==================== muldiv_issue
Figure 1. A small window of the routed layout (muldiv_issue).
Region (65, 101) to (115, 151) um. Cells in grey, sequential cells in the stronger grey; small squares are vias.
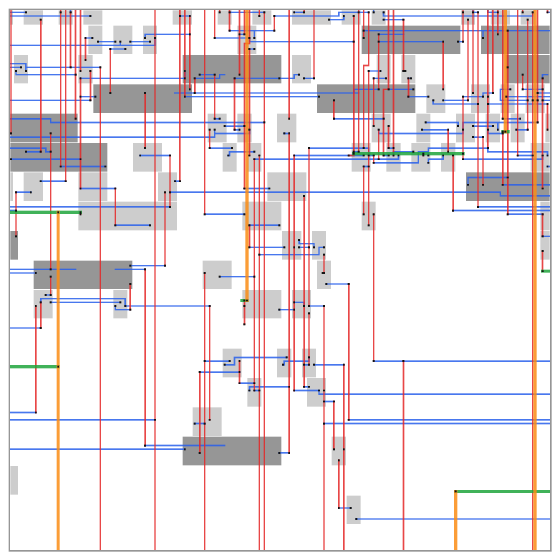

### src/rtl/muldiv_issue.sv
// HI/LO issue/capture controller for an iterative mul/div unit; optional WAIT watchdog under MULDIV_TIMEOUT_EN.
// Latency: accept edge, one ISSUE cycle with unit_start, then WAIT until unit_done (MTHI/MTLO/div-by-zero take effect on the accept edge).
// Backpressure: while an op is outstanding, stall is raised combinationally for any op or HI/LO read and those requests are dropped.
module muldiv_issue #(
    parameter int TIMEOUT_CYCLES = 64
) (
    input  logic        clk,
    input  logic        reset_n,
    input  logic        op_valid,
    input  logic [2:0]  op_code,
    input  logic [31:0] op_a,
    input  logic [31:0] op_b,
    input  logic        mf_req,
    output logic        stall,
    output logic        busy,
    output logic [31:0] hi_out,
    output logic [31:0] lo_out,
    output logic        err,
    output logic        unit_start,
    output logic        unit_sel,
    output logic        unit_signed,
    output logic [31:0] unit_src_a,
    output logic [31:0] unit_src_b,
    input  logic        unit_done,
    input  logic [31:0] unit_hi,
    input  logic [31:0] unit_lo
);

    localparam logic [2:0] OP_MULT  = 3'b001;
    localparam logic [2:0] OP_MULTU = 3'b010;
    localparam logic [2:0] OP_DIV   = 3'b011;
    localparam logic [2:0] OP_DIVU  = 3'b100;
    localparam logic [2:0] OP_MTHI  = 3'b101;
    localparam logic [2:0] OP_MTLO  = 3'b110;

    typedef enum logic [1:0] {IDLE, ISSUE, WAIT} stateT;

    stateT state;
    logic  accept;
    logic  isUnitOp;
    logic  isDiv;
    logic  divByZero;

    assign accept    = op_valid && (state == IDLE) && (op_code != 3'b000) && (op_code != 3'b111);
    assign isUnitOp  = (op_code == OP_MULT) || (op_code == OP_MULTU) || (op_code == OP_DIV) || (op_code == OP_DIVU);
    assign isDiv     = (op_code == OP_DIV) || (op_code == OP_DIVU);
    assign divByZero = isDiv && (op_b == 32'd0);

    assign busy  = (state != IDLE);
    assign stall = busy && (op_valid || mf_req);

`ifdef MULDIV_TIMEOUT_EN
    localparam int CW = $clog2(TIMEOUT_CYCLES + 1) + 1;
    logic [CW-1:0] waitCnt;
    logic          errReg;
    assign err = errReg;
`else
    logic unusedTimeoutCfg;
    assign unusedTimeoutCfg = (TIMEOUT_CYCLES > 0);
    assign err = 1'b0;
`endif

    always_ff @(posedge clk or negedge reset_n) begin
        if (!reset_n) begin
            state       <= IDLE;
            hi_out      <= 32'd0;
            lo_out      <= 32'd0;
            unit_src_a  <= 32'd0;
            unit_src_b  <= 32'd0;
            unit_sel    <= 1'b0;
            unit_signed <= 1'b0;
            unit_start  <= 1'b0;
`ifdef MULDIV_TIMEOUT_EN
            waitCnt     <= '0;
            errReg      <= 1'b0;
`endif
        end else begin
            case (state)
                IDLE: begin
                    if (accept) begin
                        if (op_code == OP_MTHI) begin
                            hi_out <= op_a;
                        end else if (op_code == OP_MTLO) begin
                            lo_out <= op_a;
                        end else if (isUnitOp) begin
`ifdef MULDIV_TIMEOUT_EN
                            errReg <= 1'b0;
`endif
                            // Divide by zero retires silently: architectural HI/LO keep their values.
                            if (!divByZero) begin
                                unit_src_a  <= op_a;
                                unit_src_b  <= op_b;
                                unit_sel    <= isDiv;
                                unit_signed <= (op_code == OP_MULT) || (op_code == OP_DIV);
                                unit_start  <= 1'b1;
                                state       <= ISSUE;
                            end
                        end
                    end
                end
                ISSUE: begin
                    unit_start <= 1'b0;
                    state      <= WAIT;
`ifdef MULDIV_TIMEOUT_EN
                    waitCnt    <= '0;
`endif
                end
                WAIT: begin
                    if (unit_done) begin
                        hi_out <= unit_hi;
                        lo_out <= unit_lo;
                        state  <= IDLE;
                    end
`ifdef MULDIV_TIMEOUT_EN
                    else if (waitCnt == CW'(TIMEOUT_CYCLES - 1)) begin
                        errReg <= 1'b1;
                        state  <= IDLE;
                    end else begin
                        waitCnt <= waitCnt + 1'b1;
                    end
`endif
                end
                default: begin
                    unit_start <= 1'b0;
                    state      <= IDLE;
                end
            endcase
        end
    end

endmodule

### config.mk
export PLATFORM = sky130hd
export DESIGN_NAME = muldiv_issue
export DESIGN_NICKNAME = d
export VERILOG_FILES = /design/src/rtl/muldiv_issue.sv
export SDC_FILE = /design/constraint.sdc
export NUM_CORES = 1
export LEC_CHECK = 0
export ABC_AREA = 1
export CELL_PAD_IN_SITES_DETAIL_PLACEMENT = 1
export CELL_PAD_IN_SITES_GLOBAL_PLACEMENT = 2
export CORE_MARGIN = 8
export CORE_UTILIZATION = 23
export CTS_BUF_LIST = sky130_fd_sc_hd__clkbuf_16
export CTS_CLUSTER_DIAMETER = 50
export DETAILED_ROUTE_END_ITERATION = 12
export PLACE_DENSITY = 0.9
export RECOVER_POWER = 100
export SLEW_MARGIN = 20
export SYNTH_ARGS = -nofsm -noshare
export SYNTH_HDL_FRONTEND = slang
export SYNTH_SLANG_ARGS = --single-unit
### constraint.sdc
create_clock -name clk -period 1.9 [get_ports clk]
set_input_delay 0.475 -clock clk [delete_from_list [all_inputs] [get_ports clk]]
set_output_delay 0.475 -clock clk [all_outputs]
set_load 0.05 [all_outputs]
==================== aes_subshift_serial_umsk
--- src/rtl/aes_subshift_serial_umsk.sv ---
// Byte-serial SubBytes+ShiftRows sequencer for the unmasked AES round datapath.
// A 128-bit state is accepted, then one byte per cycle is sent to an external
// S-box. Each result is written straight into its ShiftRows position, and the
// full result is presented downstream.
//
// state | meaning
// IDLE  | waiting for a state, in_ready=1
// RUN   | issuing 16 bytes to the S-box and capturing its results
// DONE  | result held on out_data with out_valid=1 until out_ready
module aes_subshift_serial_umsk #(
  parameter int SBOX_LAT = 0
) (
  input  logic         clk,
  input  logic         rst,
  input  logic [127:0] in_data,
  input  logic         in_valid,
  output logic         in_ready,
  output logic [127:0] out_data,
  output logic         out_valid,
  input  logic         out_ready,
  output logic [7:0]   sbox_in,
  output logic         sbox_in_valid,
  input  logic [7:0]   sbox_out
);

  typedef enum logic [1:0] {
    IDLE = 2'd0,
    RUN  = 2'd1,
    DONE = 2'd2
  } state_e;

  // Depth of the capture pipeline. It has at least one stage so that the
  // arrays stay legal when the S-box is combinational.
  localparam int D = (SBOX_LAT > 0) ? SBOX_LAT : 1;

  state_e       st_q;
  logic [127:0] data_q;
  logic [127:0] out_q;
  logic [3:0]   idx_q;
  logic [3:0]   idx_d;
  logic [3:0]   cap_cnt_q;
  logic [7:0]   sbox_in_q;
  logic         sbox_vld_q;
  logic         in_ready_q;
  logic         out_valid_q;

  logic [D-1:0] pv_q;
  logic [3:0]   pi_q [D];
  logic         cap_v;
  logic [3:0]   cap_idx;

  // For output byte j (row r = j%4, column c = j/4), ShiftRows takes the
  // byte from column (c+r)%4 of the same row.
  function automatic logic [3:0] src_of(input logic [3:0] j);
    logic [1:0] col;
    col = j[3:2] + j[1:0];
    return {col, j[1:0]};
  endfunction

  function automatic logic [7:0] byte_of(input logic [127:0] v, input logic [3:0] b);
    return v[8*b +: 8];
  endfunction

  // Compute the index of the next byte to issue.
  always_comb begin
    idx_d = idx_q + 4'd1;
  end

  // Delay issue-valid and issue index so they line up with the S-box result.
  always_ff @(posedge clk) begin
    if (rst) begin
      pv_q <= '0;
      for (int n = 0; n < D; n++) pi_q[n] <= '0;
    end else begin
      pv_q[0] <= sbox_vld_q;
      pi_q[0] <= idx_q;
      for (int n = 1; n < D; n++) begin
        pv_q[n] <= pv_q[n-1];
        pi_q[n] <= pi_q[n-1];
      end
    end
  end

  // A combinational S-box returns its result in the same cycle as the issue.
  assign cap_v   = (SBOX_LAT == 0) ? sbox_vld_q : pv_q[D-1];
  assign cap_idx = (SBOX_LAT == 0) ? idx_q      : pi_q[D-1];

  // Main sequencer: accept the state, issue bytes, capture results, then hand off.
  always_ff @(posedge clk) begin
    if (rst) begin
      st_q        <= IDLE;
      data_q      <= '0;
      out_q       <= '0;
      idx_q       <= '0;
      cap_cnt_q   <= '0;
      sbox_in_q   <= '0;
      sbox_vld_q  <= 1'b0;
      in_ready_q  <= 1'b1;
      out_valid_q <= 1'b0;
    end else begin
      case (st_q)
        IDLE: begin
          if (in_valid && in_ready_q) begin
            data_q     <= in_data;
            // Output byte 0 comes from source byte 0, so issue 0 loads directly.
            sbox_in_q  <= in_data[7:0];
            sbox_vld_q <= 1'b1;
            idx_q      <= '0;
            cap_cnt_q  <= '0;
            in_ready_q <= 1'b0;
            st_q       <= RUN;
          end
        end
        RUN: begin
          if (sbox_vld_q && idx_q != 4'd15) begin
            idx_q     <= idx_d;
            sbox_in_q <= byte_of(data_q, src_of(idx_d));
          end else begin
            sbox_vld_q <= 1'b0;
            sbox_in_q  <= '0;
          end
          if (cap_v) begin
            out_q[8*cap_idx +: 8] <= sbox_out;
            cap_cnt_q             <= cap_cnt_q + 4'd1;
            if (cap_cnt_q == 4'd15) begin
              st_q        <= DONE;
              out_valid_q <= 1'b1;
            end
          end
        end
        DONE: begin
          if (out_ready) begin
            st_q        <= IDLE;
            out_valid_q <= 1'b0;
            in_ready_q  <= 1'b1;
          end
        end
        default: st_q <= IDLE;
      endcase
    end
  end

  assign in_ready      = in_ready_q;
  assign out_valid     = out_valid_q;
  assign out_data      = out_q;
  assign sbox_in       = sbox_in_q;
  assign sbox_in_valid = sbox_vld_q;

endmodule

--- config.mk ---
export PLATFORM = sky130hd
export DESIGN_NAME = aes_subshift_serial_umsk
export DESIGN_NICKNAME = d
export VERILOG_FILES = /design/src/rtl/aes_subshift_serial_umsk.sv
export SDC_FILE = /design/constraint.sdc
export NUM_CORES = 1
export LEC_CHECK = 0
export CORE_MARGIN = 2
export CORE_UTILIZATION = 50
export DETAILED_ROUTE_END_ITERATION = 8
export PLACE_DENSITY = 0.8
export SLEW_MARGIN = 20
export SYNTH_ARGS = -nofsm -noshare
export SYNTH_HDL_FRONTEND = slang
export SYNTH_SLANG_ARGS = --single-unit
--- constraint.sdc ---
create_clock -name clk -period 4 [get_ports clk]
set_input_delay 1.2 -clock clk [delete_from_list [all_inputs] [get_ports clk]]
set_output_delay 1.2 -clock clk [all_outputs]
set_load 0.03 [all_outputs]
Figure 2. Wiring heat map (muldiv_issue).
Drawn at 2 px/um. The die is cut into 36 by 36 equal tiles; dark purple is low, yellow is high, scaled to the fullest tile. Values are wire area over tile area, all layers added.
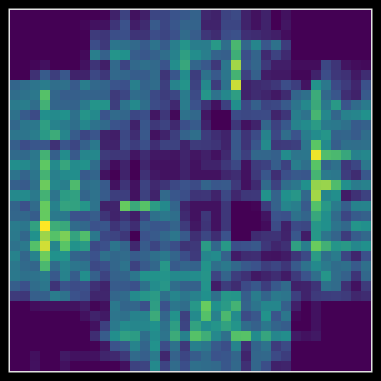
mean over tiles = 0.14
nearly empty tiles = 16%
tiles over half the peak = 10%
fullest tile = 0.53
Via Count: 6526
Post-Route WL: 27400 um
global-route total usage across every layer: 16.3%
routed wire length per instance: 18.7 um

Notes on Figure 1 above:
met1 -> blue
met2 -> red
met4 -> orange
met3 -> green
sequential cells in the window = 10
cells with their middle in the window = 74
netlist names of flops here include = `lo_out` (7), `hi_out` (3)
most frequent = nand2_1 (19)

==> flow_metrics.tcl, muldiv_issue <==
# collected from the flow reports
set metrics [dict create \
    combined_area_of_all_synthesized_cells_mm2 0.00622 \
    numCtsBuffers 17 \
    critical_path.startpoint_type "primary input" \
    worst-r2r-setup-slack_ns 0.16 \
    number_of_rows_in_the_core_area 60 \
    clock_power_share_pct 18.6 \
    status "finished clean" \
    synth.net_count 952 \
    die_w_um 181 \
    rr_endpoint "hi_out[21]" \
    timing_worst_setup_path_type "primary input to flip-flop" \
    max_cap_viol_count 0 \
    syn_area_per_cell_um2 7.63 \
    cp-startpoint "op_b[31]" \
    commonest_non_fill_non_tap_cell_in_the_layout "nand2_1" \
    cts.sink_count 133 \
    design.die.area_mm2 0.0326 \
    synth-cells-yosys 816 \
    ys_chip_area_mm2 0.00622 \
    grt_first_pass_wirelength_um 41700 \
    worst_ir_drop_vdd_uv 933 \
    hold_slack_ns 0.300 \
    dp.final_hpwl_um 20500 \
    first_iter_violations 313 \
]
-- muldiv_issue: registers in the layout, indices dropped and copies added (netlist names) --
name and cells:
state 2, unit_start 1, hi_out 32, unit_src_a 32
unit_src_b 32, unit_signed 1, unit_sel 1, lo_out 32
-- muldiv_issue: layout make-up --
cell class / count / area (um2)
sequential: 133 / 3330
fill: 3216 / 17200
clock buffer: 17 / 425
clock inverter: 15 / 165
timing repair buffer: 323 / 2570
multi-input combinational: 560 / 2430
inverter: 73 / 274
tap: 341 / 427
antenna: 2 / 5.00
-- muldiv_issue: worst min path at each step --
stage / from / endpoint / slack, ns / cells after the start
after floorplan: reset_n / hi_out[0] / 0.18 / 0
after global placement: reset_n / unit_src_b[0] / 0.45 / 1
after detailed placement: reset_n / unit_src_b[0] / 0.46 / 1
after CTS: reset_n / unit_src_b[31] / 0.005 / 1
after global routing: reset_n / unit_src_b[1] / 0.37 / 1
final: reset_n / unit_src_b[1] / 0.30 / 1
-- muldiv_issue: what timing repair did --
item	4_1_cts	5_1_grt
resized	3	18
hold endpoints to repair	0	0
setup buffers	2	3
setup endpoints to repair	41	69
pin swaps	0	3
cloned	0	6
Figure 3. Supply network (aes_subshift_serial_umsk).
Drawn at 3 px/um. Pins as bars on the die edge.
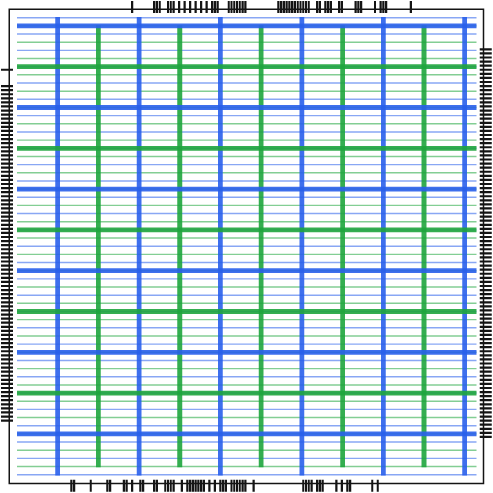
VSS -> blue
VDD -> green
signal pins = 279
met4 straps = 11
met1 rails = 57
rows = 56
met5 straps = 11
Chip Height: 158 um
Core Area: 0.0233 mm2
Peak supply drop: 251 uV

==> flow_metrics.tcl, aes_subshift_serial_umsk <==
# collected from the flow reports
set metrics [dict create \
    status "finished clean" \
    first_iter_violations 712 \
    largest_net_degree_at_the_start_of_global_routing 112 \
    ys_seq_elements 277 \
    post-route-period-util_pct 77.3 \
    synth.cellmix.xorXnorShare_pct 0.954 \
    yosysSeqAreaShare_pct 47.0 \
    drt-total-wl_um 32700 \
    cts_tree "built" \
    worst-r2r-setup-slack_ns 0.91 \
    grt_overflow 0 \
    clock_cell_area_share_pct 5.30 \
    layout.non_clock_inverters 9 \
    yosys.area.top_type_share_pct 47.0 \
    synthDominantAreaCellType "dfxtp_1" \
]
## aes_subshift_serial_umsk: power by group
part	total [mW]	switching, mW	internal, mW	leakage, nW
registers	2.92	0.0594	2.86	2.25
logic	0.660	0.359	0.300	3.05
clock network	2.41	1.03	1.38	0.399
## aes_subshift_serial_umsk: placed cells by master (no fill, tap or decap), types with 3 or more instances in the layout
cell / count
clkdlybuf4s50_1: 277
nand2_1: 346
and2_1: 27
nor3_1: 10
mux2i_1: 69
clkbuf_8: 4
o21ai_0: 13
clkbuf_1: 14
nand3_1: 78
a221oi_1: 5
nand3b_1: 6
o221ai_1: 3
nand2b_1: 11
a31oi_1: 4
dfxtp_1: 276
clkbuf_16: 29
nor2b_1: 3
mux2_2: 3
mux4_2: 23
a211oi_1: 5
ha_1: 5
buf_12: 3
buf_4: 21
nand3_2: 3
and3_1: 9
nor2_1: 79
a21oi_1: 213
o31ai_1: 11
inv_1: 8
nor3_2: 3
## aes_subshift_serial_umsk: flip-flops by register name, summed over array words and instances (netlist names)
signal	count
sbox_in	8
st_q	2
out_data	128
out_valid	1
cap_idx	4
cap_cnt_q	4
sbox_in_valid	1
data_q	128
in_ready	1

==================== tdc_interval_calc
--- src/rtl/tdc_interval_calc.sv ---
// Nutt-method interval calculator for a TDC: capture, compute, then buffer results in a
// show-ahead FIFO with a valid/ready readout, overflow status and a write counter.
module tdc_interval_calc #(
  parameter int unsigned FINE_W     = 5,
  parameter int unsigned COARSE_W   = 4,
  parameter int unsigned FIFO_DEPTH = 8,
  parameter int unsigned RES_W      = COARSE_W + FINE_W
) (
  input  logic                          clk,
  input  logic                          reset,
  input  logic [FINE_W-1:0]             bin_start,
  input  logic [FINE_W-1:0]             bin_stop,
  input  logic [COARSE_W-1:0]           coarse_count,
  input  logic                          done_in,
  output logic [RES_W:0]                out_data,
  output logic                          out_valid,
  input  logic                          out_ready,
  output logic [$clog2(FIFO_DEPTH):0]   fill_level,
  output logic                          ovf_flag,
  input  logic                          clr_ovf,
  output logic [15:0]                   meas_count
);

  localparam int unsigned AW = $clog2(FIFO_DEPTH);
  localparam logic [AW:0] PtrOne = 1;

  // Stage 1: capture
  logic                cap_vld_q;
  logic [FINE_W-1:0]   cap_start_q, cap_stop_q;
  logic [COARSE_W-1:0] cap_coarse_q;

  always_ff @(posedge clk or negedge reset) begin
    if (!reset) begin
      cap_vld_q    <= 1'b0;
      cap_start_q  <= '0;
      cap_stop_q   <= '0;
      cap_coarse_q <= '0;
    end else begin
      cap_vld_q <= done_in;
      if (done_in) begin
        cap_start_q  <= bin_start;
        cap_stop_q   <= bin_stop;
        cap_coarse_q <= coarse_count;
      end
    end
  end

  // Stage 2: compute
  logic [RES_W+1:0] raw;
  logic [RES_W:0]   comp_data_d, comp_data_q;
  logic             comp_vld_q;

  always_comb begin
    raw = {2'b00, cap_coarse_q, {FINE_W{1'b0}}}
        + {{(RES_W + 2 - FINE_W){1'b0}}, cap_start_q}
        - {{(RES_W + 2 - FINE_W){1'b0}}, cap_stop_q};
    // Non-negative results never reach the top two bits; any set bit means a negative raw.
    if (raw[RES_W+1:RES_W] != 2'b00) begin
      comp_data_d = {1'b1, {RES_W{1'b0}}};
    end else begin
      comp_data_d = {1'b0, raw[RES_W-1:0]};
    end
  end

  always_ff @(posedge clk or negedge reset) begin
    if (!reset) begin
      comp_vld_q  <= 1'b0;
      comp_data_q <= '0;
    end else begin
      comp_vld_q <= cap_vld_q;
      if (cap_vld_q) comp_data_q <= comp_data_d;
    end
  end

  // Stage 3: FIFO with extra pointer MSB for full/empty
  logic [RES_W:0] mem_q [FIFO_DEPTH];
  logic [AW:0]    wr_ptr_q, rd_ptr_q;
  logic           empty, full, push, pop, drop;

  always_comb begin
    empty     = (wr_ptr_q == rd_ptr_q);
    full      = (wr_ptr_q[AW] != rd_ptr_q[AW]) && (wr_ptr_q[AW-1:0] == rd_ptr_q[AW-1:0]);
    out_valid = !empty;
    pop       = out_valid && out_ready;
    push      = comp_vld_q && (!full || pop);
    drop      = comp_vld_q && full && !pop;
    out_data  = mem_q[rd_ptr_q[AW-1:0]];
    fill_level = wr_ptr_q - rd_ptr_q;
  end

  always_ff @(posedge clk or negedge reset) begin
    if (!reset) begin
      for (int i = 0; i < int'(FIFO_DEPTH); i++) mem_q[i] <= '0;
      wr_ptr_q   <= '0;
      rd_ptr_q   <= '0;
      meas_count <= '0;
      ovf_flag   <= 1'b0;
    end else begin
      if (push) begin
        mem_q[wr_ptr_q[AW-1:0]] <= comp_data_q;
        wr_ptr_q                <= wr_ptr_q + PtrOne;
        meas_count              <= meas_count + 16'd1;
      end
      if (pop) rd_ptr_q <= rd_ptr_q + PtrOne;
      // A drop outranks a coincident clear
      if (drop)         ovf_flag <= 1'b1;
      else if (clr_ovf) ovf_flag <= 1'b0;
    end
  end

endmodule

--- config.mk ---
export PLATFORM = sky130hd
export DESIGN_NAME = tdc_interval_calc
export DESIGN_NICKNAME = d
export VERILOG_FILES = /design/src/rtl/tdc_interval_calc.sv
export SDC_FILE = /design/constraint.sdc
export NUM_CORES = 1
export LEC_CHECK = 0
export CAP_MARGIN = 40
export CORE_MARGIN = 2
export CORE_UTILIZATION = 50
export CTS_BUF_LIST = sky130_fd_sc_hd__clkbuf_8
export CTS_CLUSTER_DIAMETER = 50
export DETAILED_ROUTE_END_ITERATION = 16
export MAX_ROUTING_LAYER = met4
export PLACE_DENSITY = 0.72
export SLEW_MARGIN = 5
export SYNTH_ARGS = -nofsm -noshare
export SYNTH_HDL_FRONTEND = slang
export SYNTH_SLANG_ARGS = --single-unit
--- constraint.sdc ---
create_clock -name clk -period 2.9 [get_ports clk]
set_input_delay 0.87 -clock clk [delete_from_list [all_inputs] [get_ports clk]]
set_output_delay 0.87 -clock clk [all_outputs]
set_load 0.02 [all_outputs]
==================== vga_fb_arbiter_flat
**src/rtl/vga_fb_arbiter_pkg.sv**
```systemverilog
// rtl/vga_fb_arbiter_pkg.sv - framebuffer arbiter types and defaults
package vga_fb_arbiter_pkg;

  localparam int PPW_DEFAULT = 4;
  localparam int BPP_DEFAULT = 8;
  localparam int AW_DEFAULT  = 17;

  // Which requester owns the RAM port in the current cycle.
  typedef enum logic [1:0] {
    SRC_IDLE,
    SRC_SCAN,
    SRC_HOST_RD,
    SRC_HOST_WR
  } mem_src_e;

  function automatic int words_per_line(input int hsize, input int ppw);
    return hsize / ppw;
  endfunction

endpackage

```
**src/rtl/vga_timing_pkg.sv**
```systemverilog
// rtl/vga_timing_pkg.sv - shared 640x480@60 video timing constants
package vga_timing_pkg;

  localparam int HSIZE = 640;
  localparam int HFP   = 16;
  localparam int HSP   = 96;
  localparam int HMAX  = 800;
  localparam int VSIZE = 480;
  localparam int VFP   = 10;
  localparam int VSP   = 2;
  localparam int VMAX  = 525;
  localparam bit HSPP  = 1'b0;
  localparam bit VSPP  = 1'b0;

endpackage

```
**src/rtl/vga_fb_arbiter_if.sv**
```systemverilog
// rtl/vga_fb_arbiter_if.sv - host request/response port of the framebuffer arbiter
interface vga_fb_arbiter_if #(
  parameter int AW = 17,
  parameter int DW = 32
);

  logic          valid;
  logic          we;
  logic [AW-1:0] addr;
  logic [DW-1:0] wdata;
  logic          ready;
  logic          rvalid;
  logic [DW-1:0] rdata;

  modport master (
    output valid, we, addr, wdata,
    input  ready, rvalid, rdata
  );

  modport slave (
    input  valid, we, addr, wdata,
    output ready, rvalid, rdata
  );

endinterface

```
**src/rtl/vga_pix_shift.sv**
```systemverilog
// rtl/vga_pix_shift.sv - scanout word shifter with 2-stage sync/blank delay
// Pixels leave LSB first; blanked pixels are forced to zero.
module vga_pix_shift #(
  parameter int PPW  = 4,
  parameter int BPP  = 8,
  parameter bit HSPP = 1'b0,
  parameter bit VSPP = 1'b0,
  localparam int DW  = PPW * BPP
) (
  input  logic           clk,
  input  logic           rst_n,
  input  logic           load,
  input  logic [DW-1:0]  rdata,
  input  logic           hsync,
  input  logic           vsync,
  input  logic           blank,
  output logic [BPP-1:0] pix_data,
  output logic           pix_hsync,
  output logic           pix_vsync,
  output logic           pix_blank
);

  logic [DW-1:0] sr;
  logic [1:0]    hs_d;
  logic [1:0]    vs_d;
  logic [1:0]    bl_d;

  always_ff @(posedge clk or negedge rst_n) begin
    if (!rst_n) begin
      sr   <= '0;
      hs_d <= {2{~HSPP}};
      vs_d <= {2{~VSPP}};
      bl_d <= 2'b11;
    end else begin
      sr   <= load ? rdata : (sr >> BPP);
      hs_d <= {hs_d[0], hsync};
      vs_d <= {vs_d[0], vsync};
      bl_d <= {bl_d[0], blank};
    end
  end

  assign pix_hsync = hs_d[1];
  assign pix_vsync = vs_d[1];
  assign pix_blank = bl_d[1];
  assign pix_data  = pix_blank ? '0 : sr[BPP-1:0];

endmodule

```
**src/rtl/vga_fb_arbiter.sv**
```systemverilog
// rtl/vga_fb_arbiter.sv - single-port framebuffer RAM shared by scanout and host
// Scanout owns every PPW-th visible column; the host gets all remaining cycles.
module vga_fb_arbiter
  import vga_fb_arbiter_pkg::*;
#(
  parameter int WIDTH = 11,
  parameter int HSIZE = vga_timing_pkg::HSIZE,
  parameter int HMAX  = vga_timing_pkg::HMAX,
  parameter int VSIZE = vga_timing_pkg::VSIZE,
  parameter int VMAX  = vga_timing_pkg::VMAX,
  parameter bit HSPP  = vga_timing_pkg::HSPP,
  parameter bit VSPP  = vga_timing_pkg::VSPP,
  parameter int PPW   = PPW_DEFAULT,
  parameter int BPP   = BPP_DEFAULT,
  parameter int AW    = AW_DEFAULT,
  localparam int DW   = PPW * BPP
) (
  input  logic              clk,
  input  logic              rst_n,
  input  logic [WIDTH-1:0]  hdata,
  input  logic [WIDTH-1:0]  vdata,
  input  logic              blank,
  input  logic              hsync,
  input  logic              vsync,
  input  logic [AW-1:0]     fb_base,
  input  logic              fb_base_wr,
  vga_fb_arbiter_if.slave   host,
  output logic              mem_en,
  output logic              mem_we,
  output logic [AW-1:0]     mem_addr,
  output logic [DW-1:0]     mem_wdata,
  input  logic [DW-1:0]     mem_rdata,
  output logic [BPP-1:0]    pix_data,
  output logic              pix_hsync,
  output logic              pix_vsync,
  output logic              pix_blank
);

  localparam int WPL = words_per_line(HSIZE, PPW);

  logic [AW-1:0] base_pending;
  logic [AW-1:0] line_addr;
  logic [AW-1:0] scan_addr;
  logic          scan_slot;
  logic          scan_pend;
  logic          rd_pend;
  mem_src_e      src;

  assign scan_slot  = !blank && ((hdata % WIDTH'(PPW)) == '0);
  assign scan_addr  = line_addr + AW'(hdata / WIDTH'(PPW));
  assign host.ready = !scan_slot;

  always_comb begin
    src = SRC_IDLE;
    if (scan_slot) begin
      src = SRC_SCAN;
    end else if (host.valid) begin
      src = host.we ? SRC_HOST_WR : SRC_HOST_RD;
    end
  end

  assign mem_en    = (src != SRC_IDLE);
  assign mem_we    = (src == SRC_HOST_WR);
  assign mem_addr  = (src == SRC_SCAN) ? scan_addr : host.addr;
  assign mem_wdata = host.wdata;

  // Read return: RAM data is valid one cycle after the access, then registered.
  always_ff @(posedge clk or negedge rst_n) begin
    if (!rst_n) begin
      rd_pend     <= 1'b0;
      scan_pend   <= 1'b0;
      host.rvalid <= 1'b0;
      host.rdata  <= '0;
    end else begin
      rd_pend     <= (src == SRC_HOST_RD);
      scan_pend   <= (src == SRC_SCAN);
      host.rvalid <= rd_pend;
      if (rd_pend) begin
        host.rdata <= mem_rdata;
      end
    end
  end

  // The pending base is only copied into the line pointer at frame end, so a
  // write coinciding with frame end takes effect one frame later.
  always_ff @(posedge clk or negedge rst_n) begin
    if (!rst_n) begin
      base_pending <= '0;
      line_addr    <= '0;
    end else begin
      if (fb_base_wr) begin
        base_pending <= fb_base;
      end
      if (hdata == WIDTH'(HMAX - 1)) begin
        if (vdata == WIDTH'(VMAX - 1)) begin
          line_addr <= base_pending;
        end else if (vdata < WIDTH'(VSIZE)) begin
          line_addr <= line_addr + AW'(WPL);
        end
      end
    end
  end

  vga_pix_shift #(
    .PPW  (PPW),
    .BPP  (BPP),
    .HSPP (HSPP),
    .VSPP (VSPP)
  ) u_pix_shift (
    .clk       (clk),
    .rst_n     (rst_n),
    .load      (scan_pend),
    .rdata     (mem_rdata),
    .hsync     (hsync),
    .vsync     (vsync),
    .blank     (blank),
    .pix_data  (pix_data),
    .pix_hsync (pix_hsync),
    .pix_vsync (pix_vsync),
    .pix_blank (pix_blank)
  );

endmodule

```
**src/flat_wrapper.sv**
```systemverilog
// flat-port wrapper written by rule: the top's interface ports become plain ports
module vga_fb_arbiter_flat import vga_fb_arbiter_pkg::*;
#(
  parameter int WIDTH = 11,
  parameter int HSIZE = vga_timing_pkg::HSIZE,
  parameter int HMAX  = vga_timing_pkg::HMAX,
  parameter int VSIZE = vga_timing_pkg::VSIZE,
  parameter int VMAX  = vga_timing_pkg::VMAX,
  parameter bit HSPP  = vga_timing_pkg::HSPP,
  parameter bit VSPP  = vga_timing_pkg::VSPP,
  parameter int PPW   = PPW_DEFAULT,
  parameter int BPP   = BPP_DEFAULT,
  parameter int AW    = AW_DEFAULT,
  localparam int DW   = PPW * BPP
)
  (clk, rst_n, hdata, vdata, blank, hsync, vsync, fb_base, fb_base_wr, mem_en, mem_we, mem_addr, mem_wdata, mem_rdata, pix_data, pix_hsync, pix_vsync, pix_blank, host_valid, host_we, host_addr, host_wdata, host_ready, host_rvalid, host_rdata);
  vga_fb_arbiter_if #(.AW(AW), .DW(32)) host_i ();
  input  logic clk;
  input  logic rst_n;
  input  logic [WIDTH-1:0] hdata;
  input  logic [WIDTH-1:0] vdata;
  input  logic blank;
  input  logic hsync;
  input  logic vsync;
  input  logic [AW-1:0] fb_base;
  input  logic fb_base_wr;
  output logic mem_en;
  output logic mem_we;
  output logic [AW-1:0] mem_addr;
  output logic [DW-1:0] mem_wdata;
  input  logic [DW-1:0] mem_rdata;
  output logic [BPP-1:0] pix_data;
  output logic pix_hsync;
  output logic pix_vsync;
  output logic pix_blank;
  input wire logic [$bits(host_i.valid)-1:0] host_valid;
  input wire logic [$bits(host_i.we)-1:0] host_we;
  input wire logic [$bits(host_i.addr)-1:0] host_addr;
  input wire logic [$bits(host_i.wdata)-1:0] host_wdata;
  output wire logic [$bits(host_i.ready)-1:0] host_ready;
  output wire logic [$bits(host_i.rvalid)-1:0] host_rvalid;
  output wire logic [$bits(host_i.rdata)-1:0] host_rdata;
  assign host_i.valid = host_valid;
  assign host_i.we = host_we;
  assign host_i.addr = host_addr;
  assign host_i.wdata = host_wdata;
  assign host_ready = host_i.ready;
  assign host_rvalid = host_i.rvalid;
  assign host_rdata = host_i.rdata;
  vga_fb_arbiter #(.WIDTH(WIDTH), .HSIZE(HSIZE), .HMAX(HMAX), .VSIZE(VSIZE), .VMAX(VMAX), .HSPP(HSPP), .VSPP(VSPP), .PPW(PPW), .BPP(BPP), .AW(AW)) u_core (.clk(clk), .rst_n(rst_n), .hdata(hdata), .vdata(vdata), .blank(blank), .hsync(hsync), .vsync(vsync), .fb_base(fb_base), .fb_base_wr(fb_base_wr), .host(host_i), .mem_en(mem_en), .mem_we(mem_we), .mem_addr(mem_addr), .mem_wdata(mem_wdata), .mem_rdata(mem_rdata), .pix_data(pix_data), .pix_hsync(pix_hsync), .pix_vsync(pix_vsync), .pix_blank(pix_blank));
endmodule
```
**config.mk**
```make
export PLATFORM = sky130hd
export DESIGN_NAME = vga_fb_arbiter_flat
export DESIGN_NICKNAME = d
export VERILOG_FILES = /design/src/rtl/vga_fb_arbiter_pkg.sv /design/src/rtl/vga_timing_pkg.sv /design/src/rtl/vga_fb_arbiter_if.sv /design/src/rtl/vga_pix_shift.sv /design/src/rtl/vga_fb_arbiter.sv /design/src/flat_wrapper.sv
export SDC_FILE = /design/constraint.sdc
export NUM_CORES = 1
export LEC_CHECK = 0
export CAP_MARGIN = 20
export CELL_PAD_IN_SITES_DETAIL_PLACEMENT = 1
export CELL_PAD_IN_SITES_GLOBAL_PLACEMENT = 2
export CORE_UTILIZATION = 26
export DETAILED_ROUTE_END_ITERATION = 8
export PLACE_DENSITY = 0.88
export SLEW_MARGIN = 15
export SYNTH_ARGS = -nofsm -noshare
export SYNTH_HDL_FRONTEND = slang
export SYNTH_SLANG_ARGS = --single-unit
```
**constraint.sdc**
```tcl
create_clock -name clk -period 5.4 [get_ports clk]
set_input_delay 1.62 -clock clk [delete_from_list [all_inputs] [get_ports clk]]
set_output_delay 1.62 -clock clk [all_outputs]
set_load 0.02 [all_outputs]
```
==================== gf_red_sched_flat
<file path="config.mk">
export PLATFORM = sky130hd
export DESIGN_NAME = gf_red_sched_flat
export DESIGN_NICKNAME = d
export VERILOG_FILES = /design/src/rtl/gf_red_pkg.sv /design/src/rtl/gf_red_sched_if.sv /design/src/rtl/gf_rr_arbiter.sv /design/src/rtl/gf_red_sched.sv /design/src/flat_wrapper.sv
export SDC_FILE = /design/constraint.sdc
export NUM_CORES = 1
export LEC_CHECK = 0
export ABC_AREA = 1
export CAP_MARGIN = 0
export CORE_MARGIN = 2
export CORE_UTILIZATION = 25
export DETAILED_ROUTE_END_ITERATION = 7
export GPL_ROUTABILITY_DRIVEN = 0
export PLACE_DENSITY_LB_ADDON = 0.3
export SETUP_SLACK_MARGIN = 0.4
export SYNTH_ARGS = -nofsm -noshare
export SYNTH_HDL_FRONTEND = slang
export SYNTH_SLANG_ARGS = --single-unit
</file>
<file path="constraint.sdc">
create_clock -name clk -period 3.85 [get_ports clk]
set_input_delay 1.155 -clock clk [delete_from_list [all_inputs] [get_ports clk]]
set_output_delay 1.155 -clock clk [all_outputs]
set_load 0.05 [all_outputs]
</file>
<file path="src/rtl/gf_red_pkg.sv">
// Shared types and width helpers for the GF(2^m) reduction scheduler and its arbiter.
package gf_red_pkg;

    typedef enum logic [2:0] {
        ST_IDLE,
        ST_LOAD,
        ST_RUN,
        ST_DONE,
        ST_CLEAR
    } gf_state_e;

    function automatic int grade_w(input int dw);
        return $clog2(dw) + 1;
    endfunction

    // A single requester still needs a 1-bit id field.
    function automatic int id_w(input int n);
        return (n > 1) ? $clog2(n) : 1;
    endfunction

    localparam int DATA_WIDTH_DEF = 4;
    localparam int NUM_REQ_DEF    = 2;
    localparam int GRADE_W        = grade_w(DATA_WIDTH_DEF);
    localparam int ID_W           = id_w(NUM_REQ_DEF);

endpackage

</file>
<file path="src/rtl/gf_red_sched_if.sv">
// Requester/response bus of the reduction scheduler; packed per-requester operand fields.
interface gf_red_sched_if
    import gf_red_pkg::*;
#(
    parameter int DATA_WIDTH = 4,
    parameter int NUM_REQ    = 2
);
    localparam int GW = grade_w(DATA_WIDTH);
    localparam int IW = id_w(NUM_REQ);

    logic [NUM_REQ-1:0]                req_valid;
    logic [NUM_REQ-1:0]                req_ready;
    logic [NUM_REQ*GW-1:0]             req_grade;
    logic [NUM_REQ*(DATA_WIDTH+1)-1:0] req_poly;
    logic [NUM_REQ*2*DATA_WIDTH-1:0]   req_data;
    logic                              rsp_valid;
    logic                              rsp_ready;
    logic [IW-1:0]                     rsp_id;
    logic [DATA_WIDTH-1:0]             rsp_data;
    logic                              rsp_err;

    modport master (
        output req_valid, req_grade, req_poly, req_data, rsp_ready,
        input  req_ready, rsp_valid, rsp_id, rsp_data, rsp_err
    );

    modport slave (
        input  req_valid, req_grade, req_poly, req_data, rsp_ready,
        output req_ready, rsp_valid, rsp_id, rsp_data, rsp_err
    );

endinterface

</file>
<file path="src/rtl/gf_rr_arbiter.sv">
// Round-robin arbiter: lowest requester at or above the pointer wins, wrapping to index 0.
module gf_rr_arbiter
    import gf_red_pkg::*;
#(
    parameter int NUM_REQ = 2
) (
    input  logic                       clk,
    input  logic                       rst_n,
    input  logic [NUM_REQ-1:0]         req,
    input  logic                       en,
    output logic [NUM_REQ-1:0]         grant,
    output logic [id_w(NUM_REQ)-1:0]   grant_idx
);
    localparam int IW = id_w(NUM_REQ);

    logic [IW-1:0] ptr;
    logic          found;

    // First pass covers indices at/above the pointer, second pass handles the wrap.
    always_comb begin
        grant     = '0;
        grant_idx = '0;
        found     = 1'b0;
        if (en) begin
            for (int i = 0; i < NUM_REQ; i++) begin
                if (!found && req[i] && (i >= int'(ptr))) begin
                    found     = 1'b1;
                    grant[i]  = 1'b1;
                    grant_idx = IW'(i);
                end
            end
            for (int i = 0; i < NUM_REQ; i++) begin
                if (!found && req[i]) begin
                    found     = 1'b1;
                    grant[i]  = 1'b1;
                    grant_idx = IW'(i);
                end
            end
        end
    end

    always_ff @(posedge clk or negedge rst_n) begin
        if (!rst_n) begin
            ptr <= '0;
        end else if (found) begin
            ptr <= (int'(grant_idx) == NUM_REQ - 1) ? '0 : grant_idx + IW'(1);
        end
    end

endmodule

</file>
<file path="src/rtl/gf_red_sched.sv">
// Shares one sequential GF(2^m) reduction unit between requesters; returns result plus requester id.
// Build option GF_GRADE_CHECK_EN: out-of-range grades are answered with rsp_err and never reach the unit.
module gf_red_sched
    import gf_red_pkg::*;
#(
    parameter int DATA_WIDTH  = 4,
    parameter int NUM_REQ     = 2,
    parameter int RED_LATENCY = DATA_WIDTH + 5
) (
    input  logic                         clk,
    input  logic                         rst_n,
    gf_red_sched_if.slave                bus,
    output logic                         busy,
    output logic                         red_op_enable,
    output logic [$clog2(DATA_WIDTH):0]  red_polyn_grade,
    output logic [DATA_WIDTH:0]          red_polyn_red_in,
    output logic [2*DATA_WIDTH-1:0]      red_reduc_in,
    input  logic [DATA_WIDTH-1:0]        red_out
);
    // state | meaning
    // IDLE  | arbitrating, req_ready live
    // LOAD  | operands on red_* ports, unit still cleared
    // RUN   | unit enabled, latency timer running
    // DONE  | result held on rsp_*, waiting for rsp_ready
    // CLEAR | one cycle with enable low to flush the unit

    localparam int GW = grade_w(DATA_WIDTH);
    localparam int IW = id_w(NUM_REQ);
    localparam int PW = DATA_WIDTH + 1;
    localparam int XW = 2 * DATA_WIDTH;
    localparam int CW = $clog2(RED_LATENCY + 1);

    gf_state_e               state;
    gf_state_e               state_nxt;
    logic [NUM_REQ-1:0]      grant;
    logic [IW-1:0]           grant_idx;
    logic                    hs;
    logic                    grade_bad;
    logic [GW-1:0]           win_grade;
    logic [PW-1:0]           win_poly;
    logic [XW-1:0]           win_data;
    logic [GW-1:0]           grade_q;
    logic [PW-1:0]           poly_q;
    logic [XW-1:0]           data_q;
    logic [IW-1:0]           id_q;
    logic [DATA_WIDTH-1:0]   rsp_data_q;
    logic [CW-1:0]           cnt;

    gf_rr_arbiter #(
        .NUM_REQ (NUM_REQ)
    ) u_arb (
        .clk       (clk),
        .rst_n     (rst_n),
        .req       (bus.req_valid),
        .en        (state == ST_IDLE),
        .grant     (grant),
        .grant_idx (grant_idx)
    );

    assign hs = |grant;

    always_comb begin
        win_grade = '0;
        win_poly  = '0;
        win_data  = '0;
        for (int i = 0; i < NUM_REQ; i++) begin
            if (grant[i]) begin
                win_grade = bus.req_grade[i*GW +: GW];
                win_poly  = bus.req_poly[i*PW +: PW];
                win_data  = bus.req_data[i*XW +: XW];
            end
        end
    end

`ifdef GF_GRADE_CHECK_EN
    logic err_q;

    assign grade_bad   = (win_grade < GW'(2)) || (win_grade > GW'(DATA_WIDTH));
    assign bus.rsp_err = err_q & (state == ST_DONE);

    always_ff @(posedge clk or negedge rst_n) begin
        if (!rst_n) begin
            err_q <= 1'b0;
        end else if (state == ST_IDLE && hs) begin
            err_q <= grade_bad;
        end
    end
`else
    assign grade_bad   = 1'b0;
    assign bus.rsp_err = 1'b0;
`endif

    always_ff @(posedge clk or negedge rst_n) begin
        if (!rst_n) begin
            state <= ST_IDLE;
        end else begin
            state <= state_nxt;
        end
    end

    // A rejected grade skips the unit entirely and answers straight from IDLE.
    always_comb begin
        state_nxt = state;
        case (state)
            ST_IDLE:  if (hs) state_nxt = grade_bad ? ST_DONE : ST_LOAD;
            ST_LOAD:  state_nxt = ST_RUN;
            ST_RUN:   if (cnt == CW'(1)) state_nxt = ST_DONE;
            ST_DONE:  if (bus.rsp_ready) state_nxt = ST_CLEAR;
            ST_CLEAR: state_nxt = ST_IDLE;
            default:  state_nxt = ST_IDLE;
        endcase
    end

    always_ff @(posedge clk or negedge rst_n) begin
        if (!rst_n) begin
            grade_q    <= '0;
            poly_q     <= '0;
            data_q     <= '0;
            id_q       <= '0;
            rsp_data_q <= '0;
            cnt        <= '0;
        end else begin
            case (state)
                ST_IDLE: begin
                    if (hs) begin
                        grade_q    <= win_grade;
                        poly_q     <= win_poly;
                        data_q     <= win_data;
                        id_q       <= grant_idx;
                        rsp_data_q <= '0;
                    end
                end
                ST_LOAD: cnt <= CW'(RED_LATENCY);
                ST_RUN: begin
                    cnt <= cnt - CW'(1);
                    if (cnt == CW'(1)) rsp_data_q <= red_out;
                end
                default: cnt <= '0;
            endcase
        end
    end

    assign bus.req_ready    = grant;
    assign bus.rsp_valid    = (state == ST_DONE);
    assign bus.rsp_id       = id_q;
    assign bus.rsp_data     = rsp_data_q;
    assign busy             = (state != ST_IDLE);
    assign red_op_enable    = (state == ST_RUN);
    assign red_polyn_grade  = grade_q;
    assign red_polyn_red_in = poly_q;
    assign red_reduc_in     = data_q;

endmodule

</file>
<file path="src/flat_wrapper.sv">
// flat-port wrapper written by rule: the top's interface ports become plain ports
module gf_red_sched_flat import gf_red_pkg::*;
#(
    parameter int DATA_WIDTH  = 4,
    parameter int NUM_REQ     = 2,
    parameter int RED_LATENCY = DATA_WIDTH + 5
)
  (clk, rst_n, busy, red_op_enable, red_polyn_grade, red_polyn_red_in, red_reduc_in, red_out, bus_req_valid, bus_req_grade, bus_req_poly, bus_req_data, bus_rsp_ready, bus_req_ready, bus_rsp_valid, bus_rsp_id, bus_rsp_data, bus_rsp_err);
  gf_red_sched_if #(.DATA_WIDTH(DATA_WIDTH), .NUM_REQ(NUM_REQ)) bus_i ();
  input  logic clk;
  input  logic rst_n;
  output logic busy;
  output logic red_op_enable;
  output logic [$clog2(DATA_WIDTH):0] red_polyn_grade;
  output logic [DATA_WIDTH:0] red_polyn_red_in;
  output logic [2*DATA_WIDTH-1:0] red_reduc_in;
  input  logic [DATA_WIDTH-1:0] red_out;
  input wire logic [$bits(bus_i.req_valid)-1:0] bus_req_valid;
  input wire logic [$bits(bus_i.req_grade)-1:0] bus_req_grade;
  input wire logic [$bits(bus_i.req_poly)-1:0] bus_req_poly;
  input wire logic [$bits(bus_i.req_data)-1:0] bus_req_data;
  input wire logic [$bits(bus_i.rsp_ready)-1:0] bus_rsp_ready;
  output wire logic [$bits(bus_i.req_ready)-1:0] bus_req_ready;
  output wire logic [$bits(bus_i.rsp_valid)-1:0] bus_rsp_valid;
  output wire logic [$bits(bus_i.rsp_id)-1:0] bus_rsp_id;
  output wire logic [$bits(bus_i.rsp_data)-1:0] bus_rsp_data;
  output wire logic [$bits(bus_i.rsp_err)-1:0] bus_rsp_err;
  assign bus_i.req_valid = bus_req_valid;
  assign bus_i.req_grade = bus_req_grade;
  assign bus_i.req_poly = bus_req_poly;
  assign bus_i.req_data = bus_req_data;
  assign bus_i.rsp_ready = bus_rsp_ready;
  assign bus_req_ready = bus_i.req_ready;
  assign bus_rsp_valid = bus_i.rsp_valid;
  assign bus_rsp_id = bus_i.rsp_id;
  assign bus_rsp_data = bus_i.rsp_data;
  assign bus_rsp_err = bus_i.rsp_err;
  gf_red_sched #(.DATA_WIDTH(DATA_WIDTH), .NUM_REQ(NUM_REQ), .RED_LATENCY(RED_LATENCY)) u_core (.clk(clk), .rst_n(rst_n), .bus(bus_i), .busy(busy), .red_op_enable(red_op_enable), .red_polyn_grade(red_polyn_grade), .red_polyn_red_in(red_polyn_red_in), .red_reduc_in(red_reduc_in), .red_out(red_out));
endmodule
</file>
==================== fetch_queue
--- src/rtl/fetch_queue.sv ---
// In-order instruction fetch queue: credit-limited request issue, redirect flush with
// discard of stale responses, combinational head. Optional perf counters: FETCH_QUEUE_PERF_EN.
module fetch_queue #(
  parameter int                AWIDTH   = 32,
  parameter int                DWIDTH   = 32,
  parameter logic [AWIDTH-1:0] BASEADDR = 32'h0100_0000,
  parameter int                DEPTH    = 4
) (
  input  logic              clk,
  input  logic              rst,
  output logic              req_valid_o,
  input  logic              req_ready_i,
  output logic [AWIDTH-1:0] req_addr_o,
  input  logic              rsp_valid_i,
  input  logic [DWIDTH-1:0] rsp_data_i,
  output logic              insn_valid_o,
  input  logic              insn_ready_i,
  output logic [DWIDTH-1:0] insn_o,
  output logic [AWIDTH-1:0] pc_o,
  input  logic              redirect_i,
  input  logic [AWIDTH-1:0] redirect_pc_i,
  output logic [31:0]       perf_fetched_o,
  output logic [31:0]       perf_flush_o
);
  localparam int PW = $clog2(DEPTH);
  localparam int CW = PW + 1;
  localparam int SW = CW + 1;

  logic [AWIDTH-1:0] fetch_pc_r;
  logic [CW-1:0]     osd_r;
  logic [CW-1:0]     discard_r;
  logic [CW-1:0]     count_r;
  logic [PW-1:0]     q_wr_r;
  logic [PW-1:0]     q_rd_r;
  logic [PW-1:0]     opc_wr_r;
  logic [PW-1:0]     opc_rd_r;
  logic [AWIDTH-1:0] q_pc_r   [DEPTH];
  logic [DWIDTH-1:0] q_data_r [DEPTH];
  logic [AWIDTH-1:0] opc_r    [DEPTH];

  logic              credit_s;
  logic              req_valid_s;
  logic              req_fire_s;
  logic              rsp_take_s;
  logic              rsp_drop_s;
  logic              push_s;
  logic              pop_s;
  logic [SW-1:0]     used_s;
  logic [CW-1:0]     osd_nxt_s;
  logic [CW-1:0]     discard_nxt_s;
  logic [CW-1:0]     count_nxt_s;
  logic [AWIDTH-1:0] fetch_pc_nxt_s;

  // Handshake qualification; outstanding count includes requests already doomed by a redirect
  always_comb begin
    used_s      = SW'(count_r) + SW'(osd_r);
    credit_s    = (used_s < SW'(DEPTH));
    req_valid_s = !rst && !redirect_i && credit_s;
    req_fire_s  = req_valid_s && req_ready_i;
    rsp_take_s  = rsp_valid_i && (osd_r != CW'(0));
    rsp_drop_s  = redirect_i || (discard_r != CW'(0));
    push_s      = rsp_take_s && !rsp_drop_s;
    pop_s       = !redirect_i && (count_r != CW'(0)) && insn_ready_i;
  end

  // Next-state for fetch PC, outstanding, discard and occupancy counters
  always_comb begin
    fetch_pc_nxt_s = fetch_pc_r;
    osd_nxt_s      = osd_r + CW'(req_fire_s) - CW'(rsp_take_s);
    discard_nxt_s  = discard_r;
    count_nxt_s    = count_r;
    if (redirect_i) begin
      fetch_pc_nxt_s = redirect_pc_i & ~AWIDTH'(3);
      // everything still in flight after this cycle is stale
      discard_nxt_s  = osd_r - CW'(rsp_take_s);
      count_nxt_s    = CW'(0);
    end else begin
      if (req_fire_s) begin
        fetch_pc_nxt_s = fetch_pc_r + AWIDTH'(4);
      end else begin
        fetch_pc_nxt_s = fetch_pc_r;
      end
      if (rsp_take_s && rsp_drop_s) begin
        discard_nxt_s = discard_r - CW'(1);
      end else begin
        discard_nxt_s = discard_r;
      end
      count_nxt_s = count_r + CW'(push_s) - CW'(pop_s);
    end
  end

  // Control state and pointers
  always_ff @(posedge clk or posedge rst) begin
    if (rst) begin
      fetch_pc_r <= BASEADDR;
      osd_r      <= CW'(0);
      discard_r  <= CW'(0);
      count_r    <= CW'(0);
      q_wr_r     <= PW'(0);
      q_rd_r     <= PW'(0);
      opc_wr_r   <= PW'(0);
      opc_rd_r   <= PW'(0);
    end else begin
      fetch_pc_r <= fetch_pc_nxt_s;
      osd_r      <= osd_nxt_s;
      discard_r  <= discard_nxt_s;
      count_r    <= count_nxt_s;
      if (redirect_i) begin
        q_wr_r <= PW'(0);
        q_rd_r <= PW'(0);
      end else begin
        if (push_s) q_wr_r <= q_wr_r + PW'(1);
        if (pop_s)  q_rd_r <= q_rd_r + PW'(1);
      end
      // the PC fifo drains on doomed responses too, keeping it aligned with memory order
      if (req_fire_s) opc_wr_r <= opc_wr_r + PW'(1);
      if (rsp_take_s) opc_rd_r <= opc_rd_r + PW'(1);
    end
  end

  // Queue payload and per-request PC storage
  always_ff @(posedge clk or posedge rst) begin
    if (rst) begin
      for (int i = 0; i < DEPTH; i++) begin
        q_pc_r[i]   <= AWIDTH'(0);
        q_data_r[i] <= DWIDTH'(0);
        opc_r[i]    <= AWIDTH'(0);
      end
    end else begin
      if (push_s) begin
        q_pc_r[q_wr_r]   <= opc_r[opc_rd_r];
        q_data_r[q_wr_r] <= rsp_data_i;
      end
      if (req_fire_s) opc_r[opc_wr_r] <= fetch_pc_r;
    end
  end

  assign req_valid_o  = req_valid_s;
  assign req_addr_o   = fetch_pc_r;
  assign insn_valid_o = (count_r != CW'(0));
  assign insn_o       = q_data_r[q_rd_r];
  assign pc_o         = q_pc_r[q_rd_r];

`ifdef FETCH_QUEUE_PERF_EN
  logic [31:0] perf_fetched_r;
  logic [31:0] perf_flush_r;

  // Delivered-instruction and redirect counters, wrapping
  always_ff @(posedge clk or posedge rst) begin
    if (rst) begin
      perf_fetched_r <= 32'd0;
      perf_flush_r   <= 32'd0;
    end else begin
      if (pop_s)      perf_fetched_r <= perf_fetched_r + 32'd1;
      if (redirect_i) perf_flush_r   <= perf_flush_r + 32'd1;
    end
  end

  assign perf_fetched_o = perf_fetched_r;
  assign perf_flush_o   = perf_flush_r;
`else
  assign perf_fetched_o = 32'd0;
  assign perf_flush_o   = 32'd0;
`endif

endmodule

--- config.mk ---
export PLATFORM = sky130hd
export DESIGN_NAME = fetch_queue
export DESIGN_NICKNAME = d
export VERILOG_FILES = /design/src/rtl/fetch_queue.sv
export SDC_FILE = /design/constraint.sdc
export NUM_CORES = 1
export LEC_CHECK = 0
export ABC_AREA = 1
export ABC_CLOCK_PERIOD_IN_PS = 22300
export CAP_MARGIN = 10
export CORE_MARGIN = 5
export CORE_UTILIZATION = 56
export CTS_CLUSTER_DIAMETER = 100
export DETAILED_ROUTE_END_ITERATION = 7
export GPL_TIMING_DRIVEN = 0
export PLACE_DENSITY = 0.83
export SYNTH_ARGS = -nofsm -noshare
export SYNTH_HDL_FRONTEND = slang
export SYNTH_SLANG_ARGS = --single-unit
export TNS_END_PERCENT = 30
--- constraint.sdc ---
create_clock -name clk -period 22.3 [get_ports clk]
set_input_delay 4.46 -clock clk [delete_from_list [all_inputs] [get_ports clk]]
set_output_delay 4.46 -clock clk [all_outputs]
set_load 0.05 [all_outputs]

==> gallery <==
Cell placement.
shot_01.png
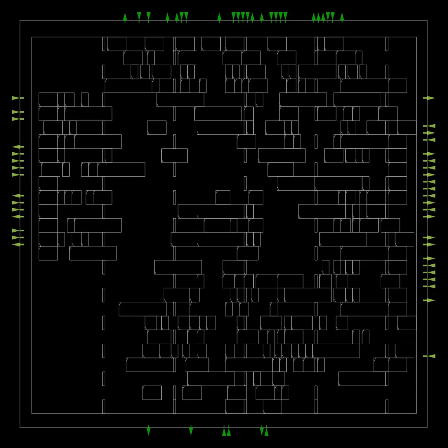
shot_02.png
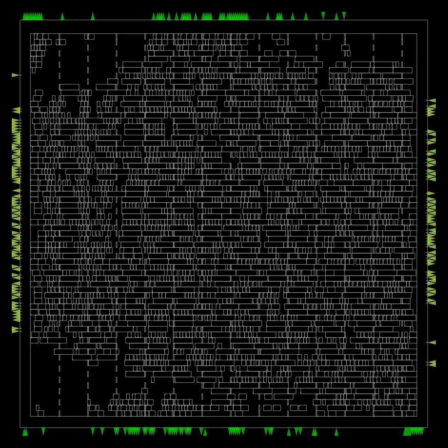
shot_03.png
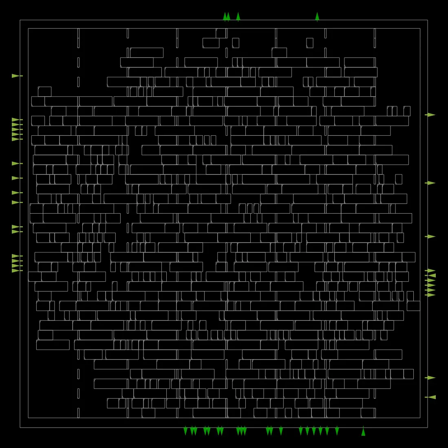
shot_04.png
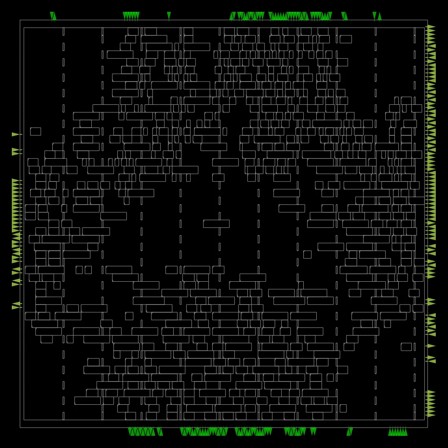
gf_red_sched_flat -> shot_01.png
vga_fb_arbiter_flat -> shot_04.png
tdc_interval_calc -> shot_03.png
fetch_queue -> shot_02.png
- most sequential cells: shot_02.png
- fewest cells: shot_01.png

Figure 4. Supply network (fetch_queue).
Drawn at 2 px/um. Pins as bars on the die edge.
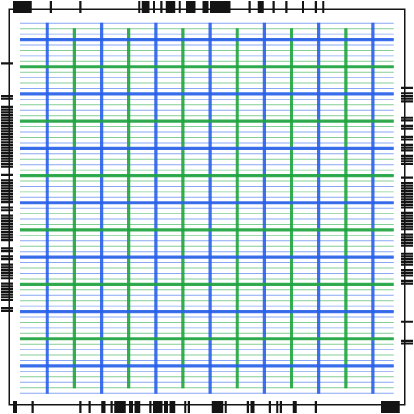
VSS -> blue
VDD -> green
met4 straps = 13
met1 rails = 69
signal pins = 232
Chip Height: 197 um
Peak supply drop: 109 uV
floorplan die width: 197 um
Core Area: 0.0345 mm2

==> flow_metrics.tcl, fetch_queue <==
# collected from the flow reports
set metrics [dict create \
    status "finished clean" \
    asyncSetResetFlopFracSynth_pct 100 \
    grt_first_pass_wirelength_um 89800 \
    setup_viol 0 \
    initial_antenna_violation_count 0 \
    first_global_vias 17700 \
    ys_top_cells_by_area "dfrtp_1, nand2_1, o21ai_0" \
    critical_path.startpoint_type "primary input" \
    clock_power_share_pct 22.6 \
    post_cts.resized_instances 0 \
    track_usage_pct 28.0 \
    clkTransAtPathRegs_ns 0.06 \
    synth_warnings 0 \
    commonest_non_fill_non_tap_cell_in_the_layout "nand2_1" \
    met1_layer_usage_reported_by_global_route_pct 37.5 \
    synth.logic.top_family "simple AND/OR/NAND/NOR gates" \
    synth.cellmix.simpleShare_pct 20.8 \
    layout.cells.non_filler 3130 \
    drt-total-wl_um 54600 \
    vias 17500 \
    synth_dominant_cell_count "nand2_1" \
    fmax_mhz 87.7 \
    m2_gr_usage_pct 46.8 \
    numCtsBuffers 43 \
    yosys.area.top_type_share_pct 52.9 \
    min_path_type "flip-flop to flip-flop" \
    worstPathBufferInverterCount 4 \
]
fetch_queue: cell type report:
type                            count  area (um2)
Timing Repair Buffer              164        1690
Sequential cell                   415       10400
Clock buffer                       64        1310
Buffer                            215        1340
Inverter                          110         430
Clock inverter                     12         138
Multi-Input combinational cell   1695        7690
Fill cell                        2662       11000
Tap cell                          455         569
fetch_queue: path summary, 6_finish.rpt:
kind	end	cells past startpoint	slack, ns	from
worst min register to register	q_pc_r[81]	2	0.48	q_pc_r[81]
worst max-delay path	req_valid_o	6	10.89	rst
worst max register to register	osd_r[2]	12	19.48	osd_r[2]
max in group asynchronous	q_pc_r[86]	5	15.93	rst
min in group asynchronous	q_pc_r[3]	2	4.34	rst
worst min-delay path	q_pc_r[81]	2	0.48	q_pc_r[81]
fetch_queue: worst min-delay path, delay by kind of cell, from the launching register on:
kind             cells  cell delay (ns)
AND-OR/OR-AND        1             0.05
AND/OR/NAND/NOR      1             0.05
flip-flops           1             0.34
fetch_queue: flip-flops by register name, summed over array words and instances (netlist names):
signal and cells:
q_data_r 128, opc_r 120, q_pc_r 120, req_addr_o 30, count_r 3, discard_r 3, osd_r 3, opc_rd_r 2
opc_wr_r 2, q_rd_r 2, q_wr_r 2
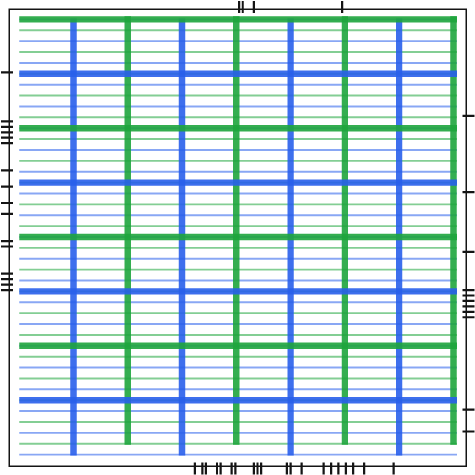
Figure 5: tdc_interval_calc, supply network.
Drawn at 4 px/um. Pins as bars on the die edge.
VDD -> green
VSS -> blue
met4 straps = 8
rows = 40
met5 straps = 8
met1 rails = 41
signal pins = 51
Peak supply drop: 713 uV
floorplan die width: 114 um

==> flow_metrics.tcl, tdc_interval_calc <==
# collected from the flow reports
set metrics [dict create \
    area_used_by_sequential_logic_in_the_layout_mm2 0.00328 \
    path_cells "buf_12 > buf_4 > mux4_2 > nand2_1 > nand2_1 > buf_2" \
    dp.cells 683 \
    worst-r2r-setup-slack_ns 0.65 \
    placement.io_buffers 50 \
    clock_power_share_pct 21.2 \
    post-route-period-util_pct 96.7 \
    gp_congestion 0.874 \
    report.final.slew_viol_count 0 \
    slew_headroom_pct 55.0 \
    rr_endpoint "mem_q[72]" \
    ctsHoldBuffers 0 \
    cts_tree "built" \
    postPlaceCellArea_mm2 0.00682 \
    timing_worst_setup_path_type "flip-flop to output port" \
    power-per-cell-area_mw_per_mm2 1110 \
    dp.final_hpwl_um 8220 \
    num_tap_cells 147 \
    layout.non_clock_inverters 23 \
    yosysSeqAreaShare_pct 54.3 \
    min_clock_period_post_route_ns 2.80 \
    worstSetupEndpoint "out_data[1]" \
    status "finished clean" \
]
==> tdc_interval_calc: per-layer routing <==
metal / global-route usage, % / wire [um] / vias to the layer above / part of all wire [%]
met2: 35.3 / 6260 / 86 / 50
met4: 6.42 / 191 / 0 / 1.5
met1: 28.7 / 5530 / 1955 / 44
li1: - / - / 1864 / -
met3: 5.69 / 590 / 20 / 4.7
met5: - / 0 / - / 0
==> tdc_interval_calc: power by group through the flow <==
stage          Clock [mW]  Sequential [mW]  Combinational (mW)
6_report             1.74             2.93                3.53
5_1_grt              1.86             3.02                3.87
4_1_cts              1.78             2.94                3.53
3_5_place_dp            0             2.96                3.50
3_3_place_gp            0             2.92                3.40
2_1_floorplan           0             2.91                2.26
==> tdc_interval_calc: registers in the layout (all words and copies together) (netlist names), 4 cells and up <==
| signal | cells |
|---|---|
| cap_coarse_q | 4 |
| cap_start_q | 5 |
| cap_stop_q | 5 |
| comp_data_q | 10 |
| meas_count | 16 |
| mem_q | 80 |
| rd_ptr_q | 4 |
| wr_ptr_q | 4 |
==> tdc_interval_calc: critical path: cells and delay by family, from the launching register on <==
kind                   cells  cell delay [ns]
muxes                      1             0.50
DFF                        1             0.41
and+or+nand+nor            2             0.15
buffers and inverters      3             0.45
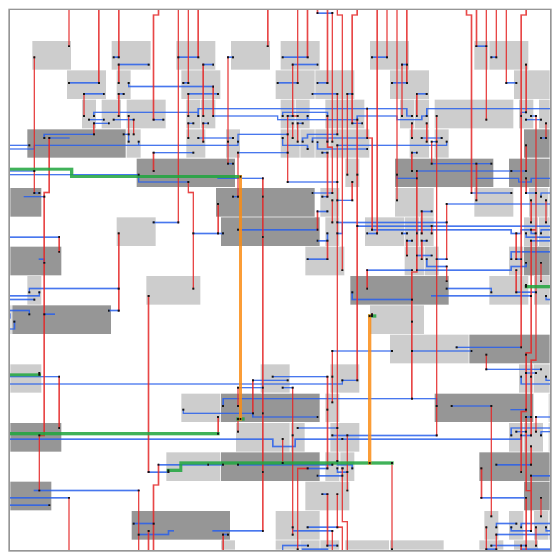
Figure 6: gf_red_sched_flat, a small window of the routed layout.
Region (15, 29) to (65, 79) um. Cells in grey, sequential cells in the stronger grey; small squares are vias.
met2 -> red
met3 -> green
met1 -> blue
met4 -> orange
cells with their middle in the window = 94
sequential cells in the window = 15
most frequent = nand2_1 (30), clkdlybuf4s50_1 (24), dfrtp_1 (15)
netlist names of flops here include = `u_core.red_reduc_in` (6), `u_core.red_polyn_red_in` (3), `u_core.red_polyn_grade` (2)

==> flow_metrics.tcl, gf_red_sched_flat <==
# collected from the flow reports
set metrics [dict create \
    status "finished clean" \
    layout.cell_area.non_filler_mm2 0.00225 \
    die_w_um 79.4 \
    max_cap_viol_count 0 \
    worstSetupEndpoint "bus_req_ready[1]" \
    post_drt_antenna_nets 0 \
    dp.cells 306 \
    aoi_share_pct 2.82 \
    met2_routed_wl_um 1670 \
    cts.sink_count 29 \
    ys_top_cells_by_area "dfrtp_1, nand2_1, nand3_1" \
    grt_first_pass_wirelength_um 5660 \
    fin_tns_setup_ns 0 \
    combined_area_of_all_synthesized_cells_mm2 0.00142 \
    fin_skew_ns 0.00410 \
    groute.layer.met3.usage_pct 3.96 \
    critical_path_cell_count 5 \
    report.final.hold_viol_count 0 \
    dp.final_hpwl_um 2540 \
    seqPwrFrac_pct 26.9 \
    yosys_most_used_dff "dfrtp_1" \
    syn_area_per_cell_um2 8.31 \
    number_of_rows_in_the_core_area 27 \
    internal_power_mw 1.00 \
    share_comb_of_total_power_pct 60.7 \
    report.final.slew_viol_count 0 \
    grt_busiest_layer "met2" \
]
gf_red_sched_flat: power by group through the flow:
stage	sequential, mW	combinational (mW)	clock, mW
2_1_floorplan	0.870	0.510	0
3_3_place_gp	0.540	1.22	0
3_5_place_dp	0.543	1.23	0
4_1_cts	0.541	1.24	0.264
5_1_grt	0.562	1.31	0.276
6_report	0.539	1.22	0.248
gf_red_sched_flat: layout by cell type (no fill, tap or decap):
cell	count
xnor2_1	1
ha_1	2
nand2_1	69
a21oi_1	1
o21a_1	1
inv_1	11
nand2_4	2
buf_4	3
nand3_2	1
nand4_1	7
nor2_4	4
dfrtp_1	29
o22ai_1	2
conb_1	1
clkbuf_8	6
nand3_1	22
clkbuf_1	1
inv_2	3
buf_12	2
nor2_1	6
nand2_2	1
o21ai_0	3
clkdlybuf4s50_1	64
gf_red_sched_flat: what timing repair did:
item	CTS	global route
setup endpoints to repair	1	0
gates resized	0	0
hold buffers	0	0
buffers inserted	1	0
gf_red_sched_flat: cell type report:
class,instances,area [um2]
Fill cell,569,3250
Sequential cell,29,726
Timing Repair Buffer,69,703
Multi-Input combinational cell,123,597
Tap cell,72,90.1
Clock buffer,7,86.3
Inverter,14,52.6
Figure 7. A small window of the routed layout (vga_fb_arbiter_flat).
Region (47, 76) to (97, 126) um. Cells in grey, sequential cells in the stronger grey; small squares are vias.
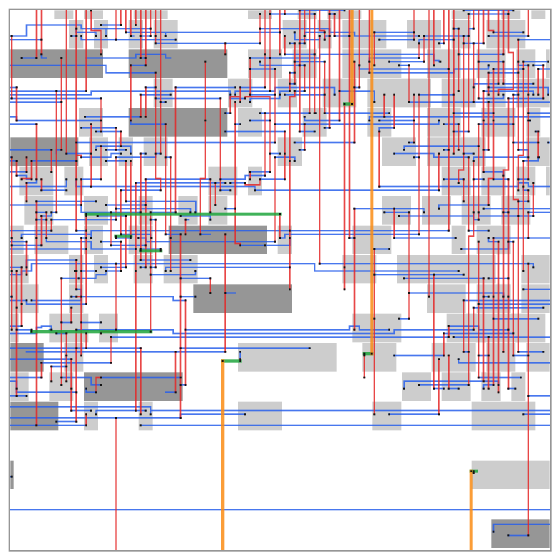
met2 -> red
met1 -> blue
met4 -> orange
met3 -> green
cells with their middle in the window = 105
sequential cells in the window = 8
netlist names of flops here include = `u_core.line_addr` (6)
most frequent = buf_4 (11), dfrtp_1 (8)

==> flow_metrics.tcl, vga_fb_arbiter_flat <==
# collected from the flow reports
set metrics [dict create \
    status "complete, but fails checks" \
    seq_cell_power_mw 0.908 \
    finalWorstSetupSlack_ns -0.0223 \
    slew_headroom_pct 44.0 \
    num-clock-buffers 9 \
    nMultiInputCombCells 287 \
    synthDominantAreaCellType "dfrtp_1" \
    failed_checks "setup timing" \
    number_of_rows_in_the_core_area 51 \
    fp_util_pct 26.7 \
    netlist_instances 452 \
    grt_first_pass_wirelength_um 23900 \
    ys_chip_area_mm2 0.00526 \
    power-per-cell-area_mw_per_mm2 271 \
    post_cts_buffers 3 \
    initial_antenna_violation_count 2 \
    numCtsBuffers 9 \
    hold_slack_ns 0.358 \
    dp.final_hpwl_um 11600 \
    power.combinational.total_mw 0.411 \
    share_comb_of_total_power_pct 20.0 \
    setup_viol 2 \
    min_path_type "flip-flop to flip-flop" \
    groute.layer.met3.usage_pct 2.32 \
    worstSetupEndpoint "mem_addr[16]" \
    ys_top_cells_by_area "dfrtp_1, mux2_2, buf_4" \
    synth_warnings 0 \
    dpl_worst_slack_ns -1.01 \
    fmax_mhz 184 \
]
vga_fb_arbiter_flat: registers in the layout, indices dropped and copies added, names as in the netlist, 2 cells and up:
signal                   flops
u_core.u_pix_shift.sr       32
u_core.line_addr            17
u_core.u_pix_shift.hs_d      2
u_core.base_pending         17
u_core.host.rdata           32
u_core.u_pix_shift.bl_d      2
u_core.u_pix_shift.vs_d      2
vga_fb_arbiter_flat: cells in the final DEF, fill, tap and decap left out, types with 6 or more instances in the layout:
cell type          n
a21oi_1           12
a21oi_2           10
and2_1            10
and3_1             6
buf_4             39
clkbuf_16          9
clkdlybuf4s50_1  139
dfrtp_1          101
dfstp_2            6
dlygate4sd2_1      6
inv_1              7
mux2_2            77
nand2_1           34
nand3_1            6
nor2_1            14
nor2b_1           10
o21ai_0           22
xnor2_1            8
vga_fb_arbiter_flat: critical path: stages:
cell       delay, ns
buf_8           0.10
ha_4            0.16
fa_2            0.38
a21o_1          0.16
a21o_1          0.23
a2111oi_4       0.47
nor3_4          0.11
and3_1          0.17
o31a_1          0.26
buf_6           0.14

==================== bldc_pwm_commutator
Figure 8. Supply network (bldc_pwm_commutator).
Drawn at 4 px/um. Pins as bars on the die edge.
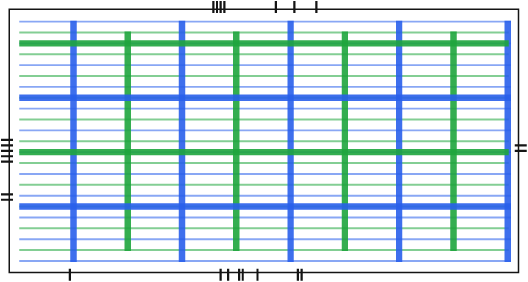

### src/rtl/bldc_pwm_commutator.sv
// bldc_pwm_commutator
//   Six-step BLDC commutator with an 8-bit PWM carrier and per-phase dead time.
//   A divided-clock bit is edge-detected into a PWM tick. The Hall code is
//   synchronized and decoded into a high/low phase pair. Each phase runs a
//   small state machine that holds both of its gates low for DEAD_CYCLES clocks
//   before driving a new level.
//
// Ports
//   clk           system clock
//   rst           synchronous active-high reset
//   tick_src      divided-clock bit; each 0->1 edge is one PWM tick
//   enable        1 = drive gates, 0 = gates off and PWM counter held at 0
//   dir           0 = forward table, 1 = high/low roles swapped
//   duty          requested duty, sampled at each PWM wrap
//   hall          raw Hall sensors {A,B,C}, asynchronous
//   gate_hi       high-side gates {A,B,C}
//   gate_lo       low-side gates {A,B,C}
//   period_start  one-clk pulse after the PWM counter wraps
//   hall_fault    synchronized Hall code is 000 or 111
//
// Phase state | meaning
//   ST_OFF    | both gates off, nothing requested
//   ST_DEAD   | both gates off, counting down before driving dead_tgt
//   ST_DRV_H  | high-side gate on
//   ST_DRV_L  | low-side gate on

module bldc_pwm_commutator #(
    parameter int DEAD_CYCLES = 4,
    parameter int PWM_BITS    = 8
) (
    input  logic                clk,
    input  logic                rst,
    input  logic                tick_src,
    input  logic                enable,
    input  logic                dir,
    input  logic [PWM_BITS-1:0] duty,
    input  logic [2:0]          hall,
    output logic [2:0]          gate_hi,
    output logic [2:0]          gate_lo,
    output logic                period_start,
    output logic                hall_fault
);

    typedef enum logic [1:0] {ST_OFF, ST_DEAD, ST_DRV_H, ST_DRV_L} phase_state_t;
    typedef enum logic [1:0] {WANT_OFF, WANT_H, WANT_L} want_t;

    localparam logic [3:0] DEAD_LOAD = 4'(DEAD_CYCLES);

    logic                tick_src_d;
    logic                tick;
    logic [PWM_BITS-1:0] pwm_cnt;
    logic [PWM_BITS-1:0] duty_q;
    logic                pwm_on;
    logic [2:0]          hall_meta;
    logic [2:0]          hall_s;
    logic [1:0]          fill_cnt;
    logic [2:0]          hi_sel;
    logic [2:0]          lo_sel;
    logic [2:0]          hi_ph;
    logic [2:0]          lo_ph;
    want_t               want         [3];
    phase_state_t        state        [3];
    phase_state_t        state_nxt    [3];
    logic [3:0]          dead_cnt     [3];
    logic [3:0]          dead_cnt_nxt [3];
    want_t               dead_tgt     [3];
    want_t               dead_tgt_nxt [3];

    assign tick   = tick_src & ~tick_src_d;
    assign pwm_on = pwm_cnt < duty_q;

    always_ff @(posedge clk) begin
        if (rst) begin
            tick_src_d   <= 1'b0;
            pwm_cnt      <= '0;
            duty_q       <= '0;
            period_start <= 1'b0;
        end else begin
            tick_src_d   <= tick_src;
            period_start <= 1'b0;
            if (!enable) begin
                pwm_cnt <= '0;
            end else if (tick) begin
                pwm_cnt <= pwm_cnt + PWM_BITS'(1);
                // New duty only takes effect at a period boundary.
                if (pwm_cnt == '1) begin
                    duty_q       <= duty;
                    period_start <= 1'b1;
                end
            end
        end
    end

    // fill_cnt masks hall_fault while the synchronizer still holds reset zeros.
    always_ff @(posedge clk) begin
        if (rst) begin
            hall_meta  <= 3'b000;
            hall_s     <= 3'b000;
            fill_cnt   <= 2'd3;
            hall_fault <= 1'b0;
        end else begin
            hall_meta  <= hall;
            hall_s     <= hall_meta;
            if (fill_cnt != 2'd0) begin
                fill_cnt <= fill_cnt - 2'd1;
            end
            hall_fault <= (fill_cnt == 2'd0) && ((hall_s == 3'b000) || (hall_s == 3'b111));
        end
    end

    // One-hot phase selects, bit 2 = A, bit 0 = C.
    always_comb begin
        hi_sel = 3'b000;
        lo_sel = 3'b000;
        case (hall_s)
            3'b101:  begin hi_sel = 3'b100; lo_sel = 3'b010; end
            3'b100:  begin hi_sel = 3'b100; lo_sel = 3'b001; end
            3'b110:  begin hi_sel = 3'b010; lo_sel = 3'b001; end
            3'b010:  begin hi_sel = 3'b010; lo_sel = 3'b100; end
            3'b011:  begin hi_sel = 3'b001; lo_sel = 3'b100; end
            3'b001:  begin hi_sel = 3'b001; lo_sel = 3'b010; end
            default: begin hi_sel = 3'b000; lo_sel = 3'b000; end
        endcase
    end

    assign hi_ph = dir ? lo_sel : hi_sel;
    assign lo_ph = dir ? hi_sel : lo_sel;

    always_comb begin
        for (int i = 0; i < 3; i++) begin
            want[i] = WANT_OFF;
            if (enable && !hall_fault) begin
                if (lo_ph[i]) begin
                    want[i] = WANT_L;
                end else if (hi_ph[i] && pwm_on) begin
                    want[i] = WANT_H;
                end
            end
        end
    end

    always_comb begin
        for (int i = 0; i < 3; i++) begin
            state_nxt[i]    = state[i];
            dead_cnt_nxt[i] = dead_cnt[i];
            dead_tgt_nxt[i] = dead_tgt[i];
            if (want[i] == WANT_OFF) begin
                // Turn-off is never delayed.
                state_nxt[i]    = ST_OFF;
                dead_cnt_nxt[i] = '0;
                dead_tgt_nxt[i] = WANT_OFF;
            end else begin
                case (state[i])
                    ST_DEAD: begin
                        if (want[i] != dead_tgt[i]) begin
                            dead_cnt_nxt[i] = DEAD_LOAD;
                            dead_tgt_nxt[i] = want[i];
                        end else if (dead_cnt[i] <= 4'd1) begin
                            state_nxt[i]    = (want[i] == WANT_H) ? ST_DRV_H : ST_DRV_L;
                            dead_cnt_nxt[i] = '0;
                        end else begin
                            dead_cnt_nxt[i] = dead_cnt[i] - 4'd1;
                        end
                    end
                    ST_DRV_H: begin
                        if (want[i] != WANT_H) begin
                            state_nxt[i]    = ST_DEAD;
                            dead_cnt_nxt[i] = DEAD_LOAD;
                            dead_tgt_nxt[i] = want[i];
                        end
                    end
                    ST_DRV_L: begin
                        if (want[i] != WANT_L) begin
                            state_nxt[i]    = ST_DEAD;
                            dead_cnt_nxt[i] = DEAD_LOAD;
                            dead_tgt_nxt[i] = want[i];
                        end
                    end
                    default: begin
                        state_nxt[i]    = ST_DEAD;
                        dead_cnt_nxt[i] = DEAD_LOAD;
                        dead_tgt_nxt[i] = want[i];
                    end
                endcase
            end
        end
    end

    // Gates share the state register's next value so they never lag the state.
    always_ff @(posedge clk) begin
        if (rst) begin
            for (int i = 0; i < 3; i++) begin
                state[i]    <= ST_OFF;
                dead_cnt[i] <= '0;
                dead_tgt[i] <= WANT_OFF;
            end
            gate_hi <= 3'b000;
            gate_lo <= 3'b000;
        end else begin
            for (int i = 0; i < 3; i++) begin
                state[i]    <= state_nxt[i];
                dead_cnt[i] <= dead_cnt_nxt[i];
                dead_tgt[i] <= dead_tgt_nxt[i];
                gate_hi[i]  <= (state_nxt[i] == ST_DRV_H);
                gate_lo[i]  <= (state_nxt[i] == ST_DRV_L);
            end
        end
    end

endmodule

### config.mk
export PLATFORM = sky130hd
export DESIGN_NAME = bldc_pwm_commutator
export DESIGN_NICKNAME = d
export VERILOG_FILES = /design/src/rtl/bldc_pwm_commutator.sv
export SDC_FILE = /design/constraint.sdc
export NUM_CORES = 1
export LEC_CHECK = 0
export CAP_MARGIN = 10
export CORE_ASPECT_RATIO = 0.5
export CORE_MARGIN = 2
export CORE_UTILIZATION = 40
export DETAILED_ROUTE_END_ITERATION = 8
export GPL_TIMING_DRIVEN = 1
export SETUP_SLACK_MARGIN = 0.1
export SYNTH_ARGS = -nofsm -noshare
export SYNTH_HDL_FRONTEND = slang
export SYNTH_SLANG_ARGS = --single-unit
### constraint.sdc
create_clock -name clk -period 4.7 [get_ports clk]
set_input_delay 0.94 -clock clk [delete_from_list [all_inputs] [get_ports clk]]
set_output_delay 0.94 -clock clk [all_outputs]
set_load 0.005 [all_outputs]
==================== matrix_loader_flat
`config.mk`:
```
export PLATFORM = sky130hd
export DESIGN_NAME = matrix_loader_flat
export DESIGN_NICKNAME = d
export VERILOG_FILES = /design/src/rtl/matrix_loader_if.sv /design/src/rtl/matrix_loader.sv /design/src/flat_wrapper.sv
export SDC_FILE = /design/constraint.sdc
export NUM_CORES = 1
export LEC_CHECK = 0
export CAP_MARGIN = 20
export CORE_MARGIN = 8
export CORE_UTILIZATION = 45
export DETAILED_ROUTE_END_ITERATION = 8
export GPL_TIMING_DRIVEN = 0
export PLACE_DENSITY = 0.78
export SETUP_SLACK_MARGIN = 0.02
export SYNTH_ARGS = -nofsm -noshare
export SYNTH_HDL_FRONTEND = slang
export SYNTH_SLANG_ARGS = --single-unit
```
`constraint.sdc`:
```
create_clock -name CLK -period 8.65 [get_ports CLK]
set_input_delay 1.73 -clock CLK [delete_from_list [all_inputs] [get_ports CLK]]
set_output_delay 1.73 -clock CLK [all_outputs]
set_load 0.1 [all_outputs]
```
`src/rtl/matrix_loader_if.sv`:
```
// Host-to-loader row stream: one packed matrix row per accepted word.
// The master drives valid/data and the loader (slave) answers with ready.
interface matrix_loader_if #(
  parameter int DW = 64
);
  logic          S_VALID;
  logic          S_READY;
  logic [DW-1:0] S_DATA;

  modport master (output S_VALID, output S_DATA, input S_READY);
  modport slave  (input S_VALID, input S_DATA, output S_READY);
endinterface

```
`src/rtl/matrix_loader.sv`:
```
// Streams M input rows then N weight rows from the host into two SRAMs,
// then launches the MAC array and waits for its completion pulse.
module matrix_loader #(
  parameter int DW = 64,
  parameter int AW = 3
) (
  input  logic           CLK,
  input  logic           RST,
  input  logic           CFG_VALID,
  input  logic [11:0]    CFG_MNT,
  matrix_loader_if.slave s_if,
  output logic           EN_I,
  output logic [AW-1:0]  ADDR_I,
  output logic [DW-1:0]  WDATA_I,
  output logic           EN_W,
  output logic [AW-1:0]  ADDR_W,
  output logic [DW-1:0]  WDATA_W,
  output logic [11:0]    MNT,
  output logic           START,
  input  logic           DONE,
  output logic           BUSY,
  output logic           ERR
);

  // Counters carry one extra bit so a full count of 8 never aliases address 0.
  localparam int CW = AW + 1;
  localparam int XW = (CW > 4) ? CW : 4;

  typedef enum logic [2:0] {
    ST_IDLE   = 3'd0,
    ST_LOAD_I = 3'd1,
    ST_LOAD_W = 3'd2,
    ST_FLUSH  = 3'd3,
    ST_LAUNCH = 3'd4,
    ST_WAIT   = 3'd5
  } state_t;

  state_t        r_state;
  state_t        w_next_state;

  logic [CW-1:0] r_cnt_i;
  logic [CW-1:0] r_cnt_w;
  logic [11:0]   r_mnt;
  logic          r_err;
  logic          r_s_ready;
  logic          r_en_i;
  logic          r_en_w;
  logic [AW-1:0] r_addr_i;
  logic [AW-1:0] r_addr_w;
  logic [DW-1:0] r_wdata_i;
  logic [DW-1:0] r_wdata_w;
  logic          r_start;
  logic          r_busy;

  logic          w_cfg_ok;
  logic          w_accept;
  logic          w_last_i;
  logic          w_last_w;
  logic          w_s_ready_d;
  logic          w_en_i_d;
  logic          w_en_w_d;
  logic          w_start_d;
  logic          w_busy_d;

  function automatic logic dim_ok(input logic [3:0] d);
    return (d != 4'd0) && (d <= 4'd8);
  endfunction

  assign w_cfg_ok = dim_ok(CFG_MNT[11:8]) && dim_ok(CFG_MNT[7:4]) && dim_ok(CFG_MNT[3:0]);
  assign w_accept = s_if.S_VALID && r_s_ready;
  assign w_last_i = ((XW'(r_cnt_i) + XW'(1'b1)) == XW'(r_mnt[11:8]));
  assign w_last_w = ((XW'(r_cnt_w) + XW'(1'b1)) == XW'(r_mnt[7:4]));

  // State register.
  always_ff @(posedge CLK or posedge RST) begin
    if (RST) begin
      r_state <= ST_IDLE;
    end else begin
      r_state <= w_next_state;
    end
  end

  // Next-state decode.
  always_comb begin
    w_next_state = r_state;
    case (r_state)
      ST_IDLE: begin
        if (CFG_VALID && w_cfg_ok) begin
          w_next_state = ST_LOAD_I;
        end else begin
          w_next_state = ST_IDLE;
        end
      end
      ST_LOAD_I: begin
        if (w_accept && w_last_i) begin
          w_next_state = ST_LOAD_W;
        end else begin
          w_next_state = ST_LOAD_I;
        end
      end
      ST_LOAD_W: begin
        if (w_accept && w_last_w) begin
          w_next_state = ST_FLUSH;
        end else begin
          w_next_state = ST_LOAD_W;
        end
      end
      ST_FLUSH:  w_next_state = ST_LAUNCH;
      ST_LAUNCH: w_next_state = ST_WAIT;
      ST_WAIT: begin
        if (DONE) begin
          w_next_state = ST_IDLE;
        end else begin
          w_next_state = ST_WAIT;
        end
      end
      default:   w_next_state = ST_IDLE;
    endcase
  end

  // Output decode; flags derive from the upcoming state so they can be registered.
  always_comb begin
    w_s_ready_d = (w_next_state == ST_LOAD_I) || (w_next_state == ST_LOAD_W);
    w_busy_d    = (w_next_state != ST_IDLE);
    w_start_d   = (w_next_state == ST_LAUNCH);
    w_en_i_d    = (r_state == ST_LOAD_I) && w_accept;
    w_en_w_d    = (r_state == ST_LOAD_W) && w_accept;
  end

  // Registered control outputs.
  always_ff @(posedge CLK or posedge RST) begin
    if (RST) begin
      r_s_ready <= 1'b0;
      r_busy    <= 1'b0;
      r_start   <= 1'b0;
    end else begin
      r_s_ready <= w_s_ready_d;
      r_busy    <= w_busy_d;
      r_start   <= w_start_d;
    end
  end

  // Configuration latch, sticky error flag and row counters.
  always_ff @(posedge CLK or posedge RST) begin
    if (RST) begin
      r_mnt   <= 12'h000;
      r_err   <= 1'b0;
      r_cnt_i <= '0;
      r_cnt_w <= '0;
    end else if ((r_state == ST_IDLE) && CFG_VALID) begin
      if (w_cfg_ok) begin
        r_mnt   <= CFG_MNT;
        r_err   <= 1'b0;
        r_cnt_i <= '0;
        r_cnt_w <= '0;
      end else begin
        r_err   <= 1'b1;
      end
    end else if (w_en_i_d) begin
      r_cnt_i <= r_cnt_i + CW'(1'b1);
    end else if (w_en_w_d) begin
      r_cnt_w <= r_cnt_w + CW'(1'b1);
    end else begin
      r_cnt_i <= r_cnt_i;
    end
  end

  // SRAM write ports, one cycle behind the accepting edge.
  always_ff @(posedge CLK or posedge RST) begin
    if (RST) begin
      r_en_i    <= 1'b0;
      r_en_w    <= 1'b0;
      r_addr_i  <= '0;
      r_addr_w  <= '0;
      r_wdata_i <= '0;
      r_wdata_w <= '0;
    end else begin
      r_en_i <= w_en_i_d;
      r_en_w <= w_en_w_d;
      if (w_en_i_d) begin
        r_addr_i  <= r_cnt_i[AW-1:0];
        r_wdata_i <= s_if.S_DATA;
      end else begin
        r_addr_i  <= r_addr_i;
      end
      if (w_en_w_d) begin
        r_addr_w  <= r_cnt_w[AW-1:0];
        r_wdata_w <= s_if.S_DATA;
      end else begin
        r_addr_w  <= r_addr_w;
      end
    end
  end

  assign s_if.S_READY = r_s_ready;
  assign EN_I         = r_en_i;
  assign ADDR_I       = r_addr_i;
  assign WDATA_I      = r_wdata_i;
  assign EN_W         = r_en_w;
  assign ADDR_W       = r_addr_w;
  assign WDATA_W      = r_wdata_w;
  assign MNT          = r_mnt;
  assign START        = r_start;
  assign BUSY         = r_busy;
  assign ERR          = r_err;

endmodule

```
`src/flat_wrapper.sv`:
```
// flat-port wrapper written by rule: the top's interface ports become plain ports
module matrix_loader_flat 
#(
  parameter int DW = 64,
  parameter int AW = 3
)
  (CLK, RST, CFG_VALID, CFG_MNT, EN_I, ADDR_I, WDATA_I, EN_W, ADDR_W, WDATA_W, MNT, START, DONE, BUSY, ERR, s_if_S_VALID, s_if_S_DATA, s_if_S_READY);
  matrix_loader_if #(.DW(DW)) s_if_i ();
  input  logic CLK;
  input  logic RST;
  input  logic CFG_VALID;
  input  logic [11:0] CFG_MNT;
  output logic EN_I;
  output logic [AW-1:0] ADDR_I;
  output logic [DW-1:0] WDATA_I;
  output logic EN_W;
  output logic [AW-1:0] ADDR_W;
  output logic [DW-1:0] WDATA_W;
  output logic [11:0] MNT;
  output logic START;
  input  logic DONE;
  output logic BUSY;
  output logic ERR;
  input wire logic [$bits(s_if_i.S_VALID)-1:0] s_if_S_VALID;
  input wire logic [$bits(s_if_i.S_DATA)-1:0] s_if_S_DATA;
  output wire logic [$bits(s_if_i.S_READY)-1:0] s_if_S_READY;
  assign s_if_i.S_VALID = s_if_S_VALID;
  assign s_if_i.S_DATA = s_if_S_DATA;
  assign s_if_S_READY = s_if_i.S_READY;
  matrix_loader #(.DW(DW), .AW(AW)) u_core (.CLK(CLK), .RST(RST), .CFG_VALID(CFG_VALID), .CFG_MNT(CFG_MNT), .s_if(s_if_i), .EN_I(EN_I), .ADDR_I(ADDR_I), .WDATA_I(WDATA_I), .EN_W(EN_W), .ADDR_W(ADDR_W), .WDATA_W(WDATA_W), .MNT(MNT), .START(START), .DONE(DONE), .BUSY(BUSY), .ERR(ERR));
endmodule
```
==================== add_pipe_nbit_flat
--- config.mk ---
export PLATFORM = sky130hd
export DESIGN_NAME = add_pipe_nbit_flat
export DESIGN_NICKNAME = d
export VERILOG_FILES = /design/src/rtl/add_pipe_nbit_pkg.sv /design/src/rtl/add_pipe_nbit_if.sv /design/src/rtl/add_pipe_nbit_chunk.sv /design/src/rtl/add_pipe_nbit.sv /design/src/flat_wrapper.sv
export SDC_FILE = /design/constraint.sdc
export NUM_CORES = 1
export LEC_CHECK = 0
export CAP_MARGIN = 10
export CORE_UTILIZATION = 45
export DETAILED_ROUTE_END_ITERATION = 8
export HOLD_SLACK_MARGIN = 0.06
export PLACE_DENSITY = 0.76
export SLEW_MARGIN = 20
export SYNTH_ARGS = -nofsm -noshare
export SYNTH_HDL_FRONTEND = slang
export SYNTH_HIERARCHICAL = 1
export SYNTH_SLANG_ARGS = --single-unit
--- constraint.sdc ---
create_clock -name clk -period 3.2 [get_ports clk]
set_input_delay 0.32 -clock clk [delete_from_list [all_inputs] [get_ports clk]]
set_output_delay 0.32 -clock clk [all_outputs]
set_load 0.01 [all_outputs]
--- src/rtl/add_pipe_nbit_pkg.sv ---
// Shared types, width rules and saturation constants for the pipelined adder.
// MAX_N bounds the operand width that the helper functions can describe.
package add_pkg;

  typedef enum logic {
    OP_ADD = 1'b0,
    OP_SUB = 1'b1
  } op_e;

  localparam int MAX_N = 64;

  function automatic int chunk_width(input int n, input int stages);
    return n / stages;
  endfunction

  function automatic bit chunk_ok(input int n, input int stages);
    return (stages > 0) && (n > 0) && (n <= MAX_N) && ((n % stages) == 0);
  endfunction

  // Largest positive two's-complement value of an n-bit word (0x7F..F).
  function automatic logic [MAX_N-1:0] max_pos(input int n);
    logic [MAX_N-1:0] r;
    r = '0;
    for (int i = 0; i < n - 1; i++) r[i] = 1'b1;
    return r;
  endfunction

  // Most negative two's-complement value of an n-bit word (0x80..0).
  function automatic logic [MAX_N-1:0] max_neg(input int n);
    logic [MAX_N-1:0] r;
    r = '0;
    r[n-1] = 1'b1;
    return r;
  endfunction

endpackage

--- src/rtl/add_pipe_nbit_if.sv ---
// Operand and result handshake bundle for add_pipe_nbit.
// master = operand producer / result consumer, slave = the adder.
interface add_pipe_nbit_if #(
  parameter int N = 16
);
  logic         in_valid;
  logic         in_ready;
  logic [N-1:0] x;
  logic [N-1:0] y;
  logic         c_in;
  logic         sub;
  logic         out_valid;
  logic         out_ready;
  logic [N-1:0] s;
  logic         c_out;
  logic         ovf;

  modport master (
    output in_valid, x, y, c_in, sub, out_ready,
    input  in_ready, out_valid, s, c_out, ovf
  );

  modport slave (
    input  in_valid, x, y, c_in, sub, out_ready,
    output in_ready, out_valid, s, c_out, ovf
  );
endinterface

--- src/rtl/add_pipe_nbit_chunk.sv ---
// Combinational W-bit ripple adder built from Full_adder cells.
// Latency 0; no handshake, pure logic. c_msb is the carry into the top bit.
module Full_adder (
  input  logic a,
  input  logic b,
  input  logic ci,
  output logic s,
  output logic co
);
  assign s  = a ^ b ^ ci;
  assign co = (a & b) | (ci & (a ^ b));
endmodule

module add_chunk
  import add_pkg::*;
#(
  parameter int W = 4
) (
  input  logic [W-1:0] a,
  input  logic [W-1:0] b,
  input  logic         ci,
  output logic [W-1:0] s,
  output logic         co,
  output logic         c_msb
);
  logic [W:0] c;

  assign c[0] = ci;

  for (genvar i = 0; i < W; i++) begin : g_bit
    Full_adder u_fa (
      .a  (a[i]),
      .b  (b[i]),
      .ci (c[i]),
      .s  (s[i]),
      .co (c[i+1])
    );
  end

  assign co    = c[W];
  assign c_msb = c[W-1];
endmodule

--- src/rtl/add_pipe_nbit.sv ---
// Pipelined N-bit add/sub, one CHUNK per stage; ADD_PIPE_SAT_EN adds signed clamping.
// Latency STAGES cycles from acceptance, throughput 1/cycle.
// out_valid && !out_ready freezes every stage; in_ready = !out_valid || out_ready.
module add_pipe_nbit
  import add_pkg::*;
#(
  parameter int N      = 16,
  parameter int STAGES = 4
) (
  input  logic           clk,
  input  logic           rst,
  add_pipe_nbit_if.slave bus
);
  localparam int CHUNK = chunk_width(N, STAGES);

  if (!chunk_ok(N, STAGES)) begin : g_bad_cfg
    $error("add_pipe_nbit: N must be a non-zero multiple of STAGES and at most MAX_N");
  end

  logic         adv;
  op_e          op;
  logic [N-1:0] y_eff;
  logic         c0;

  assign op    = op_e'(bus.sub);
  assign y_eff = (op == OP_SUB) ? ~bus.y : bus.y;
  assign c0    = (op == OP_SUB) ? 1'b1 : bus.c_in;
  assign adv   = !bus.out_valid || bus.out_ready;

  // Each stage registers the full skewed operands plus the partially built
  // result; chunk k of the result is written by stage k and then carried along.
  for (genvar k = 0; k < STAGES; k++) begin : g_stage
    logic [N-1:0]     xi;
    logic [N-1:0]     yi;
    logic [N-1:0]     ri;
    logic [N-1:0]     rn;
    logic [N-1:0]     rd;
    logic             ci;
    logic             vi;
    logic [CHUNK-1:0] sum;
    logic             co;
    logic             cm;

    logic             vq;
    logic             cq;
    logic [N-1:0]     xq;
    logic [N-1:0]     yq;
    logic [N-1:0]     rq;

    if (k == 0) begin : g_first
      assign xi = bus.x;
      assign yi = y_eff;
      assign ri = '0;
      assign ci = c0;
      assign vi = bus.in_valid;
    end else begin : g_next
      assign xi = g_stage[k-1].xq;
      assign yi = g_stage[k-1].yq;
      assign ri = g_stage[k-1].rq;
      assign ci = g_stage[k-1].cq;
      assign vi = g_stage[k-1].vq;
    end

    add_chunk #(.W(CHUNK)) u_chunk (
      .a     (xi[k*CHUNK +: CHUNK]),
      .b     (yi[k*CHUNK +: CHUNK]),
      .ci    (ci),
      .s     (sum),
      .co    (co),
      .c_msb (cm)
    );

    always_comb begin
      rn = ri;
      rn[k*CHUNK +: CHUNK] = sum;
    end

    if (k == STAGES - 1) begin : g_last
      logic ovf_n;
      logic ovf_q;
      logic unused_skew;

      assign ovf_n       = cm ^ co;
      assign unused_skew = ^{xq, yq};

`ifdef ADD_PIPE_SAT_EN
      localparam logic [MAX_N-1:0] SAT_POS_W = max_pos(N);
      localparam logic [MAX_N-1:0] SAT_NEG_W = max_neg(N);
      localparam logic [N-1:0]     SAT_POS   = SAT_POS_W[N-1:0];
      localparam logic [N-1:0]     SAT_NEG   = SAT_NEG_W[N-1:0];

      // On overflow both effective operand signs agree; a clear sign means the
      // true result is positive.
      always_comb begin
        rd = rn;
        if (ovf_n) rd = (!xi[N-1] && !yi[N-1]) ? SAT_POS : SAT_NEG;
      end
`else
      assign rd = rn;
`endif

      always_ff @(posedge clk) begin
        if (rst) begin
          ovf_q <= 1'b0;
        end else if (adv) begin
          ovf_q <= ovf_n;
        end
      end
    end else begin : g_mid
      logic unused_msb;
      assign unused_msb = cm;
      assign rd         = rn;
    end

    always_ff @(posedge clk) begin
      if (rst) begin
        vq <= 1'b0;
        cq <= 1'b0;
        xq <= '0;
        yq <= '0;
        rq <= '0;
      end else if (adv) begin
        vq <= vi;
        cq <= co;
        xq <= xi;
        yq <= yi;
        rq <= rd;
      end
    end
  end

  assign bus.in_ready  = adv;
  assign bus.out_valid = g_stage[STAGES-1].vq;
  assign bus.s         = g_stage[STAGES-1].rq;
  assign bus.c_out     = g_stage[STAGES-1].cq;
  assign bus.ovf       = g_stage[STAGES-1].g_last.ovf_q;

endmodule
--- src/flat_wrapper.sv ---
// flat-port wrapper written by rule: the top's interface ports become plain ports
module add_pipe_nbit_flat import add_pkg::*;
#(
  parameter int N      = 16,
  parameter int STAGES = 4
)
  (clk, rst, bus_in_valid, bus_x, bus_y, bus_c_in, bus_sub, bus_out_ready, bus_in_ready, bus_out_valid, bus_s, bus_c_out, bus_ovf);
  add_pipe_nbit_if #(.N(N)) bus_i ();
  input  logic clk;
  input  logic rst;
  input wire logic [$bits(bus_i.in_valid)-1:0] bus_in_valid;
  input wire logic [$bits(bus_i.x)-1:0] bus_x;
  input wire logic [$bits(bus_i.y)-1:0] bus_y;
  input wire logic [$bits(bus_i.c_in)-1:0] bus_c_in;
  input wire logic [$bits(bus_i.sub)-1:0] bus_sub;
  input wire logic [$bits(bus_i.out_ready)-1:0] bus_out_ready;
  output wire logic [$bits(bus_i.in_ready)-1:0] bus_in_ready;
  output wire logic [$bits(bus_i.out_valid)-1:0] bus_out_valid;
  output wire logic [$bits(bus_i.s)-1:0] bus_s;
  output wire logic [$bits(bus_i.c_out)-1:0] bus_c_out;
  output wire logic [$bits(bus_i.ovf)-1:0] bus_ovf;
  assign bus_i.in_valid = bus_in_valid;
  assign bus_i.x = bus_x;
  assign bus_i.y = bus_y;
  assign bus_i.c_in = bus_c_in;
  assign bus_i.sub = bus_sub;
  assign bus_i.out_ready = bus_out_ready;
  assign bus_in_ready = bus_i.in_ready;
  assign bus_out_valid = bus_i.out_valid;
  assign bus_s = bus_i.s;
  assign bus_c_out = bus_i.c_out;
  assign bus_ovf = bus_i.ovf;
  add_pipe_nbit #(.N(N), .STAGES(STAGES)) u_core (.clk(clk), .rst(rst), .bus(bus_i));
endmodule
Figure 9. A small window of the routed layout (matrix_loader_flat).
Region (43, 71) to (93, 121) um. Cells in grey, sequential cells in the stronger grey; small squares are vias.
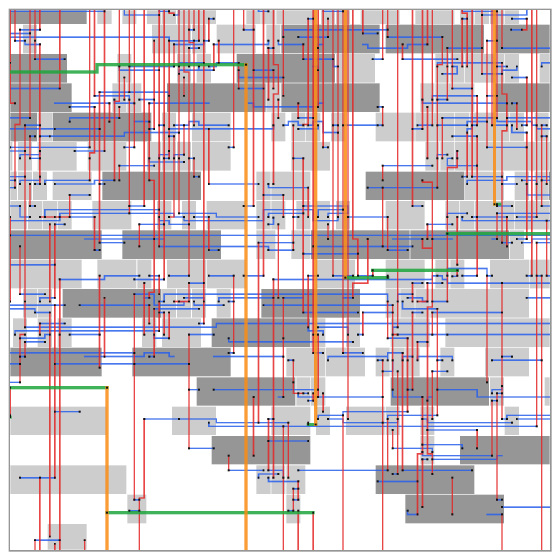
met3 -> green
met4 -> orange
met1 -> blue
met2 -> red
most frequent = nand2_1 (76), clkdlybuf4s50_1 (33), dfrtp_1 (27)
netlist names of flops here include = `u_core.WDATA_W` (14), `u_core.WDATA_I` (13)
sequential cells in the window = 27
cells with their middle in the window = 153

==> flow_metrics.tcl, matrix_loader_flat <==
# collected from the flow reports
set metrics [dict create \
    status "finished clean" \
    dp.cells 1104 \
    layout.cell_area.non_filler_mm2 0.00978 \
    antenna_cells 0 \
    setup_viol 0 \
    layout.non_clock_inverters 4 \
    finalWorstSetupSlack_ns 4.92 \
    design.die.area_mm2 0.0187 \
    met2_routed_wl_um 9390 \
    dpl_worst_slack_ns 4.92 \
    cts-root-to-sink-buffers 2 \
    synth.net_count 770 \
    aoi_share_pct 2.19 \
    post_drt_antenna_nets 0 \
    yosysSeqAreaShare_pct 62.0 \
    worstPathBufferInverterCount 1 \
    synth_warnings 0 \
    synth.cellmix.xorXnorShare_pct 1.81 \
    gp_congestion 0.786 \
    synth-edff-count 0 \
    worst-slew-pin-transition_ns 1.04 \
]
==> matrix_loader_flat: state kept, by name, summed over array words and instances (netlist names), 3 cells and up <==
register,count
u_core.WDATA_I,64
u_core.WDATA_W,64
u_core.MNT,12
u_core.r_cnt_i,4
u_core.r_cnt_w,4
u_core.ADDR_I,3
u_core.ADDR_W,3
u_core.r_state,3
==> matrix_loader_flat: worst min-delay path by stage <==
stage | startpoint | to | slack (ns) | cells past startpoint
detailed placement | u_core.WDATA_W[39] | u_core.WDATA_W[39] | 0.46 | 2
CTS | u_core.WDATA_I[59] | u_core.WDATA_I[59] | 0.48 | 2
global placement | u_core.ADDR_I[0] | u_core.ADDR_I[0] | 0.46 | 2
floorplan | u_core.r_cnt_w[3] | u_core.r_cnt_w[3] | 0.47 | 1
finish | u_core.WDATA_W[21] | u_core.WDATA_W[21] | 0.47 | 2
global route | u_core.WDATA_W[0] | u_core.WDATA_W[0] | 0.49 | 2
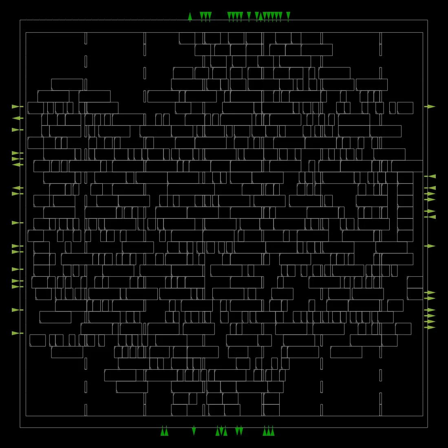
Figure 10: add_pipe_nbit_flat, cell placement.
# fillers: 795
Core Area: 0.00834 mm2
number of rows in the core area: 33
post-route insts no fill: 591

Figure 11. Wiring heat map (add_pipe_nbit_flat).
Drawn at 4 px/um. The die is cut into 19 by 19 equal tiles; dark purple is low, yellow is high, scaled to the fullest tile. Values are wire area over tile area, all layers added.
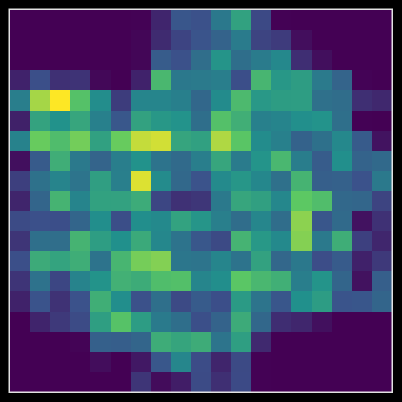
tiles over half the peak = 24%
densest ninth of the die = centre
mean over tiles = 0.12
fullest tile = 0.39
emptiest ninth of the die = lower right
Post-Route WL: 7090 um
global-route total usage across every layer: 16.6%
Via Count: 2912

==> flow_metrics.tcl, add_pipe_nbit_flat <==
# collected from the flow reports
set metrics [dict create \
    route.detailed.vias_per_inst 4.93 \
    slew_headroom_pct 31.2 \
    cts.sink_count 97 \
    ys_chip_area_mm2 0.00393 \
    top_cells_by_count_synth "nand2_1, dfxtp_1, a21oi_1" \
    worst_hold_path.num_cells 2 \
    min_clock_period_post_route_ns 2.71 \
    reg.largest.list "u_core/g_stage.rq x24, u_core/g_stage.xq x24, u_core/g_stage.yq x24" \
    log.warning_count 28 \
    required_ns 3.47 \
    grt_setup_unrepaired "false" \
    status "finished clean" \
    timing.critical_path.slowest_cell_delay_ns 0.49 \
    clk_root_buffer_cell "clkbuf_8" \
    critPathMostFrequentCell "fa_1" \
    grt_busiest_layer "met2" \
    largest_net_degree_at_the_start_of_global_routing 110 \
    synthDominantAreaCellType "dfxtp_1" \
]
-- add_pipe_nbit_flat: worst reg2reg max path, delay by kind of cell, from the launching register on --
kind / cells / cell delay (ns)
DFF: 1 / 0.34
xor gates and xnor gates: 1 / 0.20
AOI/OAI and AO/OA: 1 / 0.09
adders and majority gates: 4 / 1.71
-- add_pipe_nbit_flat: layout make-up --
class | instances | area share (%)
Inverter | 1 | 0.108
Tap cell | 105 | 2.84
Timing Repair Buffer | 60 | 13.0
Clock inverter | 4 | 1.14
Multi-Input combinational cell | 312 | 37.8
Sequential cell | 97 | 42.0
Clock buffer | 12 | 3.14
-- add_pipe_nbit_flat: logic make-up (layout without fill, tap and decap cells) --
family / count (synthesis) / after routing / share of synthesized area (%)
flip-flops: 97 / 97 / 49.5
XOR/XNOR: 17 / 17 / 3.79
buffers and inverters: 35 / 77 / 6.05
AND/OR/NAND/NOR: 183 / 183 / 17.8
adder cells (fa/ha/maj): 16 / 16 / 8.16
AND-OR/OR-AND: 96 / 96 / 14.7
Figure 12. Cell placement (bldc_pwm_commutator).
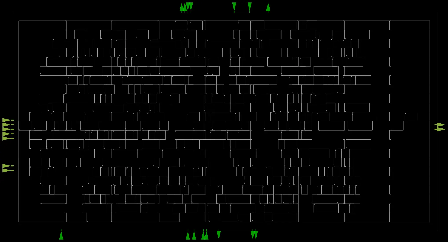
Flop Count: 57
Core Area: 0.00732 mm2
share of cell area taken by flip-flops and latches: 31.7%

About Figure 8:
VDD -> green
VSS -> blue
rows = 22
met5 straps = 4
signal pins = 24
met1 rails = 23
floorplan die width: 127 um
Chip Height: 65.5 um

==> flow_metrics.tcl, bldc_pwm_commutator <==
# collected from the flow reports
set metrics [dict create \
    ctsHtreeMaxLevel 3 \
    grt_setup_unrepaired "false" \
    min_clock_period_post_route_ns 3.27 \
    design.die.area_mm2 0.00831 \
    ioPinCount 24 \
    gp_congestion 0.865 \
    ys_top_cells_by_area "dfxtp_1, ha_1, mux2i_1" \
    post-route-period-util_pct 69.6 \
    status "finished clean" \
    synth.logic.top_family "simple AND/OR/NAND/NOR gates" \
    synth-cells-yosys 338 \
    worstSetupEndpoint "gate_hi[1]" \
    grt_first_pass_wirelength_um 10500 \
    layout-area-overhead-vs-synth_pct 19.2 \
    synth-edff-count 0 \
    synth.cellmix.xorXnorShare_pct 4.55 \
    setup_viol 0 \
    log.warning_count 29 \
    synth_warnings 0 \
    clock_cell_area_share_pct 7.82 \
    finish.net_count 394 \
    track_usage_pct 15.8 \
    hold_slack_ns 0.439 \
    arrival_time_worst_endpoint_ns 3.50 \
    nMultiInputCombCells 245 \
    worst_hold_path.num_cells 1 \
]
## bldc_pwm_commutator: flip-flops by register name (all words and copies together), names as in the netlist
signal        cells
duty_q            8
gate_lo           3
state             6
hall_s            3
hall_meta         3
dead_cnt         12
gate_hi           3
fill_cnt          2
hall_fault        1
dead_tgt          6
period_start      1
pwm_cnt           8
tick_src_d        1
## bldc_pwm_commutator: worst max-delay path, stage by stage
cell	delay, ns
clkdlybuf4s50_1	0.59
or3b_1	0.47
a21oi_4	0.33
xor2_2	0.14
or3_2	0.47
a31oi_1	0.26
nor4bb_1	0.29
## bldc_pwm_commutator: metal layers
metal  share of wire, %  GRT usage, %  up-vias  routed length, um
met3                4.2          4.80        9                260
met5                  0             0        -                  0
met2                 43          24.8       45               2670
li1                   -             -     1256                  -
met4                1.2          6.18        0                 72
met1                 51          20.6     1147               3160
## bldc_pwm_commutator: cell families (layout without fill, tap and decap cells)
group	count (synthesis)	after routing
buffers and inverters	36	65
XOR/XNOR	14	14
multiplexers	14	14
AND-OR/OR-AND	69	69
AND/OR/NAND/NOR	133	133
adder cells (fa/ha/maj)	15	15
flip-flops	57	57

==================== parity_sweep_monitor
Figure 13. Supply network (parity_sweep_monitor).
Drawn at 4 px/um. Pins as bars on the die edge.
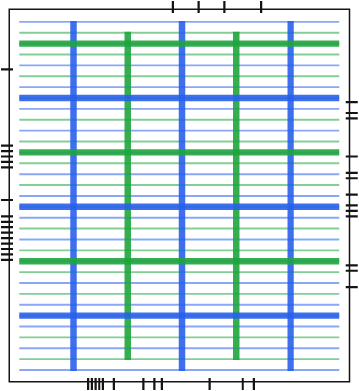

## src/rtl/parity_mon_pkg.sv

```systemverilog
// parity_mon_pkg: shared state encodings and default widths for the parity sweep monitor.
package parity_mon_pkg;
    localparam int ADDR_W = 4;
    localparam int DATA_W = 8;
    localparam int CNT_W  = 5;
    typedef enum logic [1:0] {
        ST_IDLE  = 2'd0,
        ST_SWEEP = 2'd1,
        ST_DONE  = 2'd2
    } state_t;
endpackage

```

## src/rtl/err_addr_fifo.sv

```systemverilog
// err_addr_fifo: first-word fall-through FIFO buffering failing {addr, data} entries.
module err_addr_fifo #(
    parameter int DEPTH = 4,
    parameter int W     = 12,
    localparam int AW   = $clog2(DEPTH)
) (
    input  logic         clk,
    input  logic         rst,
    input  logic         flush,
    input  logic         push,
    input  logic         pop,
    input  logic [W-1:0] din,
    output logic [W-1:0] dout,
    output logic         full,
    output logic         empty,
    output logic [AW:0]  count
);
    logic [W-1:0]  mem_q [DEPTH];
    logic [AW-1:0] wr_q, rd_q;
    logic [AW:0]   cnt_q;
    logic          do_pop, do_push;
    assign empty   = cnt_q == '0;
    assign full    = cnt_q == (AW+1)'(DEPTH);
    assign count   = cnt_q;
    assign do_pop  = pop && !empty;
    // A pop frees the slot, so a push into a full FIFO is still accepted
    assign do_push = push && (!full || do_pop);
    assign dout    = empty ? '0 : mem_q[rd_q];
    always_ff @(posedge clk) begin
        if (rst || flush) begin
            wr_q  <= '0;
            rd_q  <= '0;
            cnt_q <= '0;
        end else begin
            wr_q  <= do_push ? wr_q + AW'(1) : wr_q;
            rd_q  <= do_pop ? rd_q + AW'(1) : rd_q;
            cnt_q <= cnt_q + (AW+1)'(do_push) - (AW+1)'(do_pop);
        end
    end
    always_ff @(posedge clk) begin
        if (do_push) mem_q[wr_q] <= din;
    end
endmodule

```

## src/rtl/parity_sweep_monitor.sv

```systemverilog
// parity_sweep_monitor: tallies parity pass/fail samples over an address sweep,
// buffers failing entries and reports completion and verdict.
module parity_sweep_monitor
    import parity_mon_pkg::*;
#(
    parameter int ADDR_W     = parity_mon_pkg::ADDR_W,
    parameter int DATA_W     = parity_mon_pkg::DATA_W,
    parameter int FIFO_DEPTH = 4,
    parameter int CNT_W      = parity_mon_pkg::CNT_W
) (
    input  logic              CLK,
    input  logic              Reset,
    input  logic              start,
    input  logic              valid,
    input  logic [ADDR_W-1:0] addr,
    input  logic [DATA_W-1:0] data,
    input  logic              match,
    input  logic              rd_en,
    output logic              err_valid,
    output logic [ADDR_W-1:0] err_addr,
    output logic [DATA_W-1:0] err_data,
    output logic [CNT_W-1:0]  pass_cnt,
    output logic [CNT_W-1:0]  fail_cnt,
    output logic              overflow,
    output logic              busy,
    output logic              done,
    output logic              pass
);
    localparam int FW = $clog2(FIFO_DEPTH);
    state_t             state_q;
    logic               busy_q, done_q, ovf_q;
    logic [CNT_W-1:0]   pass_cnt_q, pass_cnt_d, fail_cnt_q, fail_cnt_d;
    logic               accept, push, pop, full, empty;
    logic [FW:0]        fifo_cnt;
    logic [ADDR_W+DATA_W-1:0] head;
    assign accept     = state_q == ST_SWEEP && valid && !start;
    assign push       = accept && !match;
    assign pop        = rd_en && !empty;
    assign pass_cnt_d = pass_cnt_q + CNT_W'(accept && match && pass_cnt_q != '1);
    assign fail_cnt_d = fail_cnt_q + CNT_W'(push && fail_cnt_q != '1);
    always_ff @(posedge CLK) begin
        if (Reset) begin
            state_q    <= ST_IDLE;
            busy_q     <= 1'b0;
            done_q     <= 1'b0;
            ovf_q      <= 1'b0;
            pass_cnt_q <= '0;
            fail_cnt_q <= '0;
        end else if (start) begin
            state_q    <= ST_SWEEP;
            busy_q     <= 1'b1;
            done_q     <= 1'b0;
            ovf_q      <= 1'b0;
            pass_cnt_q <= '0;
            fail_cnt_q <= '0;
        end else begin
            pass_cnt_q <= pass_cnt_d;
            fail_cnt_q <= fail_cnt_d;
            ovf_q      <= ovf_q || (push && full && !pop);
            if (accept && addr == '1) begin
                state_q <= ST_DONE;
                busy_q  <= 1'b0;
                done_q  <= 1'b1;
            end
        end
    end
    err_addr_fifo #(
        .DEPTH (FIFO_DEPTH),
        .W     (ADDR_W + DATA_W)
    ) u_fifo (
        .clk   (CLK),
        .rst   (Reset),
        .flush (start),
        .push  (push),
        .pop   (rd_en),
        .din   ({addr, data}),
        .dout  (head),
        .full  (full),
        .empty (empty),
        .count (fifo_cnt)
    );
    assign err_valid = fifo_cnt != '0;
    assign {err_addr, err_data} = head;
    assign pass_cnt  = pass_cnt_q;
    assign fail_cnt  = fail_cnt_q;
    assign overflow  = ovf_q;
    assign busy      = busy_q;
    assign done      = done_q;
    assign pass      = done_q && fail_cnt_q == '0;
endmodule
```

## config.mk

```make
export PLATFORM = sky130hd
export DESIGN_NAME = parity_sweep_monitor
export DESIGN_NICKNAME = d
export VERILOG_FILES = /design/src/rtl/parity_mon_pkg.sv /design/src/rtl/err_addr_fifo.sv /design/src/rtl/parity_sweep_monitor.sv
export SDC_FILE = /design/constraint.sdc
export NUM_CORES = 1
export LEC_CHECK = 0
export CAP_MARGIN = 20
export CORE_ASPECT_RATIO = 1.1
export CORE_MARGIN = 2
export CORE_UTILIZATION = 40
export CTS_CLUSTER_DIAMETER = 120
export DETAILED_ROUTE_END_ITERATION = 10
export REMOVE_ABC_BUFFERS = 1
export SLEW_MARGIN = 20
export SYNTH_ARGS = -nofsm -noshare
export SYNTH_HDL_FRONTEND = slang
export SYNTH_HIERARCHICAL = 1
export SYNTH_SLANG_ARGS = --single-unit
```

## constraint.sdc

```tcl
create_clock -name CLK -period 6.8 [get_ports CLK]
set_clock_uncertainty 0.1 [all_clocks]
set_input_delay 2.04 -clock CLK [delete_from_list [all_inputs] [get_ports CLK]]
set_output_delay 2.04 -clock CLK [all_outputs]
set_load 0.02 [all_outputs]
```

==================== time_set_ctrl
<file path="src/rtl/time_set_ctrl.sv">
// time_set_ctrl: BCD hour/minute/second setter with field cursor,
// inc/dec auto-repeat, load-on-entry and a display blink strobe.
module time_set_ctrl #(
  parameter bit SEC_EN        = 1'b1,
  parameter bit HR24          = 1'b1,
  parameter int HOLD_CYCLES   = 50_000_000,
  parameter int REPEAT_CYCLES = 10_000_000,
  parameter int BLINK_CYCLES  = 25_000_000
) (
  input  logic       clk,
  input  logic       rst,
  input  logic       mode,
  input  logic       sel,
  input  logic       inc,
  input  logic       dec,
  input  logic [3:0] hr_high_i,
  input  logic [3:0] hr_low_i,
  input  logic [3:0] min_high_i,
  input  logic [3:0] min_low_i,
  input  logic [3:0] sec_high_i,
  input  logic [3:0] sec_low_i,
  output logic [3:0] hr_high_o,
  output logic [3:0] hr_low_o,
  output logic [3:0] min_high_o,
  output logic [3:0] min_low_o,
  output logic [3:0] sec_high_o,
  output logic [3:0] sec_low_o,
  output logic       LED_hr,
  output logic       LED_min,
  output logic       LED_sec,
  output logic       blink_o,
  output logic       changed_o
);

  typedef enum logic [1:0] {
    CUR_HR  = 2'd0,
    CUR_MIN = 2'd1,
    CUR_SEC = 2'd2
  } cur_t;

  localparam int HMAX = (HOLD_CYCLES > REPEAT_CYCLES) ?
                        HOLD_CYCLES : REPEAT_CYCLES;
  localparam int CW = $clog2(HMAX + 1);
  localparam int BW = $clog2(BLINK_CYCLES + 1);

  localparam logic [CW-1:0] HOLD_C = CW'(HOLD_CYCLES);
  localparam logic [CW-1:0] REP_C  = CW'(REPEAT_CYCLES);
  localparam logic [BW-1:0] BLK_LAST = BW'(BLINK_CYCLES - 1);

  localparam logic [7:0] HR_LO_B = HR24 ? 8'h00 : 8'h01;
  localparam logic [7:0] HR_HI_B = HR24 ? 8'h23 : 8'h12;
  localparam logic [7:0] HR_LO_D = HR24 ? 8'd0 : 8'd1;
  localparam logic [7:0] HR_HI_D = HR24 ? 8'd23 : 8'd12;
  localparam logic [7:0] HR_RST  = HR24 ? 8'h00 : 8'h12;

  function automatic logic in_range(
    input logic [7:0] v,
    input logic [7:0] lo,
    input logic [7:0] hi
  );
    logic [7:0] d;
    d = ({4'd0, v[7:4]} << 3) + ({4'd0, v[7:4]} << 1)
      + {4'd0, v[3:0]};
    return (v[7:4] <= 4'd9) && (v[3:0] <= 4'd9)
        && (d >= lo) && (d <= hi);
  endfunction

  // Two-digit BCD +/-1 with wrap between lo and hi (both BCD)
  function automatic logic [7:0] bcd_step(
    input logic [7:0] v,
    input logic       up,
    input logic [7:0] lo,
    input logic [7:0] hi
  );
    if (up) begin
      if (v == hi) return lo;
      if (v[3:0] == 4'd9) return {v[7:4] + 4'd1, 4'd0};
      return {v[7:4], v[3:0] + 4'd1};
    end
    if (v == lo) return hi;
    if (v[3:0] == 4'd0) return {v[7:4] - 4'd1, 4'd9};
    return {v[7:4], v[3:0] - 4'd1};
  endfunction

  logic          mode_t, sel_t, inc_t, dec_t, settle;
  logic [7:0]    hr, mn, sc, hr_n, mn_n, sc_n;
  logic [7:0]    ld_hr, ld_mn, ld_sc;
  cur_t          cur, cur_n, cur_adv;
  logic          rep_on, rep_up, rep_ph;
  logic          rep_on_n, rep_up_n, rep_ph_n;
  logic [CW-1:0] hcnt, hcnt_n;
  logic          chg, chg_n, blink, blink_n;
  logic [BW-1:0] bcnt, bcnt_n;
  logic          sel_e, inc_e, dec_e, step, up;

  assign sel_e = sel & ~sel_t;
  assign inc_e = inc & ~inc_t;
  assign dec_e = dec & ~dec_t;

  always_comb begin
    case (cur)
      CUR_HR:  cur_adv = CUR_MIN;
      CUR_MIN: cur_adv = SEC_EN ? CUR_SEC : CUR_HR;
      default: cur_adv = CUR_HR;
    endcase
  end

  always_comb begin
    ld_hr = in_range({hr_high_i, hr_low_i}, HR_LO_D, HR_HI_D) ?
            {hr_high_i, hr_low_i} : HR_LO_B;
    ld_mn = in_range({min_high_i, min_low_i}, 8'd0, 8'd59) ?
            {min_high_i, min_low_i} : 8'h00;
    ld_sc = (SEC_EN &&
             in_range({sec_high_i, sec_low_i}, 8'd0, 8'd59)) ?
            {sec_high_i, sec_low_i} : 8'h00;
  end

  always_comb begin
    hr_n     = hr;
    mn_n     = mn;
    sc_n     = sc;
    cur_n    = cur;
    rep_on_n = rep_on;
    rep_up_n = rep_up;
    rep_ph_n = rep_ph;
    hcnt_n   = hcnt;
    chg_n    = 1'b0;
    blink_n  = blink;
    bcnt_n   = bcnt;
    step     = 1'b0;
    up       = 1'b0;
    if (settle) begin
      // first cycle after reset only samples the buttons
      rep_on_n = 1'b0;
    end else if (mode_t && !mode) begin
      hr_n     = ld_hr;
      mn_n     = ld_mn;
      sc_n     = ld_sc;
      cur_n    = CUR_HR;
      rep_on_n = 1'b0;
      rep_ph_n = 1'b0;
      hcnt_n   = '0;
      blink_n  = 1'b1;
      bcnt_n   = '0;
    end else if (mode) begin
      rep_on_n = 1'b0;
      blink_n  = 1'b0;
      bcnt_n   = '0;
    end else begin
      if (sel_e) cur_n = cur_adv;
      if (bcnt == BLK_LAST) begin
        blink_n = ~blink;
        bcnt_n  = '0;
      end else begin
        bcnt_n = bcnt + BW'(1);
      end
      if (inc && dec) begin
        rep_on_n = 1'b0;
      end else if (inc_e || dec_e) begin
        step     = 1'b1;
        up       = inc_e;
        rep_on_n = 1'b1;
        rep_up_n = inc_e;
        rep_ph_n = 1'b0;
        hcnt_n   = '0;
      end else if (rep_on && (rep_up ? inc : dec)) begin
        up     = rep_up;
        hcnt_n = hcnt + CW'(1);
        if (!rep_ph && hcnt_n == HOLD_C) begin
          step     = 1'b1;
          rep_ph_n = 1'b1;
          hcnt_n   = '0;
        end else if (rep_ph && hcnt_n == REP_C) begin
          step   = 1'b1;
          hcnt_n = '0;
        end
      end else begin
        rep_on_n = 1'b0;
      end
      if (step) begin
        chg_n   = 1'b1;
        blink_n = 1'b1;
        bcnt_n  = '0;
        case (cur)
          CUR_HR:  hr_n = bcd_step(hr, up, HR_LO_B, HR_HI_B);
          CUR_MIN: mn_n = bcd_step(mn, up, 8'h00, 8'h59);
          default: sc_n = bcd_step(sc, up, 8'h00, 8'h59);
        endcase
      end
    end
  end

  always_ff @(posedge clk) begin
    if (rst) begin
      mode_t <= 1'b0;
      sel_t  <= 1'b0;
      inc_t  <= 1'b0;
      dec_t  <= 1'b0;
      settle <= 1'b1;
      hr     <= HR_RST;
      mn     <= 8'h00;
      sc     <= 8'h00;
      cur    <= CUR_HR;
      rep_on <= 1'b0;
      rep_up <= 1'b0;
      rep_ph <= 1'b0;
      hcnt   <= '0;
      chg    <= 1'b0;
      blink  <= 1'b0;
      bcnt   <= '0;
    end else begin
      mode_t <= mode;
      sel_t  <= sel;
      inc_t  <= inc;
      dec_t  <= dec;
      settle <= 1'b0;
      hr     <= hr_n;
      mn     <= mn_n;
      sc     <= sc_n;
      cur    <= cur_n;
      rep_on <= rep_on_n;
      rep_up <= rep_up_n;
      rep_ph <= rep_ph_n;
      hcnt   <= hcnt_n;
      chg    <= chg_n;
      blink  <= blink_n;
      bcnt   <= bcnt_n;
    end
  end

  assign hr_high_o  = hr[7:4];
  assign hr_low_o   = hr[3:0];
  assign min_high_o = mn[7:4];
  assign min_low_o  = mn[3:0];
  assign sec_high_o = sc[7:4];
  assign sec_low_o  = sc[3:0];
  assign LED_hr     = (cur == CUR_HR) & ~mode;
  assign LED_min    = (cur == CUR_MIN) & ~mode;
  assign LED_sec    = SEC_EN & (cur == CUR_SEC) & ~mode;
  assign blink_o    = blink & ~mode;
  assign changed_o  = chg;

endmodule

</file>
<file path="config.mk">
export PLATFORM = sky130hd
export DESIGN_NAME = time_set_ctrl
export DESIGN_NICKNAME = d
export VERILOG_FILES = /design/src/rtl/time_set_ctrl.sv
export SDC_FILE = /design/constraint.sdc
export NUM_CORES = 1
export LEC_CHECK = 0
export CAP_MARGIN = 0
export CORE_MARGIN = 8
export CORE_UTILIZATION = 55
export DETAILED_ROUTE_END_ITERATION = 16
export PLACE_DENSITY = 0.76
export SYNTH_ARGS = -nofsm -noshare
export SYNTH_HDL_FRONTEND = slang
export SYNTH_SLANG_ARGS = --single-unit
</file>
<file path="constraint.sdc">
create_clock -name clk -period 4.3 [get_ports clk]
set_clock_uncertainty 0.05 [all_clocks]
set_input_delay 1.29 -clock clk [delete_from_list [all_inputs] [get_ports clk]]
set_output_delay 1.29 -clock clk [all_outputs]
set_load 0.05 [all_outputs]
</file>
==================== irq_pending_arbiter
<file path="src/rtl/irq_pending_arbiter.sv">
// Pending-interrupt arbiter: captures requests into a pending register, grants the
// highest-priority unmasked one and holds it until ack. IRQ_EDGE_DETECT_EN selects edge capture.
module irq_pending_arbiter (
  input  logic       clk,
  input  logic       rst,
  input  logic [7:0] req,
  input  logic       mask_wr,
  input  logic [7:0] mask_in,
  input  logic       ack,
  output logic       valid,
  output logic [2:0] idx,
  output logic [7:0] pending,
  output logic [7:0] mask
);

  typedef enum logic [1:0] {IDLE, GRANT, CLEAR} state_t;

  state_t     state, state_nxt;
  logic [7:0] capture;
  logic [7:0] eligible;
  logic [7:0] clr;
  logic [2:0] hi_idx;
  logic [2:0] idx_nxt;

`ifdef IRQ_EDGE_DETECT_EN
  logic [7:0] req_d;

  always_ff @(posedge clk) begin
    if (rst) req_d <= '0;
    else     req_d <= req;
  end

  assign capture = req & ~req_d;
`else
  assign capture = req;
`endif

  assign eligible = pending & mask;
  assign valid    = (state == GRANT);

  // Ascending scan so the last hit, i.e. the highest set bit, wins.
  always_comb begin
    hi_idx = '0;
    for (int unsigned i = 0; i < 8; i++) begin
      if (eligible[i]) hi_idx = 3'(i);
    end
  end

  always_comb begin
    state_nxt = state;
    idx_nxt   = idx;
    clr       = '0;
    case (state)
      IDLE: begin
        if (|eligible) begin
          state_nxt = GRANT;
          idx_nxt   = hi_idx;
        end
      end
      GRANT: begin
        if (ack) begin
          clr       = 8'b1 << idx;
          state_nxt = CLEAR;
        end
      end
      CLEAR:   state_nxt = IDLE;
      default: state_nxt = IDLE;
    endcase
  end

  always_ff @(posedge clk) begin
    if (rst) begin
      state   <= IDLE;
      idx     <= '0;
      pending <= '0;
      mask    <= '1;
    end else begin
      state   <= state_nxt;
      idx     <= idx_nxt;
      // Capture is OR-ed after the clear so a coincident set survives the ack.
      pending <= (pending & ~clr) | capture;
      if (mask_wr) mask <= mask_in;
    end
  end

endmodule

</file>
<file path="config.mk">
export PLATFORM = sky130hd
export DESIGN_NAME = irq_pending_arbiter
export DESIGN_NICKNAME = d
export VERILOG_FILES = /design/src/rtl/irq_pending_arbiter.sv
export SDC_FILE = /design/constraint.sdc
export NUM_CORES = 1
export LEC_CHECK = 0
export CAP_MARGIN = 20
export CORE_MARGIN = 3
export CORE_UTILIZATION = 37
export CTS_CLUSTER_SIZE = 8
export DETAILED_ROUTE_END_ITERATION = 10
export GPL_TIMING_DRIVEN = 0
export PLACE_DENSITY = 0.74
export SLEW_MARGIN = 0
export SYNTH_ARGS = -nofsm -noshare
export SYNTH_HDL_FRONTEND = slang
export SYNTH_SLANG_ARGS = --single-unit
</file>
<file path="constraint.sdc">
create_clock -name clk -period 1.16 [get_ports clk]
set_input_delay 0.232 -clock clk [delete_from_list [all_inputs] [get_ports clk]]
set_output_delay 0.232 -clock clk [all_outputs]
set_load 0.05 [all_outputs]
</file>
==================== uart_tx
--- config.mk ---
export PLATFORM = sky130hd
export DESIGN_NAME = uart_tx
export DESIGN_NICKNAME = d
export VERILOG_FILES = /design/src/rtl/uart_tx_pkg.sv /design/src/rtl/uart_tx_baudgen.sv /design/src/rtl/uart_tx.sv
export SDC_FILE = /design/constraint.sdc
export NUM_CORES = 1
export LEC_CHECK = 0
export CAP_MARGIN = 25
export CORE_MARGIN = 2
export CORE_UTILIZATION = 55
export CTS_BUF_LIST = sky130_fd_sc_hd__clkbuf_4 sky130_fd_sc_hd__clkbuf_8 sky130_fd_sc_hd__clkbuf_16
export CTS_CLUSTER_SIZE = 25
export DETAILED_ROUTE_END_ITERATION = 7
export DONT_BUFFER_PORTS = 1
export PLACE_DENSITY = 0.7
export SYNTH_ARGS = -nofsm -noshare
export SYNTH_HDL_FRONTEND = slang
export SYNTH_SLANG_ARGS = --single-unit
--- constraint.sdc ---
create_clock -name clk -period 4.75 [get_ports clk]
set_input_delay 1.425 -clock clk [delete_from_list [all_inputs] [get_ports clk]]
set_output_delay 1.425 -clock clk [all_outputs]
set_load 0.005 [all_outputs]
--- src/rtl/uart_tx_pkg.sv ---
// Shared UART definitions: frame geometry, baud divider math and TX FSM encoding.
package uart_tx_pkg;

    localparam int DATA_BITS  = 8;
    localparam int OVERSAMPLE = 16;

    // Clocks per oversample tick; the RX baud generator uses the same formula.
    function automatic int calc_div(input int freq_hz, input int baud);
        return freq_hz / (baud * OVERSAMPLE);
    endfunction

    typedef enum logic [1:0] {
        ST_IDLE  = 2'd0,
        ST_START = 2'd1,
        ST_DATA  = 2'd2,
        ST_STOP  = 2'd3
    } tx_state_e;

endpackage

--- src/rtl/uart_tx_baudgen.sv ---
// Oversample tick generator for the transmitter: one-cycle tick every DIV clocks,
// with a synchronous clear that restarts the period.
module baudgen_tx #(
    parameter int DIV = 13
) (
    input  logic clk,
    input  logic reset,
    input  logic clear,
    output logic tick
);

    localparam int            CW   = (DIV > 1) ? $clog2(DIV) : 1;
    localparam logic [CW-1:0] LAST = CW'(DIV - 1);

    logic [CW-1:0] cnt_q, cnt_d;

    // Next divider count: clear wins, otherwise wrap at the end of the period.
    always_comb begin
        cnt_d = cnt_q + 1'b1;
        if (clear || cnt_q == LAST)
            cnt_d = '0;
    end

    // Divider counter register.
    always_ff @(posedge clk or negedge reset) begin
        if (!reset) cnt_q <= '0;
        else        cnt_q <= cnt_d;
    end

    assign tick = (cnt_q == LAST);

endmodule

--- src/rtl/uart_tx.sv ---
// 8N1 UART transmitter with a one-deep holding register for gap-free frames.
module uart_tx
    import uart_tx_pkg::*;
#(
    parameter int baudrate = 9600,
    parameter int freq     = 2000000
) (
    input  logic                 clk,
    input  logic                 reset,
    input  logic                 TX_start,
    input  logic [DATA_BITS-1:0] Data_in,
    output logic                 Serial_out,
    output logic                 TX_ready,
    output logic                 TX_busy,
    output logic                 TX_done
);

    localparam int DIV = calc_div(freq, baudrate);

    tx_state_e            state_q, state_d;
    logic [DATA_BITS-1:0] hold_q, hold_d;
    logic                 hold_valid_q, hold_valid_d;
    logic [DATA_BITS-1:0] shift_q, shift_d;
    logic [3:0]           tick_cnt_q, tick_cnt_d;
    logic [2:0]           bit_idx_q, bit_idx_d;
    logic                 serial_q, serial_d;
    logic                 done_q, done_d;
    logic                 load;
    logic                 tick;

    // The divider is restarted on every frame load so the start bit is full length.
    baudgen_tx #(.DIV(DIV)) u_baud (
        .clk   (clk),
        .reset (reset),
        .clear (load),
        .tick  (tick)
    );

    // Frame sequencer: counts 16 ticks per bit, loads from the holding register.
    always_comb begin
        state_d    = state_q;
        shift_d    = shift_q;
        tick_cnt_d = tick_cnt_q;
        bit_idx_d  = bit_idx_q;
        done_d     = 1'b0;
        load       = 1'b0;
        unique case (state_q)
            ST_IDLE: begin
                if (hold_valid_q) load = 1'b1;
            end
            ST_START: begin
                if (tick) begin
                    tick_cnt_d = tick_cnt_q + 4'd1;
                    if (tick_cnt_q == 4'd15) state_d = ST_DATA;
                end
            end
            ST_DATA: begin
                if (tick) begin
                    tick_cnt_d = tick_cnt_q + 4'd1;
                    if (tick_cnt_q == 4'd15) begin
                        shift_d   = shift_q >> 1;
                        bit_idx_d = bit_idx_q + 3'd1;
                        if (bit_idx_q == 3'(DATA_BITS - 1)) state_d = ST_STOP;
                    end
                end
            end
            ST_STOP: begin
                if (tick) begin
                    tick_cnt_d = tick_cnt_q + 4'd1;
                    if (tick_cnt_q == 4'd15) begin
                        done_d = 1'b1;
                        // A queued byte chains straight into the next start bit.
                        if (hold_valid_q) load = 1'b1;
                        else              state_d = ST_IDLE;
                    end
                end
            end
            default: state_d = ST_IDLE;
        endcase
        if (load) begin
            state_d    = ST_START;
            shift_d    = hold_q;
            tick_cnt_d = '0;
            bit_idx_d  = '0;
        end
    end

    // Holding register: accept only when empty, empty on load.
    always_comb begin
        hold_d       = hold_q;
        hold_valid_d = hold_valid_q;
        if (load) begin
            hold_valid_d = 1'b0;
        end else if (TX_start && !hold_valid_q) begin
            hold_valid_d = 1'b1;
            hold_d       = Data_in;
        end
    end

    // Line level follows the state being entered so the output can be registered.
    always_comb begin
        serial_d = 1'b1;
        unique case (state_d)
            ST_START: serial_d = 1'b0;
            ST_DATA:  serial_d = shift_d[0];
            default:  serial_d = 1'b1;
        endcase
    end

    // State registers; reset drops the frame and returns the line high.
    always_ff @(posedge clk or negedge reset) begin
        if (!reset) begin
            state_q      <= ST_IDLE;
            hold_q       <= '0;
            hold_valid_q <= 1'b0;
            shift_q      <= '0;
            tick_cnt_q   <= '0;
            bit_idx_q    <= '0;
            serial_q     <= 1'b1;
            done_q       <= 1'b0;
        end else begin
            state_q      <= state_d;
            hold_q       <= hold_d;
            hold_valid_q <= hold_valid_d;
            shift_q      <= shift_d;
            tick_cnt_q   <= tick_cnt_d;
            bit_idx_q    <= bit_idx_d;
            serial_q     <= serial_d;
            done_q       <= done_d;
        end
    end

    assign Serial_out = serial_q;
    assign TX_ready   = !hold_valid_q;
    assign TX_busy    = (state_q != ST_IDLE);
    assign TX_done    = done_q;

endmodule

Figure 14. Wiring heat map (time_set_ctrl).
Drawn at 3 px/um. The die is cut into 25 by 25 equal tiles; dark purple is low, yellow is high, scaled to the fullest tile. Values are wire area over tile area, all layers added.
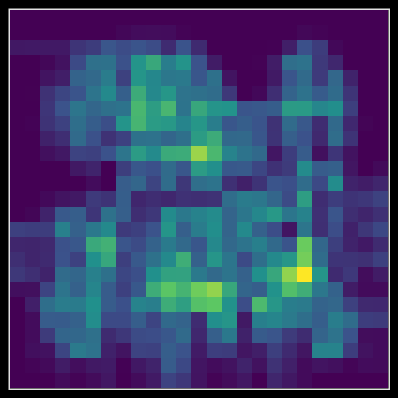
mean over tiles = 0.18
emptiest ninth of the die = upper right
fullest tile = 0.79
tiles over half the peak = 9.8%
global-route total usage across every layer: 21.8%
routed wire length per instance: 16.5 um
Via Count: 6639
Post-Route WL: 17500 um

==> flow_metrics.tcl, time_set_ctrl <==
# collected from the flow reports
set metrics [dict create \
    status "finished clean" \
    non_clock_buffer_count 90 \
    seq_cell_power_mw 0.843 \
    route.detailed.vias_per_inst 6.29 \
    ctsHtreeMaxLevel 3 \
    initial_antenna_violation_count 0 \
    die_w_um 126 \
    internal_power_mw 1.39 \
    cts-root-to-sink-buffers 2 \
    synth.net_count 935 \
    combined_area_of_all_synthesized_cells_mm2 0.00667 \
    report.final.hold_viol_count 0 \
    highest_layer "met4" \
    nMultiInputCombCells 678 \
    layout-area-overhead-vs-synth_pct 15.8 \
    worst_hold_path.num_cells 1 \
    critical_path.startpoint_type "primary input" \
    fp_util_pct 56.0 \
    postPlaceCellArea_mm2 0.00742 \
    area_share_nonclk_buffers_pct 11.1 \
    cts_tree "built" \
    largest_cell_class "combinational gates" \
    clkTransAtPathRegs_ns 0.07 \
    number_of_rows_in_the_core_area 40 \
    clk_latency_ns 0.36 \
]
time_set_ctrl: cell families (layout without fill, tap and decap cells):
logic type                 count (synthesis)  after routing  share of synthesized area, %
adders and majority gates                 50             50                          10.1
buffers and inverters                     90            144                          6.43
muxes                                      3              3                         0.469
xor gates and xnor gates                  42             42                          5.51
AOI/OAI and AO/OA                        203            203                          22.0
and+or+nand+nor                          380            380                          29.4
DFF                                       87             87                          26.1
time_set_ctrl: critical path: stages:
cell and delay, ns:
clkdlybuf4s50_1 0.46, fa_1 0.55, fa_2 0.43, xor2_1 0.15, and3_1 0.19, a21oi_1 0.05, o21bai_1 0.12, a21oi_1 0.08
o2111a_2 0.32, buf_4 0.15, a221o_1 0.33, nor2_1 0.09, a211oi_1 0.06
time_set_ctrl: what timing repair did:
action	CTS	global route
buffers inserted	0	1
endpoints found under the setup margin	0	7
gates resized	0	3
time_set_ctrl: through the flow:
step / TNS (ns) / hold WS, ns
after floorplan: 0 / 0.408
after global placement: -0.923 / 0.417
after detailed placement: -1.90 / 0.448
after CTS: 0 / 0.461
after global routing: 0 / 0.475
final: 0 / 0.458
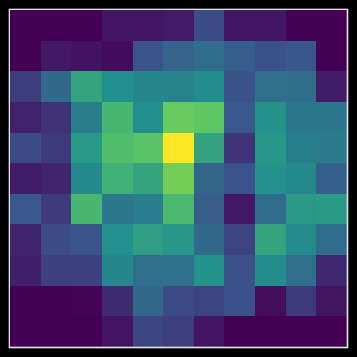
Figure 15: irq_pending_arbiter, wiring heat map.
Drawn at 6 px/um. The die is cut into 11 by 11 equal tiles; dark purple is low, yellow is high, scaled to the fullest tile. Values are wire area over tile area, all layers added.
emptiest ninth of the die = lower left
nearly empty tiles = 14%
tiles over half the peak = 19%
fullest tile = 0.41
mean over tiles = 0.12
global-route total usage across every layer: 15.6%
Post-Route WL: 2360 um
Via Count: 881

==> flow_metrics.tcl, irq_pending_arbiter <==
# collected from the flow reports
set metrics [dict create \
    largest_cell_class "combinational gates" \
    top_cells_by_count_synth "dfxtp_1, a21oi_1, nor2b_1" \
    synth.cellmix.simpleShare_pct 17.8 \
    status "complete, but fails checks" \
    min_clock_period_post_route_ns 1.23 \
    synth_dominant_cell_count "dfxtp_1" \
    fin_tns_setup_ns -0.257 \
    ys_top_cells_by_area "dfxtp_1, a211o_1, nor2b_1" \
    arrival_time_worst_endpoint_ns 1.41 \
    yosys.area.top_type_share_pct 45.2 \
    log.warning_count 29 \
    grt_overflow 0 \
    post_drt_antenna_nets 0 \
    layout.cell_area.non_filler_mm2 0.00152 \
    path_cells "or2_4 > a41oi_4 > nand2b_4 > a21oi_2" \
    first_global_vias 899 \
    clkTransAtPathRegs_ns 0.11 \
    setup_viol 6 \
    final.fill_count 210 \
    dieHeight_um 56.1 \
    timing.critical_path.to_type "flip-flop" \
    yosysSeqAreaShare_pct 45.2 \
    finalWorstSetupSlack_ns -0.0743 \
    failed_checks "setup timing" \
    number_of_rows_in_the_core_area 17 \
]
-- irq_pending_arbiter: worst max-delay path: cells and delay by family (launching register included) --
| family | cells | cell delay [ns] |
|---|---|---|
| AND/OR/NAND/NOR | 2 | 0.45 |
| AND-OR/OR-AND | 2 | 0.30 |
| flip-flops | 1 | 0.36 |
-- irq_pending_arbiter: timing repair --
action | CTS | global route
pin swaps | 3 | 4
hold buffers | 0 | 0
resized | 139 | 19
setup endpoints to repair | 30 | 21
gates cloned | 0 | 0
buffers inserted | 1 | 0
-- irq_pending_arbiter: routing by layer --
layer	GRT usage, %	routed length, um	share of wire [%]	up-vias
li1	-	-	-	445
met1	18.6	1080	46	408
met2	27.0	1130	48	26
met3	3.94	134	5.7	2
met4	5.08	19	0.80	0
met5	0	0	0	-
-- irq_pending_arbiter: worst max path at each step --
| stage | start | to | slack (ns) | cells past startpoint |
|---|---|---|---|---|
| detailed placement | ack | pending[4] | -0.42 | 5 |
| finish | state[0] | idx[2] | -0.07 | 4 |
| global placement | ack | pending[4] | -0.42 | 5 |
| CTS | state[0] | valid | -0.08 | 2 |
| global route | state[0] | valid | -0.13 | 2 |
| floorplan | idx[2] | pending[4] | -0.01 | 4 |
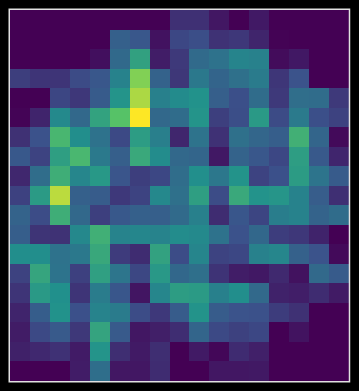
Figure 16: parity_sweep_monitor, wiring heat map.
Drawn at 4 px/um. The die is cut into 17 by 19 equal tiles; dark purple is low, yellow is high, scaled to the fullest tile. Values are wire area over tile area, all layers added.
mean over tiles = 0.10
tiles over half the peak = 13%
fullest tile = 0.39
nearly empty tiles = 17%
emptiest ninth of the die = lower right
routed wire length per instance: 15.4 um
global-route total usage across every layer: 14.1%
Post-Route WL: 5050 um

About Figure 13:
VSS -> blue
VDD -> green
met5 straps = 6
met4 straps = 5
met1 rails = 33
rows = 32
Peak supply drop: 104 uV
floorplan die width: 84.7 um
Core Area: 0.00697 mm2
Chip Height: 92.7 um

==> flow_metrics.tcl, parity_sweep_monitor <==
# collected from the flow reports
set metrics [dict create \
    status "finished clean" \
    dpl_worst_slack_ns 2.14 \
    grt_overflow 0 \
    max_cap_viol_count 0 \
    layout.cells.non_filler 327 \
    synth_cell_types 37 \
    ctsHoldBuffers 0 \
    ys_chip_area_mm2 0.00286 \
    wl_met3_um 243 \
    required_ns 4.66 \
    fp_util_pct 41.1 \
    synth-cells-yosys 185 \
    grt_setup_unrepaired "false" \
    worst_hold_path.num_cells 2 \
    ioPinCount 45 \
    grt_first_pass_wirelength_um 8340 \
    holdPathEnd "overflow" \
    clkTransAtPathRegs_ns 0.07 \
    placement.io_buffers 44 \
    log.warning_count 28 \
    report.final.hold_viol_count 0 \
]
parity_sweep_monitor: logic make-up after synthesis:
| family | after synthesis | share of synthesized area [%] |
|---|---|---|
| flip-flops | 70 | 65.7 |
| AND-OR/OR-AND | 6 | 1.44 |
| XOR/XNOR | 10 | 3.06 |
| adder cells (fa/ha/maj) | 10 | 4.63 |
| multiplexers | 14 | 10.1 |
| buffers and inverters | 8 | 1.40 |
| AND/OR/NAND/NOR | 67 | 13.6 |
parity_sweep_monitor: where the power goes:
group	total [mW]	switching, mW	internal (mW)
sequential	0.458	0.00182	0.456
clock	0.281	0.150	0.131
combinational	0.0361	0.0171	0.0191
parity_sweep_monitor: Yosys cell counts (all sizes together) (6+ instances only):
library cell	n	area, um2
edfxtp	48	1440
dfxtp	22	440
mux4	12	270
nor2b	12	75.1
nor2	10	37.5
ha	9	113
nand2	8	32.5
nor3	7	40.0
and2	6	37.5
and3	6	38.8
nand3	6	30.0
xor2	6	52.6
parity_sweep_monitor: cell type report:
class	instances	area (um2)
clock inverter	6	37.5
timing repair buffer	45	448
sequential	70	1880
multi-input combinational	107	941
tap	85	106
fill	629	3410
inverter	4	15.0
clock buffer	10	128
Figure 17. Cell placement (uart_tx).
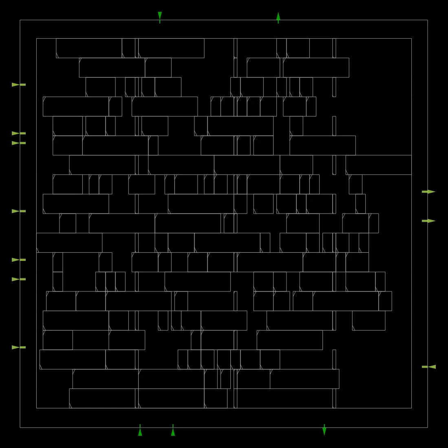
post-route insts no fill: 177
Core Area: 0.00271 mm2

Figure 18. Where the registers sit (uart_tx).
Drawn at 6 px/um. Other sequential cells in the stronger grey, the rest of the logic in the fainter grey.
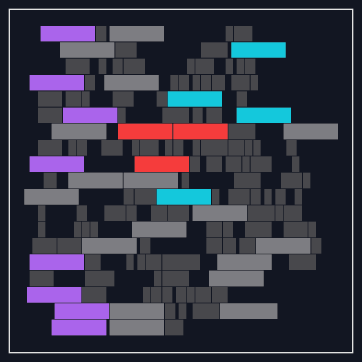
`hold_q` -> purple  # flops 8
`bit_idx_q` -> red  # flops 3
`tick_cnt_q` -> cyan  # flops 4
not coloured = 17
end-of-flow core utilization: 60.1%
reported sequential group power: 0.440 mW
area used by sequential logic in the layout: 802 um2

==> flow_metrics.tcl, uart_tx <==
# collected from the flow reports
set metrics [dict create \
    post-route-period-util_pct 55.8 \
    commonest_non_fill_non_tap_cell_in_the_layout "dfrtp_1" \
    fp_util_pct 57.0 \
    groute.layer.met3.usage_pct 6.58 \
    ys_chip_area_mm2 0.00154 \
    syn_area_per_cell_um2 10.9 \
    status "finished clean" \
    arrival_time_worst_endpoint_ns 1.23 \
    layout-area-overhead-vs-synth_pct 5.43 \
    synth.cellmix.xorXnorShare_pct 2.27 \
    layout.cell_area.non_filler_mm2 0.00163 \
    min_path_type "flip-flop to flip-flop" \
    synth-cells-yosys 142 \
    lay_top_cells "dfrtp_1, nand2_1, nor2_1" \
    timing.critical_path.slowest_cell_delay_ns 0.43 \
    report.final.hold_viol_count 0 \
    hold_slack_ns 0.497 \
]
uart_tx: through the flow:
step / util (%) / setup WS, ns
2_1_floorplan: - / 2.46
3_3_place_gp: 57.6 / 2.30
3_5_place_dp: 57.6 / 2.24
4_1_cts: 60.1 / 2.09
5_1_grt: 60.1 / 2.00
6_report: 60.1 / 2.10
uart_tx: area by class of cell:
cell class | count | area [um2] | area share (%)
clock buffer | 6 | 51.3 | 3.15
clock inverter | 2 | 15.0 | 0.922
tap | 31 | 38.8 | 2.38
sequential | 32 | 802 | 49.3
multi-input combinational | 96 | 683 | 42.0
inverter | 10 | 37.5 | 2.31
uart_tx: kinds of logic (layout without fill, tap and decap cells):
kind of cell / Yosys count / after routing
multiplexers: 15 / 15
adder cells (fa/ha/maj): 10 / 10
AND-OR/OR-AND: 26 / 26
flip-flops: 32 / 32
buffers and inverters: 14 / 18
XOR/XNOR: 4 / 4
AND/OR/NAND/NOR: 41 / 41
uart_tx: worst reg2reg max path, cell delays in order, from the launching register on:
cell and delay, ns:
dfrtp_1 0.41, inv_1 0.09, ha_1 0.24, nand3_4 0.15
nor3_1 0.36, o21a_1 0.63, o21ai_0 0.23

## Gallery

Sizing map.
panel A
Drawn at 2 px/um.
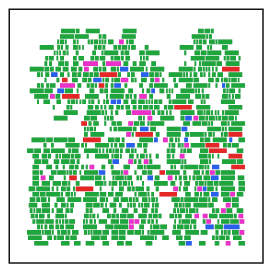
panel B
Drawn at 4 px/um.
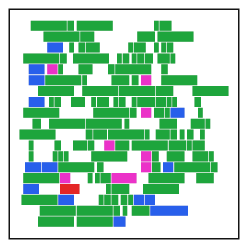
panel C
Drawn at 3 px/um.
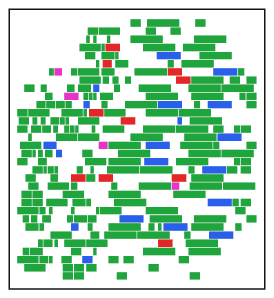
panel D
Drawn at 4 px/um.
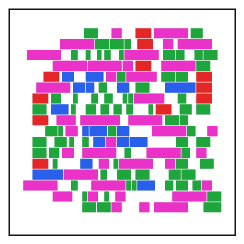
- panel C = parity_sweep_monitor
- panel D = irq_pending_arbiter
- panel B = uart_tx
- panel A = time_set_ctrl
The one with the largest die is panel A.

Key to panel C:
drive 1 or less -> green  # cells 209, share 86%, most used edfxtp_1
drive 3 to 4 -> magenta  # cells 4, share 1.7%
drive 6 and up -> red  # cells 10, share 4.1%, most used clkbuf_8
drive 2 -> blue  # cells 19, share 7.9%, most used mux4_2


==================== speed_dash_sequencer
Figure 19. Wiring heat map (speed_dash_sequencer).
Drawn at 4 px/um. The die is cut into 15 by 15 equal tiles; dark purple is low, yellow is high, scaled to the fullest tile. Values are wire area over tile area, all layers added.
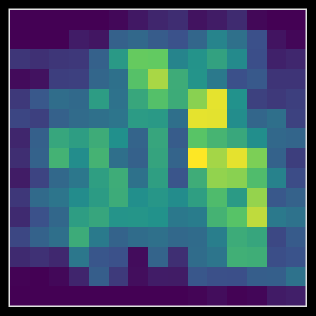

## config.mk

```make
export PLATFORM = sky130hd
export DESIGN_NAME = speed_dash_sequencer
export DESIGN_NICKNAME = d
export VERILOG_FILES = /design/src/rtl/speed_dash_sequencer.sv
export SDC_FILE = /design/constraint.sdc
export NUM_CORES = 1
export LEC_CHECK = 0
export CAP_MARGIN = 30
export CORE_UTILIZATION = 53
export CTS_CLUSTER_DIAMETER = 150
export DETAILED_ROUTE_END_ITERATION = 8
export PLACE_DENSITY = 0.9
export SETUP_SLACK_MARGIN = 0.5
export SLEW_MARGIN = 20
export SYNTH_ARGS = -nofsm -noshare
export SYNTH_HDL_FRONTEND = slang
export SYNTH_SLANG_ARGS = --single-unit
export TNS_END_PERCENT = 10
```

## constraint.sdc

```tcl
create_clock -name i_clk -period 4.8 [get_ports i_clk]
set_input_delay 0.48 -clock i_clk [delete_from_list [all_inputs] [get_ports i_clk]]
set_output_delay 0.48 -clock i_clk [all_outputs]
set_load 0.005 [all_outputs]
```

## src/rtl/speed_dash_sequencer.sv

```systemverilog
// Speed-cluster dash sequencer: converts a target speed into a dash count by
// scanning the threshold table, then ramps the lit dashes one step per STEP_DIV frames.
module speed_dash_sequencer #(
    parameter int unsigned STEP_DIV = 32'd1
) (
    input  logic        i_clk,
    input  logic        i_rst_n,
    input  logic        i_animate,
    input  logic        i_speed_valid,
    input  logic [6:0]  i_speed,
    output logic        o_speed_ready,
    output logic [32:0] o_dash_en,
    output logic [5:0]  o_lit_count,
    output logic        o_busy,
    output logic        o_done
);

    typedef enum logic [1:0] {
        S_IDLE      = 2'd0,
        S_CALC      = 2'd1,
        S_RAMP_UP   = 2'd2,
        S_RAMP_DOWN = 2'd3
    } state_t;

    localparam logic [5:0] MAX_DASH = 6'd33;
    localparam logic [3:0] DIV_MAX  = 4'(STEP_DIV - 32'd1);

    // Threshold in mph for dash k: 5 + 10*(k/4) + {0,2,5,8}[k%4].
    function automatic logic [6:0] dash_thr(input logic [5:0] k);
        logic [6:0] off;
        case (k[1:0])
            2'd0:    off = 7'd0;
            2'd1:    off = 7'd2;
            2'd2:    off = 7'd5;
            2'd3:    off = 7'd8;
            default: off = 7'd0;
        endcase
        return 7'd5 + (7'd10 * {3'd0, k[5:2]}) + off;
    endfunction

    state_t      state_q, state_d;
    logic [5:0]  lit_q, lit_d;
    logic [5:0]  target_q, target_d;
    logic [5:0]  k_q, k_d;
    logic [3:0]  div_q, div_d;
    logic [6:0]  speed_q, speed_d;
    logic        done_q, done_d;
    logic        calc_done_s;
    logic        accept_s;
    logic [5:0]  step_lit_s;
    logic [32:0] dash_en_s;

    // State and datapath registers with asynchronous active-low reset.
    always_ff @(posedge i_clk or negedge i_rst_n) begin
        if (!i_rst_n) begin
            state_q  <= S_IDLE;
            lit_q    <= 6'd0;
            target_q <= 6'd0;
            k_q      <= 6'd0;
            div_q    <= 4'd0;
            speed_q  <= 7'd0;
            done_q   <= 1'b0;
        end else begin
            state_q  <= state_d;
            lit_q    <= lit_d;
            target_q <= target_d;
            k_q      <= k_d;
            div_q    <= div_d;
            speed_q  <= speed_d;
            done_q   <= done_d;
        end
    end

    assign accept_s = i_speed_valid && (state_q != S_CALC);

    // Next-state logic; a new request outranks any same-cycle ramp step.
    always_comb begin
        state_d     = state_q;
        lit_d       = lit_q;
        target_d    = target_q;
        k_d         = k_q;
        div_d       = div_q;
        speed_d     = speed_q;
        done_d      = 1'b0;
        calc_done_s = 1'b0;
        step_lit_s  = lit_q;
        case (state_q)
            S_IDLE: begin
                if (accept_s) begin
                    speed_d = i_speed;
                    k_d     = 6'd0;
                    state_d = S_CALC;
                end else begin
                    state_d = S_IDLE;
                end
            end
            S_CALC: begin
                if ((k_q == MAX_DASH) || (speed_q < dash_thr(k_q))) begin
                    target_d = k_q;
                    if (k_q > lit_q) begin
                        state_d = S_RAMP_UP;
                        div_d   = 4'd0;
                    end else if (k_q < lit_q) begin
                        state_d = S_RAMP_DOWN;
                        div_d   = 4'd0;
                    end else begin
                        state_d     = S_IDLE;
                        calc_done_s = 1'b1;
                    end
                end else begin
                    k_d = k_q + 6'd1;
                end
            end
            S_RAMP_UP, S_RAMP_DOWN: begin
                if (accept_s) begin
                    speed_d = i_speed;
                    k_d     = 6'd0;
                    state_d = S_CALC;
                end else if (i_animate) begin
                    if (div_q == DIV_MAX) begin
                        div_d = 4'd0;
                        if ((state_q == S_RAMP_UP) && (lit_q != MAX_DASH)) begin
                            step_lit_s = lit_q + 6'd1;
                        end else if ((state_q == S_RAMP_DOWN) && (lit_q != 6'd0)) begin
                            step_lit_s = lit_q - 6'd1;
                        end else begin
                            step_lit_s = lit_q;
                        end
                        lit_d = step_lit_s;
                        if (step_lit_s == target_q) begin
                            state_d = S_IDLE;
                            done_d  = 1'b1;
                        end else begin
                            state_d = state_q;
                        end
                    end else begin
                        div_d = div_q + 4'd1;
                    end
                end else begin
                    state_d = state_q;
                end
            end
            default: begin
                state_d = S_IDLE;
            end
        endcase
    end

    // Thermometer decode of the lit register.
    always_comb begin
        dash_en_s = 33'd0;
        for (int i = 0; i < 33; i++) begin
            dash_en_s[i] = (6'(i) < lit_q);
        end
    end

    assign o_dash_en     = dash_en_s;
    assign o_lit_count   = lit_q;
    assign o_busy        = (state_q != S_IDLE);
    assign o_speed_ready = (state_q != S_CALC);
    assign o_done        = done_q | calc_done_s;

endmodule

```

==================== ifft_8pt
--- src/rtl/ifft_pkg.sv ---
// ifft_pkg: shared widths, FSM states, twiddle constant and butterfly scheduling helpers for ifft_8pt.
package ifft_pkg;
    localparam int N_DEF = 4;
    localparam int GUARD_DEF = 2;
    localparam int DW_DEF = 2**N_DEF;
    localparam int IW_DEF = DW_DEF + GUARD_DEF;
    localparam int C_Q30 = 759250125;

    typedef enum logic [1:0] {LOAD, COMPUTE, OUT} state_t;

    typedef struct packed {
        logic [2:0] a;
        logic [2:0] b;
        logic [1:0] m;
    } bf_t;

    // cos(pi/4) in Q1.(dw-2), derived from a Q30 master constant
    function automatic int c_q(input int dw);
        return C_Q30 >>> (32 - dw);
    endfunction

    function automatic logic [2:0] bitrev3(input logic [2:0] k);
        return {k[0], k[1], k[2]};
    endfunction

    // k = {stage, pair}: returns in-place addresses a, b = a+span and twiddle index m
    function automatic bf_t bf_map(input logic [3:0] k);
        logic [1:0] s, j;
        logic [2:0] span, a;
        s = k[3:2];
        span = 3'd1 << s;
        j = k[1:0] & 2'(span - 3'd1);
        a = ((3'(k[1:0]) >> s) << (s + 2'd1)) | 3'(j);
        return '{a: a, b: a + span, m: 2'(j << (2'd2 - s))};
    endfunction
endpackage

--- src/rtl/ifft_butterfly.sv ---
// ifft_butterfly: combinational radix-2 IFFT butterfly with W8^(+m) twiddle and 1/2 scaling.
module ifft_butterfly
    import ifft_pkg::*;
#(
    parameter int DW = DW_DEF,
    parameter int IW = IW_DEF
) (
    input  logic signed [IW-1:0] a_re,
    input  logic signed [IW-1:0] a_im,
    input  logic signed [IW-1:0] b_re,
    input  logic signed [IW-1:0] b_im,
    input  logic [1:0]           m,
    output logic signed [IW-1:0] ya_re,
    output logic signed [IW-1:0] ya_im,
    output logic signed [IW-1:0] yb_re,
    output logic signed [IW-1:0] yb_im
);
    localparam int PW = IW + DW + 2;
    localparam int F = DW - 2;
    localparam logic signed [PW-1:0] C = PW'(c_q(DW));
    logic signed [PW-1:0] pp, pm, pn;
    logic signed [IW-1:0] t_re, t_im;
    logic signed [IW:0] sa_re, sa_im, sb_re, sb_im;

    always_comb begin
        pp = (PW'(b_re) + PW'(b_im)) * C;
        pm = (PW'(b_re) - PW'(b_im)) * C;
        pn = -pp;
        t_re = m == 2'd0 ? b_re : m == 2'd1 ? IW'(pm >>> F) : m == 2'd2 ? -b_im : IW'(pn >>> F);
        t_im = m == 2'd0 ? b_im : m == 2'd1 ? IW'(pp >>> F) : m == 2'd2 ? b_re : IW'(pm >>> F);
        sa_re = (IW+1)'(a_re) + (IW+1)'(t_re);
        sa_im = (IW+1)'(a_im) + (IW+1)'(t_im);
        sb_re = (IW+1)'(a_re) - (IW+1)'(t_re);
        sb_im = (IW+1)'(a_im) - (IW+1)'(t_im);
        ya_re = IW'(sa_re >>> 1);
        ya_im = IW'(sa_im >>> 1);
        yb_re = IW'(sb_re >>> 1);
        yb_im = IW'(sb_im >>> 1);
    end
endmodule

--- src/rtl/ifft_8pt.sv ---
// ifft_8pt: serial 8-point radix-2 DIT inverse FFT with one shared butterfly.
// Loads 8 bins in bit-reversed order, runs 12 in-place butterflies, streams 8 saturated real samples.
module ifft_8pt
    import ifft_pkg::*;
#(
    parameter int N = N_DEF,
    parameter int GUARD = GUARD_DEF
) (
    input  logic          clk,
    input  logic          rst,
    input  logic          in_valid,
    output logic          in_ready,
    input  logic [2**N-1:0] in_re,
    input  logic [2**N-1:0] in_im,
    output logic          out_valid,
    input  logic          out_ready,
    output logic [2**N-1:0] out_data,
    output logic [2:0]    out_idx,
    output logic          busy
);
    localparam int DW = 2**N;
    localparam int IW = DW + GUARD;
    localparam logic signed [IW-1:0] SMAX = {{(GUARD+1){1'b0}}, {(DW-1){1'b1}}};
    localparam logic signed [IW-1:0] SMIN = {{(GUARD+1){1'b1}}, {(DW-1){1'b0}}};

    state_t state_q, state_d;
    logic [3:0] cnt;
    logic signed [IW-1:0] re_q [8];
    logic signed [IW-1:0] im_q [8];
    logic signed [IW-1:0] ya_re, ya_im, yb_re, yb_im, nxt;
    logic [DW-1:0] sat;
    logic [2:0] nidx;
    logic acc, fire;
    bf_t bf;

    ifft_butterfly #(.DW(DW), .IW(IW)) u_bf (
        .a_re(re_q[bf.a]), .a_im(im_q[bf.a]),
        .b_re(re_q[bf.b]), .b_im(im_q[bf.b]),
        .m(bf.m),
        .ya_re(ya_re), .ya_im(ya_im), .yb_re(yb_re), .yb_im(yb_im)
    );

    always_comb begin
        acc = in_valid && in_ready;
        fire = state_q == OUT && out_valid && out_ready;
        bf = bf_map(cnt);
        nidx = out_valid ? out_idx + 3'd1 : 3'd0;
        nxt = re_q[nidx];
        sat = nxt > SMAX ? {1'b0, {(DW-1){1'b1}}} : nxt < SMIN ? {1'b1, {(DW-1){1'b0}}} : nxt[DW-1:0];
        state_d = (state_q == LOAD && acc && cnt == 4'd7) ? COMPUTE :
                  (state_q == COMPUTE && cnt == 4'd11) ? OUT :
                  (fire && out_idx == 3'd7) ? LOAD : state_q;
    end

    always_ff @(posedge clk or posedge rst) begin
        if (rst) begin
            state_q <= LOAD;
            cnt <= '0;
            in_ready <= 1'b1;
            out_valid <= 1'b0;
            out_data <= '0;
            out_idx <= '0;
        end else begin
            state_q <= state_d;
            in_ready <= state_d == LOAD;
            cnt <= state_d != state_q ? 4'd0 : (acc || state_q == COMPUTE) ? cnt + 4'd1 : cnt;
            // output register refills on OUT entry and on every accepted sample
            if (state_q == OUT && (!out_valid || out_ready)) begin
                out_valid <= !(out_valid && out_idx == 3'd7);
                out_idx <= nidx;
                out_data <= sat;
            end
        end
    end

    always_ff @(posedge clk) begin
        if (acc) begin
            re_q[bitrev3(cnt[2:0])] <= IW'($signed(in_re));
            im_q[bitrev3(cnt[2:0])] <= IW'($signed(in_im));
        end else if (state_q == COMPUTE) begin
            re_q[bf.a] <= ya_re;
            im_q[bf.a] <= ya_im;
            re_q[bf.b] <= yb_re;
            im_q[bf.b] <= yb_im;
        end
    end

    assign busy = state_q != LOAD;
endmodule

--- config.mk ---
export PLATFORM = sky130hd
export DESIGN_NAME = ifft_8pt
export DESIGN_NICKNAME = d
export VERILOG_FILES = /design/src/rtl/ifft_pkg.sv /design/src/rtl/ifft_butterfly.sv /design/src/rtl/ifft_8pt.sv
export SDC_FILE = /design/constraint.sdc
export NUM_CORES = 2
export LEC_CHECK = 0
export ABC_AREA = 0
export CORE_ASPECT_RATIO = 2
export CORE_MARGIN = 4
export CORE_UTILIZATION = 50
export DETAILED_ROUTE_END_ITERATION = 10
export PLACE_DENSITY = 0.69
export SLEW_MARGIN = 20
export SYNTH_ARGS = -nofsm -noshare
export SYNTH_HDL_FRONTEND = slang
export SYNTH_SLANG_ARGS = --single-unit
--- constraint.sdc ---
create_clock -name clk -period 13.1 [get_ports clk]
set_input_delay 1.965 -clock clk [delete_from_list [all_inputs] [get_ports clk]]
set_output_delay 1.965 -clock clk [all_outputs]
set_load 0.005 [all_outputs]
==================== hazard_detect_unit_flat
<file path="src/rtl/hazard_detect_unit_if.sv">
// hazard_detect_unit_if: decode-stage hazard bus; master drives decode info, slave returns stall/flush status.
interface hazard_detect_unit_if #(
    parameter int REG_W = 3,
    parameter int CNT_W = 16
);
    logic             id_valid;
    logic             id_readEn1;
    logic             id_readEn2;
    logic [REG_W-1:0] id_rs;
    logic [REG_W-1:0] id_rt;
    logic             id_regWrite;
    logic [REG_W-1:0] id_writeReg;
    logic             id_memRead;
    logic             id_branch;
    logic             id_jump;
    logic             ex_redirect;
    logic             stall;
    logic             flush;
    logic             ctrl_pending;
    logic [CNT_W-1:0] stall_count;

    modport master (
        output id_valid, id_readEn1, id_readEn2, id_rs, id_rt, id_regWrite,
               id_writeReg, id_memRead, id_branch, id_jump, ex_redirect,
        input  stall, flush, ctrl_pending, stall_count
    );

    modport slave (
        input  id_valid, id_readEn1, id_readEn2, id_rs, id_rt, id_regWrite,
               id_writeReg, id_memRead, id_branch, id_jump, ex_redirect,
        output stall, flush, ctrl_pending, stall_count
    );
endinterface

</file>
<file path="src/rtl/hazard_detect_unit.sv">
// hazard_detect_unit: decode-stage RAW hazard detector with EX/MEM/WB scoreboard, stall/flush and stall counter.
// Define HAZARD_FORWARDING_EN to stall only on load-use hazards against the EX entry.
module hazard_detect_unit #(
    parameter int REG_W = 3,
    parameter int CNT_W = 16
) (
    input  logic                 clk,
    input  logic                 rst_n,
    hazard_detect_unit_if.slave  bus
);
    typedef struct packed {
        logic             valid;
        logic [REG_W-1:0] rd;
        logic             is_load;
    } entry_t;

    entry_t ex_e, mem_e, wb_e, ex_next;
    logic   match_ex, match_mem, raw, stall_i, flush_i, set_pending;
    logic   unused_sb;

    always_comb begin
        match_ex  = ex_e.valid && ((bus.id_readEn1 && bus.id_rs == ex_e.rd) ||
                                   (bus.id_readEn2 && bus.id_rt == ex_e.rd));
        match_mem = mem_e.valid && ((bus.id_readEn1 && bus.id_rs == mem_e.rd) ||
                                    (bus.id_readEn2 && bus.id_rt == mem_e.rd));
`ifdef HAZARD_FORWARDING_EN
        raw = bus.id_valid && match_ex && ex_e.is_load;
`else
        raw = bus.id_valid && (match_ex || match_mem);
`endif
        // A redirect makes the decode instruction wrong-path, so it beats the stall.
        stall_i     = rst_n && raw && !bus.ex_redirect;
        flush_i     = rst_n && bus.ex_redirect;
        set_pending = bus.id_valid && (bus.id_branch || bus.id_jump) && !stall_i && !flush_i;
        ex_next     = (stall_i || flush_i || !bus.id_valid || !bus.id_regWrite) ? '0 :
                      {1'b1, bus.id_writeReg, bus.id_memRead};
    end

    assign bus.stall = stall_i;
    assign bus.flush = flush_i;

    // WB is tracked for pipeline fidelity but never hazards thanks to the register-file bypass.
    assign unused_sb = ^{wb_e, match_mem};

    always_ff @(posedge clk) begin
        if (!rst_n) begin
            ex_e             <= '0;
            mem_e            <= '0;
            wb_e             <= '0;
            bus.ctrl_pending <= 1'b0;
            bus.stall_count  <= '0;
        end else begin
            wb_e             <= mem_e;
            mem_e            <= ex_e;
            ex_e             <= ex_next;
            bus.ctrl_pending <= set_pending;
            if (stall_i && bus.stall_count != '1)
                bus.stall_count <= bus.stall_count + CNT_W'(1);
        end
    end
endmodule

</file>
<file path="src/flat_wrapper.sv">
// flat-port wrapper written by rule: the top's interface ports become plain ports
module hazard_detect_unit_flat 
#(
    parameter int REG_W = 3,
    parameter int CNT_W = 16
)
  (clk, rst_n, bus_id_valid, bus_id_readEn1, bus_id_readEn2, bus_id_rs, bus_id_rt, bus_id_regWrite, bus_id_writeReg, bus_id_memRead, bus_id_branch, bus_id_jump, bus_ex_redirect, bus_stall, bus_flush, bus_ctrl_pending, bus_stall_count);
  hazard_detect_unit_if #(.REG_W(REG_W), .CNT_W(CNT_W)) bus_i ();
  input  logic clk;
  input  logic rst_n;
  input wire logic [$bits(bus_i.id_valid)-1:0] bus_id_valid;
  input wire logic [$bits(bus_i.id_readEn1)-1:0] bus_id_readEn1;
  input wire logic [$bits(bus_i.id_readEn2)-1:0] bus_id_readEn2;
  input wire logic [$bits(bus_i.id_rs)-1:0] bus_id_rs;
  input wire logic [$bits(bus_i.id_rt)-1:0] bus_id_rt;
  input wire logic [$bits(bus_i.id_regWrite)-1:0] bus_id_regWrite;
  input wire logic [$bits(bus_i.id_writeReg)-1:0] bus_id_writeReg;
  input wire logic [$bits(bus_i.id_memRead)-1:0] bus_id_memRead;
  input wire logic [$bits(bus_i.id_branch)-1:0] bus_id_branch;
  input wire logic [$bits(bus_i.id_jump)-1:0] bus_id_jump;
  input wire logic [$bits(bus_i.ex_redirect)-1:0] bus_ex_redirect;
  output wire logic [$bits(bus_i.stall)-1:0] bus_stall;
  output wire logic [$bits(bus_i.flush)-1:0] bus_flush;
  output wire logic [$bits(bus_i.ctrl_pending)-1:0] bus_ctrl_pending;
  output wire logic [$bits(bus_i.stall_count)-1:0] bus_stall_count;
  assign bus_i.id_valid = bus_id_valid;
  assign bus_i.id_readEn1 = bus_id_readEn1;
  assign bus_i.id_readEn2 = bus_id_readEn2;
  assign bus_i.id_rs = bus_id_rs;
  assign bus_i.id_rt = bus_id_rt;
  assign bus_i.id_regWrite = bus_id_regWrite;
  assign bus_i.id_writeReg = bus_id_writeReg;
  assign bus_i.id_memRead = bus_id_memRead;
  assign bus_i.id_branch = bus_id_branch;
  assign bus_i.id_jump = bus_id_jump;
  assign bus_i.ex_redirect = bus_ex_redirect;
  assign bus_stall = bus_i.stall;
  assign bus_flush = bus_i.flush;
  assign bus_ctrl_pending = bus_i.ctrl_pending;
  assign bus_stall_count = bus_i.stall_count;
  hazard_detect_unit #(.REG_W(REG_W), .CNT_W(CNT_W)) u_core (.clk(clk), .rst_n(rst_n), .bus(bus_i));
endmodule
</file>
<file path="config.mk">
export PLATFORM = sky130hd
export DESIGN_NAME = hazard_detect_unit_flat
export DESIGN_NICKNAME = d
export VERILOG_FILES = /design/src/rtl/hazard_detect_unit_if.sv /design/src/rtl/hazard_detect_unit.sv /design/src/flat_wrapper.sv
export SDC_FILE = /design/constraint.sdc
export NUM_CORES = 1
export LEC_CHECK = 0
export ABC_AREA = 1
export ABC_CLOCK_PERIOD_IN_PS = 2600
export CAP_MARGIN = 20
export CORE_AREA = 8 8 84 49
export CTS_BUF_LIST = sky130_fd_sc_hd__clkbuf_8
export DETAILED_ROUTE_END_ITERATION = 16
export DIE_AREA = 0 0 92 57
export PLACE_DENSITY = 0.88
export SKIP_CTS_REPAIR_TIMING = 1
export SLEW_MARGIN = 20
export SYNTH_ARGS = -nofsm -noshare
export SYNTH_HDL_FRONTEND = slang
export SYNTH_SLANG_ARGS = --single-unit
</file>
<file path="constraint.sdc">
create_clock -name clk -period 2.6 [get_ports clk]
set_input_delay 0.39 -clock clk [delete_from_list [all_inputs] [get_ports clk]]
set_output_delay 0.39 -clock clk [all_outputs]
set_load 0.05 [all_outputs]
</file>
Figure 20. Sizing map (hazard_detect_unit_flat).
Drawn at 4 px/um.
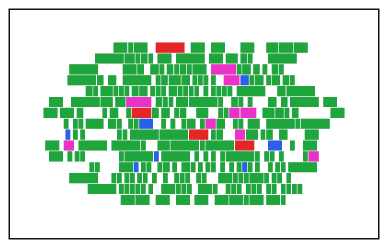
drive 3 to 4 -> magenta  # cells 9, share 3.3%, most used buf_4
drive 1 or less -> green  # cells 255, share 93%, most used nand2_1
drive 6 and up -> red  # cells 4, share 1.5%, most used clkbuf_8
drive 2 -> blue  # cells 7, share 2.5%, most used inv_2
number of buffers outside the clock class in the layout: 39
final instance area: 0.00197 mm2
area added between synthesis and finish: 30.3%

==> flow_metrics.tcl, hazard_detect_unit_flat <==
# collected from the flow reports
set metrics [dict create \
    synth_dominant_cell_count "nand2_1" \
    fin_skew_ns 0.00398 \
    path_cells "clkdlybuf4s50_1 > inv_1 > nand2_1 > nand2_1 > nor2_1 > nand2_1 > nand2_1 > nand2_1 > nand2_1 > nand2_1 > inv_1 > buf_12" \
    cts_tree "built" \
    initial_antenna_violation_count 0 \
    vias 1594 \
    hold_start "u_core.ex_e[4]" \
    placement.io_buffers 36 \
    slew_headroom_pct 66.4 \
    min_path_type "flip-flop to flip-flop" \
    nMultiInputCombCells 178 \
    die_w_um 92 \
    share_of_cell_area_taken_by_flip_flops_and_latches_pct 25.4 \
    finish.net_count 296 \
    num-clock-buffers 3 \
    synth.logic.top_family "simple AND/OR/NAND/NOR gates" \
    synth_adder_area_share_pct 0.827 \
    route.detailed.wl_per_inst_um 12.6 \
    status "finished clean" \
    yosysSeqAreaShare_pct 33.1 \
    report.final.slew_viol_count 0 \
    report.final.hold_viol_count 0 \
    yosys.area.top_type_share_pct 33.1 \
    synth.net_count 258 \
    largest_fanout_of_any_net_on_the_critical_path 3 \
    ioPinCount 38 \
]
-- hazard_detect_unit_flat: worst paths after layout --
kind / slack, ns / cells after the start / endpoint
setup / recovery: 0.47 / 12 / bus_stall
setup reg to reg: 0.59 / 9 / u_core.bus.stall_count[3]
hold / removal: 0.46 / 2 / u_core.mem_e[4]
hold reg to reg: 0.46 / 2 / u_core.mem_e[4]
-- hazard_detect_unit_flat: per-layer routing --
| layer | vias to the layer above | global-route usage (%) | part of all wire (%) |
|---|---|---|---|
| met5 | - | 0 | 0 |
| li1 | 816 | - | - |
| met4 | 0 | 4.09 | 1.1 |
| met2 | 55 | 23.0 | 44 |
| met1 | 719 | 20.5 | 47 |
| met3 | 4 | 3.66 | 7.4 |
-- hazard_detect_unit_flat: metrics by stage --
stage | util, % | setup slack (ns) | hold WS (ns) | instances
2_1_floorplan | - | 0.521 | 0.407 | 238
6_report | 64.0 | 0.469 | 0.463 | 317
3_5_place_dp | 62.4 | 0.393 | 0.448 | 313
4_1_cts | 64.0 | 0.463 | 0.461 | 317
5_1_grt | 64.0 | 0.284 | 0.502 | 317
3_3_place_gp | 62.4 | 0.437 | 0.417 | 313
Figure 21. Cell placement (speed_dash_sequencer).
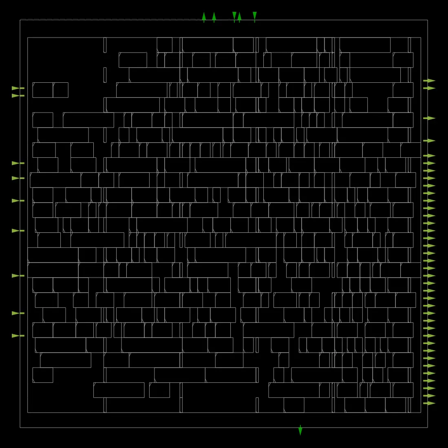
end-of-flow core utilization: 71.3%
share of cell area taken by flip-flops and latches: 23.2%
# fillers: 378
number of rows in the core area: 25
post-route insts no fill: 435

## Picture notes: Figure 19
nearly empty tiles = 11%
mean over tiles = 0.20
tiles over half the peak = 27%
fullest tile = 0.57
emptiest ninth of the die = upper left
Via Count: 2520
global-route total usage across every layer: 27.1%
Post-Route WL: 6650 um

==> flow_metrics.tcl, speed_dash_sequencer <==
# collected from the flow reports
set metrics [dict create \
    status "finished clean" \
    yosysSeqAreaShare_pct 29.2 \
    antenna_cells 0 \
    yosys_most_used_dff "dfrtp_1" \
    met1_length_um 2710 \
    grt_setup_unrepaired "false" \
    first_iter_violations 186 \
    ioPinCount 53 \
    clk_latency_ns 0.30 \
    finalWorstSetupSlack_ns 0.698 \
    synth-edff-count 0 \
    route.detailed.vias_per_inst 5.79 \
    final_layout_size_suffix_gt1_share_pct 10.1 \
    synth-cells-yosys 318 \
    hold_slack_ns 0.504 \
    cts-root-to-sink-buffers 2 \
    synth.logic.top_family "simple AND/OR/NAND/NOR gates" \
    critical_path.startpoint_type "flip-flop" \
    initial_antenna_violation_count 0 \
    post_cts.resized_instances 8 \
]
-- speed_dash_sequencer: layout make-up --
cell class / instances / share of cell area [%]
Sequential cell: 32 / 23.2
Inverter: 31 / 3.37
Clock inverter: 3 / 1.23
Multi-Input combinational cell: 241 / 51.9
Clock buffer: 5 / 1.99
Timing Repair Buffer: 56 / 15.9
Tap cell: 67 / 2.42
-- speed_dash_sequencer: sequential cells by signal (all words and copies together), names as in the netlist --
signal	flops
o_lit_count	6
k_q	6
div_q	4
done_q	1
state_q	2
target_q	6
speed_q	7
-- speed_dash_sequencer: layer usage --
metal	vias to the layer above	global-route usage (%)
met5	-	0
met1	1186	32.5
met4	0	12.2
met3	18	4.80
met2	108	47.3
li1	1208	-
-- speed_dash_sequencer: critical path, stage by stage, from the launching register on --
cell	delay (ns)
dfrtp_1	0.38
inv_1	0.11
ha_2	0.21
inv_1	0.07
ha_4	0.28
inv_1	0.05
ha_1	0.29
a21o_1	0.17
a21o_1	0.19
xnor2_1	0.13
ha_1	0.29
a21o_1	0.17
a211o_1	0.32
o221ai_4	0.17
nand2_1	0.10
o21bai_1	0.15
dlygate4sd2_1	0.24
Figure 22. A small window of the routed layout (ifft_8pt).
Region (73, 245) to (123, 295) um. Cells in grey, sequential cells in the stronger grey; small squares are vias.
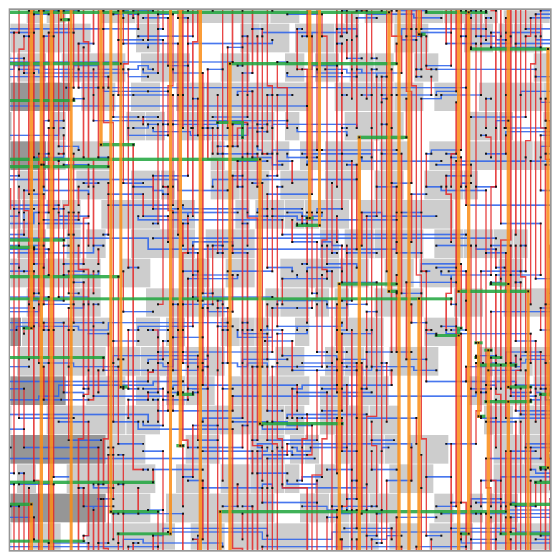
met1 -> blue
met2 -> red
met3 -> green
met4 -> orange
cells with their middle in the window = 195
most frequent = buf_4 (44), nand2_1 (18), nor2_1 (15)
sequential cells in the window = 3
netlist names of flops here include = `re_q` (3)

==> flow_metrics.tcl, ifft_8pt <==
# collected from the flow reports
set metrics [dict create \
    arrival_time_worst_endpoint_ns 12.95 \
    combined_area_of_all_synthesized_cells_mm2 0.0357 \
    max_cap_viol_count 0 \
    synth_dominant_cell_count "nand2_1" \
    grt_first_pass_wirelength_um 192000 \
    min_clock_period_post_route_ns 12.65 \
    rr_endpoint "re_q[0][14]" \
    layout.non_clock_inverters 372 \
    design.die.area_mm2 0.0759 \
    initial_antenna_violation_count 1 \
    ioPinCount 58 \
    combGateArea_mm2 0.0250 \
    first_iter_violations 2910 \
    finish.net_count 4706 \
    layout.cell_area.non_filler_mm2 0.0417 \
    route.detailed.wl_per_inst_um 25.7 \
    ys_seq_elements 315 \
    status "finished clean" \
    dp.final_hpwl_um 96800 \
    min_path_type "flip-flop to flip-flop" \
]
## ifft_8pt: cell families after synthesis
group,count (synthesis),synth area share (%)
buffers and inverters,584,6.37
and+or+nand+nor,1186,15.1
adders and majority gates,524,21.4
muxes,379,14.2
DFF,315,26.1
xor gates and xnor gates,163,4.24
AOI/OAI and AO/OA,689,12.5
## ifft_8pt: state kept, by name, summed over array words and instances, names as in the netlist
register / count
cnt: 4
im_q: 144
in_ready: 1
out_data: 16
out_idx: 3
out_valid: 1
re_q: 144
state_q: 2
## ifft_8pt: metal layers
layer	GRT usage (%)	vias to the layer above	routed length, um
li1	-	14200	-
met1	32.4	15300	40400
met2	58.7	1613	64900
met3	5.37	722	9030
met4	32.2	2	16300
met5	0	-	18

==> notes/layouts.md <==
Pictures saved along the way, in no particular order.

Supply network.
image #1
Drawn at 1.5 px/um. Pins as bars on the die edge.
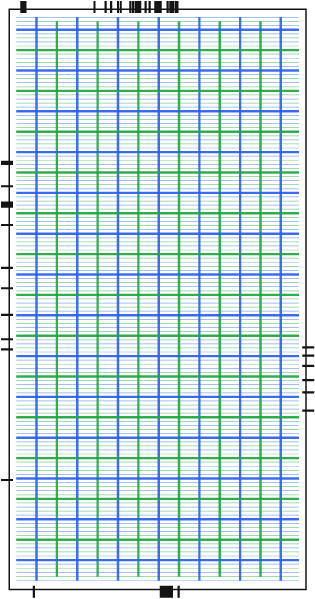
image #2
Drawn at 6 px/um. Pins as bars on the die edge.
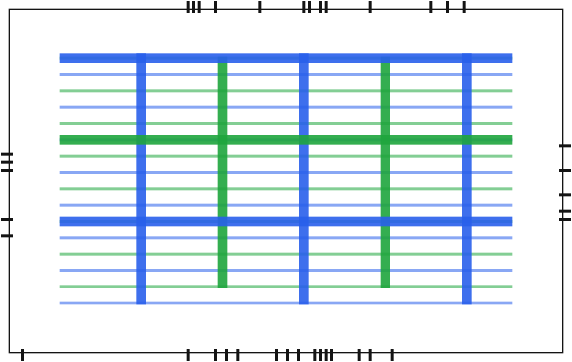
image #3
Drawn at 6 px/um. Pins as bars on the die edge.
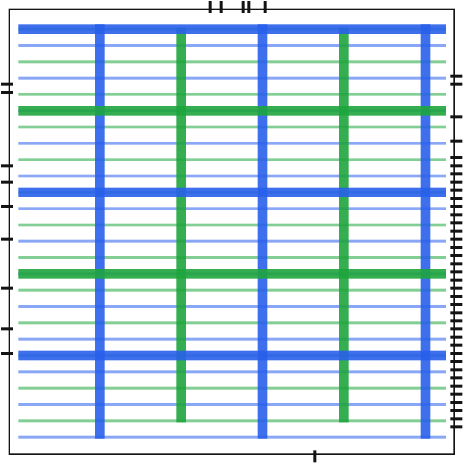
Of these, largest die: image #1
For ifft_8pt, see image #1.
For speed_dash_sequencer, see image #3.
For hazard_detect_unit_flat, see image #2.


==================== alu_operand_sequencer
Figure 23. Where the registers sit (alu_operand_sequencer).
Drawn at 6 px/um. Other sequential cells in the stronger grey, the rest of the logic in the fainter grey.
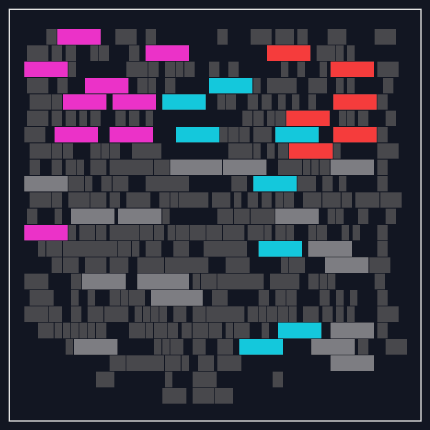

[config.mk]
export PLATFORM = sky130hd
export DESIGN_NAME = alu_operand_sequencer
export DESIGN_NICKNAME = d
export VERILOG_FILES = /design/src/rtl/alu_operand_sequencer.sv
export SDC_FILE = /design/constraint.sdc
export NUM_CORES = 1
export LEC_CHECK = 0
export ABC_AREA = 1
export CORE_MARGIN = 2
export CORE_UTILIZATION = 39
export CTS_CLUSTER_SIZE = 40
export DETAILED_ROUTE_END_ITERATION = 12
export PLACE_DENSITY = 0.75
export SLEW_MARGIN = 40
export SYNTH_ARGS = -nofsm -noshare
export SYNTH_HDL_FRONTEND = slang
export SYNTH_SLANG_ARGS = --single-unit
[constraint.sdc]
create_clock -name clock -period 1.3 [get_ports clock]
set_clock_uncertainty 0.15 [all_clocks]
set_input_delay 0.26 -clock clock [delete_from_list [all_inputs] [get_ports clock]]
set_output_delay 0.26 -clock clock [all_outputs]
set_load 0.02 [all_outputs]
[src/rtl/alu_operand_sequencer.sv]
// Byte-stream front end for the ALU: collects A, B and opcode, issues them for one cycle, then captures and hands off the result.
// Optional opcode screening is enabled by defining ALU_SEQ_OPCODE_CHECK_EN.
module alu_operand_sequencer #(
    parameter int DATA_BUS       = 8,
    parameter int OP_BUS         = 6,
    parameter int RESULT_LATENCY = 1
) (
    input  logic                clock,
    input  logic                reset,
    input  logic [DATA_BUS-1:0] rx_data,
    input  logic                rx_valid,
    output logic                rx_ready,
    output logic [DATA_BUS-1:0] op_a_bus,
    output logic [DATA_BUS-1:0] op_b_bus,
    output logic [OP_BUS-1:0]   op_code_bus,
    output logic [2:0]          enables,
    input  logic [DATA_BUS:0]   result_bus,
    output logic [DATA_BUS:0]   tx_data,
    output logic                tx_valid,
    input  logic                tx_ready,
    output logic                busy,
    output logic                error
);

    localparam logic [2:0] LOAD_A  = 3'd0;
    localparam logic [2:0] LOAD_B  = 3'd1;
    localparam logic [2:0] LOAD_OP = 3'd2;
    localparam logic [2:0] ISSUE   = 3'd3;
    localparam logic [2:0] WAIT    = 3'd4;
    localparam logic [2:0] OUTPUT  = 3'd5;

    localparam logic [3:0] WAIT_INIT = 4'(RESULT_LATENCY - 1);

    logic [2:0] state;
    logic [3:0] wait_cnt;
    logic       rx_xfer;

    assign rx_ready = (state == LOAD_A) || (state == LOAD_B) || (state == LOAD_OP);
    assign rx_xfer  = rx_valid && rx_ready;
    assign busy     = (state != LOAD_A);
    assign enables  = (state == ISSUE) ? 3'b111 : 3'b000;

`ifdef ALU_SEQ_OPCODE_CHECK_EN
    function automatic logic opcode_legal(input logic [OP_BUS-1:0] op);
        int unsigned v;
        v = 32'(op);
        case (v)
            32'h20, 32'h22, 32'h24, 32'h25,
            32'h26, 32'h27, 32'h02, 32'h03: opcode_legal = 1'b1;
            default:                        opcode_legal = 1'b0;
        endcase
    endfunction
`else
    assign error = 1'b0;
`endif

    always_ff @(posedge clock) begin
        if (reset) begin
            state       <= LOAD_A;
            wait_cnt    <= 4'd0;
            op_a_bus    <= '0;
            op_b_bus    <= '0;
            op_code_bus <= '0;
            tx_data     <= '0;
            tx_valid    <= 1'b0;
`ifdef ALU_SEQ_OPCODE_CHECK_EN
            error       <= 1'b0;
`endif
        end else begin
            case (state)
                LOAD_A: if (rx_xfer) begin
                    op_a_bus <= rx_data;
                    state    <= LOAD_B;
                end
                LOAD_B: if (rx_xfer) begin
                    op_b_bus <= rx_data;
                    state    <= LOAD_OP;
                end
                LOAD_OP: if (rx_xfer) begin
`ifdef ALU_SEQ_OPCODE_CHECK_EN
                    // Rejected opcodes never reach the ALU; the previous opcode stays on the bus.
                    if (opcode_legal(rx_data[OP_BUS-1:0])) begin
                        op_code_bus <= rx_data[OP_BUS-1:0];
                        state       <= ISSUE;
                    end else begin
                        error <= 1'b1;
                        state <= LOAD_A;
                    end
`else
                    op_code_bus <= rx_data[OP_BUS-1:0];
                    state       <= ISSUE;
`endif
                end
                ISSUE: begin
                    wait_cnt <= WAIT_INIT;
                    state    <= WAIT;
`ifdef ALU_SEQ_OPCODE_CHECK_EN
                    error    <= 1'b0;
`endif
                end
                WAIT: begin
                    if (wait_cnt == 4'd0) begin
                        tx_data  <= result_bus;
                        tx_valid <= 1'b1;
                        state    <= OUTPUT;
                    end else begin
                        wait_cnt <= wait_cnt - 4'd1;
                    end
                end
                OUTPUT: if (tx_ready) begin
                    // tx_valid is already high here, so a ready coinciding with its rise is not a handshake.
                    tx_valid <= 1'b0;
                    state    <= LOAD_A;
                end
                default: state <= LOAD_A;
            endcase
        end
    end

endmodule
==================== local_port_ni
File: config.mk
export PLATFORM = sky130hd
export DESIGN_NAME = local_port_ni
export DESIGN_NICKNAME = d
export VERILOG_FILES = /design/src/rtl/local_port_ni_pkg.sv /design/src/rtl/local_port_ni_fifo.sv /design/src/rtl/local_port_ni.sv
export SDC_FILE = /design/constraint.sdc
export NUM_CORES = 1
export LEC_CHECK = 0
export ABC_AREA = 1
export CAP_MARGIN = 20
export CORE_MARGIN = 1.5
export CORE_UTILIZATION = 48
export DETAILED_ROUTE_END_ITERATION = 10
export PLACE_DENSITY = 0.75
export REMOVE_ABC_BUFFERS = 1
export SLEW_MARGIN = 5
export SYNTH_ARGS = -nofsm -noshare
export SYNTH_HDL_FRONTEND = slang
export SYNTH_SLANG_ARGS = --single-unit
File: constraint.sdc
create_clock -name clk -period 1.9 [get_ports clk]
set_input_delay 0.57 -clock clk [delete_from_list [all_inputs] [get_ports clk]]
set_output_delay 0.57 -clock clk [all_outputs]
set_load 0.01 [all_outputs]
File: src/rtl/local_port_ni_pkg.sv
// Shared definitions for the router local-port network interface:
// flit field geometry and router direction indices.
package local_port_ni_pkg;

  localparam int ADDR_SZ_DEF = 4;
  localparam int PL_SZ_DEF   = 16;
  localparam int HDR_SZ_DEF  = 2;

  // Flit layout, LSB first: destination, payload, header
  localparam int ADDR_OFF = 0;
  localparam int PL_OFF   = ADDR_SZ_DEF;
  localparam int HDR_OFF  = ADDR_SZ_DEF + PL_SZ_DEF;
  localparam int FLIT_W   = HDR_SZ_DEF + PL_SZ_DEF + ADDR_SZ_DEF;

  localparam int CNT_W = 16;

  typedef enum logic [2:0] {
    DIR_NORTH = 3'd0,
    DIR_EAST  = 3'd1,
    DIR_SOUTH = 3'd2,
    DIR_WEST  = 3'd3,
    DIR_LOCAL = 3'd4
  } dir_e;

  localparam int LOCAL = 4;

  function automatic int flitWidth(input int addrSz, input int plSz, input int hdrSz);
    return addrSz + plSz + hdrSz;
  endfunction

endpackage

File: src/rtl/local_port_ni_fifo.sv
// Synchronous show-ahead FIFO used for both the injection and ejection paths.
// Push and pop are qualified here by full/empty, so callers may request freely.
module ni_fifo
  import local_port_ni_pkg::*;
#(
  parameter int WIDTH = FLIT_W,
  parameter int DEPTH = 4
) (
  input  logic             clk,
  input  logic             reset,
  input  logic             wr_en,
  input  logic [WIDTH-1:0] wr_data,
  input  logic             rd_en,
  output logic [WIDTH-1:0] rd_data,
  output logic             full,
  output logic             empty
);

  localparam int AW = $clog2(DEPTH);

  logic [WIDTH-1:0] r_mem [DEPTH];
  logic [AW-1:0]    r_wrPtr;
  logic [AW-1:0]    r_rdPtr;
  logic [AW:0]      r_count;
  logic             w_push;
  logic             w_pop;
  logic             w_full;
  logic             w_empty;

  assign w_full  = (r_count == (AW+1)'(DEPTH));
  assign w_empty = (r_count == '0);
  assign w_push  = wr_en && !w_full;
  assign w_pop   = rd_en && !w_empty;

  assign full  = w_full;
  assign empty = w_empty;
  // Empty FIFO presents zero so stale storage never leaks onto the outputs
  assign rd_data = w_empty ? '0 : r_mem[r_rdPtr];

  always_ff @(posedge clk or posedge reset) begin
    if (reset) begin
      r_wrPtr <= '0;
      r_rdPtr <= '0;
      r_count <= '0;
    end else begin
      if (w_push) r_wrPtr <= r_wrPtr + AW'(1);
      if (w_pop)  r_rdPtr <= r_rdPtr + AW'(1);
      case ({w_push, w_pop})
        2'b10:   r_count <= r_count + (AW+1)'(1);
        2'b01:   r_count <= r_count - (AW+1)'(1);
        default: r_count <= r_count;
      endcase
    end
  end

  always_ff @(posedge clk) begin
    if (w_push) r_mem[r_wrPtr] <= wr_data;
  end

endmodule

File: src/rtl/local_port_ni.sv
// Router local-port network interface: buffered injection toward the router,
// buffered ejection toward the core, traffic counters, misroute flag and stall watchdog.
module local_port_ni
  import local_port_ni_pkg::*;
#(
  parameter int ADDR_SZ   = ADDR_SZ_DEF,
  parameter int PL_SZ     = PL_SZ_DEF,
  parameter int HDR_SZ    = HDR_SZ_DEF,
  parameter int INJ_DEPTH = 4,
  parameter int EJ_DEPTH  = 4,
  parameter int STALL_MAX = 255,
  localparam int FW       = flitWidth(ADDR_SZ, PL_SZ, HDR_SZ)
) (
  input  logic               clk,
  input  logic               reset,
  input  logic [ADDR_SZ-1:0] id,
  input  logic               inj_valid,
  input  logic [FW-1:0]      inj_data,
  output logic               inj_ready,
  output logic [FW-1:0]      net_rx_data,
  output logic               net_rx_valid,
  input  logic               net_rx_busy,
  input  logic [FW-1:0]      net_tx_data,
  input  logic               net_tx_valid,
  output logic               net_tx_busy,
  output logic               ej_valid,
  output logic [FW-1:0]      ej_data,
  input  logic               ej_ready,
  output logic [CNT_W-1:0]   sent_count,
  output logic [CNT_W-1:0]   recv_count,
  output logic               misroute,
  output logic               stall
);

  localparam int STALL_W = ($clog2(STALL_MAX + 1) > 8) ? $clog2(STALL_MAX + 1) : 8;

  logic               w_injFull;
  logic               w_injEmpty;
  logic               w_ejFull;
  logic               w_ejEmpty;
  logic               w_sendXfer;
  logic               w_recvXfer;
  logic               w_stalling;
  logic [CNT_W-1:0]   r_sentCount;
  logic [CNT_W-1:0]   r_recvCount;
  logic               r_misroute;
  logic               r_stall;
  logic [STALL_W-1:0] r_stallCnt;

  assign inj_ready    = !w_injFull;
  assign net_rx_valid = !w_injEmpty;
  assign net_tx_busy  = w_ejFull;
  assign ej_valid     = !w_ejEmpty;

  assign w_sendXfer = !w_injEmpty && !net_rx_busy;
  assign w_recvXfer = net_tx_valid && !w_ejFull;
  assign w_stalling = !w_injEmpty && net_rx_busy;

  assign sent_count = r_sentCount;
  assign recv_count = r_recvCount;
  assign misroute   = r_misroute;
  assign stall      = r_stall;

  ni_fifo #(.WIDTH(FW), .DEPTH(INJ_DEPTH)) u_injFifo (
    .clk     (clk),
    .reset   (reset),
    .wr_en   (inj_valid),
    .wr_data (inj_data),
    .rd_en   (!net_rx_busy),
    .rd_data (net_rx_data),
    .full    (w_injFull),
    .empty   (w_injEmpty)
  );

  ni_fifo #(.WIDTH(FW), .DEPTH(EJ_DEPTH)) u_ejFifo (
    .clk     (clk),
    .reset   (reset),
    .wr_en   (net_tx_valid),
    .wr_data (net_tx_data),
    .rd_en   (ej_ready),
    .rd_data (ej_data),
    .full    (w_ejFull),
    .empty   (w_ejEmpty)
  );

  // Misrouted flits are still buffered; the flag only records that one arrived
  always_ff @(posedge clk or posedge reset) begin
    if (reset) begin
      r_sentCount <= '0;
      r_recvCount <= '0;
      r_misroute  <= 1'b0;
    end else begin
      if (w_sendXfer) r_sentCount <= r_sentCount + CNT_W'(1);
      if (w_recvXfer) begin
        r_recvCount <= r_recvCount + CNT_W'(1);
        if (net_tx_data[ADDR_SZ-1:0] != id) r_misroute <= 1'b1;
      end
    end
  end

  // Flag is raised on the edge the saturating counter reaches STALL_MAX
  always_ff @(posedge clk or posedge reset) begin
    if (reset) begin
      r_stallCnt <= '0;
      r_stall    <= 1'b0;
    end else if (w_stalling) begin
      if (r_stallCnt != STALL_W'(STALL_MAX)) r_stallCnt <= r_stallCnt + STALL_W'(1);
      if (r_stallCnt >= STALL_W'(STALL_MAX - 1)) r_stall <= 1'b1;
    end else begin
      r_stallCnt <= '0;
    end
  end

endmodule

==================== rr_arb32_32
File: config.mk
export PLATFORM = sky130hd
export DESIGN_NAME = rr_arb32_32
export DESIGN_NICKNAME = d
export VERILOG_FILES = /design/src/rtl/rr_arb32_32.sv
export SDC_FILE = /design/constraint.sdc
export NUM_CORES = 1
export LEC_CHECK = 0
export ABC_AREA = 1
export ABC_CLOCK_PERIOD_IN_PS = 11500
export CORE_AREA = 4 4 432 434
export DETAILED_ROUTE_END_ITERATION = 7
export DIE_AREA = 0 0 436 438
export GPL_ROUTABILITY_DRIVEN = 1
export PLACE_DENSITY = 0.3
export SLEW_MARGIN = 20
export SYNTH_ARGS = -nofsm -noshare
export SYNTH_HDL_FRONTEND = slang
export SYNTH_SLANG_ARGS = --single-unit
export TNS_END_PERCENT = 30
File: constraint.sdc
create_clock -name clk -period 11.5 [get_ports clk]
set_input_delay 2.3 -clock clk [delete_from_list [all_inputs] [get_ports clk]]
set_output_delay 2.3 -clock clk [all_outputs]
set_load 0.01 [all_outputs]
File: src/rtl/rr_arb32_32.sv
// 32-requester round-robin arbiter that captures the granted word into a
// valid/ready output register. Optional grant locking: define RR_ARB32_LOCK_EN.
module rr_arb32_32 #(
  parameter int WIDTH = 32
) (
  input  logic                 clk,
  input  logic                 rst,
  input  logic [31:0]          in_req,
  input  logic [32*WIDTH-1:0]  in_data,
`ifdef RR_ARB32_LOCK_EN
  input  logic [31:0]          in_lock,
`endif
  output logic [31:0]          in_ack,
  output logic                 out_valid,
  input  logic                 out_ready,
  output logic [WIDTH-1:0]     out_data,
  output logic [4:0]           out_sel
);

  typedef enum logic {IDLE = 1'b0, GRANT = 1'b1} state_t;

  state_t            state_q, state_d;
  logic [4:0]        ptr_q, ptr_d;
  logic              valid_q, valid_d;
  logic [WIDTH-1:0]  data_q, data_d;
  logic [4:0]        sel_q, sel_d;
  logic [31:0]       ack_q, ack_d;
  logic              lock_q, lock_d;

  logic [4:0]        cand;
  logic [4:0]        grant_idx;
  logic              grant_found;

  // Search upward from ptr+1; 5-bit arithmetic provides the wrap for free.
  always_comb begin
    cand        = '0;
    grant_idx   = '0;
    grant_found = 1'b0;
    for (int k = 0; k < 32; k++) begin
      cand = ptr_q + 5'd1 + 5'(k);
      if (!grant_found && in_req[cand]) begin
        grant_idx   = cand;
        grant_found = 1'b1;
      end
    end
`ifdef RR_ARB32_LOCK_EN
    // ptr holds the last granted index, so a stored lock regrants it directly.
    if (lock_q && in_req[ptr_q]) begin
      grant_idx   = ptr_q;
      grant_found = 1'b1;
    end
`endif
  end

  always_comb begin
    state_d = state_q;
    ptr_d   = ptr_q;
    valid_d = valid_q;
    data_d  = data_q;
    sel_d   = sel_q;
    ack_d   = '0;
    lock_d  = lock_q;
    case (state_q)
      IDLE: begin
        if (grant_found) begin
          state_d = GRANT;
          valid_d = 1'b1;
          data_d  = in_data[grant_idx*WIDTH +: WIDTH];
          sel_d   = grant_idx;
          ack_d   = 32'd1 << grant_idx;
`ifdef RR_ARB32_LOCK_EN
          lock_d  = in_lock[grant_idx];
`else
          lock_d  = 1'b0;
`endif
        end
      end
      GRANT: begin
        if (valid_q && out_ready) begin
          ptr_d   = sel_q;
          valid_d = 1'b0;
          state_d = IDLE;
        end
      end
      default: state_d = IDLE;
    endcase
  end

  always_ff @(posedge clk) begin
    if (rst) begin
      state_q <= IDLE;
      ptr_q   <= 5'd31;
      valid_q <= 1'b0;
      data_q  <= '0;
      sel_q   <= '0;
      ack_q   <= '0;
      lock_q  <= 1'b0;
    end else begin
      state_q <= state_d;
      ptr_q   <= ptr_d;
      valid_q <= valid_d;
      data_q  <= data_d;
      sel_q   <= sel_d;
      ack_q   <= ack_d;
      lock_q  <= lock_d;
    end
  end

  assign in_ack    = ack_q;
  assign out_valid = valid_q;
  assign out_data  = data_q;
  assign out_sel   = sel_q;

endmodule

==================== jts16b_busarb_flat
$ cat src/rtl/jts16b_busarb_pkg.sv
// Shared definitions for the System 16B bus-arbitration logic: state encoding
// and the default ownership/hold-off limits reused by the mapper and MCU wrapper.
package jts16b_pkg;

  typedef enum logic [1:0] {
    IDLE    = 2'd0,
    REQ     = 2'd1,
    OWN     = 2'd2,
    RELEASE = 2'd3
  } arb_state_t;

  localparam int         JTS16B_CW      = 8;
  localparam logic [7:0] JTS16B_MAXOWN  = 8'd200;
  localparam logic [7:0] JTS16B_HOLDOFF = 8'd4;

endpackage

$ cat src/rtl/jts16b_busarb_if.sv
// Bus signals between the 68000 / secondary master and the arbitration sequencer.
interface jts16b_busarb_if #(
  parameter int CW = 8
);
  logic          dma_req;
  logic          dma_gnt;
  logic          dma_abort;
  logic          cpu_asn;
  logic          cpu_dtackn;
  logic          cpu_bgn;
  logic          cpu_brn;
  logic          cpu_bgackn;
  logic [CW-1:0] own_cnt;

  // Arbiter side.
  modport slave (
    input  dma_req, cpu_asn, cpu_dtackn, cpu_bgn,
    output dma_gnt, dma_abort, cpu_brn, cpu_bgackn, own_cnt
  );

  // CPU / secondary-master side.
  modport master (
    output dma_req, cpu_asn, cpu_dtackn, cpu_bgn,
    input  dma_gnt, dma_abort, cpu_brn, cpu_bgackn, own_cnt
  );
endinterface

$ cat src/rtl/jts16b_busarb_cencnt.sv
// Cen-gated saturating counter: load has priority, otherwise counts up or down
// when enabled, sticking at all-ones or zero.
module jts16b_cencnt #(
  parameter int CW = 8
) (
  input  logic          clk,
  input  logic          rstn,
  input  logic          i_cen,
  input  logic          i_ld,
  input  logic [CW-1:0] i_ld_val,
  input  logic          i_en,
  input  logic          i_up,
  output logic [CW-1:0] o_cnt
);

  localparam logic [CW-1:0] ONE = {{(CW-1){1'b0}}, 1'b1};

  logic [CW-1:0] r_cnt;

  always_ff @(posedge clk or negedge rstn) begin
    if (!rstn) begin
      r_cnt <= '0;
    end else if (i_cen) begin
      if (i_ld) begin
        r_cnt <= i_ld_val;
      end else if (i_en) begin
        if (i_up) begin
          if (r_cnt != '1) r_cnt <= r_cnt + ONE;
        end else begin
          if (r_cnt != '0) r_cnt <= r_cnt - ONE;
        end
      end
    end
  end

  assign o_cnt = r_cnt;

endmodule

$ cat src/rtl/jts16b_busarb.sv
// 68000 bus-arbitration sequencer: hands the CPU bus to one secondary master,
// bounds the grant length and enforces a hold-off before the next request.
module jts16b_busarb
  import jts16b_pkg::*;
#(
  parameter int            CW      = JTS16B_CW,
  parameter logic [CW-1:0] MAXOWN  = CW'(JTS16B_MAXOWN),
  parameter logic [CW-1:0] HOLDOFF = CW'(JTS16B_HOLDOFF)
) (
  input  logic            clk,
  input  logic            rstn,
  input  logic            cpu_cen,
  jts16b_busarb_if.slave  bus
);

  localparam logic [CW-1:0] W_LIM = MAXOWN - {{(CW-1){1'b0}}, 1'b1};

  arb_state_t    r_state, w_state_nx;
  logic          r_brn, w_brn_nx;
  logic          r_bgackn, w_bgackn_nx;
  logic          r_gnt, w_gnt_nx;
  logic          r_abort, w_abort_nx;

  logic          w_own_ld, w_own_en;
  logic          w_hold_ld, w_hold_en;
  logic [CW-1:0] w_own_cnt, w_hold_cnt;
  logic          w_bus_idle;

  // The CPU has released the bus only once BGn is low and no cycle is in flight.
  assign w_bus_idle = !bus.cpu_bgn && bus.cpu_asn && bus.cpu_dtackn;

  jts16b_cencnt #(.CW(CW)) u_own (
    .clk      (clk),
    .rstn     (rstn),
    .i_cen    (cpu_cen),
    .i_ld     (w_own_ld),
    .i_ld_val ('0),
    .i_en     (w_own_en),
    .i_up     (1'b1),
    .o_cnt    (w_own_cnt)
  );

  jts16b_cencnt #(.CW(CW)) u_hold (
    .clk      (clk),
    .rstn     (rstn),
    .i_cen    (cpu_cen),
    .i_ld     (w_hold_ld),
    .i_ld_val (HOLDOFF),
    .i_en     (w_hold_en),
    .i_up     (1'b0),
    .o_cnt    (w_hold_cnt)
  );

  always_ff @(posedge clk or negedge rstn) begin
    if (!rstn) begin
      r_state  <= IDLE;
      r_brn    <= 1'b1;
      r_bgackn <= 1'b1;
      r_gnt    <= 1'b0;
      r_abort  <= 1'b0;
    end else if (cpu_cen) begin
      r_state  <= w_state_nx;
      r_brn    <= w_brn_nx;
      r_bgackn <= w_bgackn_nx;
      r_gnt    <= w_gnt_nx;
      r_abort  <= w_abort_nx;
    end
  end

  always_comb begin
    w_state_nx  = r_state;
    w_brn_nx    = r_brn;
    w_bgackn_nx = r_bgackn;
    w_gnt_nx    = r_gnt;
    w_abort_nx  = 1'b0;
    w_own_ld    = 1'b0;
    w_own_en    = 1'b0;
    w_hold_ld   = 1'b0;
    w_hold_en   = 1'b0;
    unique case (r_state)
      IDLE: begin
        w_hold_en = 1'b1;
        if (bus.dma_req && w_hold_cnt == '0) begin
          w_state_nx = REQ;
          w_brn_nx   = 1'b0;
        end
      end
      REQ: begin
        if (!bus.dma_req) begin
          w_state_nx = IDLE;
          w_brn_nx   = 1'b1;
        end else if (w_bus_idle) begin
          w_state_nx  = OWN;
          w_bgackn_nx = 1'b0;
          w_brn_nx    = 1'b1;
          w_gnt_nx    = 1'b1;
          w_own_ld    = 1'b1;
        end
      end
      OWN: begin
        w_own_en = 1'b1;
        // Voluntary release is checked first so a tie never raises abort.
        if (!bus.dma_req) begin
          w_state_nx = RELEASE;
          w_gnt_nx   = 1'b0;
        end else if (MAXOWN != '0 && w_own_cnt == W_LIM) begin
          w_state_nx = RELEASE;
          w_gnt_nx   = 1'b0;
          w_abort_nx = 1'b1;
        end
      end
      RELEASE: begin
        w_bgackn_nx = 1'b1;
        w_hold_ld   = 1'b1;
        w_state_nx  = IDLE;
      end
      default: w_state_nx = IDLE;
    endcase
  end

  assign bus.cpu_brn    = r_brn;
  assign bus.cpu_bgackn = r_bgackn;
  assign bus.dma_gnt    = r_gnt;
  assign bus.dma_abort  = r_abort;
  assign bus.own_cnt    = w_own_cnt;

endmodule

$ cat src/flat_wrapper.sv
// flat-port wrapper written by rule: the top's interface ports become plain ports
module jts16b_busarb_flat import jts16b_pkg::*;
#(
  parameter int            CW      = JTS16B_CW,
  parameter logic [CW-1:0] MAXOWN  = CW'(JTS16B_MAXOWN),
  parameter logic [CW-1:0] HOLDOFF = CW'(JTS16B_HOLDOFF)
)
  (clk, rstn, cpu_cen, bus_dma_req, bus_cpu_asn, bus_cpu_dtackn, bus_cpu_bgn, bus_dma_gnt, bus_dma_abort, bus_cpu_brn, bus_cpu_bgackn, bus_own_cnt);
  jts16b_busarb_if #(.CW(CW)) bus_i ();
  input  logic clk;
  input  logic rstn;
  input  logic cpu_cen;
  input wire logic [$bits(bus_i.dma_req)-1:0] bus_dma_req;
  input wire logic [$bits(bus_i.cpu_asn)-1:0] bus_cpu_asn;
  input wire logic [$bits(bus_i.cpu_dtackn)-1:0] bus_cpu_dtackn;
  input wire logic [$bits(bus_i.cpu_bgn)-1:0] bus_cpu_bgn;
  output wire logic [$bits(bus_i.dma_gnt)-1:0] bus_dma_gnt;
  output wire logic [$bits(bus_i.dma_abort)-1:0] bus_dma_abort;
  output wire logic [$bits(bus_i.cpu_brn)-1:0] bus_cpu_brn;
  output wire logic [$bits(bus_i.cpu_bgackn)-1:0] bus_cpu_bgackn;
  output wire logic [$bits(bus_i.own_cnt)-1:0] bus_own_cnt;
  assign bus_i.dma_req = bus_dma_req;
  assign bus_i.cpu_asn = bus_cpu_asn;
  assign bus_i.cpu_dtackn = bus_cpu_dtackn;
  assign bus_i.cpu_bgn = bus_cpu_bgn;
  assign bus_dma_gnt = bus_i.dma_gnt;
  assign bus_dma_abort = bus_i.dma_abort;
  assign bus_cpu_brn = bus_i.cpu_brn;
  assign bus_cpu_bgackn = bus_i.cpu_bgackn;
  assign bus_own_cnt = bus_i.own_cnt;
  jts16b_busarb #(.CW(CW), .MAXOWN(MAXOWN), .HOLDOFF(HOLDOFF)) u_core (.clk(clk), .rstn(rstn), .cpu_cen(cpu_cen), .bus(bus_i));
endmodule
$ cat config.mk
export PLATFORM = sky130hd
export DESIGN_NAME = jts16b_busarb_flat
export DESIGN_NICKNAME = d
export VERILOG_FILES = /design/src/rtl/jts16b_busarb_pkg.sv /design/src/rtl/jts16b_busarb_if.sv /design/src/rtl/jts16b_busarb_cencnt.sv /design/src/rtl/jts16b_busarb.sv /design/src/flat_wrapper.sv
export SDC_FILE = /design/constraint.sdc
export NUM_CORES = 1
export LEC_CHECK = 0
export CAP_MARGIN = 10
export CELL_PAD_IN_SITES_DETAIL_PLACEMENT = 1
export CELL_PAD_IN_SITES_GLOBAL_PLACEMENT = 1
export CORE_ASPECT_RATIO = 0.5
export CORE_MARGIN = 2
export CORE_UTILIZATION = 47
export DETAILED_ROUTE_END_ITERATION = 6
export GPL_ROUTABILITY_DRIVEN = 0
export PLACE_DENSITY = 0.83
export REMOVE_ABC_BUFFERS = 1
export SKIP_LAST_GASP = 1
export SLEW_MARGIN = 20
export SYNTH_ARGS = -nofsm -noshare
export SYNTH_HDL_FRONTEND = slang
export SYNTH_HIERARCHICAL = 1
export SYNTH_SLANG_ARGS = --single-unit
$ cat constraint.sdc
create_clock -name clk -period 5.7 [get_ports clk]
set_input_delay 0.57 -clock clk [delete_from_list [all_inputs] [get_ports clk]]
set_output_delay 0.57 -clock clk [all_outputs]
set_load 0.03 [all_outputs]

==> layout pictures side by side <==
Supply network.
picture 1
Drawn at 6 px/um. Pins as bars on the die edge.
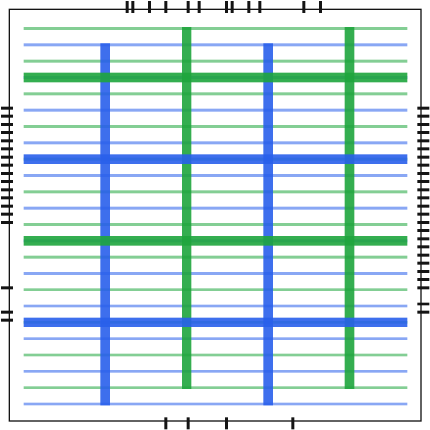
picture 2
Drawn at 6 px/um. Pins as bars on the die edge.
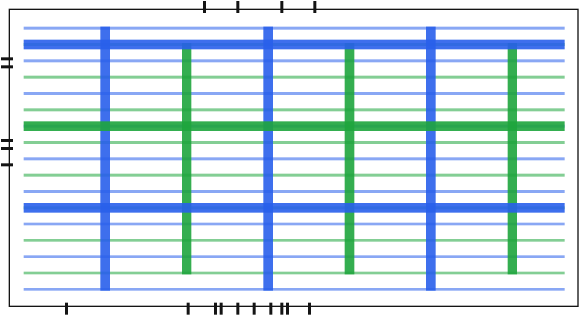
picture 3
Drawn at 3 px/um. Pins as bars on the die edge.
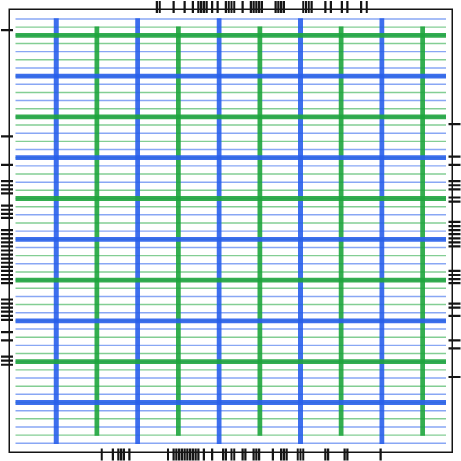
picture 4
Drawn at 1 px/um. Pins as bars on the die edge.
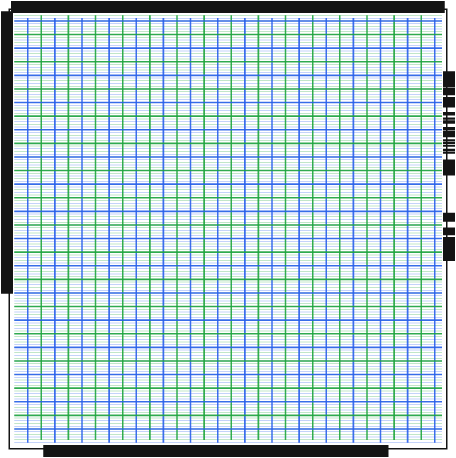
jts16b_busarb_flat is picture 2.
local_port_ni is picture 3.
rr_arb32_32 is picture 4.
alu_operand_sequencer is picture 1.
- most pins: picture 4

Key to picture 1:
VSS -> blue
VDD -> green
met5 straps = 4
met4 straps = 4
met1 rails = 24
rows = 23

Figure 24. Wiring heat map (alu_operand_sequencer).
Drawn at 6 px/um. The die is cut into 14 by 14 equal tiles; dark purple is low, yellow is high, scaled to the fullest tile. Values are wire area over tile area, all layers added.
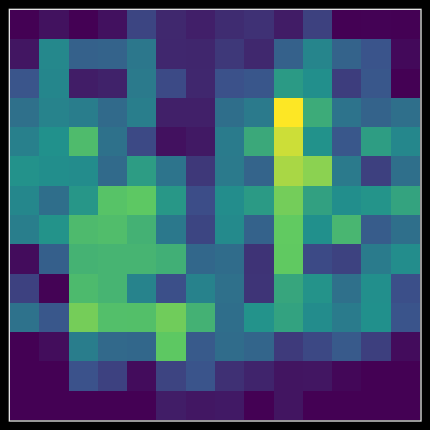
mean over tiles = 0.15
nearly empty tiles = 12%
fullest tile = 0.45
emptiest ninth of the die = lower right
global-route total usage across every layer: 17.9%
routed wire length per instance: 12.0 um
Via Count: 1652
Post-Route WL: 4200 um

About Figure 23:
`tx_data` -> magenta  # flops 9, where upper left
`op_code_bus` -> red  # flops 6, where upper right
`op_a_bus` -> cyan  # flops 8
end-of-flow core utilization: 64.0%
share of cell area taken by flip-flops and latches: 30.9%
reported sequential group power: 1.35 mW

==> flow_metrics.tcl, alu_operand_sequencer <==
# collected from the flow reports
set metrics [dict create \
    failed_checks "setup timing" \
    dieHeight_um 68.4 \
    status "complete, but fails checks" \
    finalWorstSetupSlack_ns -0.154 \
    clkTransAtPathRegs_ns 0.08 \
    power-top-group "sequential cells" \
    arrival_time_worst_endpoint_ns 1.04 \
    route.detailed.vias_per_inst 4.71 \
    yosys_most_used_dff "dfxtp_1" \
    timing.critical_path.to_type "output port" \
    num_tap_cells 50 \
    setup_viol 27 \
    first_iter_violations 99 \
    m2_gr_usage_pct 29.8 \
    combined_area_of_all_synthesized_cells_mm2 0.00162 \
    dpl_worst_slack_ns -0.452 \
    post-route-period-util_pct 112 \
    layout.cell_area.non_filler_mm2 0.00256 \
]
## alu_operand_sequencer: path summary, 6_finish.rpt
check | start | end | cells after the start
max | state[1] | rx_ready | 5
min | tx_data[5] | tx_data[5] | 2
max reg2reg | state[1] | wait_cnt[2] | 8
min reg2reg | tx_data[5] | tx_data[5] | 2
## alu_operand_sequencer: sequential cells by signal (all words and copies together) (netlist names)
| name | count |
|---|---|
| wait_cnt | 4 |
| op_a_bus | 8 |
| tx_valid | 1 |
| op_b_bus | 8 |
| state | 3 |
| tx_data | 9 |
| op_code_bus | 6 |
## alu_operand_sequencer: cell families after synthesis
family                     count (synthesis)  share of synthesized area [%]
DFF                                       39                           48.3
buffers and inverters                     33                           8.67
adders and majority gates                  1                          0.774
xor gates and xnor gates                   1                          0.542
other                                      1                          0.232
AOI/OAI and AO/OA                         46                           14.4
and+or+nand+nor                           90                           27.1
## alu_operand_sequencer: cells in the mapped netlist, drive strengths merged, types with 2 or more instances
master	count	area, um2
nand2	26	118
nand4	4	37.5
o21ai	25	125
clkbuf	3	11.3
nor3	2	10.0
nor2	41	178
a21oi	20	100
dfxtp	39	781
inv	25	96.4
nand3	17	95.1
buf	5	32.5
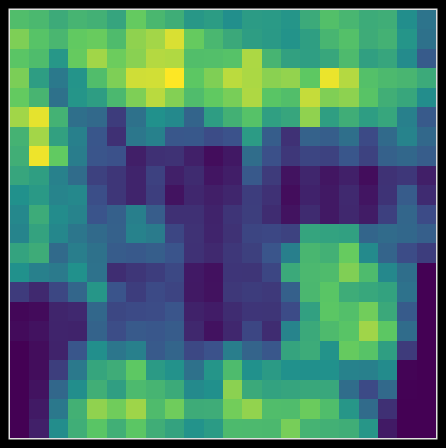
Figure 25: rr_arb32_32, wiring heat map.
The die is cut into 22 by 22 equal tiles; dark purple is low, yellow is high, scaled to the fullest tile. Values are wire area over tile area, all layers added.
emptiest ninth of the die = centre
mean over tiles = 0.17
tiles over half the peak = 45%
Post-Route WL: 210000 um
routed wire length per instance: 28.2 um
Via Count: 30300

==> flow_metrics.tcl, rr_arb32_32 <==
# collected from the flow reports
set metrics [dict create \
    status "finished clean" \
    timing_worst_setup_path_type "primary input to flip-flop" \
    post_cts.resized_instances 0 \
    setup_viol 0 \
    final.fill_count 21600 \
    first_iter_violations 2404 \
    worst-r2r-setup-slack_ns 3.27 \
    power-per-cell-area_mw_per_mm2 222 \
    critPathMostFrequentCell "nand2_1" \
    ys_seq_elements 76 \
    slew_headroom_pct 22.4 \
    yosysSeqAreaShare_pct 8.13 \
    rr_endpoint "out_data[19]" \
    track_usage_pct 20.9 \
    fmax_mhz 117 \
    worstSetupEndpoint "out_data[19]" \
    dieHeight_um 438 \
    final_layout_size_suffix_gt1_share_pct 3.05 \
]
==> rr_arb32_32: cell type report <==
cell class                 count  area, um2  share of cell area [%]
multi-input combinational   3618      15200                    46.4
inverter                     135        514                    1.57
antenna                       22       55.1                   0.168
clock buffer                  10        239                   0.729
sequential                    76       1520                    4.64
clock inverter                 6       53.8                   0.164
tap                         2385       2980                    9.11
timing repair buffer        1206      12200                    37.2
==> rr_arb32_32: kinds of logic (layout without fill, tap and decap cells) <==
group,count (synthesis),count (layout),synth area share (%)
flops,76,76,8.13
compound gates,124,124,3.61
other cells,0,22,0
fa+ha+maj,7,7,0.468
simple gates,3474,3474,76.0
buf+inv,409,1357,11.0
xor+xnor,13,13,0.829
==> rr_arb32_32: layout by cell type, fill, tap and decap left out, drive strengths merged, types with 42 or more instances in the layout <==
master	n
nand2	2624
nand3	694
buf	78
inv	134
dfxtp	76
nor2	105
o21ai	81
nand4	42
clkdlybuf4s50	1128
==> rr_arb32_32: critical path, delay by kind of cell <==
| kind | cells | cell delay (ns) |
|---|---|---|
| buffers and inverters | 4 | 1.36 |
| AND-OR/OR-AND | 2 | 0.87 |
| AND/OR/NAND/NOR | 24 | 4.20 |
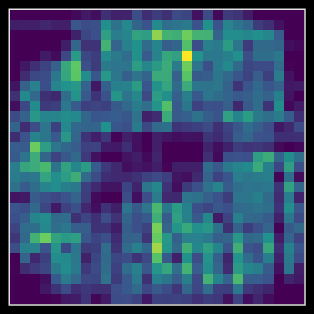
Figure 26: local_port_ni, wiring heat map.
Drawn at 2 px/um. The die is cut into 29 by 29 equal tiles; dark purple is low, yellow is high, scaled to the fullest tile. Values are wire area over tile area, all layers added.
mean over tiles = 0.17
emptiest ninth of the die = centre
fullest tile = 0.63
nearly empty tiles = 9.2%
tiles over half the peak = 12%
densest ninth of the die = top centre
Via Count: 7319
routed wire length per instance: 16.7 um
Post-Route WL: 23600 um
global-route total usage across every layer: 21.0%

==> flow_metrics.tcl, local_port_ni <==
# collected from the flow reports
set metrics [dict create \
    groute.layer.met3.usage_pct 3.60 \
    synth.cellmix.simpleShare_pct 16.0 \
    p_sw_share_pct 35.5 \
    placeableCoreArea_mm2 0.0203 \
    gp_congestion 0.801 \
    status "complete, but fails checks" \
    synth.cellmix.xorXnorShare_pct 2.72 \
    synthDominantAreaCellType "edfxtp_1" \
    netlist_instances 897 \
    critical_path.startpoint_type "flip-flop" \
    setup_viol 45 \
    die_w_um 147 \
    power_mw 21.9 \
    failed_checks "setup timing" \
    seq_cell_power_mw 7.15 \
    finish.net_count 1193 \
    finalWorstSetupSlack_ns -0.508 \
    worst-r2r-setup-slack_ns 0.09 \
    share_comb_of_total_power_pct 45.5 \
    fin_skew_ns 0.00541 \
    cpLargestDelayFamily "buffers and inverters" \
    number_of_rows_in_the_core_area 52 \
    post_drt_antenna_nets 0 \
    finish.utilization_pct 67.8 \
    ys_chip_area_mm2 0.00997 \
    grt_first_pass_wirelength_um 36200 \
    final_layout_size_suffix_gt1_share_pct 29.6 \
    cts-root-to-sink-buffers 3 \
]
## local_port_ni: area by class of cell
| cell class | instances | area (um2) |
|---|---|---|
| Sequential cell | 232 | 6700 |
| Tap cell | 270 | 338 |
| Clock buffer | 34 | 659 |
| Fill cell | 1478 | 6540 |
| Inverter | 65 | 262 |
| Multi-Input combinational cell | 568 | 3300 |
| Timing Repair inverter | 1 | 7.51 |
| Timing Repair Buffer | 231 | 2350 |
| Clock inverter | 10 | 148 |
## local_port_ni: what timing repair did
item | in CTS | in global routing
resized | 364 | 115
gates cloned | 8 | 4
endpoints found under the setup margin | 85 | 50
pin swaps | 48 | 66
setup buffers | 23 | 8
hold endpoints to repair | 0 | 0
hold buffers | 0 | 0
## local_port_ni: worst max path at each step
stage	from	to	slack (ns)	depth (start not counted)
floorplan	u_ejFifo.r_rdPtr[0]	ej_data[0]	-0.46	3
CTS	u_ejFifo.r_rdPtr[0]	ej_data[0]	-0.44	7
global route	u_injFifo.r_rdPtr[0]	net_rx_data[16]	-0.55	7
detailed placement	ej_ready	u_ejFifo.r_count[2]	-0.43	9
finish	u_injFifo.r_rdPtr[0]	net_rx_data[16]	-0.51	7
global placement	ej_ready	u_ejFifo.r_count[2]	-0.43	9
Figure 27. Sizing map (jts16b_busarb_flat).
Drawn at 4 px/um.
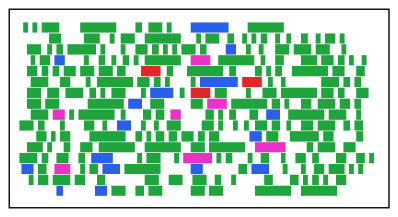
drive 1 or less -> green  # cells 224, share 90%, most used conb_1
drive 2 -> blue  # cells 16, share 6.4%, most used nor3_2
drive 3 to 4 -> magenta  # cells 7, share 2.8%, most used nor2b_4
drive 6 and up -> red  # cells 3, share 1.2%, most used clkbuf_8
setup ws final: 3.06 ns
final instance area: 0.00225 mm2
number of buffers outside the clock class in the layout: 19

Figure 28. Wiring heat map (jts16b_busarb_flat).
Drawn at 4 px/um. The die is cut into 19 by 10 equal tiles; dark purple is low, yellow is high, scaled to the fullest tile. Values are wire area over tile area, all layers added.
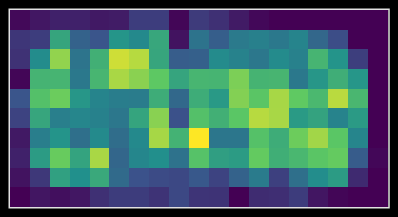
tiles over half the peak = 38%
emptiest ninth of the die = upper right
mean over tiles = 0.16
fullest tile = 0.39
routed wire length per instance: 15.8 um
Post-Route WL: 4810 um
Via Count: 1720

==> flow_metrics.tcl, jts16b_busarb_flat <==
# collected from the flow reports
set metrics [dict create \
    power-per-cell-area_mw_per_mm2 521 \
    first_global_vias 1847 \
    log.warning_count 25 \
    worst-slew-pin-transition_ns 0.851 \
    cts-root-to-sink-buffers 2 \
    dpl_worst_slack_ns 2.78 \
    finish.utilization_pct 57.4 \
    clk_root_buffer_cell "clkbuf_8" \
    worstRegToRegCells 5 \
    largest_cell_class "combinational gates" \
    min_path_type "primary input to asynchronous set/reset pin" \
    asyncSetResetFlopFracSynth_pct 100 \
    synth_cell_types 60 \
    area_share_nonclk_buffers_pct 8.11 \
    cts.sink_count 22 \
    fp_util_pct 49.1 \
    route.detailed.vias_per_inst 5.66 \
    post_cts_buffers 0 \
    initial_antenna_violation_count 0 \
    top_cells_by_count_synth "a21oi_1, dfrtp_1, nor2_1" \
    internal_power_mw 0.611 \
    timing_worst_setup_path_type "primary input to flip-flop" \
    synth_warnings 6 \
    status "finished clean" \
    placeableCoreArea_mm2 0.00392 \
    post-route-period-util_pct 46.2 \
    synth-cells-yosys 210 \
]
-- jts16b_busarb_flat: flip-flops by register name, indices dropped and copies added, names as in the netlist, named ones only --
| name | cells |
|---|---|
| u_core/u_own/o_cnt | 8 |
| u_core/u_hold/o_cnt | 8 |
| u_core/bus.cpu_brn | 1 |
| u_core/bus.dma_abort | 1 |
| u_core/r_state | 1 |
| u_core/bus.cpu_bgackn | 1 |
| u_core/bus.dma_gnt | 1 |
-- jts16b_busarb_flat: power groups by stage --
stage | sequential (mW) | clock (mW) | combinational [mW]
final | 0.349 | 0.101 | 0.722
after global routing | 0.368 | 0.111 | 0.803
after CTS | 0.350 | 0.105 | 0.718
after detailed placement | 0.352 | 0 | 0.708
after global placement | 0.346 | 0 | 0.680
after floorplan | 0.386 | 0 | 0.465
-- jts16b_busarb_flat: metal layers --
layer / track usage [%] / vias up / share of wire, %
li1: - / 866 / -
met1: 28.1 / 838 / 46
met2: 42.4 / 12 / 51
met3: 5.10 / 4 / 2.0
met4: 2.42 / 0 / 0.54
met5: 0 / - / 0
-- jts16b_busarb_flat: worst max-delay path: stages --
cell and delay (ns):
clkdlybuf4s50_1 0.80, nand2_1 0.13, a31o_1 0.23, o21ai_1 0.67, mux2_1 0.38

==================== tinker_fetch
Figure 29. Wiring heat map (tinker_fetch).
Drawn at 2 px/um. The die is cut into 21 by 21 equal tiles; dark purple is low, yellow is high, scaled to the fullest tile. Values are wire area over tile area, all layers added.
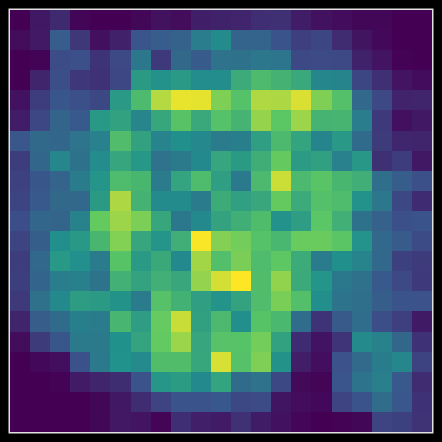

**config.mk**
```make
export PLATFORM = sky130hd
export DESIGN_NAME = tinker_fetch
export DESIGN_NICKNAME = d
export VERILOG_FILES = /design/src/rtl/tinker_pkg.sv /design/src/rtl/tinker_fetch.sv
export SDC_FILE = /design/constraint.sdc
export NUM_CORES = 1
export LEC_CHECK = 0
export CORE_MARGIN = 8
export CORE_UTILIZATION = 50
export DETAILED_ROUTE_END_ITERATION = 16
export PLACE_DENSITY = 0.84
export SYNTH_ARGS = -nofsm -noshare
export SYNTH_HDL_FRONTEND = slang
export SYNTH_SLANG_ARGS = --single-unit
export TNS_END_PERCENT = 5
```
**constraint.sdc**
```tcl
create_clock -name clk -period 4.5 [get_ports clk]
set_input_delay 0.9 -clock clk [delete_from_list [all_inputs] [get_ports clk]]
set_output_delay 0.9 -clock clk [all_outputs]
set_load 0.01 [all_outputs]
```
**src/rtl/tinker_pkg.sv**
```systemverilog
// Shared definitions for the tinker fetch unit and decoder: instruction
// layout, fetch FSM states and PC helpers.
package tinker_pkg;

  localparam int XLEN        = 64;
  localparam int INSTR_BYTES = 4;

  // Instruction field layout consumed by the decoder
  localparam int OPC_MSB = 31;
  localparam int OPC_LSB = 27;
  localparam int RD_MSB  = 26;
  localparam int RD_LSB  = 22;
  localparam int RS_MSB  = 21;
  localparam int RS_LSB  = 17;
  localparam int RT_MSB  = 16;
  localparam int RT_LSB  = 12;
  localparam int L_MSB   = 11;
  localparam int L_LSB   = 0;

  typedef enum logic [1:0] {
    ST_FETCH = 2'd0,
    ST_HOLD  = 2'd1,
    ST_ERROR = 2'd2
  } fetch_state_t;

  // Instructions are word aligned; redirect targets must be too
  function automatic logic pc_aligned(input logic [1:0] pc_lsbs);
    return pc_lsbs == 2'b00;
  endfunction

endpackage

```
**src/rtl/tinker_fetch.sv**
```systemverilog
// Instruction fetch: reads four little-endian bytes over a byte-wide
// req/ack port, assembles them and offers the word on valid/ready.
// Redirects never abort a byte request in flight; instead the pending
// byte is dropped when it arrives.
module tinker_fetch
  import tinker_pkg::*;
#(
  parameter int               XLEN     = tinker_pkg::XLEN,
  parameter logic [XLEN-1:0]  RESET_PC = 64'h0000_0000_0000_2000
) (
  input  logic            clk,
  input  logic            rst_n,
  output logic            mem_req,
  output logic [XLEN-1:0] mem_addr,
  input  logic            mem_ack,
  input  logic [7:0]      mem_rdata,
  output logic            instr_valid,
  input  logic            instr_ready,
  output logic [31:0]     instr,
  output logic [XLEN-1:0] instr_pc,
  input  logic            redirect_valid,
  input  logic [XLEN-1:0] redirect_pc,
  output logic            fetch_err
);

  fetch_state_t    state_q, state_d;
  logic [XLEN-1:0] pc_q, pc_d;
  logic [1:0]      beat_q, beat_d;
  logic            discard_q, discard_d;   // next acked byte is dropped
  logic            err_pend_q, err_pend_d; // drop goes to ERROR, not rpc
  logic [XLEN-1:0] rpc_q, rpc_d;           // latched redirect target
  logic [31:0]     instr_q, instr_d;
  logic            instr_vld_q, instr_vld_d;
  logic [XLEN-1:0] instr_pc_q, instr_pc_d;
  logic            ferr_q, ferr_d;
  logic            mem_req_q, mem_req_d;
  logic [XLEN-1:0] mem_addr_q, mem_addr_d;

  logic xfer;
  logic mis;

  assign xfer = mem_req_q & mem_ack;
  assign mis  = ~pc_aligned(redirect_pc[1:0]);

  // Next-state logic for the fetch FSM and datapath
  always_comb begin
    state_d     = state_q;
    pc_d        = pc_q;
    beat_d      = beat_q;
    discard_d   = discard_q;
    err_pend_d  = err_pend_q;
    rpc_d       = rpc_q;
    instr_d     = instr_q;
    instr_vld_d = instr_vld_q;
    instr_pc_d  = instr_pc_q;
    ferr_d      = ferr_q;

    unique case (state_q)
      ST_FETCH: begin
        if (redirect_valid) begin
          if (mis) begin
            ferr_d      = 1'b1;
            instr_vld_d = 1'b0;
            if (mem_req_q && !mem_ack) begin
              // Byte in flight: finish the handshake, then enter ERROR
              discard_d  = 1'b1;
              err_pend_d = 1'b1;
            end else begin
              state_d    = ST_ERROR;
              beat_d     = 2'd0;
              discard_d  = 1'b0;
              err_pend_d = 1'b0;
            end
          end else if (mem_req_q && !mem_ack) begin
            // Hold the address until ack, then jump to the latched target
            discard_d  = 1'b1;
            rpc_d      = redirect_pc;
            err_pend_d = 1'b0;
            if (err_pend_q) ferr_d = 1'b0;
          end else begin
            // Acked byte this cycle (or no request yet) is simply dropped
            pc_d       = redirect_pc;
            beat_d     = 2'd0;
            discard_d  = 1'b0;
            err_pend_d = 1'b0;
          end
        end else if (xfer) begin
          if (discard_q) begin
            beat_d     = 2'd0;
            discard_d  = 1'b0;
            err_pend_d = 1'b0;
            if (err_pend_q) state_d = ST_ERROR;
            else            pc_d    = rpc_q;
          end else begin
            instr_d[{beat_q, 3'b000} +: 8] = mem_rdata;
            beat_d = beat_q + 2'd1;
            if (beat_q == 2'd3) begin
              instr_pc_d  = pc_q;
              instr_vld_d = 1'b1;
              state_d     = ST_HOLD;
              beat_d      = 2'd0;
            end
          end
        end
      end

      ST_HOLD: begin
        if (redirect_valid) begin
          instr_vld_d = 1'b0;
          if (mis) begin
            ferr_d  = 1'b1;
            state_d = ST_ERROR;
          end else begin
            pc_d    = redirect_pc;
            state_d = ST_FETCH;
          end
        end else if (instr_vld_q && instr_ready) begin
          instr_vld_d = 1'b0;
          pc_d        = pc_q + XLEN'(INSTR_BYTES);
          state_d     = ST_FETCH;
        end
      end

      ST_ERROR: begin
        instr_vld_d = 1'b0;
        if (redirect_valid && !mis) begin
          pc_d    = redirect_pc;
          beat_d  = 2'd0;
          ferr_d  = 1'b0;
          state_d = ST_FETCH;
        end
      end

      default: begin
        state_d = ST_FETCH;
        beat_d  = 2'd0;
      end
    endcase
  end

  // Memory port is registered off the next state; address only moves when
  // pc or beat move, which happens only on ack
  always_comb begin
    mem_req_d  = (state_d == ST_FETCH);
    mem_addr_d = mem_addr_q;
    if (mem_req_d) mem_addr_d = pc_d + {{(XLEN-2){1'b0}}, beat_d};
  end

  // State and registered outputs
  always_ff @(posedge clk or negedge rst_n) begin
    if (!rst_n) begin
      state_q     <= ST_FETCH;
      pc_q        <= RESET_PC;
      beat_q      <= 2'd0;
      discard_q   <= 1'b0;
      err_pend_q  <= 1'b0;
      rpc_q       <= '0;
      instr_q     <= '0;
      instr_vld_q <= 1'b0;
      instr_pc_q  <= '0;
      ferr_q      <= 1'b0;
      mem_req_q   <= 1'b0;
      mem_addr_q  <= '0;
    end else begin
      state_q     <= state_d;
      pc_q        <= pc_d;
      beat_q      <= beat_d;
      discard_q   <= discard_d;
      err_pend_q  <= err_pend_d;
      rpc_q       <= rpc_d;
      instr_q     <= instr_d;
      instr_vld_q <= instr_vld_d;
      instr_pc_q  <= instr_pc_d;
      ferr_q      <= ferr_d;
      mem_req_q   <= mem_req_d;
      mem_addr_q  <= mem_addr_d;
    end
  end

  assign mem_req     = mem_req_q;
  assign mem_addr    = mem_addr_q;
  assign instr_valid = instr_vld_q;
  assign instr       = instr_q;
  assign instr_pc    = instr_pc_q;
  assign fetch_err   = ferr_q;

endmodule

```
==================== dmem_port_arb
File: config.mk
export PLATFORM = sky130hd
export DESIGN_NAME = dmem_port_arb
export DESIGN_NICKNAME = d
export VERILOG_FILES = /design/src/rtl/dmem_port_arb.sv
export SDC_FILE = /design/constraint.sdc
export NUM_CORES = 1
export LEC_CHECK = 0
export ABC_AREA = 1
export CORE_ASPECT_RATIO = 0.6
export CORE_MARGIN = 3
export CORE_UTILIZATION = 30
export DETAILED_ROUTE_END_ITERATION = 6
export PLACE_DENSITY = 0.89
export SLEW_MARGIN = 15
export SYNTH_ARGS = -nofsm -noshare
export SYNTH_HDL_FRONTEND = slang
export SYNTH_SLANG_ARGS = --single-unit
File: constraint.sdc
create_clock -name clk -period 3.08 [get_ports clk]
set_input_delay 0.77 -clock clk [delete_from_list [all_inputs] [get_ports clk]]
set_output_delay 0.77 -clock clk [all_outputs]
set_load 0.01 [all_outputs]
File: src/rtl/dmem_port_arb.sv
// dmem_port_arb: two-requester arbiter for the single data-memory port.
// The ASIP core normally wins the port. The host is forced in after MAX_WAIT
// consecutive refusals. A granted host asserting host_lock takes the port
// over for a back-to-back burst (LOCK state). The issue path is purely
// combinational from the requests and the registered state. Read data
// returns one cycle later and is tagged with the owner that issued it.
module dmem_port_arb #(
  parameter int MEM_W        = 32,
  parameter int DMEMCSW      = 4,
  parameter int SUBDMEMADDRW = 8,
  parameter int MAX_WAIT     = 4
) (
  input  logic                    clk,
  input  logic                    reset_b,
  // core side
  input  logic                    core_req,
  input  logic                    core_rw,
  input  logic [DMEMCSW-1:0]      core_cs,
  input  logic [SUBDMEMADDRW-1:0] core_addr,
  input  logic [MEM_W-1:0]        core_wdat,
  output logic                    core_stall,
  output logic [MEM_W-1:0]        core_rdat,
  output logic                    core_rvalid,
  // host / loader side
  input  logic                    host_req,
  input  logic                    host_rw,
  input  logic [DMEMCSW-1:0]      host_cs,
  input  logic [SUBDMEMADDRW-1:0] host_addr,
  input  logic [MEM_W-1:0]        host_wdat,
  input  logic                    host_lock,
  output logic                    host_gnt,
  output logic [MEM_W-1:0]        host_rdat,
  output logic                    host_rvalid,
  // SRAM port
  output logic                    dmem_rw,
  output logic                    dmem_en_b,
  output logic [DMEMCSW-1:0]      dmem_cs,
  output logic [SUBDMEMADDRW-1:0] dmem_addr,
  output logic [MEM_W-1:0]        dmem_wdat,
  input  logic [MEM_W-1:0]        dmem_rdat,
  // status
  output logic                    host_owns
);

  typedef enum logic [0:0] {
    NORM = 1'b0,  // core has priority
    LOCK = 1'b1   // host owns the port for a burst
  } state_t;

  localparam logic [3:0] WAIT_LIMIT = 4'(MAX_WAIT);

  state_t      state_reg, state_next;
  logic [3:0]  wait_cnt_reg, wait_cnt_next;
  logic        rd_pend_reg;   // a read was issued last cycle
  logic        rd_host_reg;   // ...and it belonged to the host
  logic        issue_core;
  logic        issue_host;
  logic        issue_read;

  // Arbitration and next-state logic. Nothing is issued while reset is held
  // so every port output sits at its idle value during reset.
  always_comb begin
    state_next    = state_reg;
    wait_cnt_next = wait_cnt_reg;
    issue_core    = 1'b0;
    issue_host    = 1'b0;
    if (reset_b) begin
      case (state_reg)
        NORM: begin
          // The host wins when alone, or when it has been refused long enough.
          if (host_req && (!core_req || (wait_cnt_reg >= WAIT_LIMIT))) begin
            issue_host = 1'b1;
          end else if (core_req) begin
            issue_core = 1'b1;
          end
          if (issue_host) begin
            wait_cnt_next = 4'd0;
            if (host_lock) begin
              state_next = LOCK;
            end
          end else if (host_req && (wait_cnt_reg < WAIT_LIMIT)) begin
            wait_cnt_next = wait_cnt_reg + 4'd1;
          end
        end
        LOCK: begin
          // The core only sees gaps in the host burst.
          wait_cnt_next = 4'd0;
          if (host_req) begin
            issue_host = 1'b1;
          end else if (core_req) begin
            issue_core = 1'b1;
          end
          if (!host_req || !host_lock) begin
            state_next = NORM;
          end
        end
        default: begin
          state_next    = NORM;
          wait_cnt_next = 4'd0;
        end
      endcase
    end
  end

  // Requester handshakes: stall a core request that was not issued.
  always_comb begin
    core_stall = core_req && reset_b && !issue_core;
    host_gnt   = issue_host;
    host_owns  = (state_reg == LOCK);
  end

  // SRAM port mux; idle port drives zeros with enable and rw high.
  always_comb begin
    dmem_en_b  = 1'b1;
    dmem_rw    = 1'b1;
    dmem_cs    = '0;
    dmem_addr  = '0;
    dmem_wdat  = '0;
    issue_read = 1'b0;
    if (issue_host) begin
      dmem_en_b  = 1'b0;
      dmem_rw    = host_rw;
      dmem_cs    = host_cs;
      dmem_addr  = host_addr;
      dmem_wdat  = host_rw ? '0 : host_wdat;
      issue_read = host_rw;
    end else if (issue_core) begin
      dmem_en_b  = 1'b0;
      dmem_rw    = core_rw;
      dmem_cs    = core_cs;
      dmem_addr  = core_addr;
      dmem_wdat  = core_rw ? '0 : core_wdat;
      issue_read = core_rw;
    end
  end

  // Arbiter state and refusal counter.
  always_ff @(posedge clk or negedge reset_b) begin
    if (!reset_b) begin
      state_reg    <= NORM;
      wait_cnt_reg <= 4'd0;
    end else begin
      state_reg    <= state_next;
      wait_cnt_reg <= wait_cnt_next;
    end
  end

  // Read-return tag: remembers who issued the read in flight.
  always_ff @(posedge clk or negedge reset_b) begin
    if (!reset_b) begin
      rd_pend_reg <= 1'b0;
      rd_host_reg <= 1'b0;
    end else begin
      rd_pend_reg <= issue_read;
      rd_host_reg <= issue_host;
    end
  end

  // Return path: the SRAM data fans out to both requesters, the valid is steered.
  always_comb begin
    core_rdat   = dmem_rdat;
    host_rdat   = dmem_rdat;
    core_rvalid = rd_pend_reg && !rd_host_reg;
    host_rvalid = rd_pend_reg && rd_host_reg;
  end

endmodule

==================== delay_measure_engine
--- src/rtl/delay_measure_engine.sv ---
// delay_measure_engine
//
// Measures the propagation delay of one of CHANNELS asynchronous delay paths.
// Each run launches 2^TRIALS_LOG2 alternating rising and falling transitions
// into the selected path. For each transition it counts clock edges until a
// two-flop synchronised copy of the path output matches the launched level.
// It accumulates the sum, minimum and maximum of those trial counts. A trial
// that reaches TIMEOUT edges aborts the whole run.
//
// Ports
//   clk_i       single rising-edge clock
//   rst_i       synchronous active-high reset
//   start_i     run request, only sampled while idle
//   chan_sel_i  channel to measure, latched when a start is accepted
//   path_out_i  asynchronous delay-path outputs
//   path_in_o   registered launch drive into the delay paths
//   busy_o      high whenever a run is in progress (state is not idle)
//   done_o      one-cycle pulse at the end of a run
//   timeout_o   run was aborted; holds until the next accepted start or reset
//   sum_cnt_o   sum of trial counts
//   min_cnt_o   smallest trial count (all-ones before the first trial)
//   max_cnt_o   largest trial count
module delay_measure_engine #(
  parameter int CNT_W       = 32,
  parameter int CHANNELS    = 4,
  parameter int TRIALS_LOG2 = 4,
  parameter int TIMEOUT     = 1000,
  localparam int SEL_W      = (CHANNELS > 1) ? $clog2(CHANNELS) : 1,
  localparam int SUM_W      = CNT_W + TRIALS_LOG2
) (
  input  logic                clk_i,
  input  logic                rst_i,
  input  logic                start_i,
  input  logic [SEL_W-1:0]    chan_sel_i,
  input  logic [CHANNELS-1:0] path_out_i,
  output logic [CHANNELS-1:0] path_in_o,
  output logic                busy_o,
  output logic                done_o,
  output logic                timeout_o,
  output logic [SUM_W-1:0]    sum_cnt_o,
  output logic [CNT_W-1:0]    min_cnt_o,
  output logic [CNT_W-1:0]    max_cnt_o
);

  localparam logic [1:0] ST_IDLE = 2'd0;
  localparam logic [1:0] ST_WAIT = 2'd1;
  localparam logic [1:0] ST_DONE = 2'd2;

  logic [1:0]             state_q,   state_d;
  logic [SEL_W-1:0]       chan_q,    chan_d;
  logic [CHANNELS-1:0]    path_in_q, path_in_d;
  logic [CHANNELS-1:0]    s1_q, s2_q;
  logic [CNT_W-1:0]       cnt_q,     cnt_d;
  logic [TRIALS_LOG2-1:0] trial_q,   trial_d;
  logic [SUM_W-1:0]       sum_q,     sum_d;
  logic [CNT_W-1:0]       min_q,     min_d;
  logic [CNT_W-1:0]       max_q,     max_d;
  logic                   timeout_q, timeout_d;

  logic                   sel_valid;
  logic                   sel_level;
  logic                   obs_level;
  logic                   launch_level;
  logic [CHANNELS-1:0]    sel_onehot;
  logic [CHANNELS-1:0]    chan_onehot;
  logic [CNT_W-1:0]       trial_val;

  // chan_sel_i may exceed CHANNELS-1 when CHANNELS is not a power of two.
  assign sel_valid = ({1'b0, chan_sel_i} < (SEL_W + 1)'(CHANNELS));

  // Channel multiplexers written as compare loops so that an out-of-range
  // select simply reads as level 0 / no one-hot bit instead of indexing
  // past the end of the vectors.
  always_comb begin
    sel_level    = 1'b0;
    obs_level    = 1'b0;
    launch_level = 1'b0;
    sel_onehot   = '0;
    chan_onehot  = '0;
    for (int i = 0; i < CHANNELS; i++) begin
      if (chan_sel_i == SEL_W'(i)) begin
        sel_level     = s2_q[i];
        sel_onehot[i] = 1'b1;
      end
      if (chan_q == SEL_W'(i)) begin
        obs_level      = s2_q[i];
        launch_level   = path_in_q[i];
        chan_onehot[i] = 1'b1;
      end
    end
  end

  // Count for the current trial if it completes on this edge. It cannot wrap
  // because a trial never runs past TIMEOUT, which fits in CNT_W bits.
  assign trial_val = cnt_q + CNT_W'(1);

  always_comb begin
    state_d   = state_q;
    chan_d    = chan_q;
    path_in_d = path_in_q;
    cnt_d     = cnt_q;
    trial_d   = trial_q;
    sum_d     = sum_q;
    min_d     = min_q;
    max_d     = max_q;
    timeout_d = timeout_q;

    case (state_q)
      ST_IDLE: begin
        // The selected path must read low so the first rising launch is
        // a real transition.
        if (start_i && sel_valid && !sel_level) begin
          chan_d    = chan_sel_i;
          path_in_d = sel_onehot;
          cnt_d     = '0;
          trial_d   = '0;
          sum_d     = '0;
          min_d     = '1;
          max_d     = '0;
          timeout_d = 1'b0;
          state_d   = ST_WAIT;
        end
      end

      ST_WAIT: begin
        // A match takes priority over the timeout, so a trial that
        // completes exactly at TIMEOUT edges still counts.
        if (obs_level == launch_level) begin
          sum_d = sum_q + SUM_W'(trial_val);
          if (trial_val < min_q) min_d = trial_val;
          if (trial_val > max_q) max_d = trial_val;
          if (trial_q == '1) begin
            // Even trial count: the drive is already low after the last
            // falling launch, so it is left untouched.
            state_d = ST_DONE;
          end else begin
            // Next launch on the same edge, no idle cycle between trials.
            path_in_d = path_in_q ^ chan_onehot;
            cnt_d     = '0;
            trial_d   = trial_q + TRIALS_LOG2'(1);
          end
        end else if (trial_val == CNT_W'(TIMEOUT)) begin
          path_in_d = '0;
          timeout_d = 1'b1;
          state_d   = ST_DONE;
        end else begin
          cnt_d = trial_val;
        end
      end

      ST_DONE: begin
        state_d = ST_IDLE;
      end

      default: begin
        state_d = ST_IDLE;
      end
    endcase
  end

  always_ff @(posedge clk_i) begin
    if (rst_i) begin
      state_q   <= ST_IDLE;
      chan_q    <= '0;
      path_in_q <= '0;
      s1_q      <= '0;
      s2_q      <= '0;
      cnt_q     <= '0;
      trial_q   <= '0;
      sum_q     <= '0;
      min_q     <= '1;
      max_q     <= '0;
      timeout_q <= 1'b0;
    end else begin
      state_q   <= state_d;
      chan_q    <= chan_d;
      path_in_q <= path_in_d;
      s1_q      <= path_out_i;
      s2_q      <= s1_q;
      cnt_q     <= cnt_d;
      trial_q   <= trial_d;
      sum_q     <= sum_d;
      min_q     <= min_d;
      max_q     <= max_d;
      timeout_q <= timeout_d;
    end
  end

  assign path_in_o = path_in_q;
  assign busy_o    = (state_q != ST_IDLE);
  assign done_o    = (state_q == ST_DONE);
  assign timeout_o = timeout_q;
  assign sum_cnt_o = sum_q;
  assign min_cnt_o = min_q;
  assign max_cnt_o = max_q;

endmodule
--- config.mk ---
export PLATFORM = sky130hd
export DESIGN_NAME = delay_measure_engine
export DESIGN_NICKNAME = d
export VERILOG_FILES = /design/src/rtl/delay_measure_engine.sv
export SDC_FILE = /design/constraint.sdc
export NUM_CORES = 1
export LEC_CHECK = 0
export CORE_MARGIN = 5
export CORE_UTILIZATION = 40
export DETAILED_ROUTE_END_ITERATION = 12
export GPL_TIMING_DRIVEN = 0
export SLEW_MARGIN = 5
export SYNTH_ARGS = -nofsm -noshare
export SYNTH_HDL_FRONTEND = slang
export SYNTH_SLANG_ARGS = --single-unit
--- constraint.sdc ---
create_clock -name clk_i -period 5.63 [get_ports clk_i]
set_input_delay 1.126 -clock clk_i [delete_from_list [all_inputs] [get_ports clk_i]]
set_output_delay 1.126 -clock clk_i [all_outputs]
set_load 0.02 [all_outputs]
==================== disp_scan_ctrl
===== src/rtl/disp_pkg.sv =====
// Shared constants for the display scan controller.
// Optional leading-zero blanking is selected with DISP_LZ_BLANK_EN.
package disp_pkg;
  localparam int          DIG_W        = 4;
  localparam logic [3:0]  BLANK_CODE   = 4'hF;
  localparam int          DEF_NDIG     = 4;
  localparam int          DEF_PRESCALE = 50000;
  localparam int          DEF_GUARD    = 500;
endpackage


===== src/rtl/disp_scan_timer.sv =====
// Slot/digit counters for the display scan; flags the guard interval and the
// last cycle of the frame (the cycle whose closing edge wraps idx to 0).
import disp_pkg::*;

module disp_scan_timer #(
  parameter int NDIG     = DEF_NDIG,
  parameter int PRESCALE = DEF_PRESCALE,
  parameter int GUARD    = DEF_GUARD,
  localparam int IW = (NDIG > 1) ? $clog2(NDIG) : 1,
  localparam int CW = $clog2(PRESCALE)
) (
  input  logic          clk,
  input  logic          rst,
  output logic [IW-1:0] idx,
  output logic          in_guard,
  output logic          frame_wrap
);
  logic [CW-1:0] slot_cnt;
  logic          slot_end, idx_end;

  assign slot_end   = (slot_cnt == CW'(PRESCALE-1));
  assign idx_end    = (idx == IW'(NDIG-1));
  assign in_guard   = (slot_cnt < CW'(GUARD));
  assign frame_wrap = slot_end && idx_end;

  always_ff @(posedge clk or posedge rst) begin
    if (rst) begin
      slot_cnt <= '0;
      idx      <= '0;
    end else if (slot_end) begin
      slot_cnt <= '0;
      idx      <= idx_end ? '0 : idx + IW'(1);
    end else begin
      slot_cnt <= slot_cnt + CW'(1);
    end
  end
endmodule


===== src/rtl/disp_scan_ctrl.sv =====
// Multiplexed 7-segment scan controller: double-buffered BCD value, guard
// blanking, frame-boundary transfer. DISP_LZ_BLANK_EN enables leading-zero blanking.
import disp_pkg::*;

module disp_scan_ctrl #(
  parameter int NDIG     = DEF_NDIG,
  parameter int PRESCALE = DEF_PRESCALE,
  parameter int GUARD    = DEF_GUARD,
  localparam int IW = (NDIG > 1) ? $clog2(NDIG) : 1
) (
  input  logic                  clk,
  input  logic                  rst,
  input  logic                  load,
  input  logic [DIG_W*NDIG-1:0] value_bcd,
  output logic [DIG_W-1:0]      digit_bcd,
  output logic [NDIG-1:0]       digit_sel,
  output logic                  frame_tick,
  output logic                  pending
);
  logic [NDIG-1:0][DIG_W-1:0] shadow, active;
  logic [NDIG-1:0]            lz;
  logic [IW-1:0]              idx;
  logic                       in_guard, frame_wrap;
  logic [1:0]                 vld_pipe;

  disp_scan_timer #(.NDIG(NDIG), .PRESCALE(PRESCALE), .GUARD(GUARD)) u_timer (
    .clk(clk), .rst(rst), .idx(idx), .in_guard(in_guard), .frame_wrap(frame_wrap)
  );

  // Per-digit blank flag: digit i is a leading zero when it and everything above it is 0.
  for (genvar i = 0; i < NDIG; i++) begin : g_lz
`ifdef DISP_LZ_BLANK_EN
    if (i == 0) begin : g_d0
      assign lz[i] = 1'b0;
    end else begin : g_dn
      assign lz[i] = (active[NDIG-1:i] == '0);
    end
`else
    assign lz[i] = 1'b0;
`endif
  end

  // A load coinciding with the wrap bypasses shadow so it shows in the next frame.
  always_ff @(posedge clk or posedge rst) begin
    if (rst) begin
      shadow  <= '0;
      active  <= '0;
      pending <= 1'b0;
    end else if (frame_wrap) begin
      pending <= 1'b0;
      if (load)         active <= value_bcd;
      else if (pending) active <= shadow;
    end else if (load) begin
      shadow  <= value_bcd;
      pending <= 1'b1;
    end
  end

  // frame_tick trails the wrap edge by one clock, so it is a two-stage pipe.
  always_ff @(posedge clk or posedge rst) begin
    if (rst) begin
      vld_pipe   <= '0;
      digit_sel  <= '0;
      digit_bcd  <= BLANK_CODE;
    end else begin
      vld_pipe   <= {vld_pipe[0], frame_wrap};
      if (in_guard) begin
        digit_sel <= '0;
        digit_bcd <= BLANK_CODE;
      end else begin
        digit_sel <= NDIG'(1) << idx;
        digit_bcd <= lz[idx] ? BLANK_CODE : active[idx];
      end
    end
  end

  assign frame_tick = vld_pipe[1];
endmodule


===== config.mk =====
export PLATFORM = sky130hd
export DESIGN_NAME = disp_scan_ctrl
export DESIGN_NICKNAME = d
export VERILOG_FILES = /design/src/rtl/disp_pkg.sv /design/src/rtl/disp_scan_timer.sv /design/src/rtl/disp_scan_ctrl.sv
export SDC_FILE = /design/constraint.sdc
export NUM_CORES = 1
export LEC_CHECK = 0
export ABC_AREA = 1
export CAP_MARGIN = 15
export CORE_UTILIZATION = 45
export DETAILED_ROUTE_END_ITERATION = 10
export PLACE_DENSITY = 0.65
export SYNTH_ARGS = -nofsm -noshare
export SYNTH_HDL_FRONTEND = slang
export SYNTH_SLANG_ARGS = --single-unit

===== constraint.sdc =====
create_clock -name clk -period 2.6 [get_ports clk]
set_input_delay 0.52 -clock clk [delete_from_list [all_inputs] [get_ports clk]]
set_output_delay 0.52 -clock clk [all_outputs]
set_load 0.005 [all_outputs]


==> layout pictures side by side <==
A small window of the routed layout.
(a)
Region (17, 34) to (67, 84) um. Cells in grey, sequential cells in the stronger grey; small squares are vias.
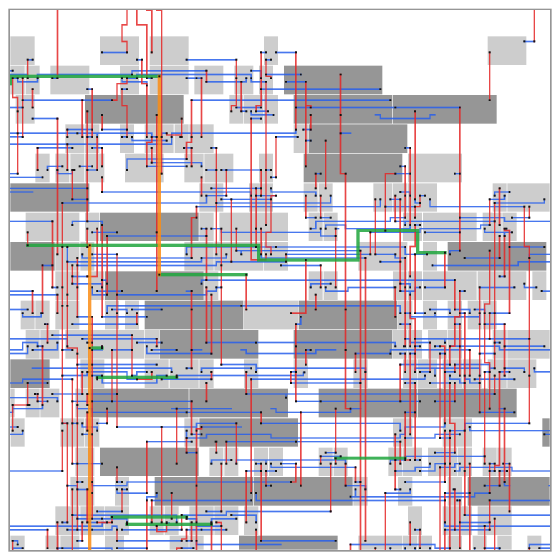
(b)
Region (60, 95) to (110, 145) um. Cells in grey, sequential cells in the stronger grey; small squares are vias.
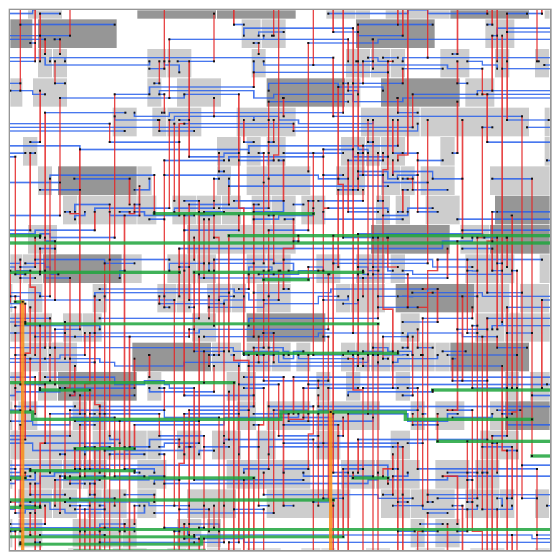
(c)
Region (80, 123) to (130, 173) um. Cells in grey, sequential cells in the stronger grey; small squares are vias.
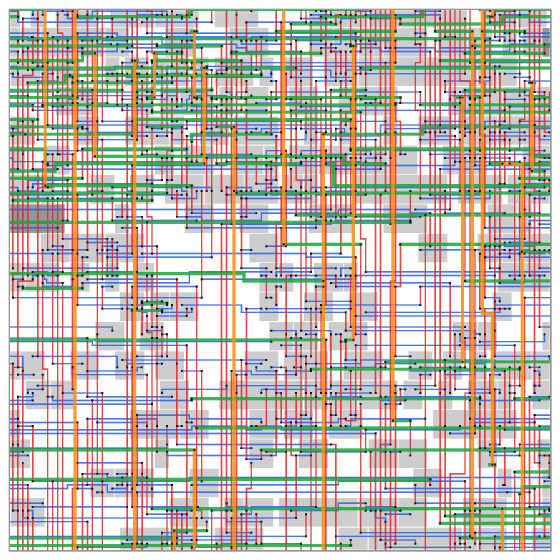
(a) is disp_scan_ctrl.
(b) is delay_measure_engine.
(c) is tinker_fetch.

Key to (c):
met3 -> green
met2 -> red
met4 -> orange
met1 -> blue
netlist names of flops here include = `rpc_q` (1)
sequential cells in the window = 1
cells with their middle in the window = 197
most frequent = buf_4 (38), nand2_1 (26), nand3_1 (10)

Figure 30. Metal 2 (dmem_port_arb).
Drawn at 6 px/um. Cells faint in the background.
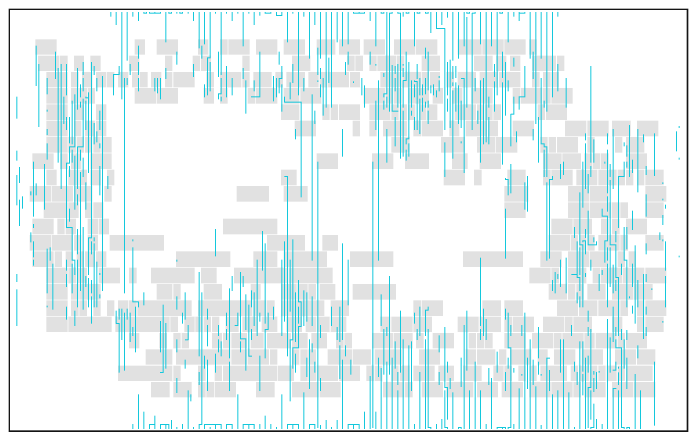
longest straight run = 44.2 um
wire length on this layer = 3180 um
nets with wire on the layer = 442
share of all routed wire = 45%
M2 GR Usage: 26.1%
Via Count: 2301
Post-Route WL: 7020 um

==> flow_metrics.tcl, dmem_port_arb <==
# collected from the flow reports
set metrics [dict create \
    yosysSeqAreaShare_pct 8.53 \
    rr_endpoint "rd_pend_reg" \
    fin_tns_setup_ns 0 \
    route.detailed.wl_per_inst_um 13.8 \
    grt_busiest_layer "met2" \
    max_cap_viol_count 0 \
    dpl_worst_slack_ns -0.240 \
    met1_layer_usage_reported_by_global_route_pct 21.7 \
    met1_length_um 3000 \
    min_path_type "flip-flop to flip-flop" \
    initial_antenna_violation_count 0 \
    cpLargestDelayFamily "buffers and inverters" \
    synth.net_count 459 \
    status "finished clean" \
    fin_skew_ns 0.00220 \
    top_cells_by_count_synth "buf_4, nand2_1, inv_1" \
    synth-edff-count 0 \
    post_cts.resized_instances 67 \
    first_global_vias 2155 \
    layout-area-overhead-vs-synth_pct 61.1 \
    die_w_um 113 \
    synth-cells-yosys 331 \
    synth_warnings 0 \
    remaining_drc_errors 0 \
    synth.mux.area_fraction_pct 0 \
]
==> dmem_port_arb: how the worst max path moves through the flow <==
stage | end | depth (start not counted)
3_5_place_dp | dmem_addr[2] | 6
6_report | dmem_wdat[13] | 6
2_1_floorplan | dmem_addr[5] | 8
5_1_grt | dmem_wdat[13] | 6
4_1_cts | dmem_cs[1] | 9
3_3_place_gp | dmem_addr[4] | 6
==> dmem_port_arb: area by class of cell <==
cell class	instances	area, um2	area share (%)
inverters	47	189	5.71
repair buffers	173	1700	51.5
multi-input cells	193	1060	31.9
well taps	84	105	3.18
flip-flops and latches	7	175	5.30
clock buffers	4	78.8	2.38
==> dmem_port_arb: stage by stage <==
| stage | instances | total power [mW] | instance area [um2] |
|---|---|---|---|
| final | 508 | 0.725 | 3310 |
| after global placement | 498 | 0.503 | 3200 |
| after detailed placement | 498 | 0.513 | 3200 |
| after global routing | 508 | 0.774 | 3310 |
| after CTS | 506 | 0.731 | 3310 |
| after floorplan | 331 | 0.362 | 2050 |
==> dmem_port_arb: tightest hold or removal path, stage by stage (launching register included) <==
cell and delay, ns:
dfrtp_1 0.34, nand2_1 0.05, o21ai_0 0.06
Figure 31. Supply network (disp_scan_ctrl).
Drawn at 6 px/um. Pins as bars on the die edge.
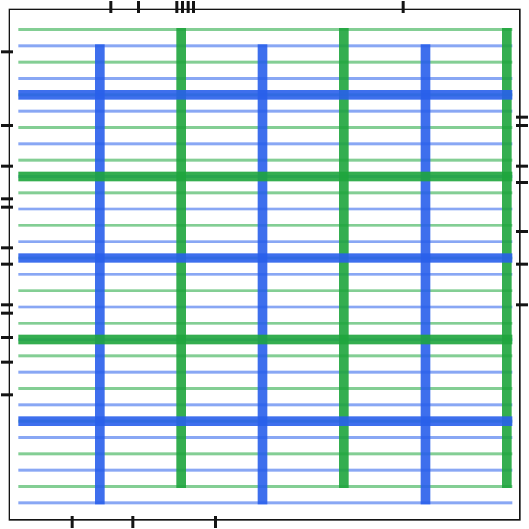
VDD -> green
VSS -> blue
met1 rails = 30
met4 straps = 6
rows = 29
signal pins = 29
floorplan die width: 84.9 um
Core Area: 0.00649 mm2

Figure 32. Sizing map (disp_scan_ctrl).
Drawn at 3 px/um.
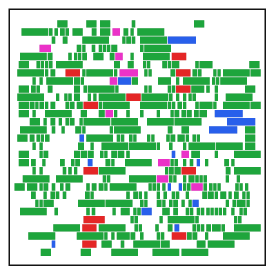
drive 1 or less -> green  # cells 392, share 91%, most used nand2_1
drive 2 -> blue  # cells 15, share 3.5%, most used inv_2
drive 3 to 4 -> magenta  # cells 10, share 2.3%, most used buf_4
drive 6 and up -> red  # cells 12, share 2.8%, most used clkbuf_8
setup ws final: 0.671 ns
final instance area: 0.00361 mm2
area added between synthesis and finish: 16.8%
number of buffers outside the clock class in the layout: 33

==> flow_metrics.tcl, disp_scan_ctrl <==
# collected from the flow reports
set metrics [dict create \
    area_used_by_sequential_logic_in_the_layout_mm2 0.00153 \
    remaining_drc_errors 1 \
    grt_busiest_layer "met1" \
    fin_skew_ns 0.00457 \
    ys_seq_elements 61 \
    synth_adder_area_share_pct 2.03 \
    status "complete, but fails checks" \
    grt_overflow 0 \
    gp_congestion 0.841 \
    power-top-group "sequential cells" \
    cpLargestDelayFamily "simple AND/OR/NAND/NOR gates" \
    synth_warnings 0 \
    dp.final_hpwl_um 4360 \
    sh_comb_area_pct 35.6 \
    cp-startpoint "u_timer.idx[0]" \
    failed_checks "DRC" \
    clock_power_share_pct 40.6 \
]
## disp_scan_ctrl: state kept, by name, summed over array words and instances, names as in the netlist
signal,count
pending,1
u_timer.slot_cnt,16
shadow,16
vld_pipe,2
digit_sel,4
u_timer.idx,2
digit_bcd,4
active,16
## disp_scan_ctrl: cell usage after synthesis (2+ instances only)
master,number,area (um2)
o211ai_1,5,37.5
ha_1,5,62.6
inv_1,45,169
dfrtp_1,57,1430
o21ai_0,26,130
nor2_4,3,33.8
nor2_1,52,195
buf_4,2,15.0
nand4_1,20,125
inv_2,4,15.0
nor3_1,4,20.0
nand2_1,116,435
clkbuf_1,5,18.8
nand3_1,23,115
xor2_1,6,52.6
buf_2,7,35.0
dfstp_2,4,105
a21oi_1,3,15.0
## disp_scan_ctrl: per-stage QoR
step / total power, mW / instances / setup WS (ns)
after floorplan: 1.06 / 396 / 0.574
after global placement: 1.11 / 490 / 0.719
after detailed placement: 1.12 / 490 / 0.687
after CTS: 1.87 / 506 / 0.678
after global routing: 1.94 / 506 / 0.429
final: 1.85 / 506 / 0.671
Figure 33. Supply network (tinker_fetch).
Drawn at 2 px/um. Pins as bars on the die edge.
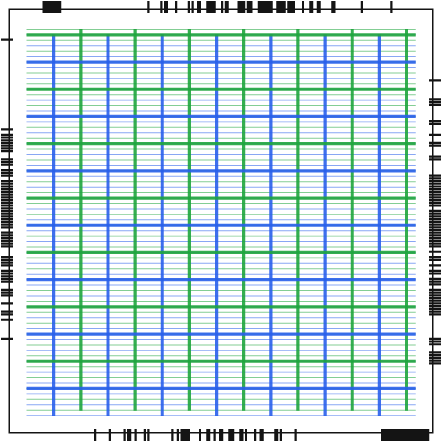
VSS -> blue
VDD -> green
met4 straps = 14
met1 rails = 72
rows = 71
signal pins = 240
Chip Height: 211 um
Peak supply drop: 352 uV
Core Area: 0.0376 mm2
floorplan die width: 211 um

Figure 34. Cell placement (tinker_fetch).
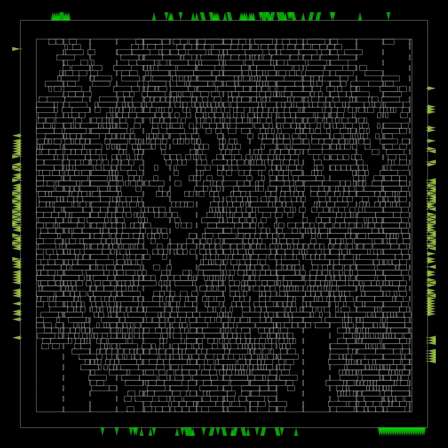
end-of-flow core utilization: 65.8%
# fillers: 3017
well tap count: 511
post-route insts no fill: 3001

Notes on Figure 29 above:
fullest tile = 0.80
mean over tiles = 0.31
nearly empty tiles = 8.2%
densest ninth of the die = centre
tiles over half the peak = 35%
routed wire length per instance: 26.1 um
Post-Route WL: 78300 um
global-route total usage across every layer: 34.2%
Via Count: 20100

==> flow_metrics.tcl, tinker_fetch <==
# collected from the flow reports
set metrics [dict create \
    status "finished clean" \
    remaining_drc_errors 0 \
    layout.cell_area.non_filler_mm2 0.0247 \
    post_cts.resized_instances 0 \
    number_of_rows_in_the_core_area 71 \
    worst-slew-pin-transition_ns 1.07 \
    post_drt_antenna_nets 0 \
    initial_antenna_violation_count 2 \
    layout-area-overhead-vs-synth_pct 30.0 \
    timing_worst_setup_path_type "primary input to flip-flop" \
    route.detailed.vias_per_inst 6.71 \
    fp_util_pct 50.6 \
    grt_setup_unrepaired "true" \
    numCtsBuffers 34 \
    non_clock_buffer_count 523 \
    largest_cell_class "combinational gates" \
    first_iter_violations 2822 \
    arrival_time_worst_endpoint_ns 4.84 \
    report.final.hold_viol_count 0 \
    yosys_most_used_dff "dfrtp_1" \
    required_ns 4.92 \
    grt_first_pass_wirelength_um 119000 \
    synth.logic.top_family "simple AND/OR/NAND/NOR gates" \
    cts_tree "built" \
    worstRegToRegCells 18 \
]
## tinker_fetch: power by group
group | leakage, nW | switching [mW] | internal [mW]
Combinational | 5.77 | 3.22 | 2.50
Sequential | 3.93 | 0.745 | 3.40
Clock | 0.586 | 1.20 | 1.81
## tinker_fetch: critical path, stage by stage
cell and delay [ns]:
clkdlybuf4s50_1 0.47, buf_4 0.24, or2_1 0.23, o21ai_0 0.60, nand2_1 0.31, buf_4 0.22
a221o_1 0.39, and4b_1 0.24, and3_4 0.19, nor4b_4 0.12, buf_4 0.16, buf_4 0.20
and3_1 0.21, a41oi_1 0.20, o211ai_1 0.13
## tinker_fetch: state kept, by name, summed over array words and instances (netlist names)
signal,cells
mem_req,1
state_q,2
discard_q,1
instr_pc,64
rpc_q,64
instr_valid,1
pc_q,64
beat_q,2
instr,32
fetch_err,1
err_pend_q,1
mem_addr,64
## tinker_fetch: per-stage QoR
stage	setup TNS, ns	cells	util, %
after global routing	-0.0366	3001	65.8
final	0	3001	65.8
after floorplan	0	2100	-
after detailed placement	-8.47	2940	62.4
after global placement	-6.47	2940	62.4
after CTS	0	2999	65.6
Figure 35. Sizing map (delay_measure_engine).
Drawn at 1.5 px/um.
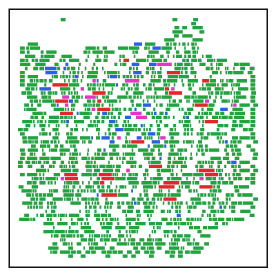
drive 6 and up -> red  # cells 27, share 1.9%, most used clkbuf_16
drive 2 -> blue  # cells 46, share 3.2%, most used buf_2
drive 3 to 4 -> magenta  # cells 18, share 1.3%, most used buf_4
drive 1 or less -> green  # cells 1329, share 94%, most used dfxtp_1
number of buffers outside the clock class in the layout: 186
setup ws final: 0.228 ns
final instance area: 0.0127 mm2
area added between synthesis and finish: 22.6%

==> flow_metrics.tcl, delay_measure_engine <==
# collected from the flow reports
set metrics [dict create \
    p_clk_mw 1.32 \
    final.fill_count 2569 \
    clk_root_buffer_cell "clkbuf_16" \
    firstDrtPassIters 5 \
    max_cap_viol_count 0 \
    met1_layer_usage_reported_by_global_route_pct 31.7 \
    synth.mux.area_fraction_pct 4.43 \
    slowest_stage "dfxtp_1" \
    synth.net_count 1381 \
    slew_headroom_pct 26.1 \
    hold_start "s1_q[3]" \
    syn_area_per_cell_um2 8.14 \
    dp.final_hpwl_um 25100 \
    dp.cells 1722 \
    cts-root-to-sink-buffers 2 \
    synth-edff-count 0 \
    power.net_switching_mw 0.814 \
    worst-r2r-setup-slack_ns 0.23 \
    groute.layer.met3.usage_pct 4.23 \
    area_share_nonclk_buffers_pct 11.5 \
    synth-cells-yosys 1272 \
    synthDominantAreaCellType "dfxtp_1" \
    clock_cell_area_share_pct 5.19 \
    highest_layer "met4" \
    yosysSeqAreaShare_pct 29.6 \
    hold_slack_ns 0.439 \
    status "finished clean" \
    dieHeight_um 171 \
    report.final.slew_viol_count 0 \
    post-route-period-util_pct 96.0 \
]
delay_measure_engine: cells in the mapped netlist, types with 20 or more instances:
library cell  instances
dfxtp_1             153
nand2_1             137
ha_1                 99
nor2_1               97
a21oi_1              81
inv_1                78
clkbuf_1             52
xnor2_1              42
o21ai_0              41
mux2i_1              38
nand3_1              36
a21o_1               34
o21bai_1             34
nand4_1              29
nor3b_1              29
nor2b_1              25
xor2_1               20
delay_measure_engine: cell usage in the layout, fill, tap and decap left out, types with 18 or more instances in the layout:
| cell | netlist | routed |
|---|---|---|
| a21o_1 | 34 | 34 |
| a21oi_1 | 81 | 81 |
| clkbuf_1 | 52 | 48 |
| clkdlybuf4s50_1 | 0 | 115 |
| dfxtp_1 | 153 | 153 |
| ha_1 | 99 | 99 |
| inv_1 | 78 | 78 |
| mux2i_1 | 38 | 38 |
| nand2_1 | 137 | 137 |
| nand3_1 | 36 | 36 |
| nand4_1 | 29 | 29 |
| nor2_1 | 97 | 96 |
| nor2b_1 | 25 | 25 |
| nor3_1 | 18 | 18 |
| nor3b_1 | 29 | 29 |
| o21ai_0 | 41 | 41 |
| o21bai_1 | 34 | 34 |
| xnor2_1 | 42 | 36 |
| xor2_1 | 20 | 18 |


## Gallery

Where the registers sit.
Plate I
Drawn at 4 px/um. Other sequential cells in the stronger grey, the rest of the logic in the fainter grey.
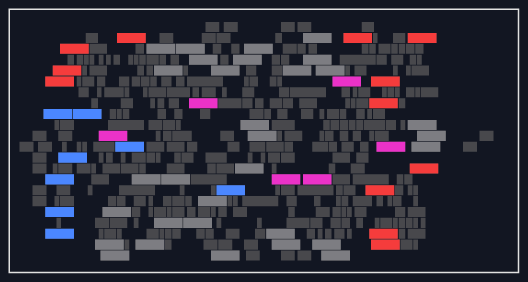
Plate II
Drawn at 6 px/um. Other sequential cells in the stronger grey, the rest of the logic in the fainter grey.
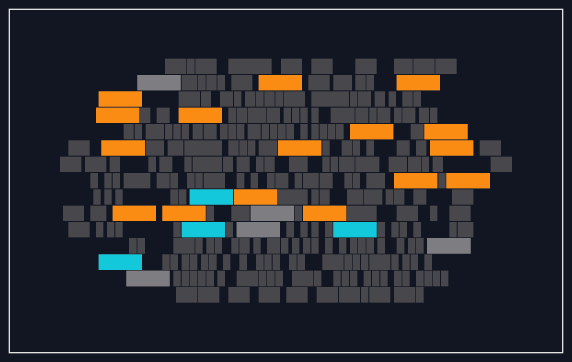
Plate III
Drawn at 6 px/um. Other sequential cells in the stronger grey, the rest of the logic in the fainter grey.
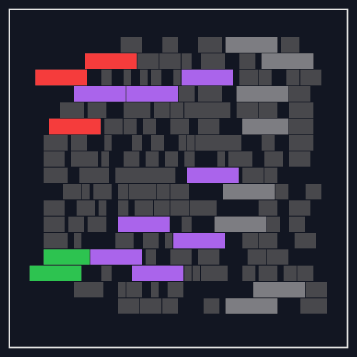
Plate IV
Drawn at 4 px/um. Other sequential cells in the stronger grey, the rest of the logic in the fainter grey.
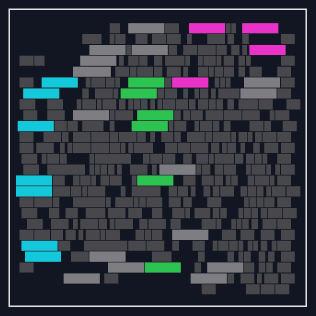
| from | picture |
|---|---|
| speed_dash_sequencer | Plate IV |
| hazard_detect_unit_flat | Plate II |
| bldc_pwm_commutator | Plate I |
| irq_pending_arbiter | Plate III |
- smallest die: Plate III


==> layout pictures side by side <==
Wiring heat map.
image #1
Drawn at 2 px/um. The die is cut into 29 by 29 equal tiles; dark purple is low, yellow is high, scaled to the fullest tile. Values are wire area over tile area, all layers added.
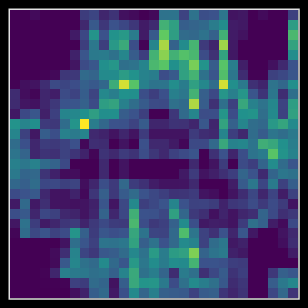
image #2
Drawn at 1 px/um. The die is cut into 20 by 39 equal tiles; dark purple is low, yellow is high, scaled to the fullest tile. Values are wire area over tile area, all layers added.
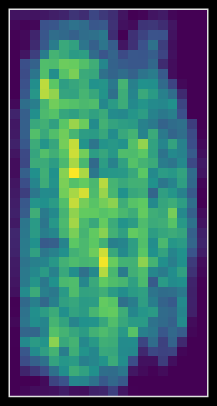
image #3
Drawn at 4 px/um. The die is cut into 16 by 16 equal tiles; dark purple is low, yellow is high, scaled to the fullest tile. Values are wire area over tile area, all layers added.
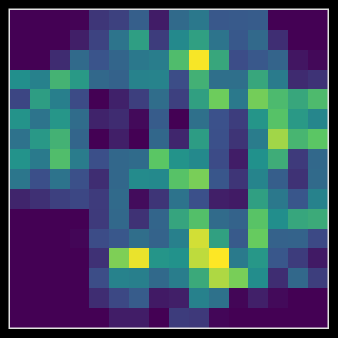
image #4
Drawn at 2 px/um. The die is cut into 39 by 39 equal tiles; dark purple is low, yellow is high, scaled to the fullest tile. Values are wire area over tile area, all layers added.
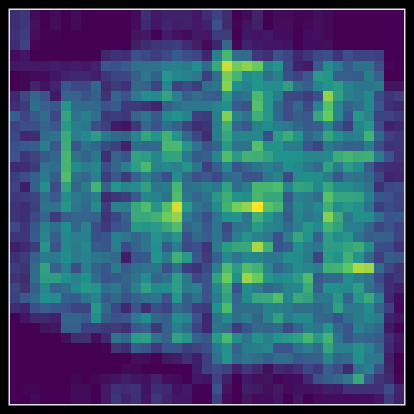
image #5
Drawn at 2 px/um. The die is cut into 34 by 34 equal tiles; dark purple is low, yellow is high, scaled to the fullest tile. Values are wire area over tile area, all layers added.
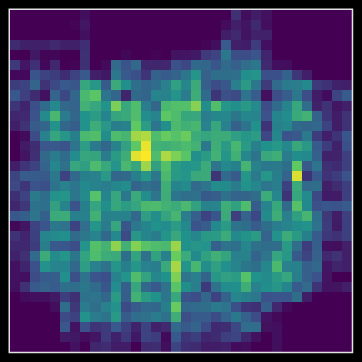
image #6
Drawn at 3 px/um. The die is cut into 27 by 27 equal tiles; dark purple is low, yellow is high, scaled to the fullest tile. Values are wire area over tile area, all layers added.
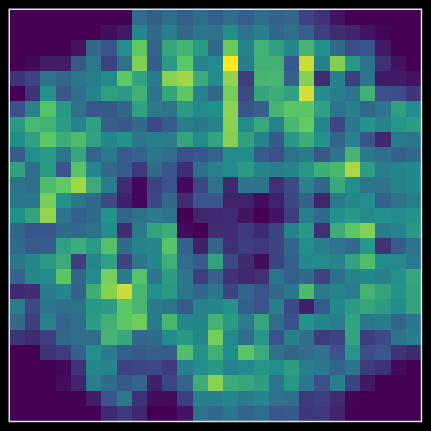
fetch_queue is image #4.
vga_fb_arbiter_flat is image #1.
delay_measure_engine is image #5.
matrix_loader_flat is image #6.
gf_red_sched_flat is image #3.
ifft_8pt is image #2.
- smallest die: image #3

Power and IR drop assume default switching activity.
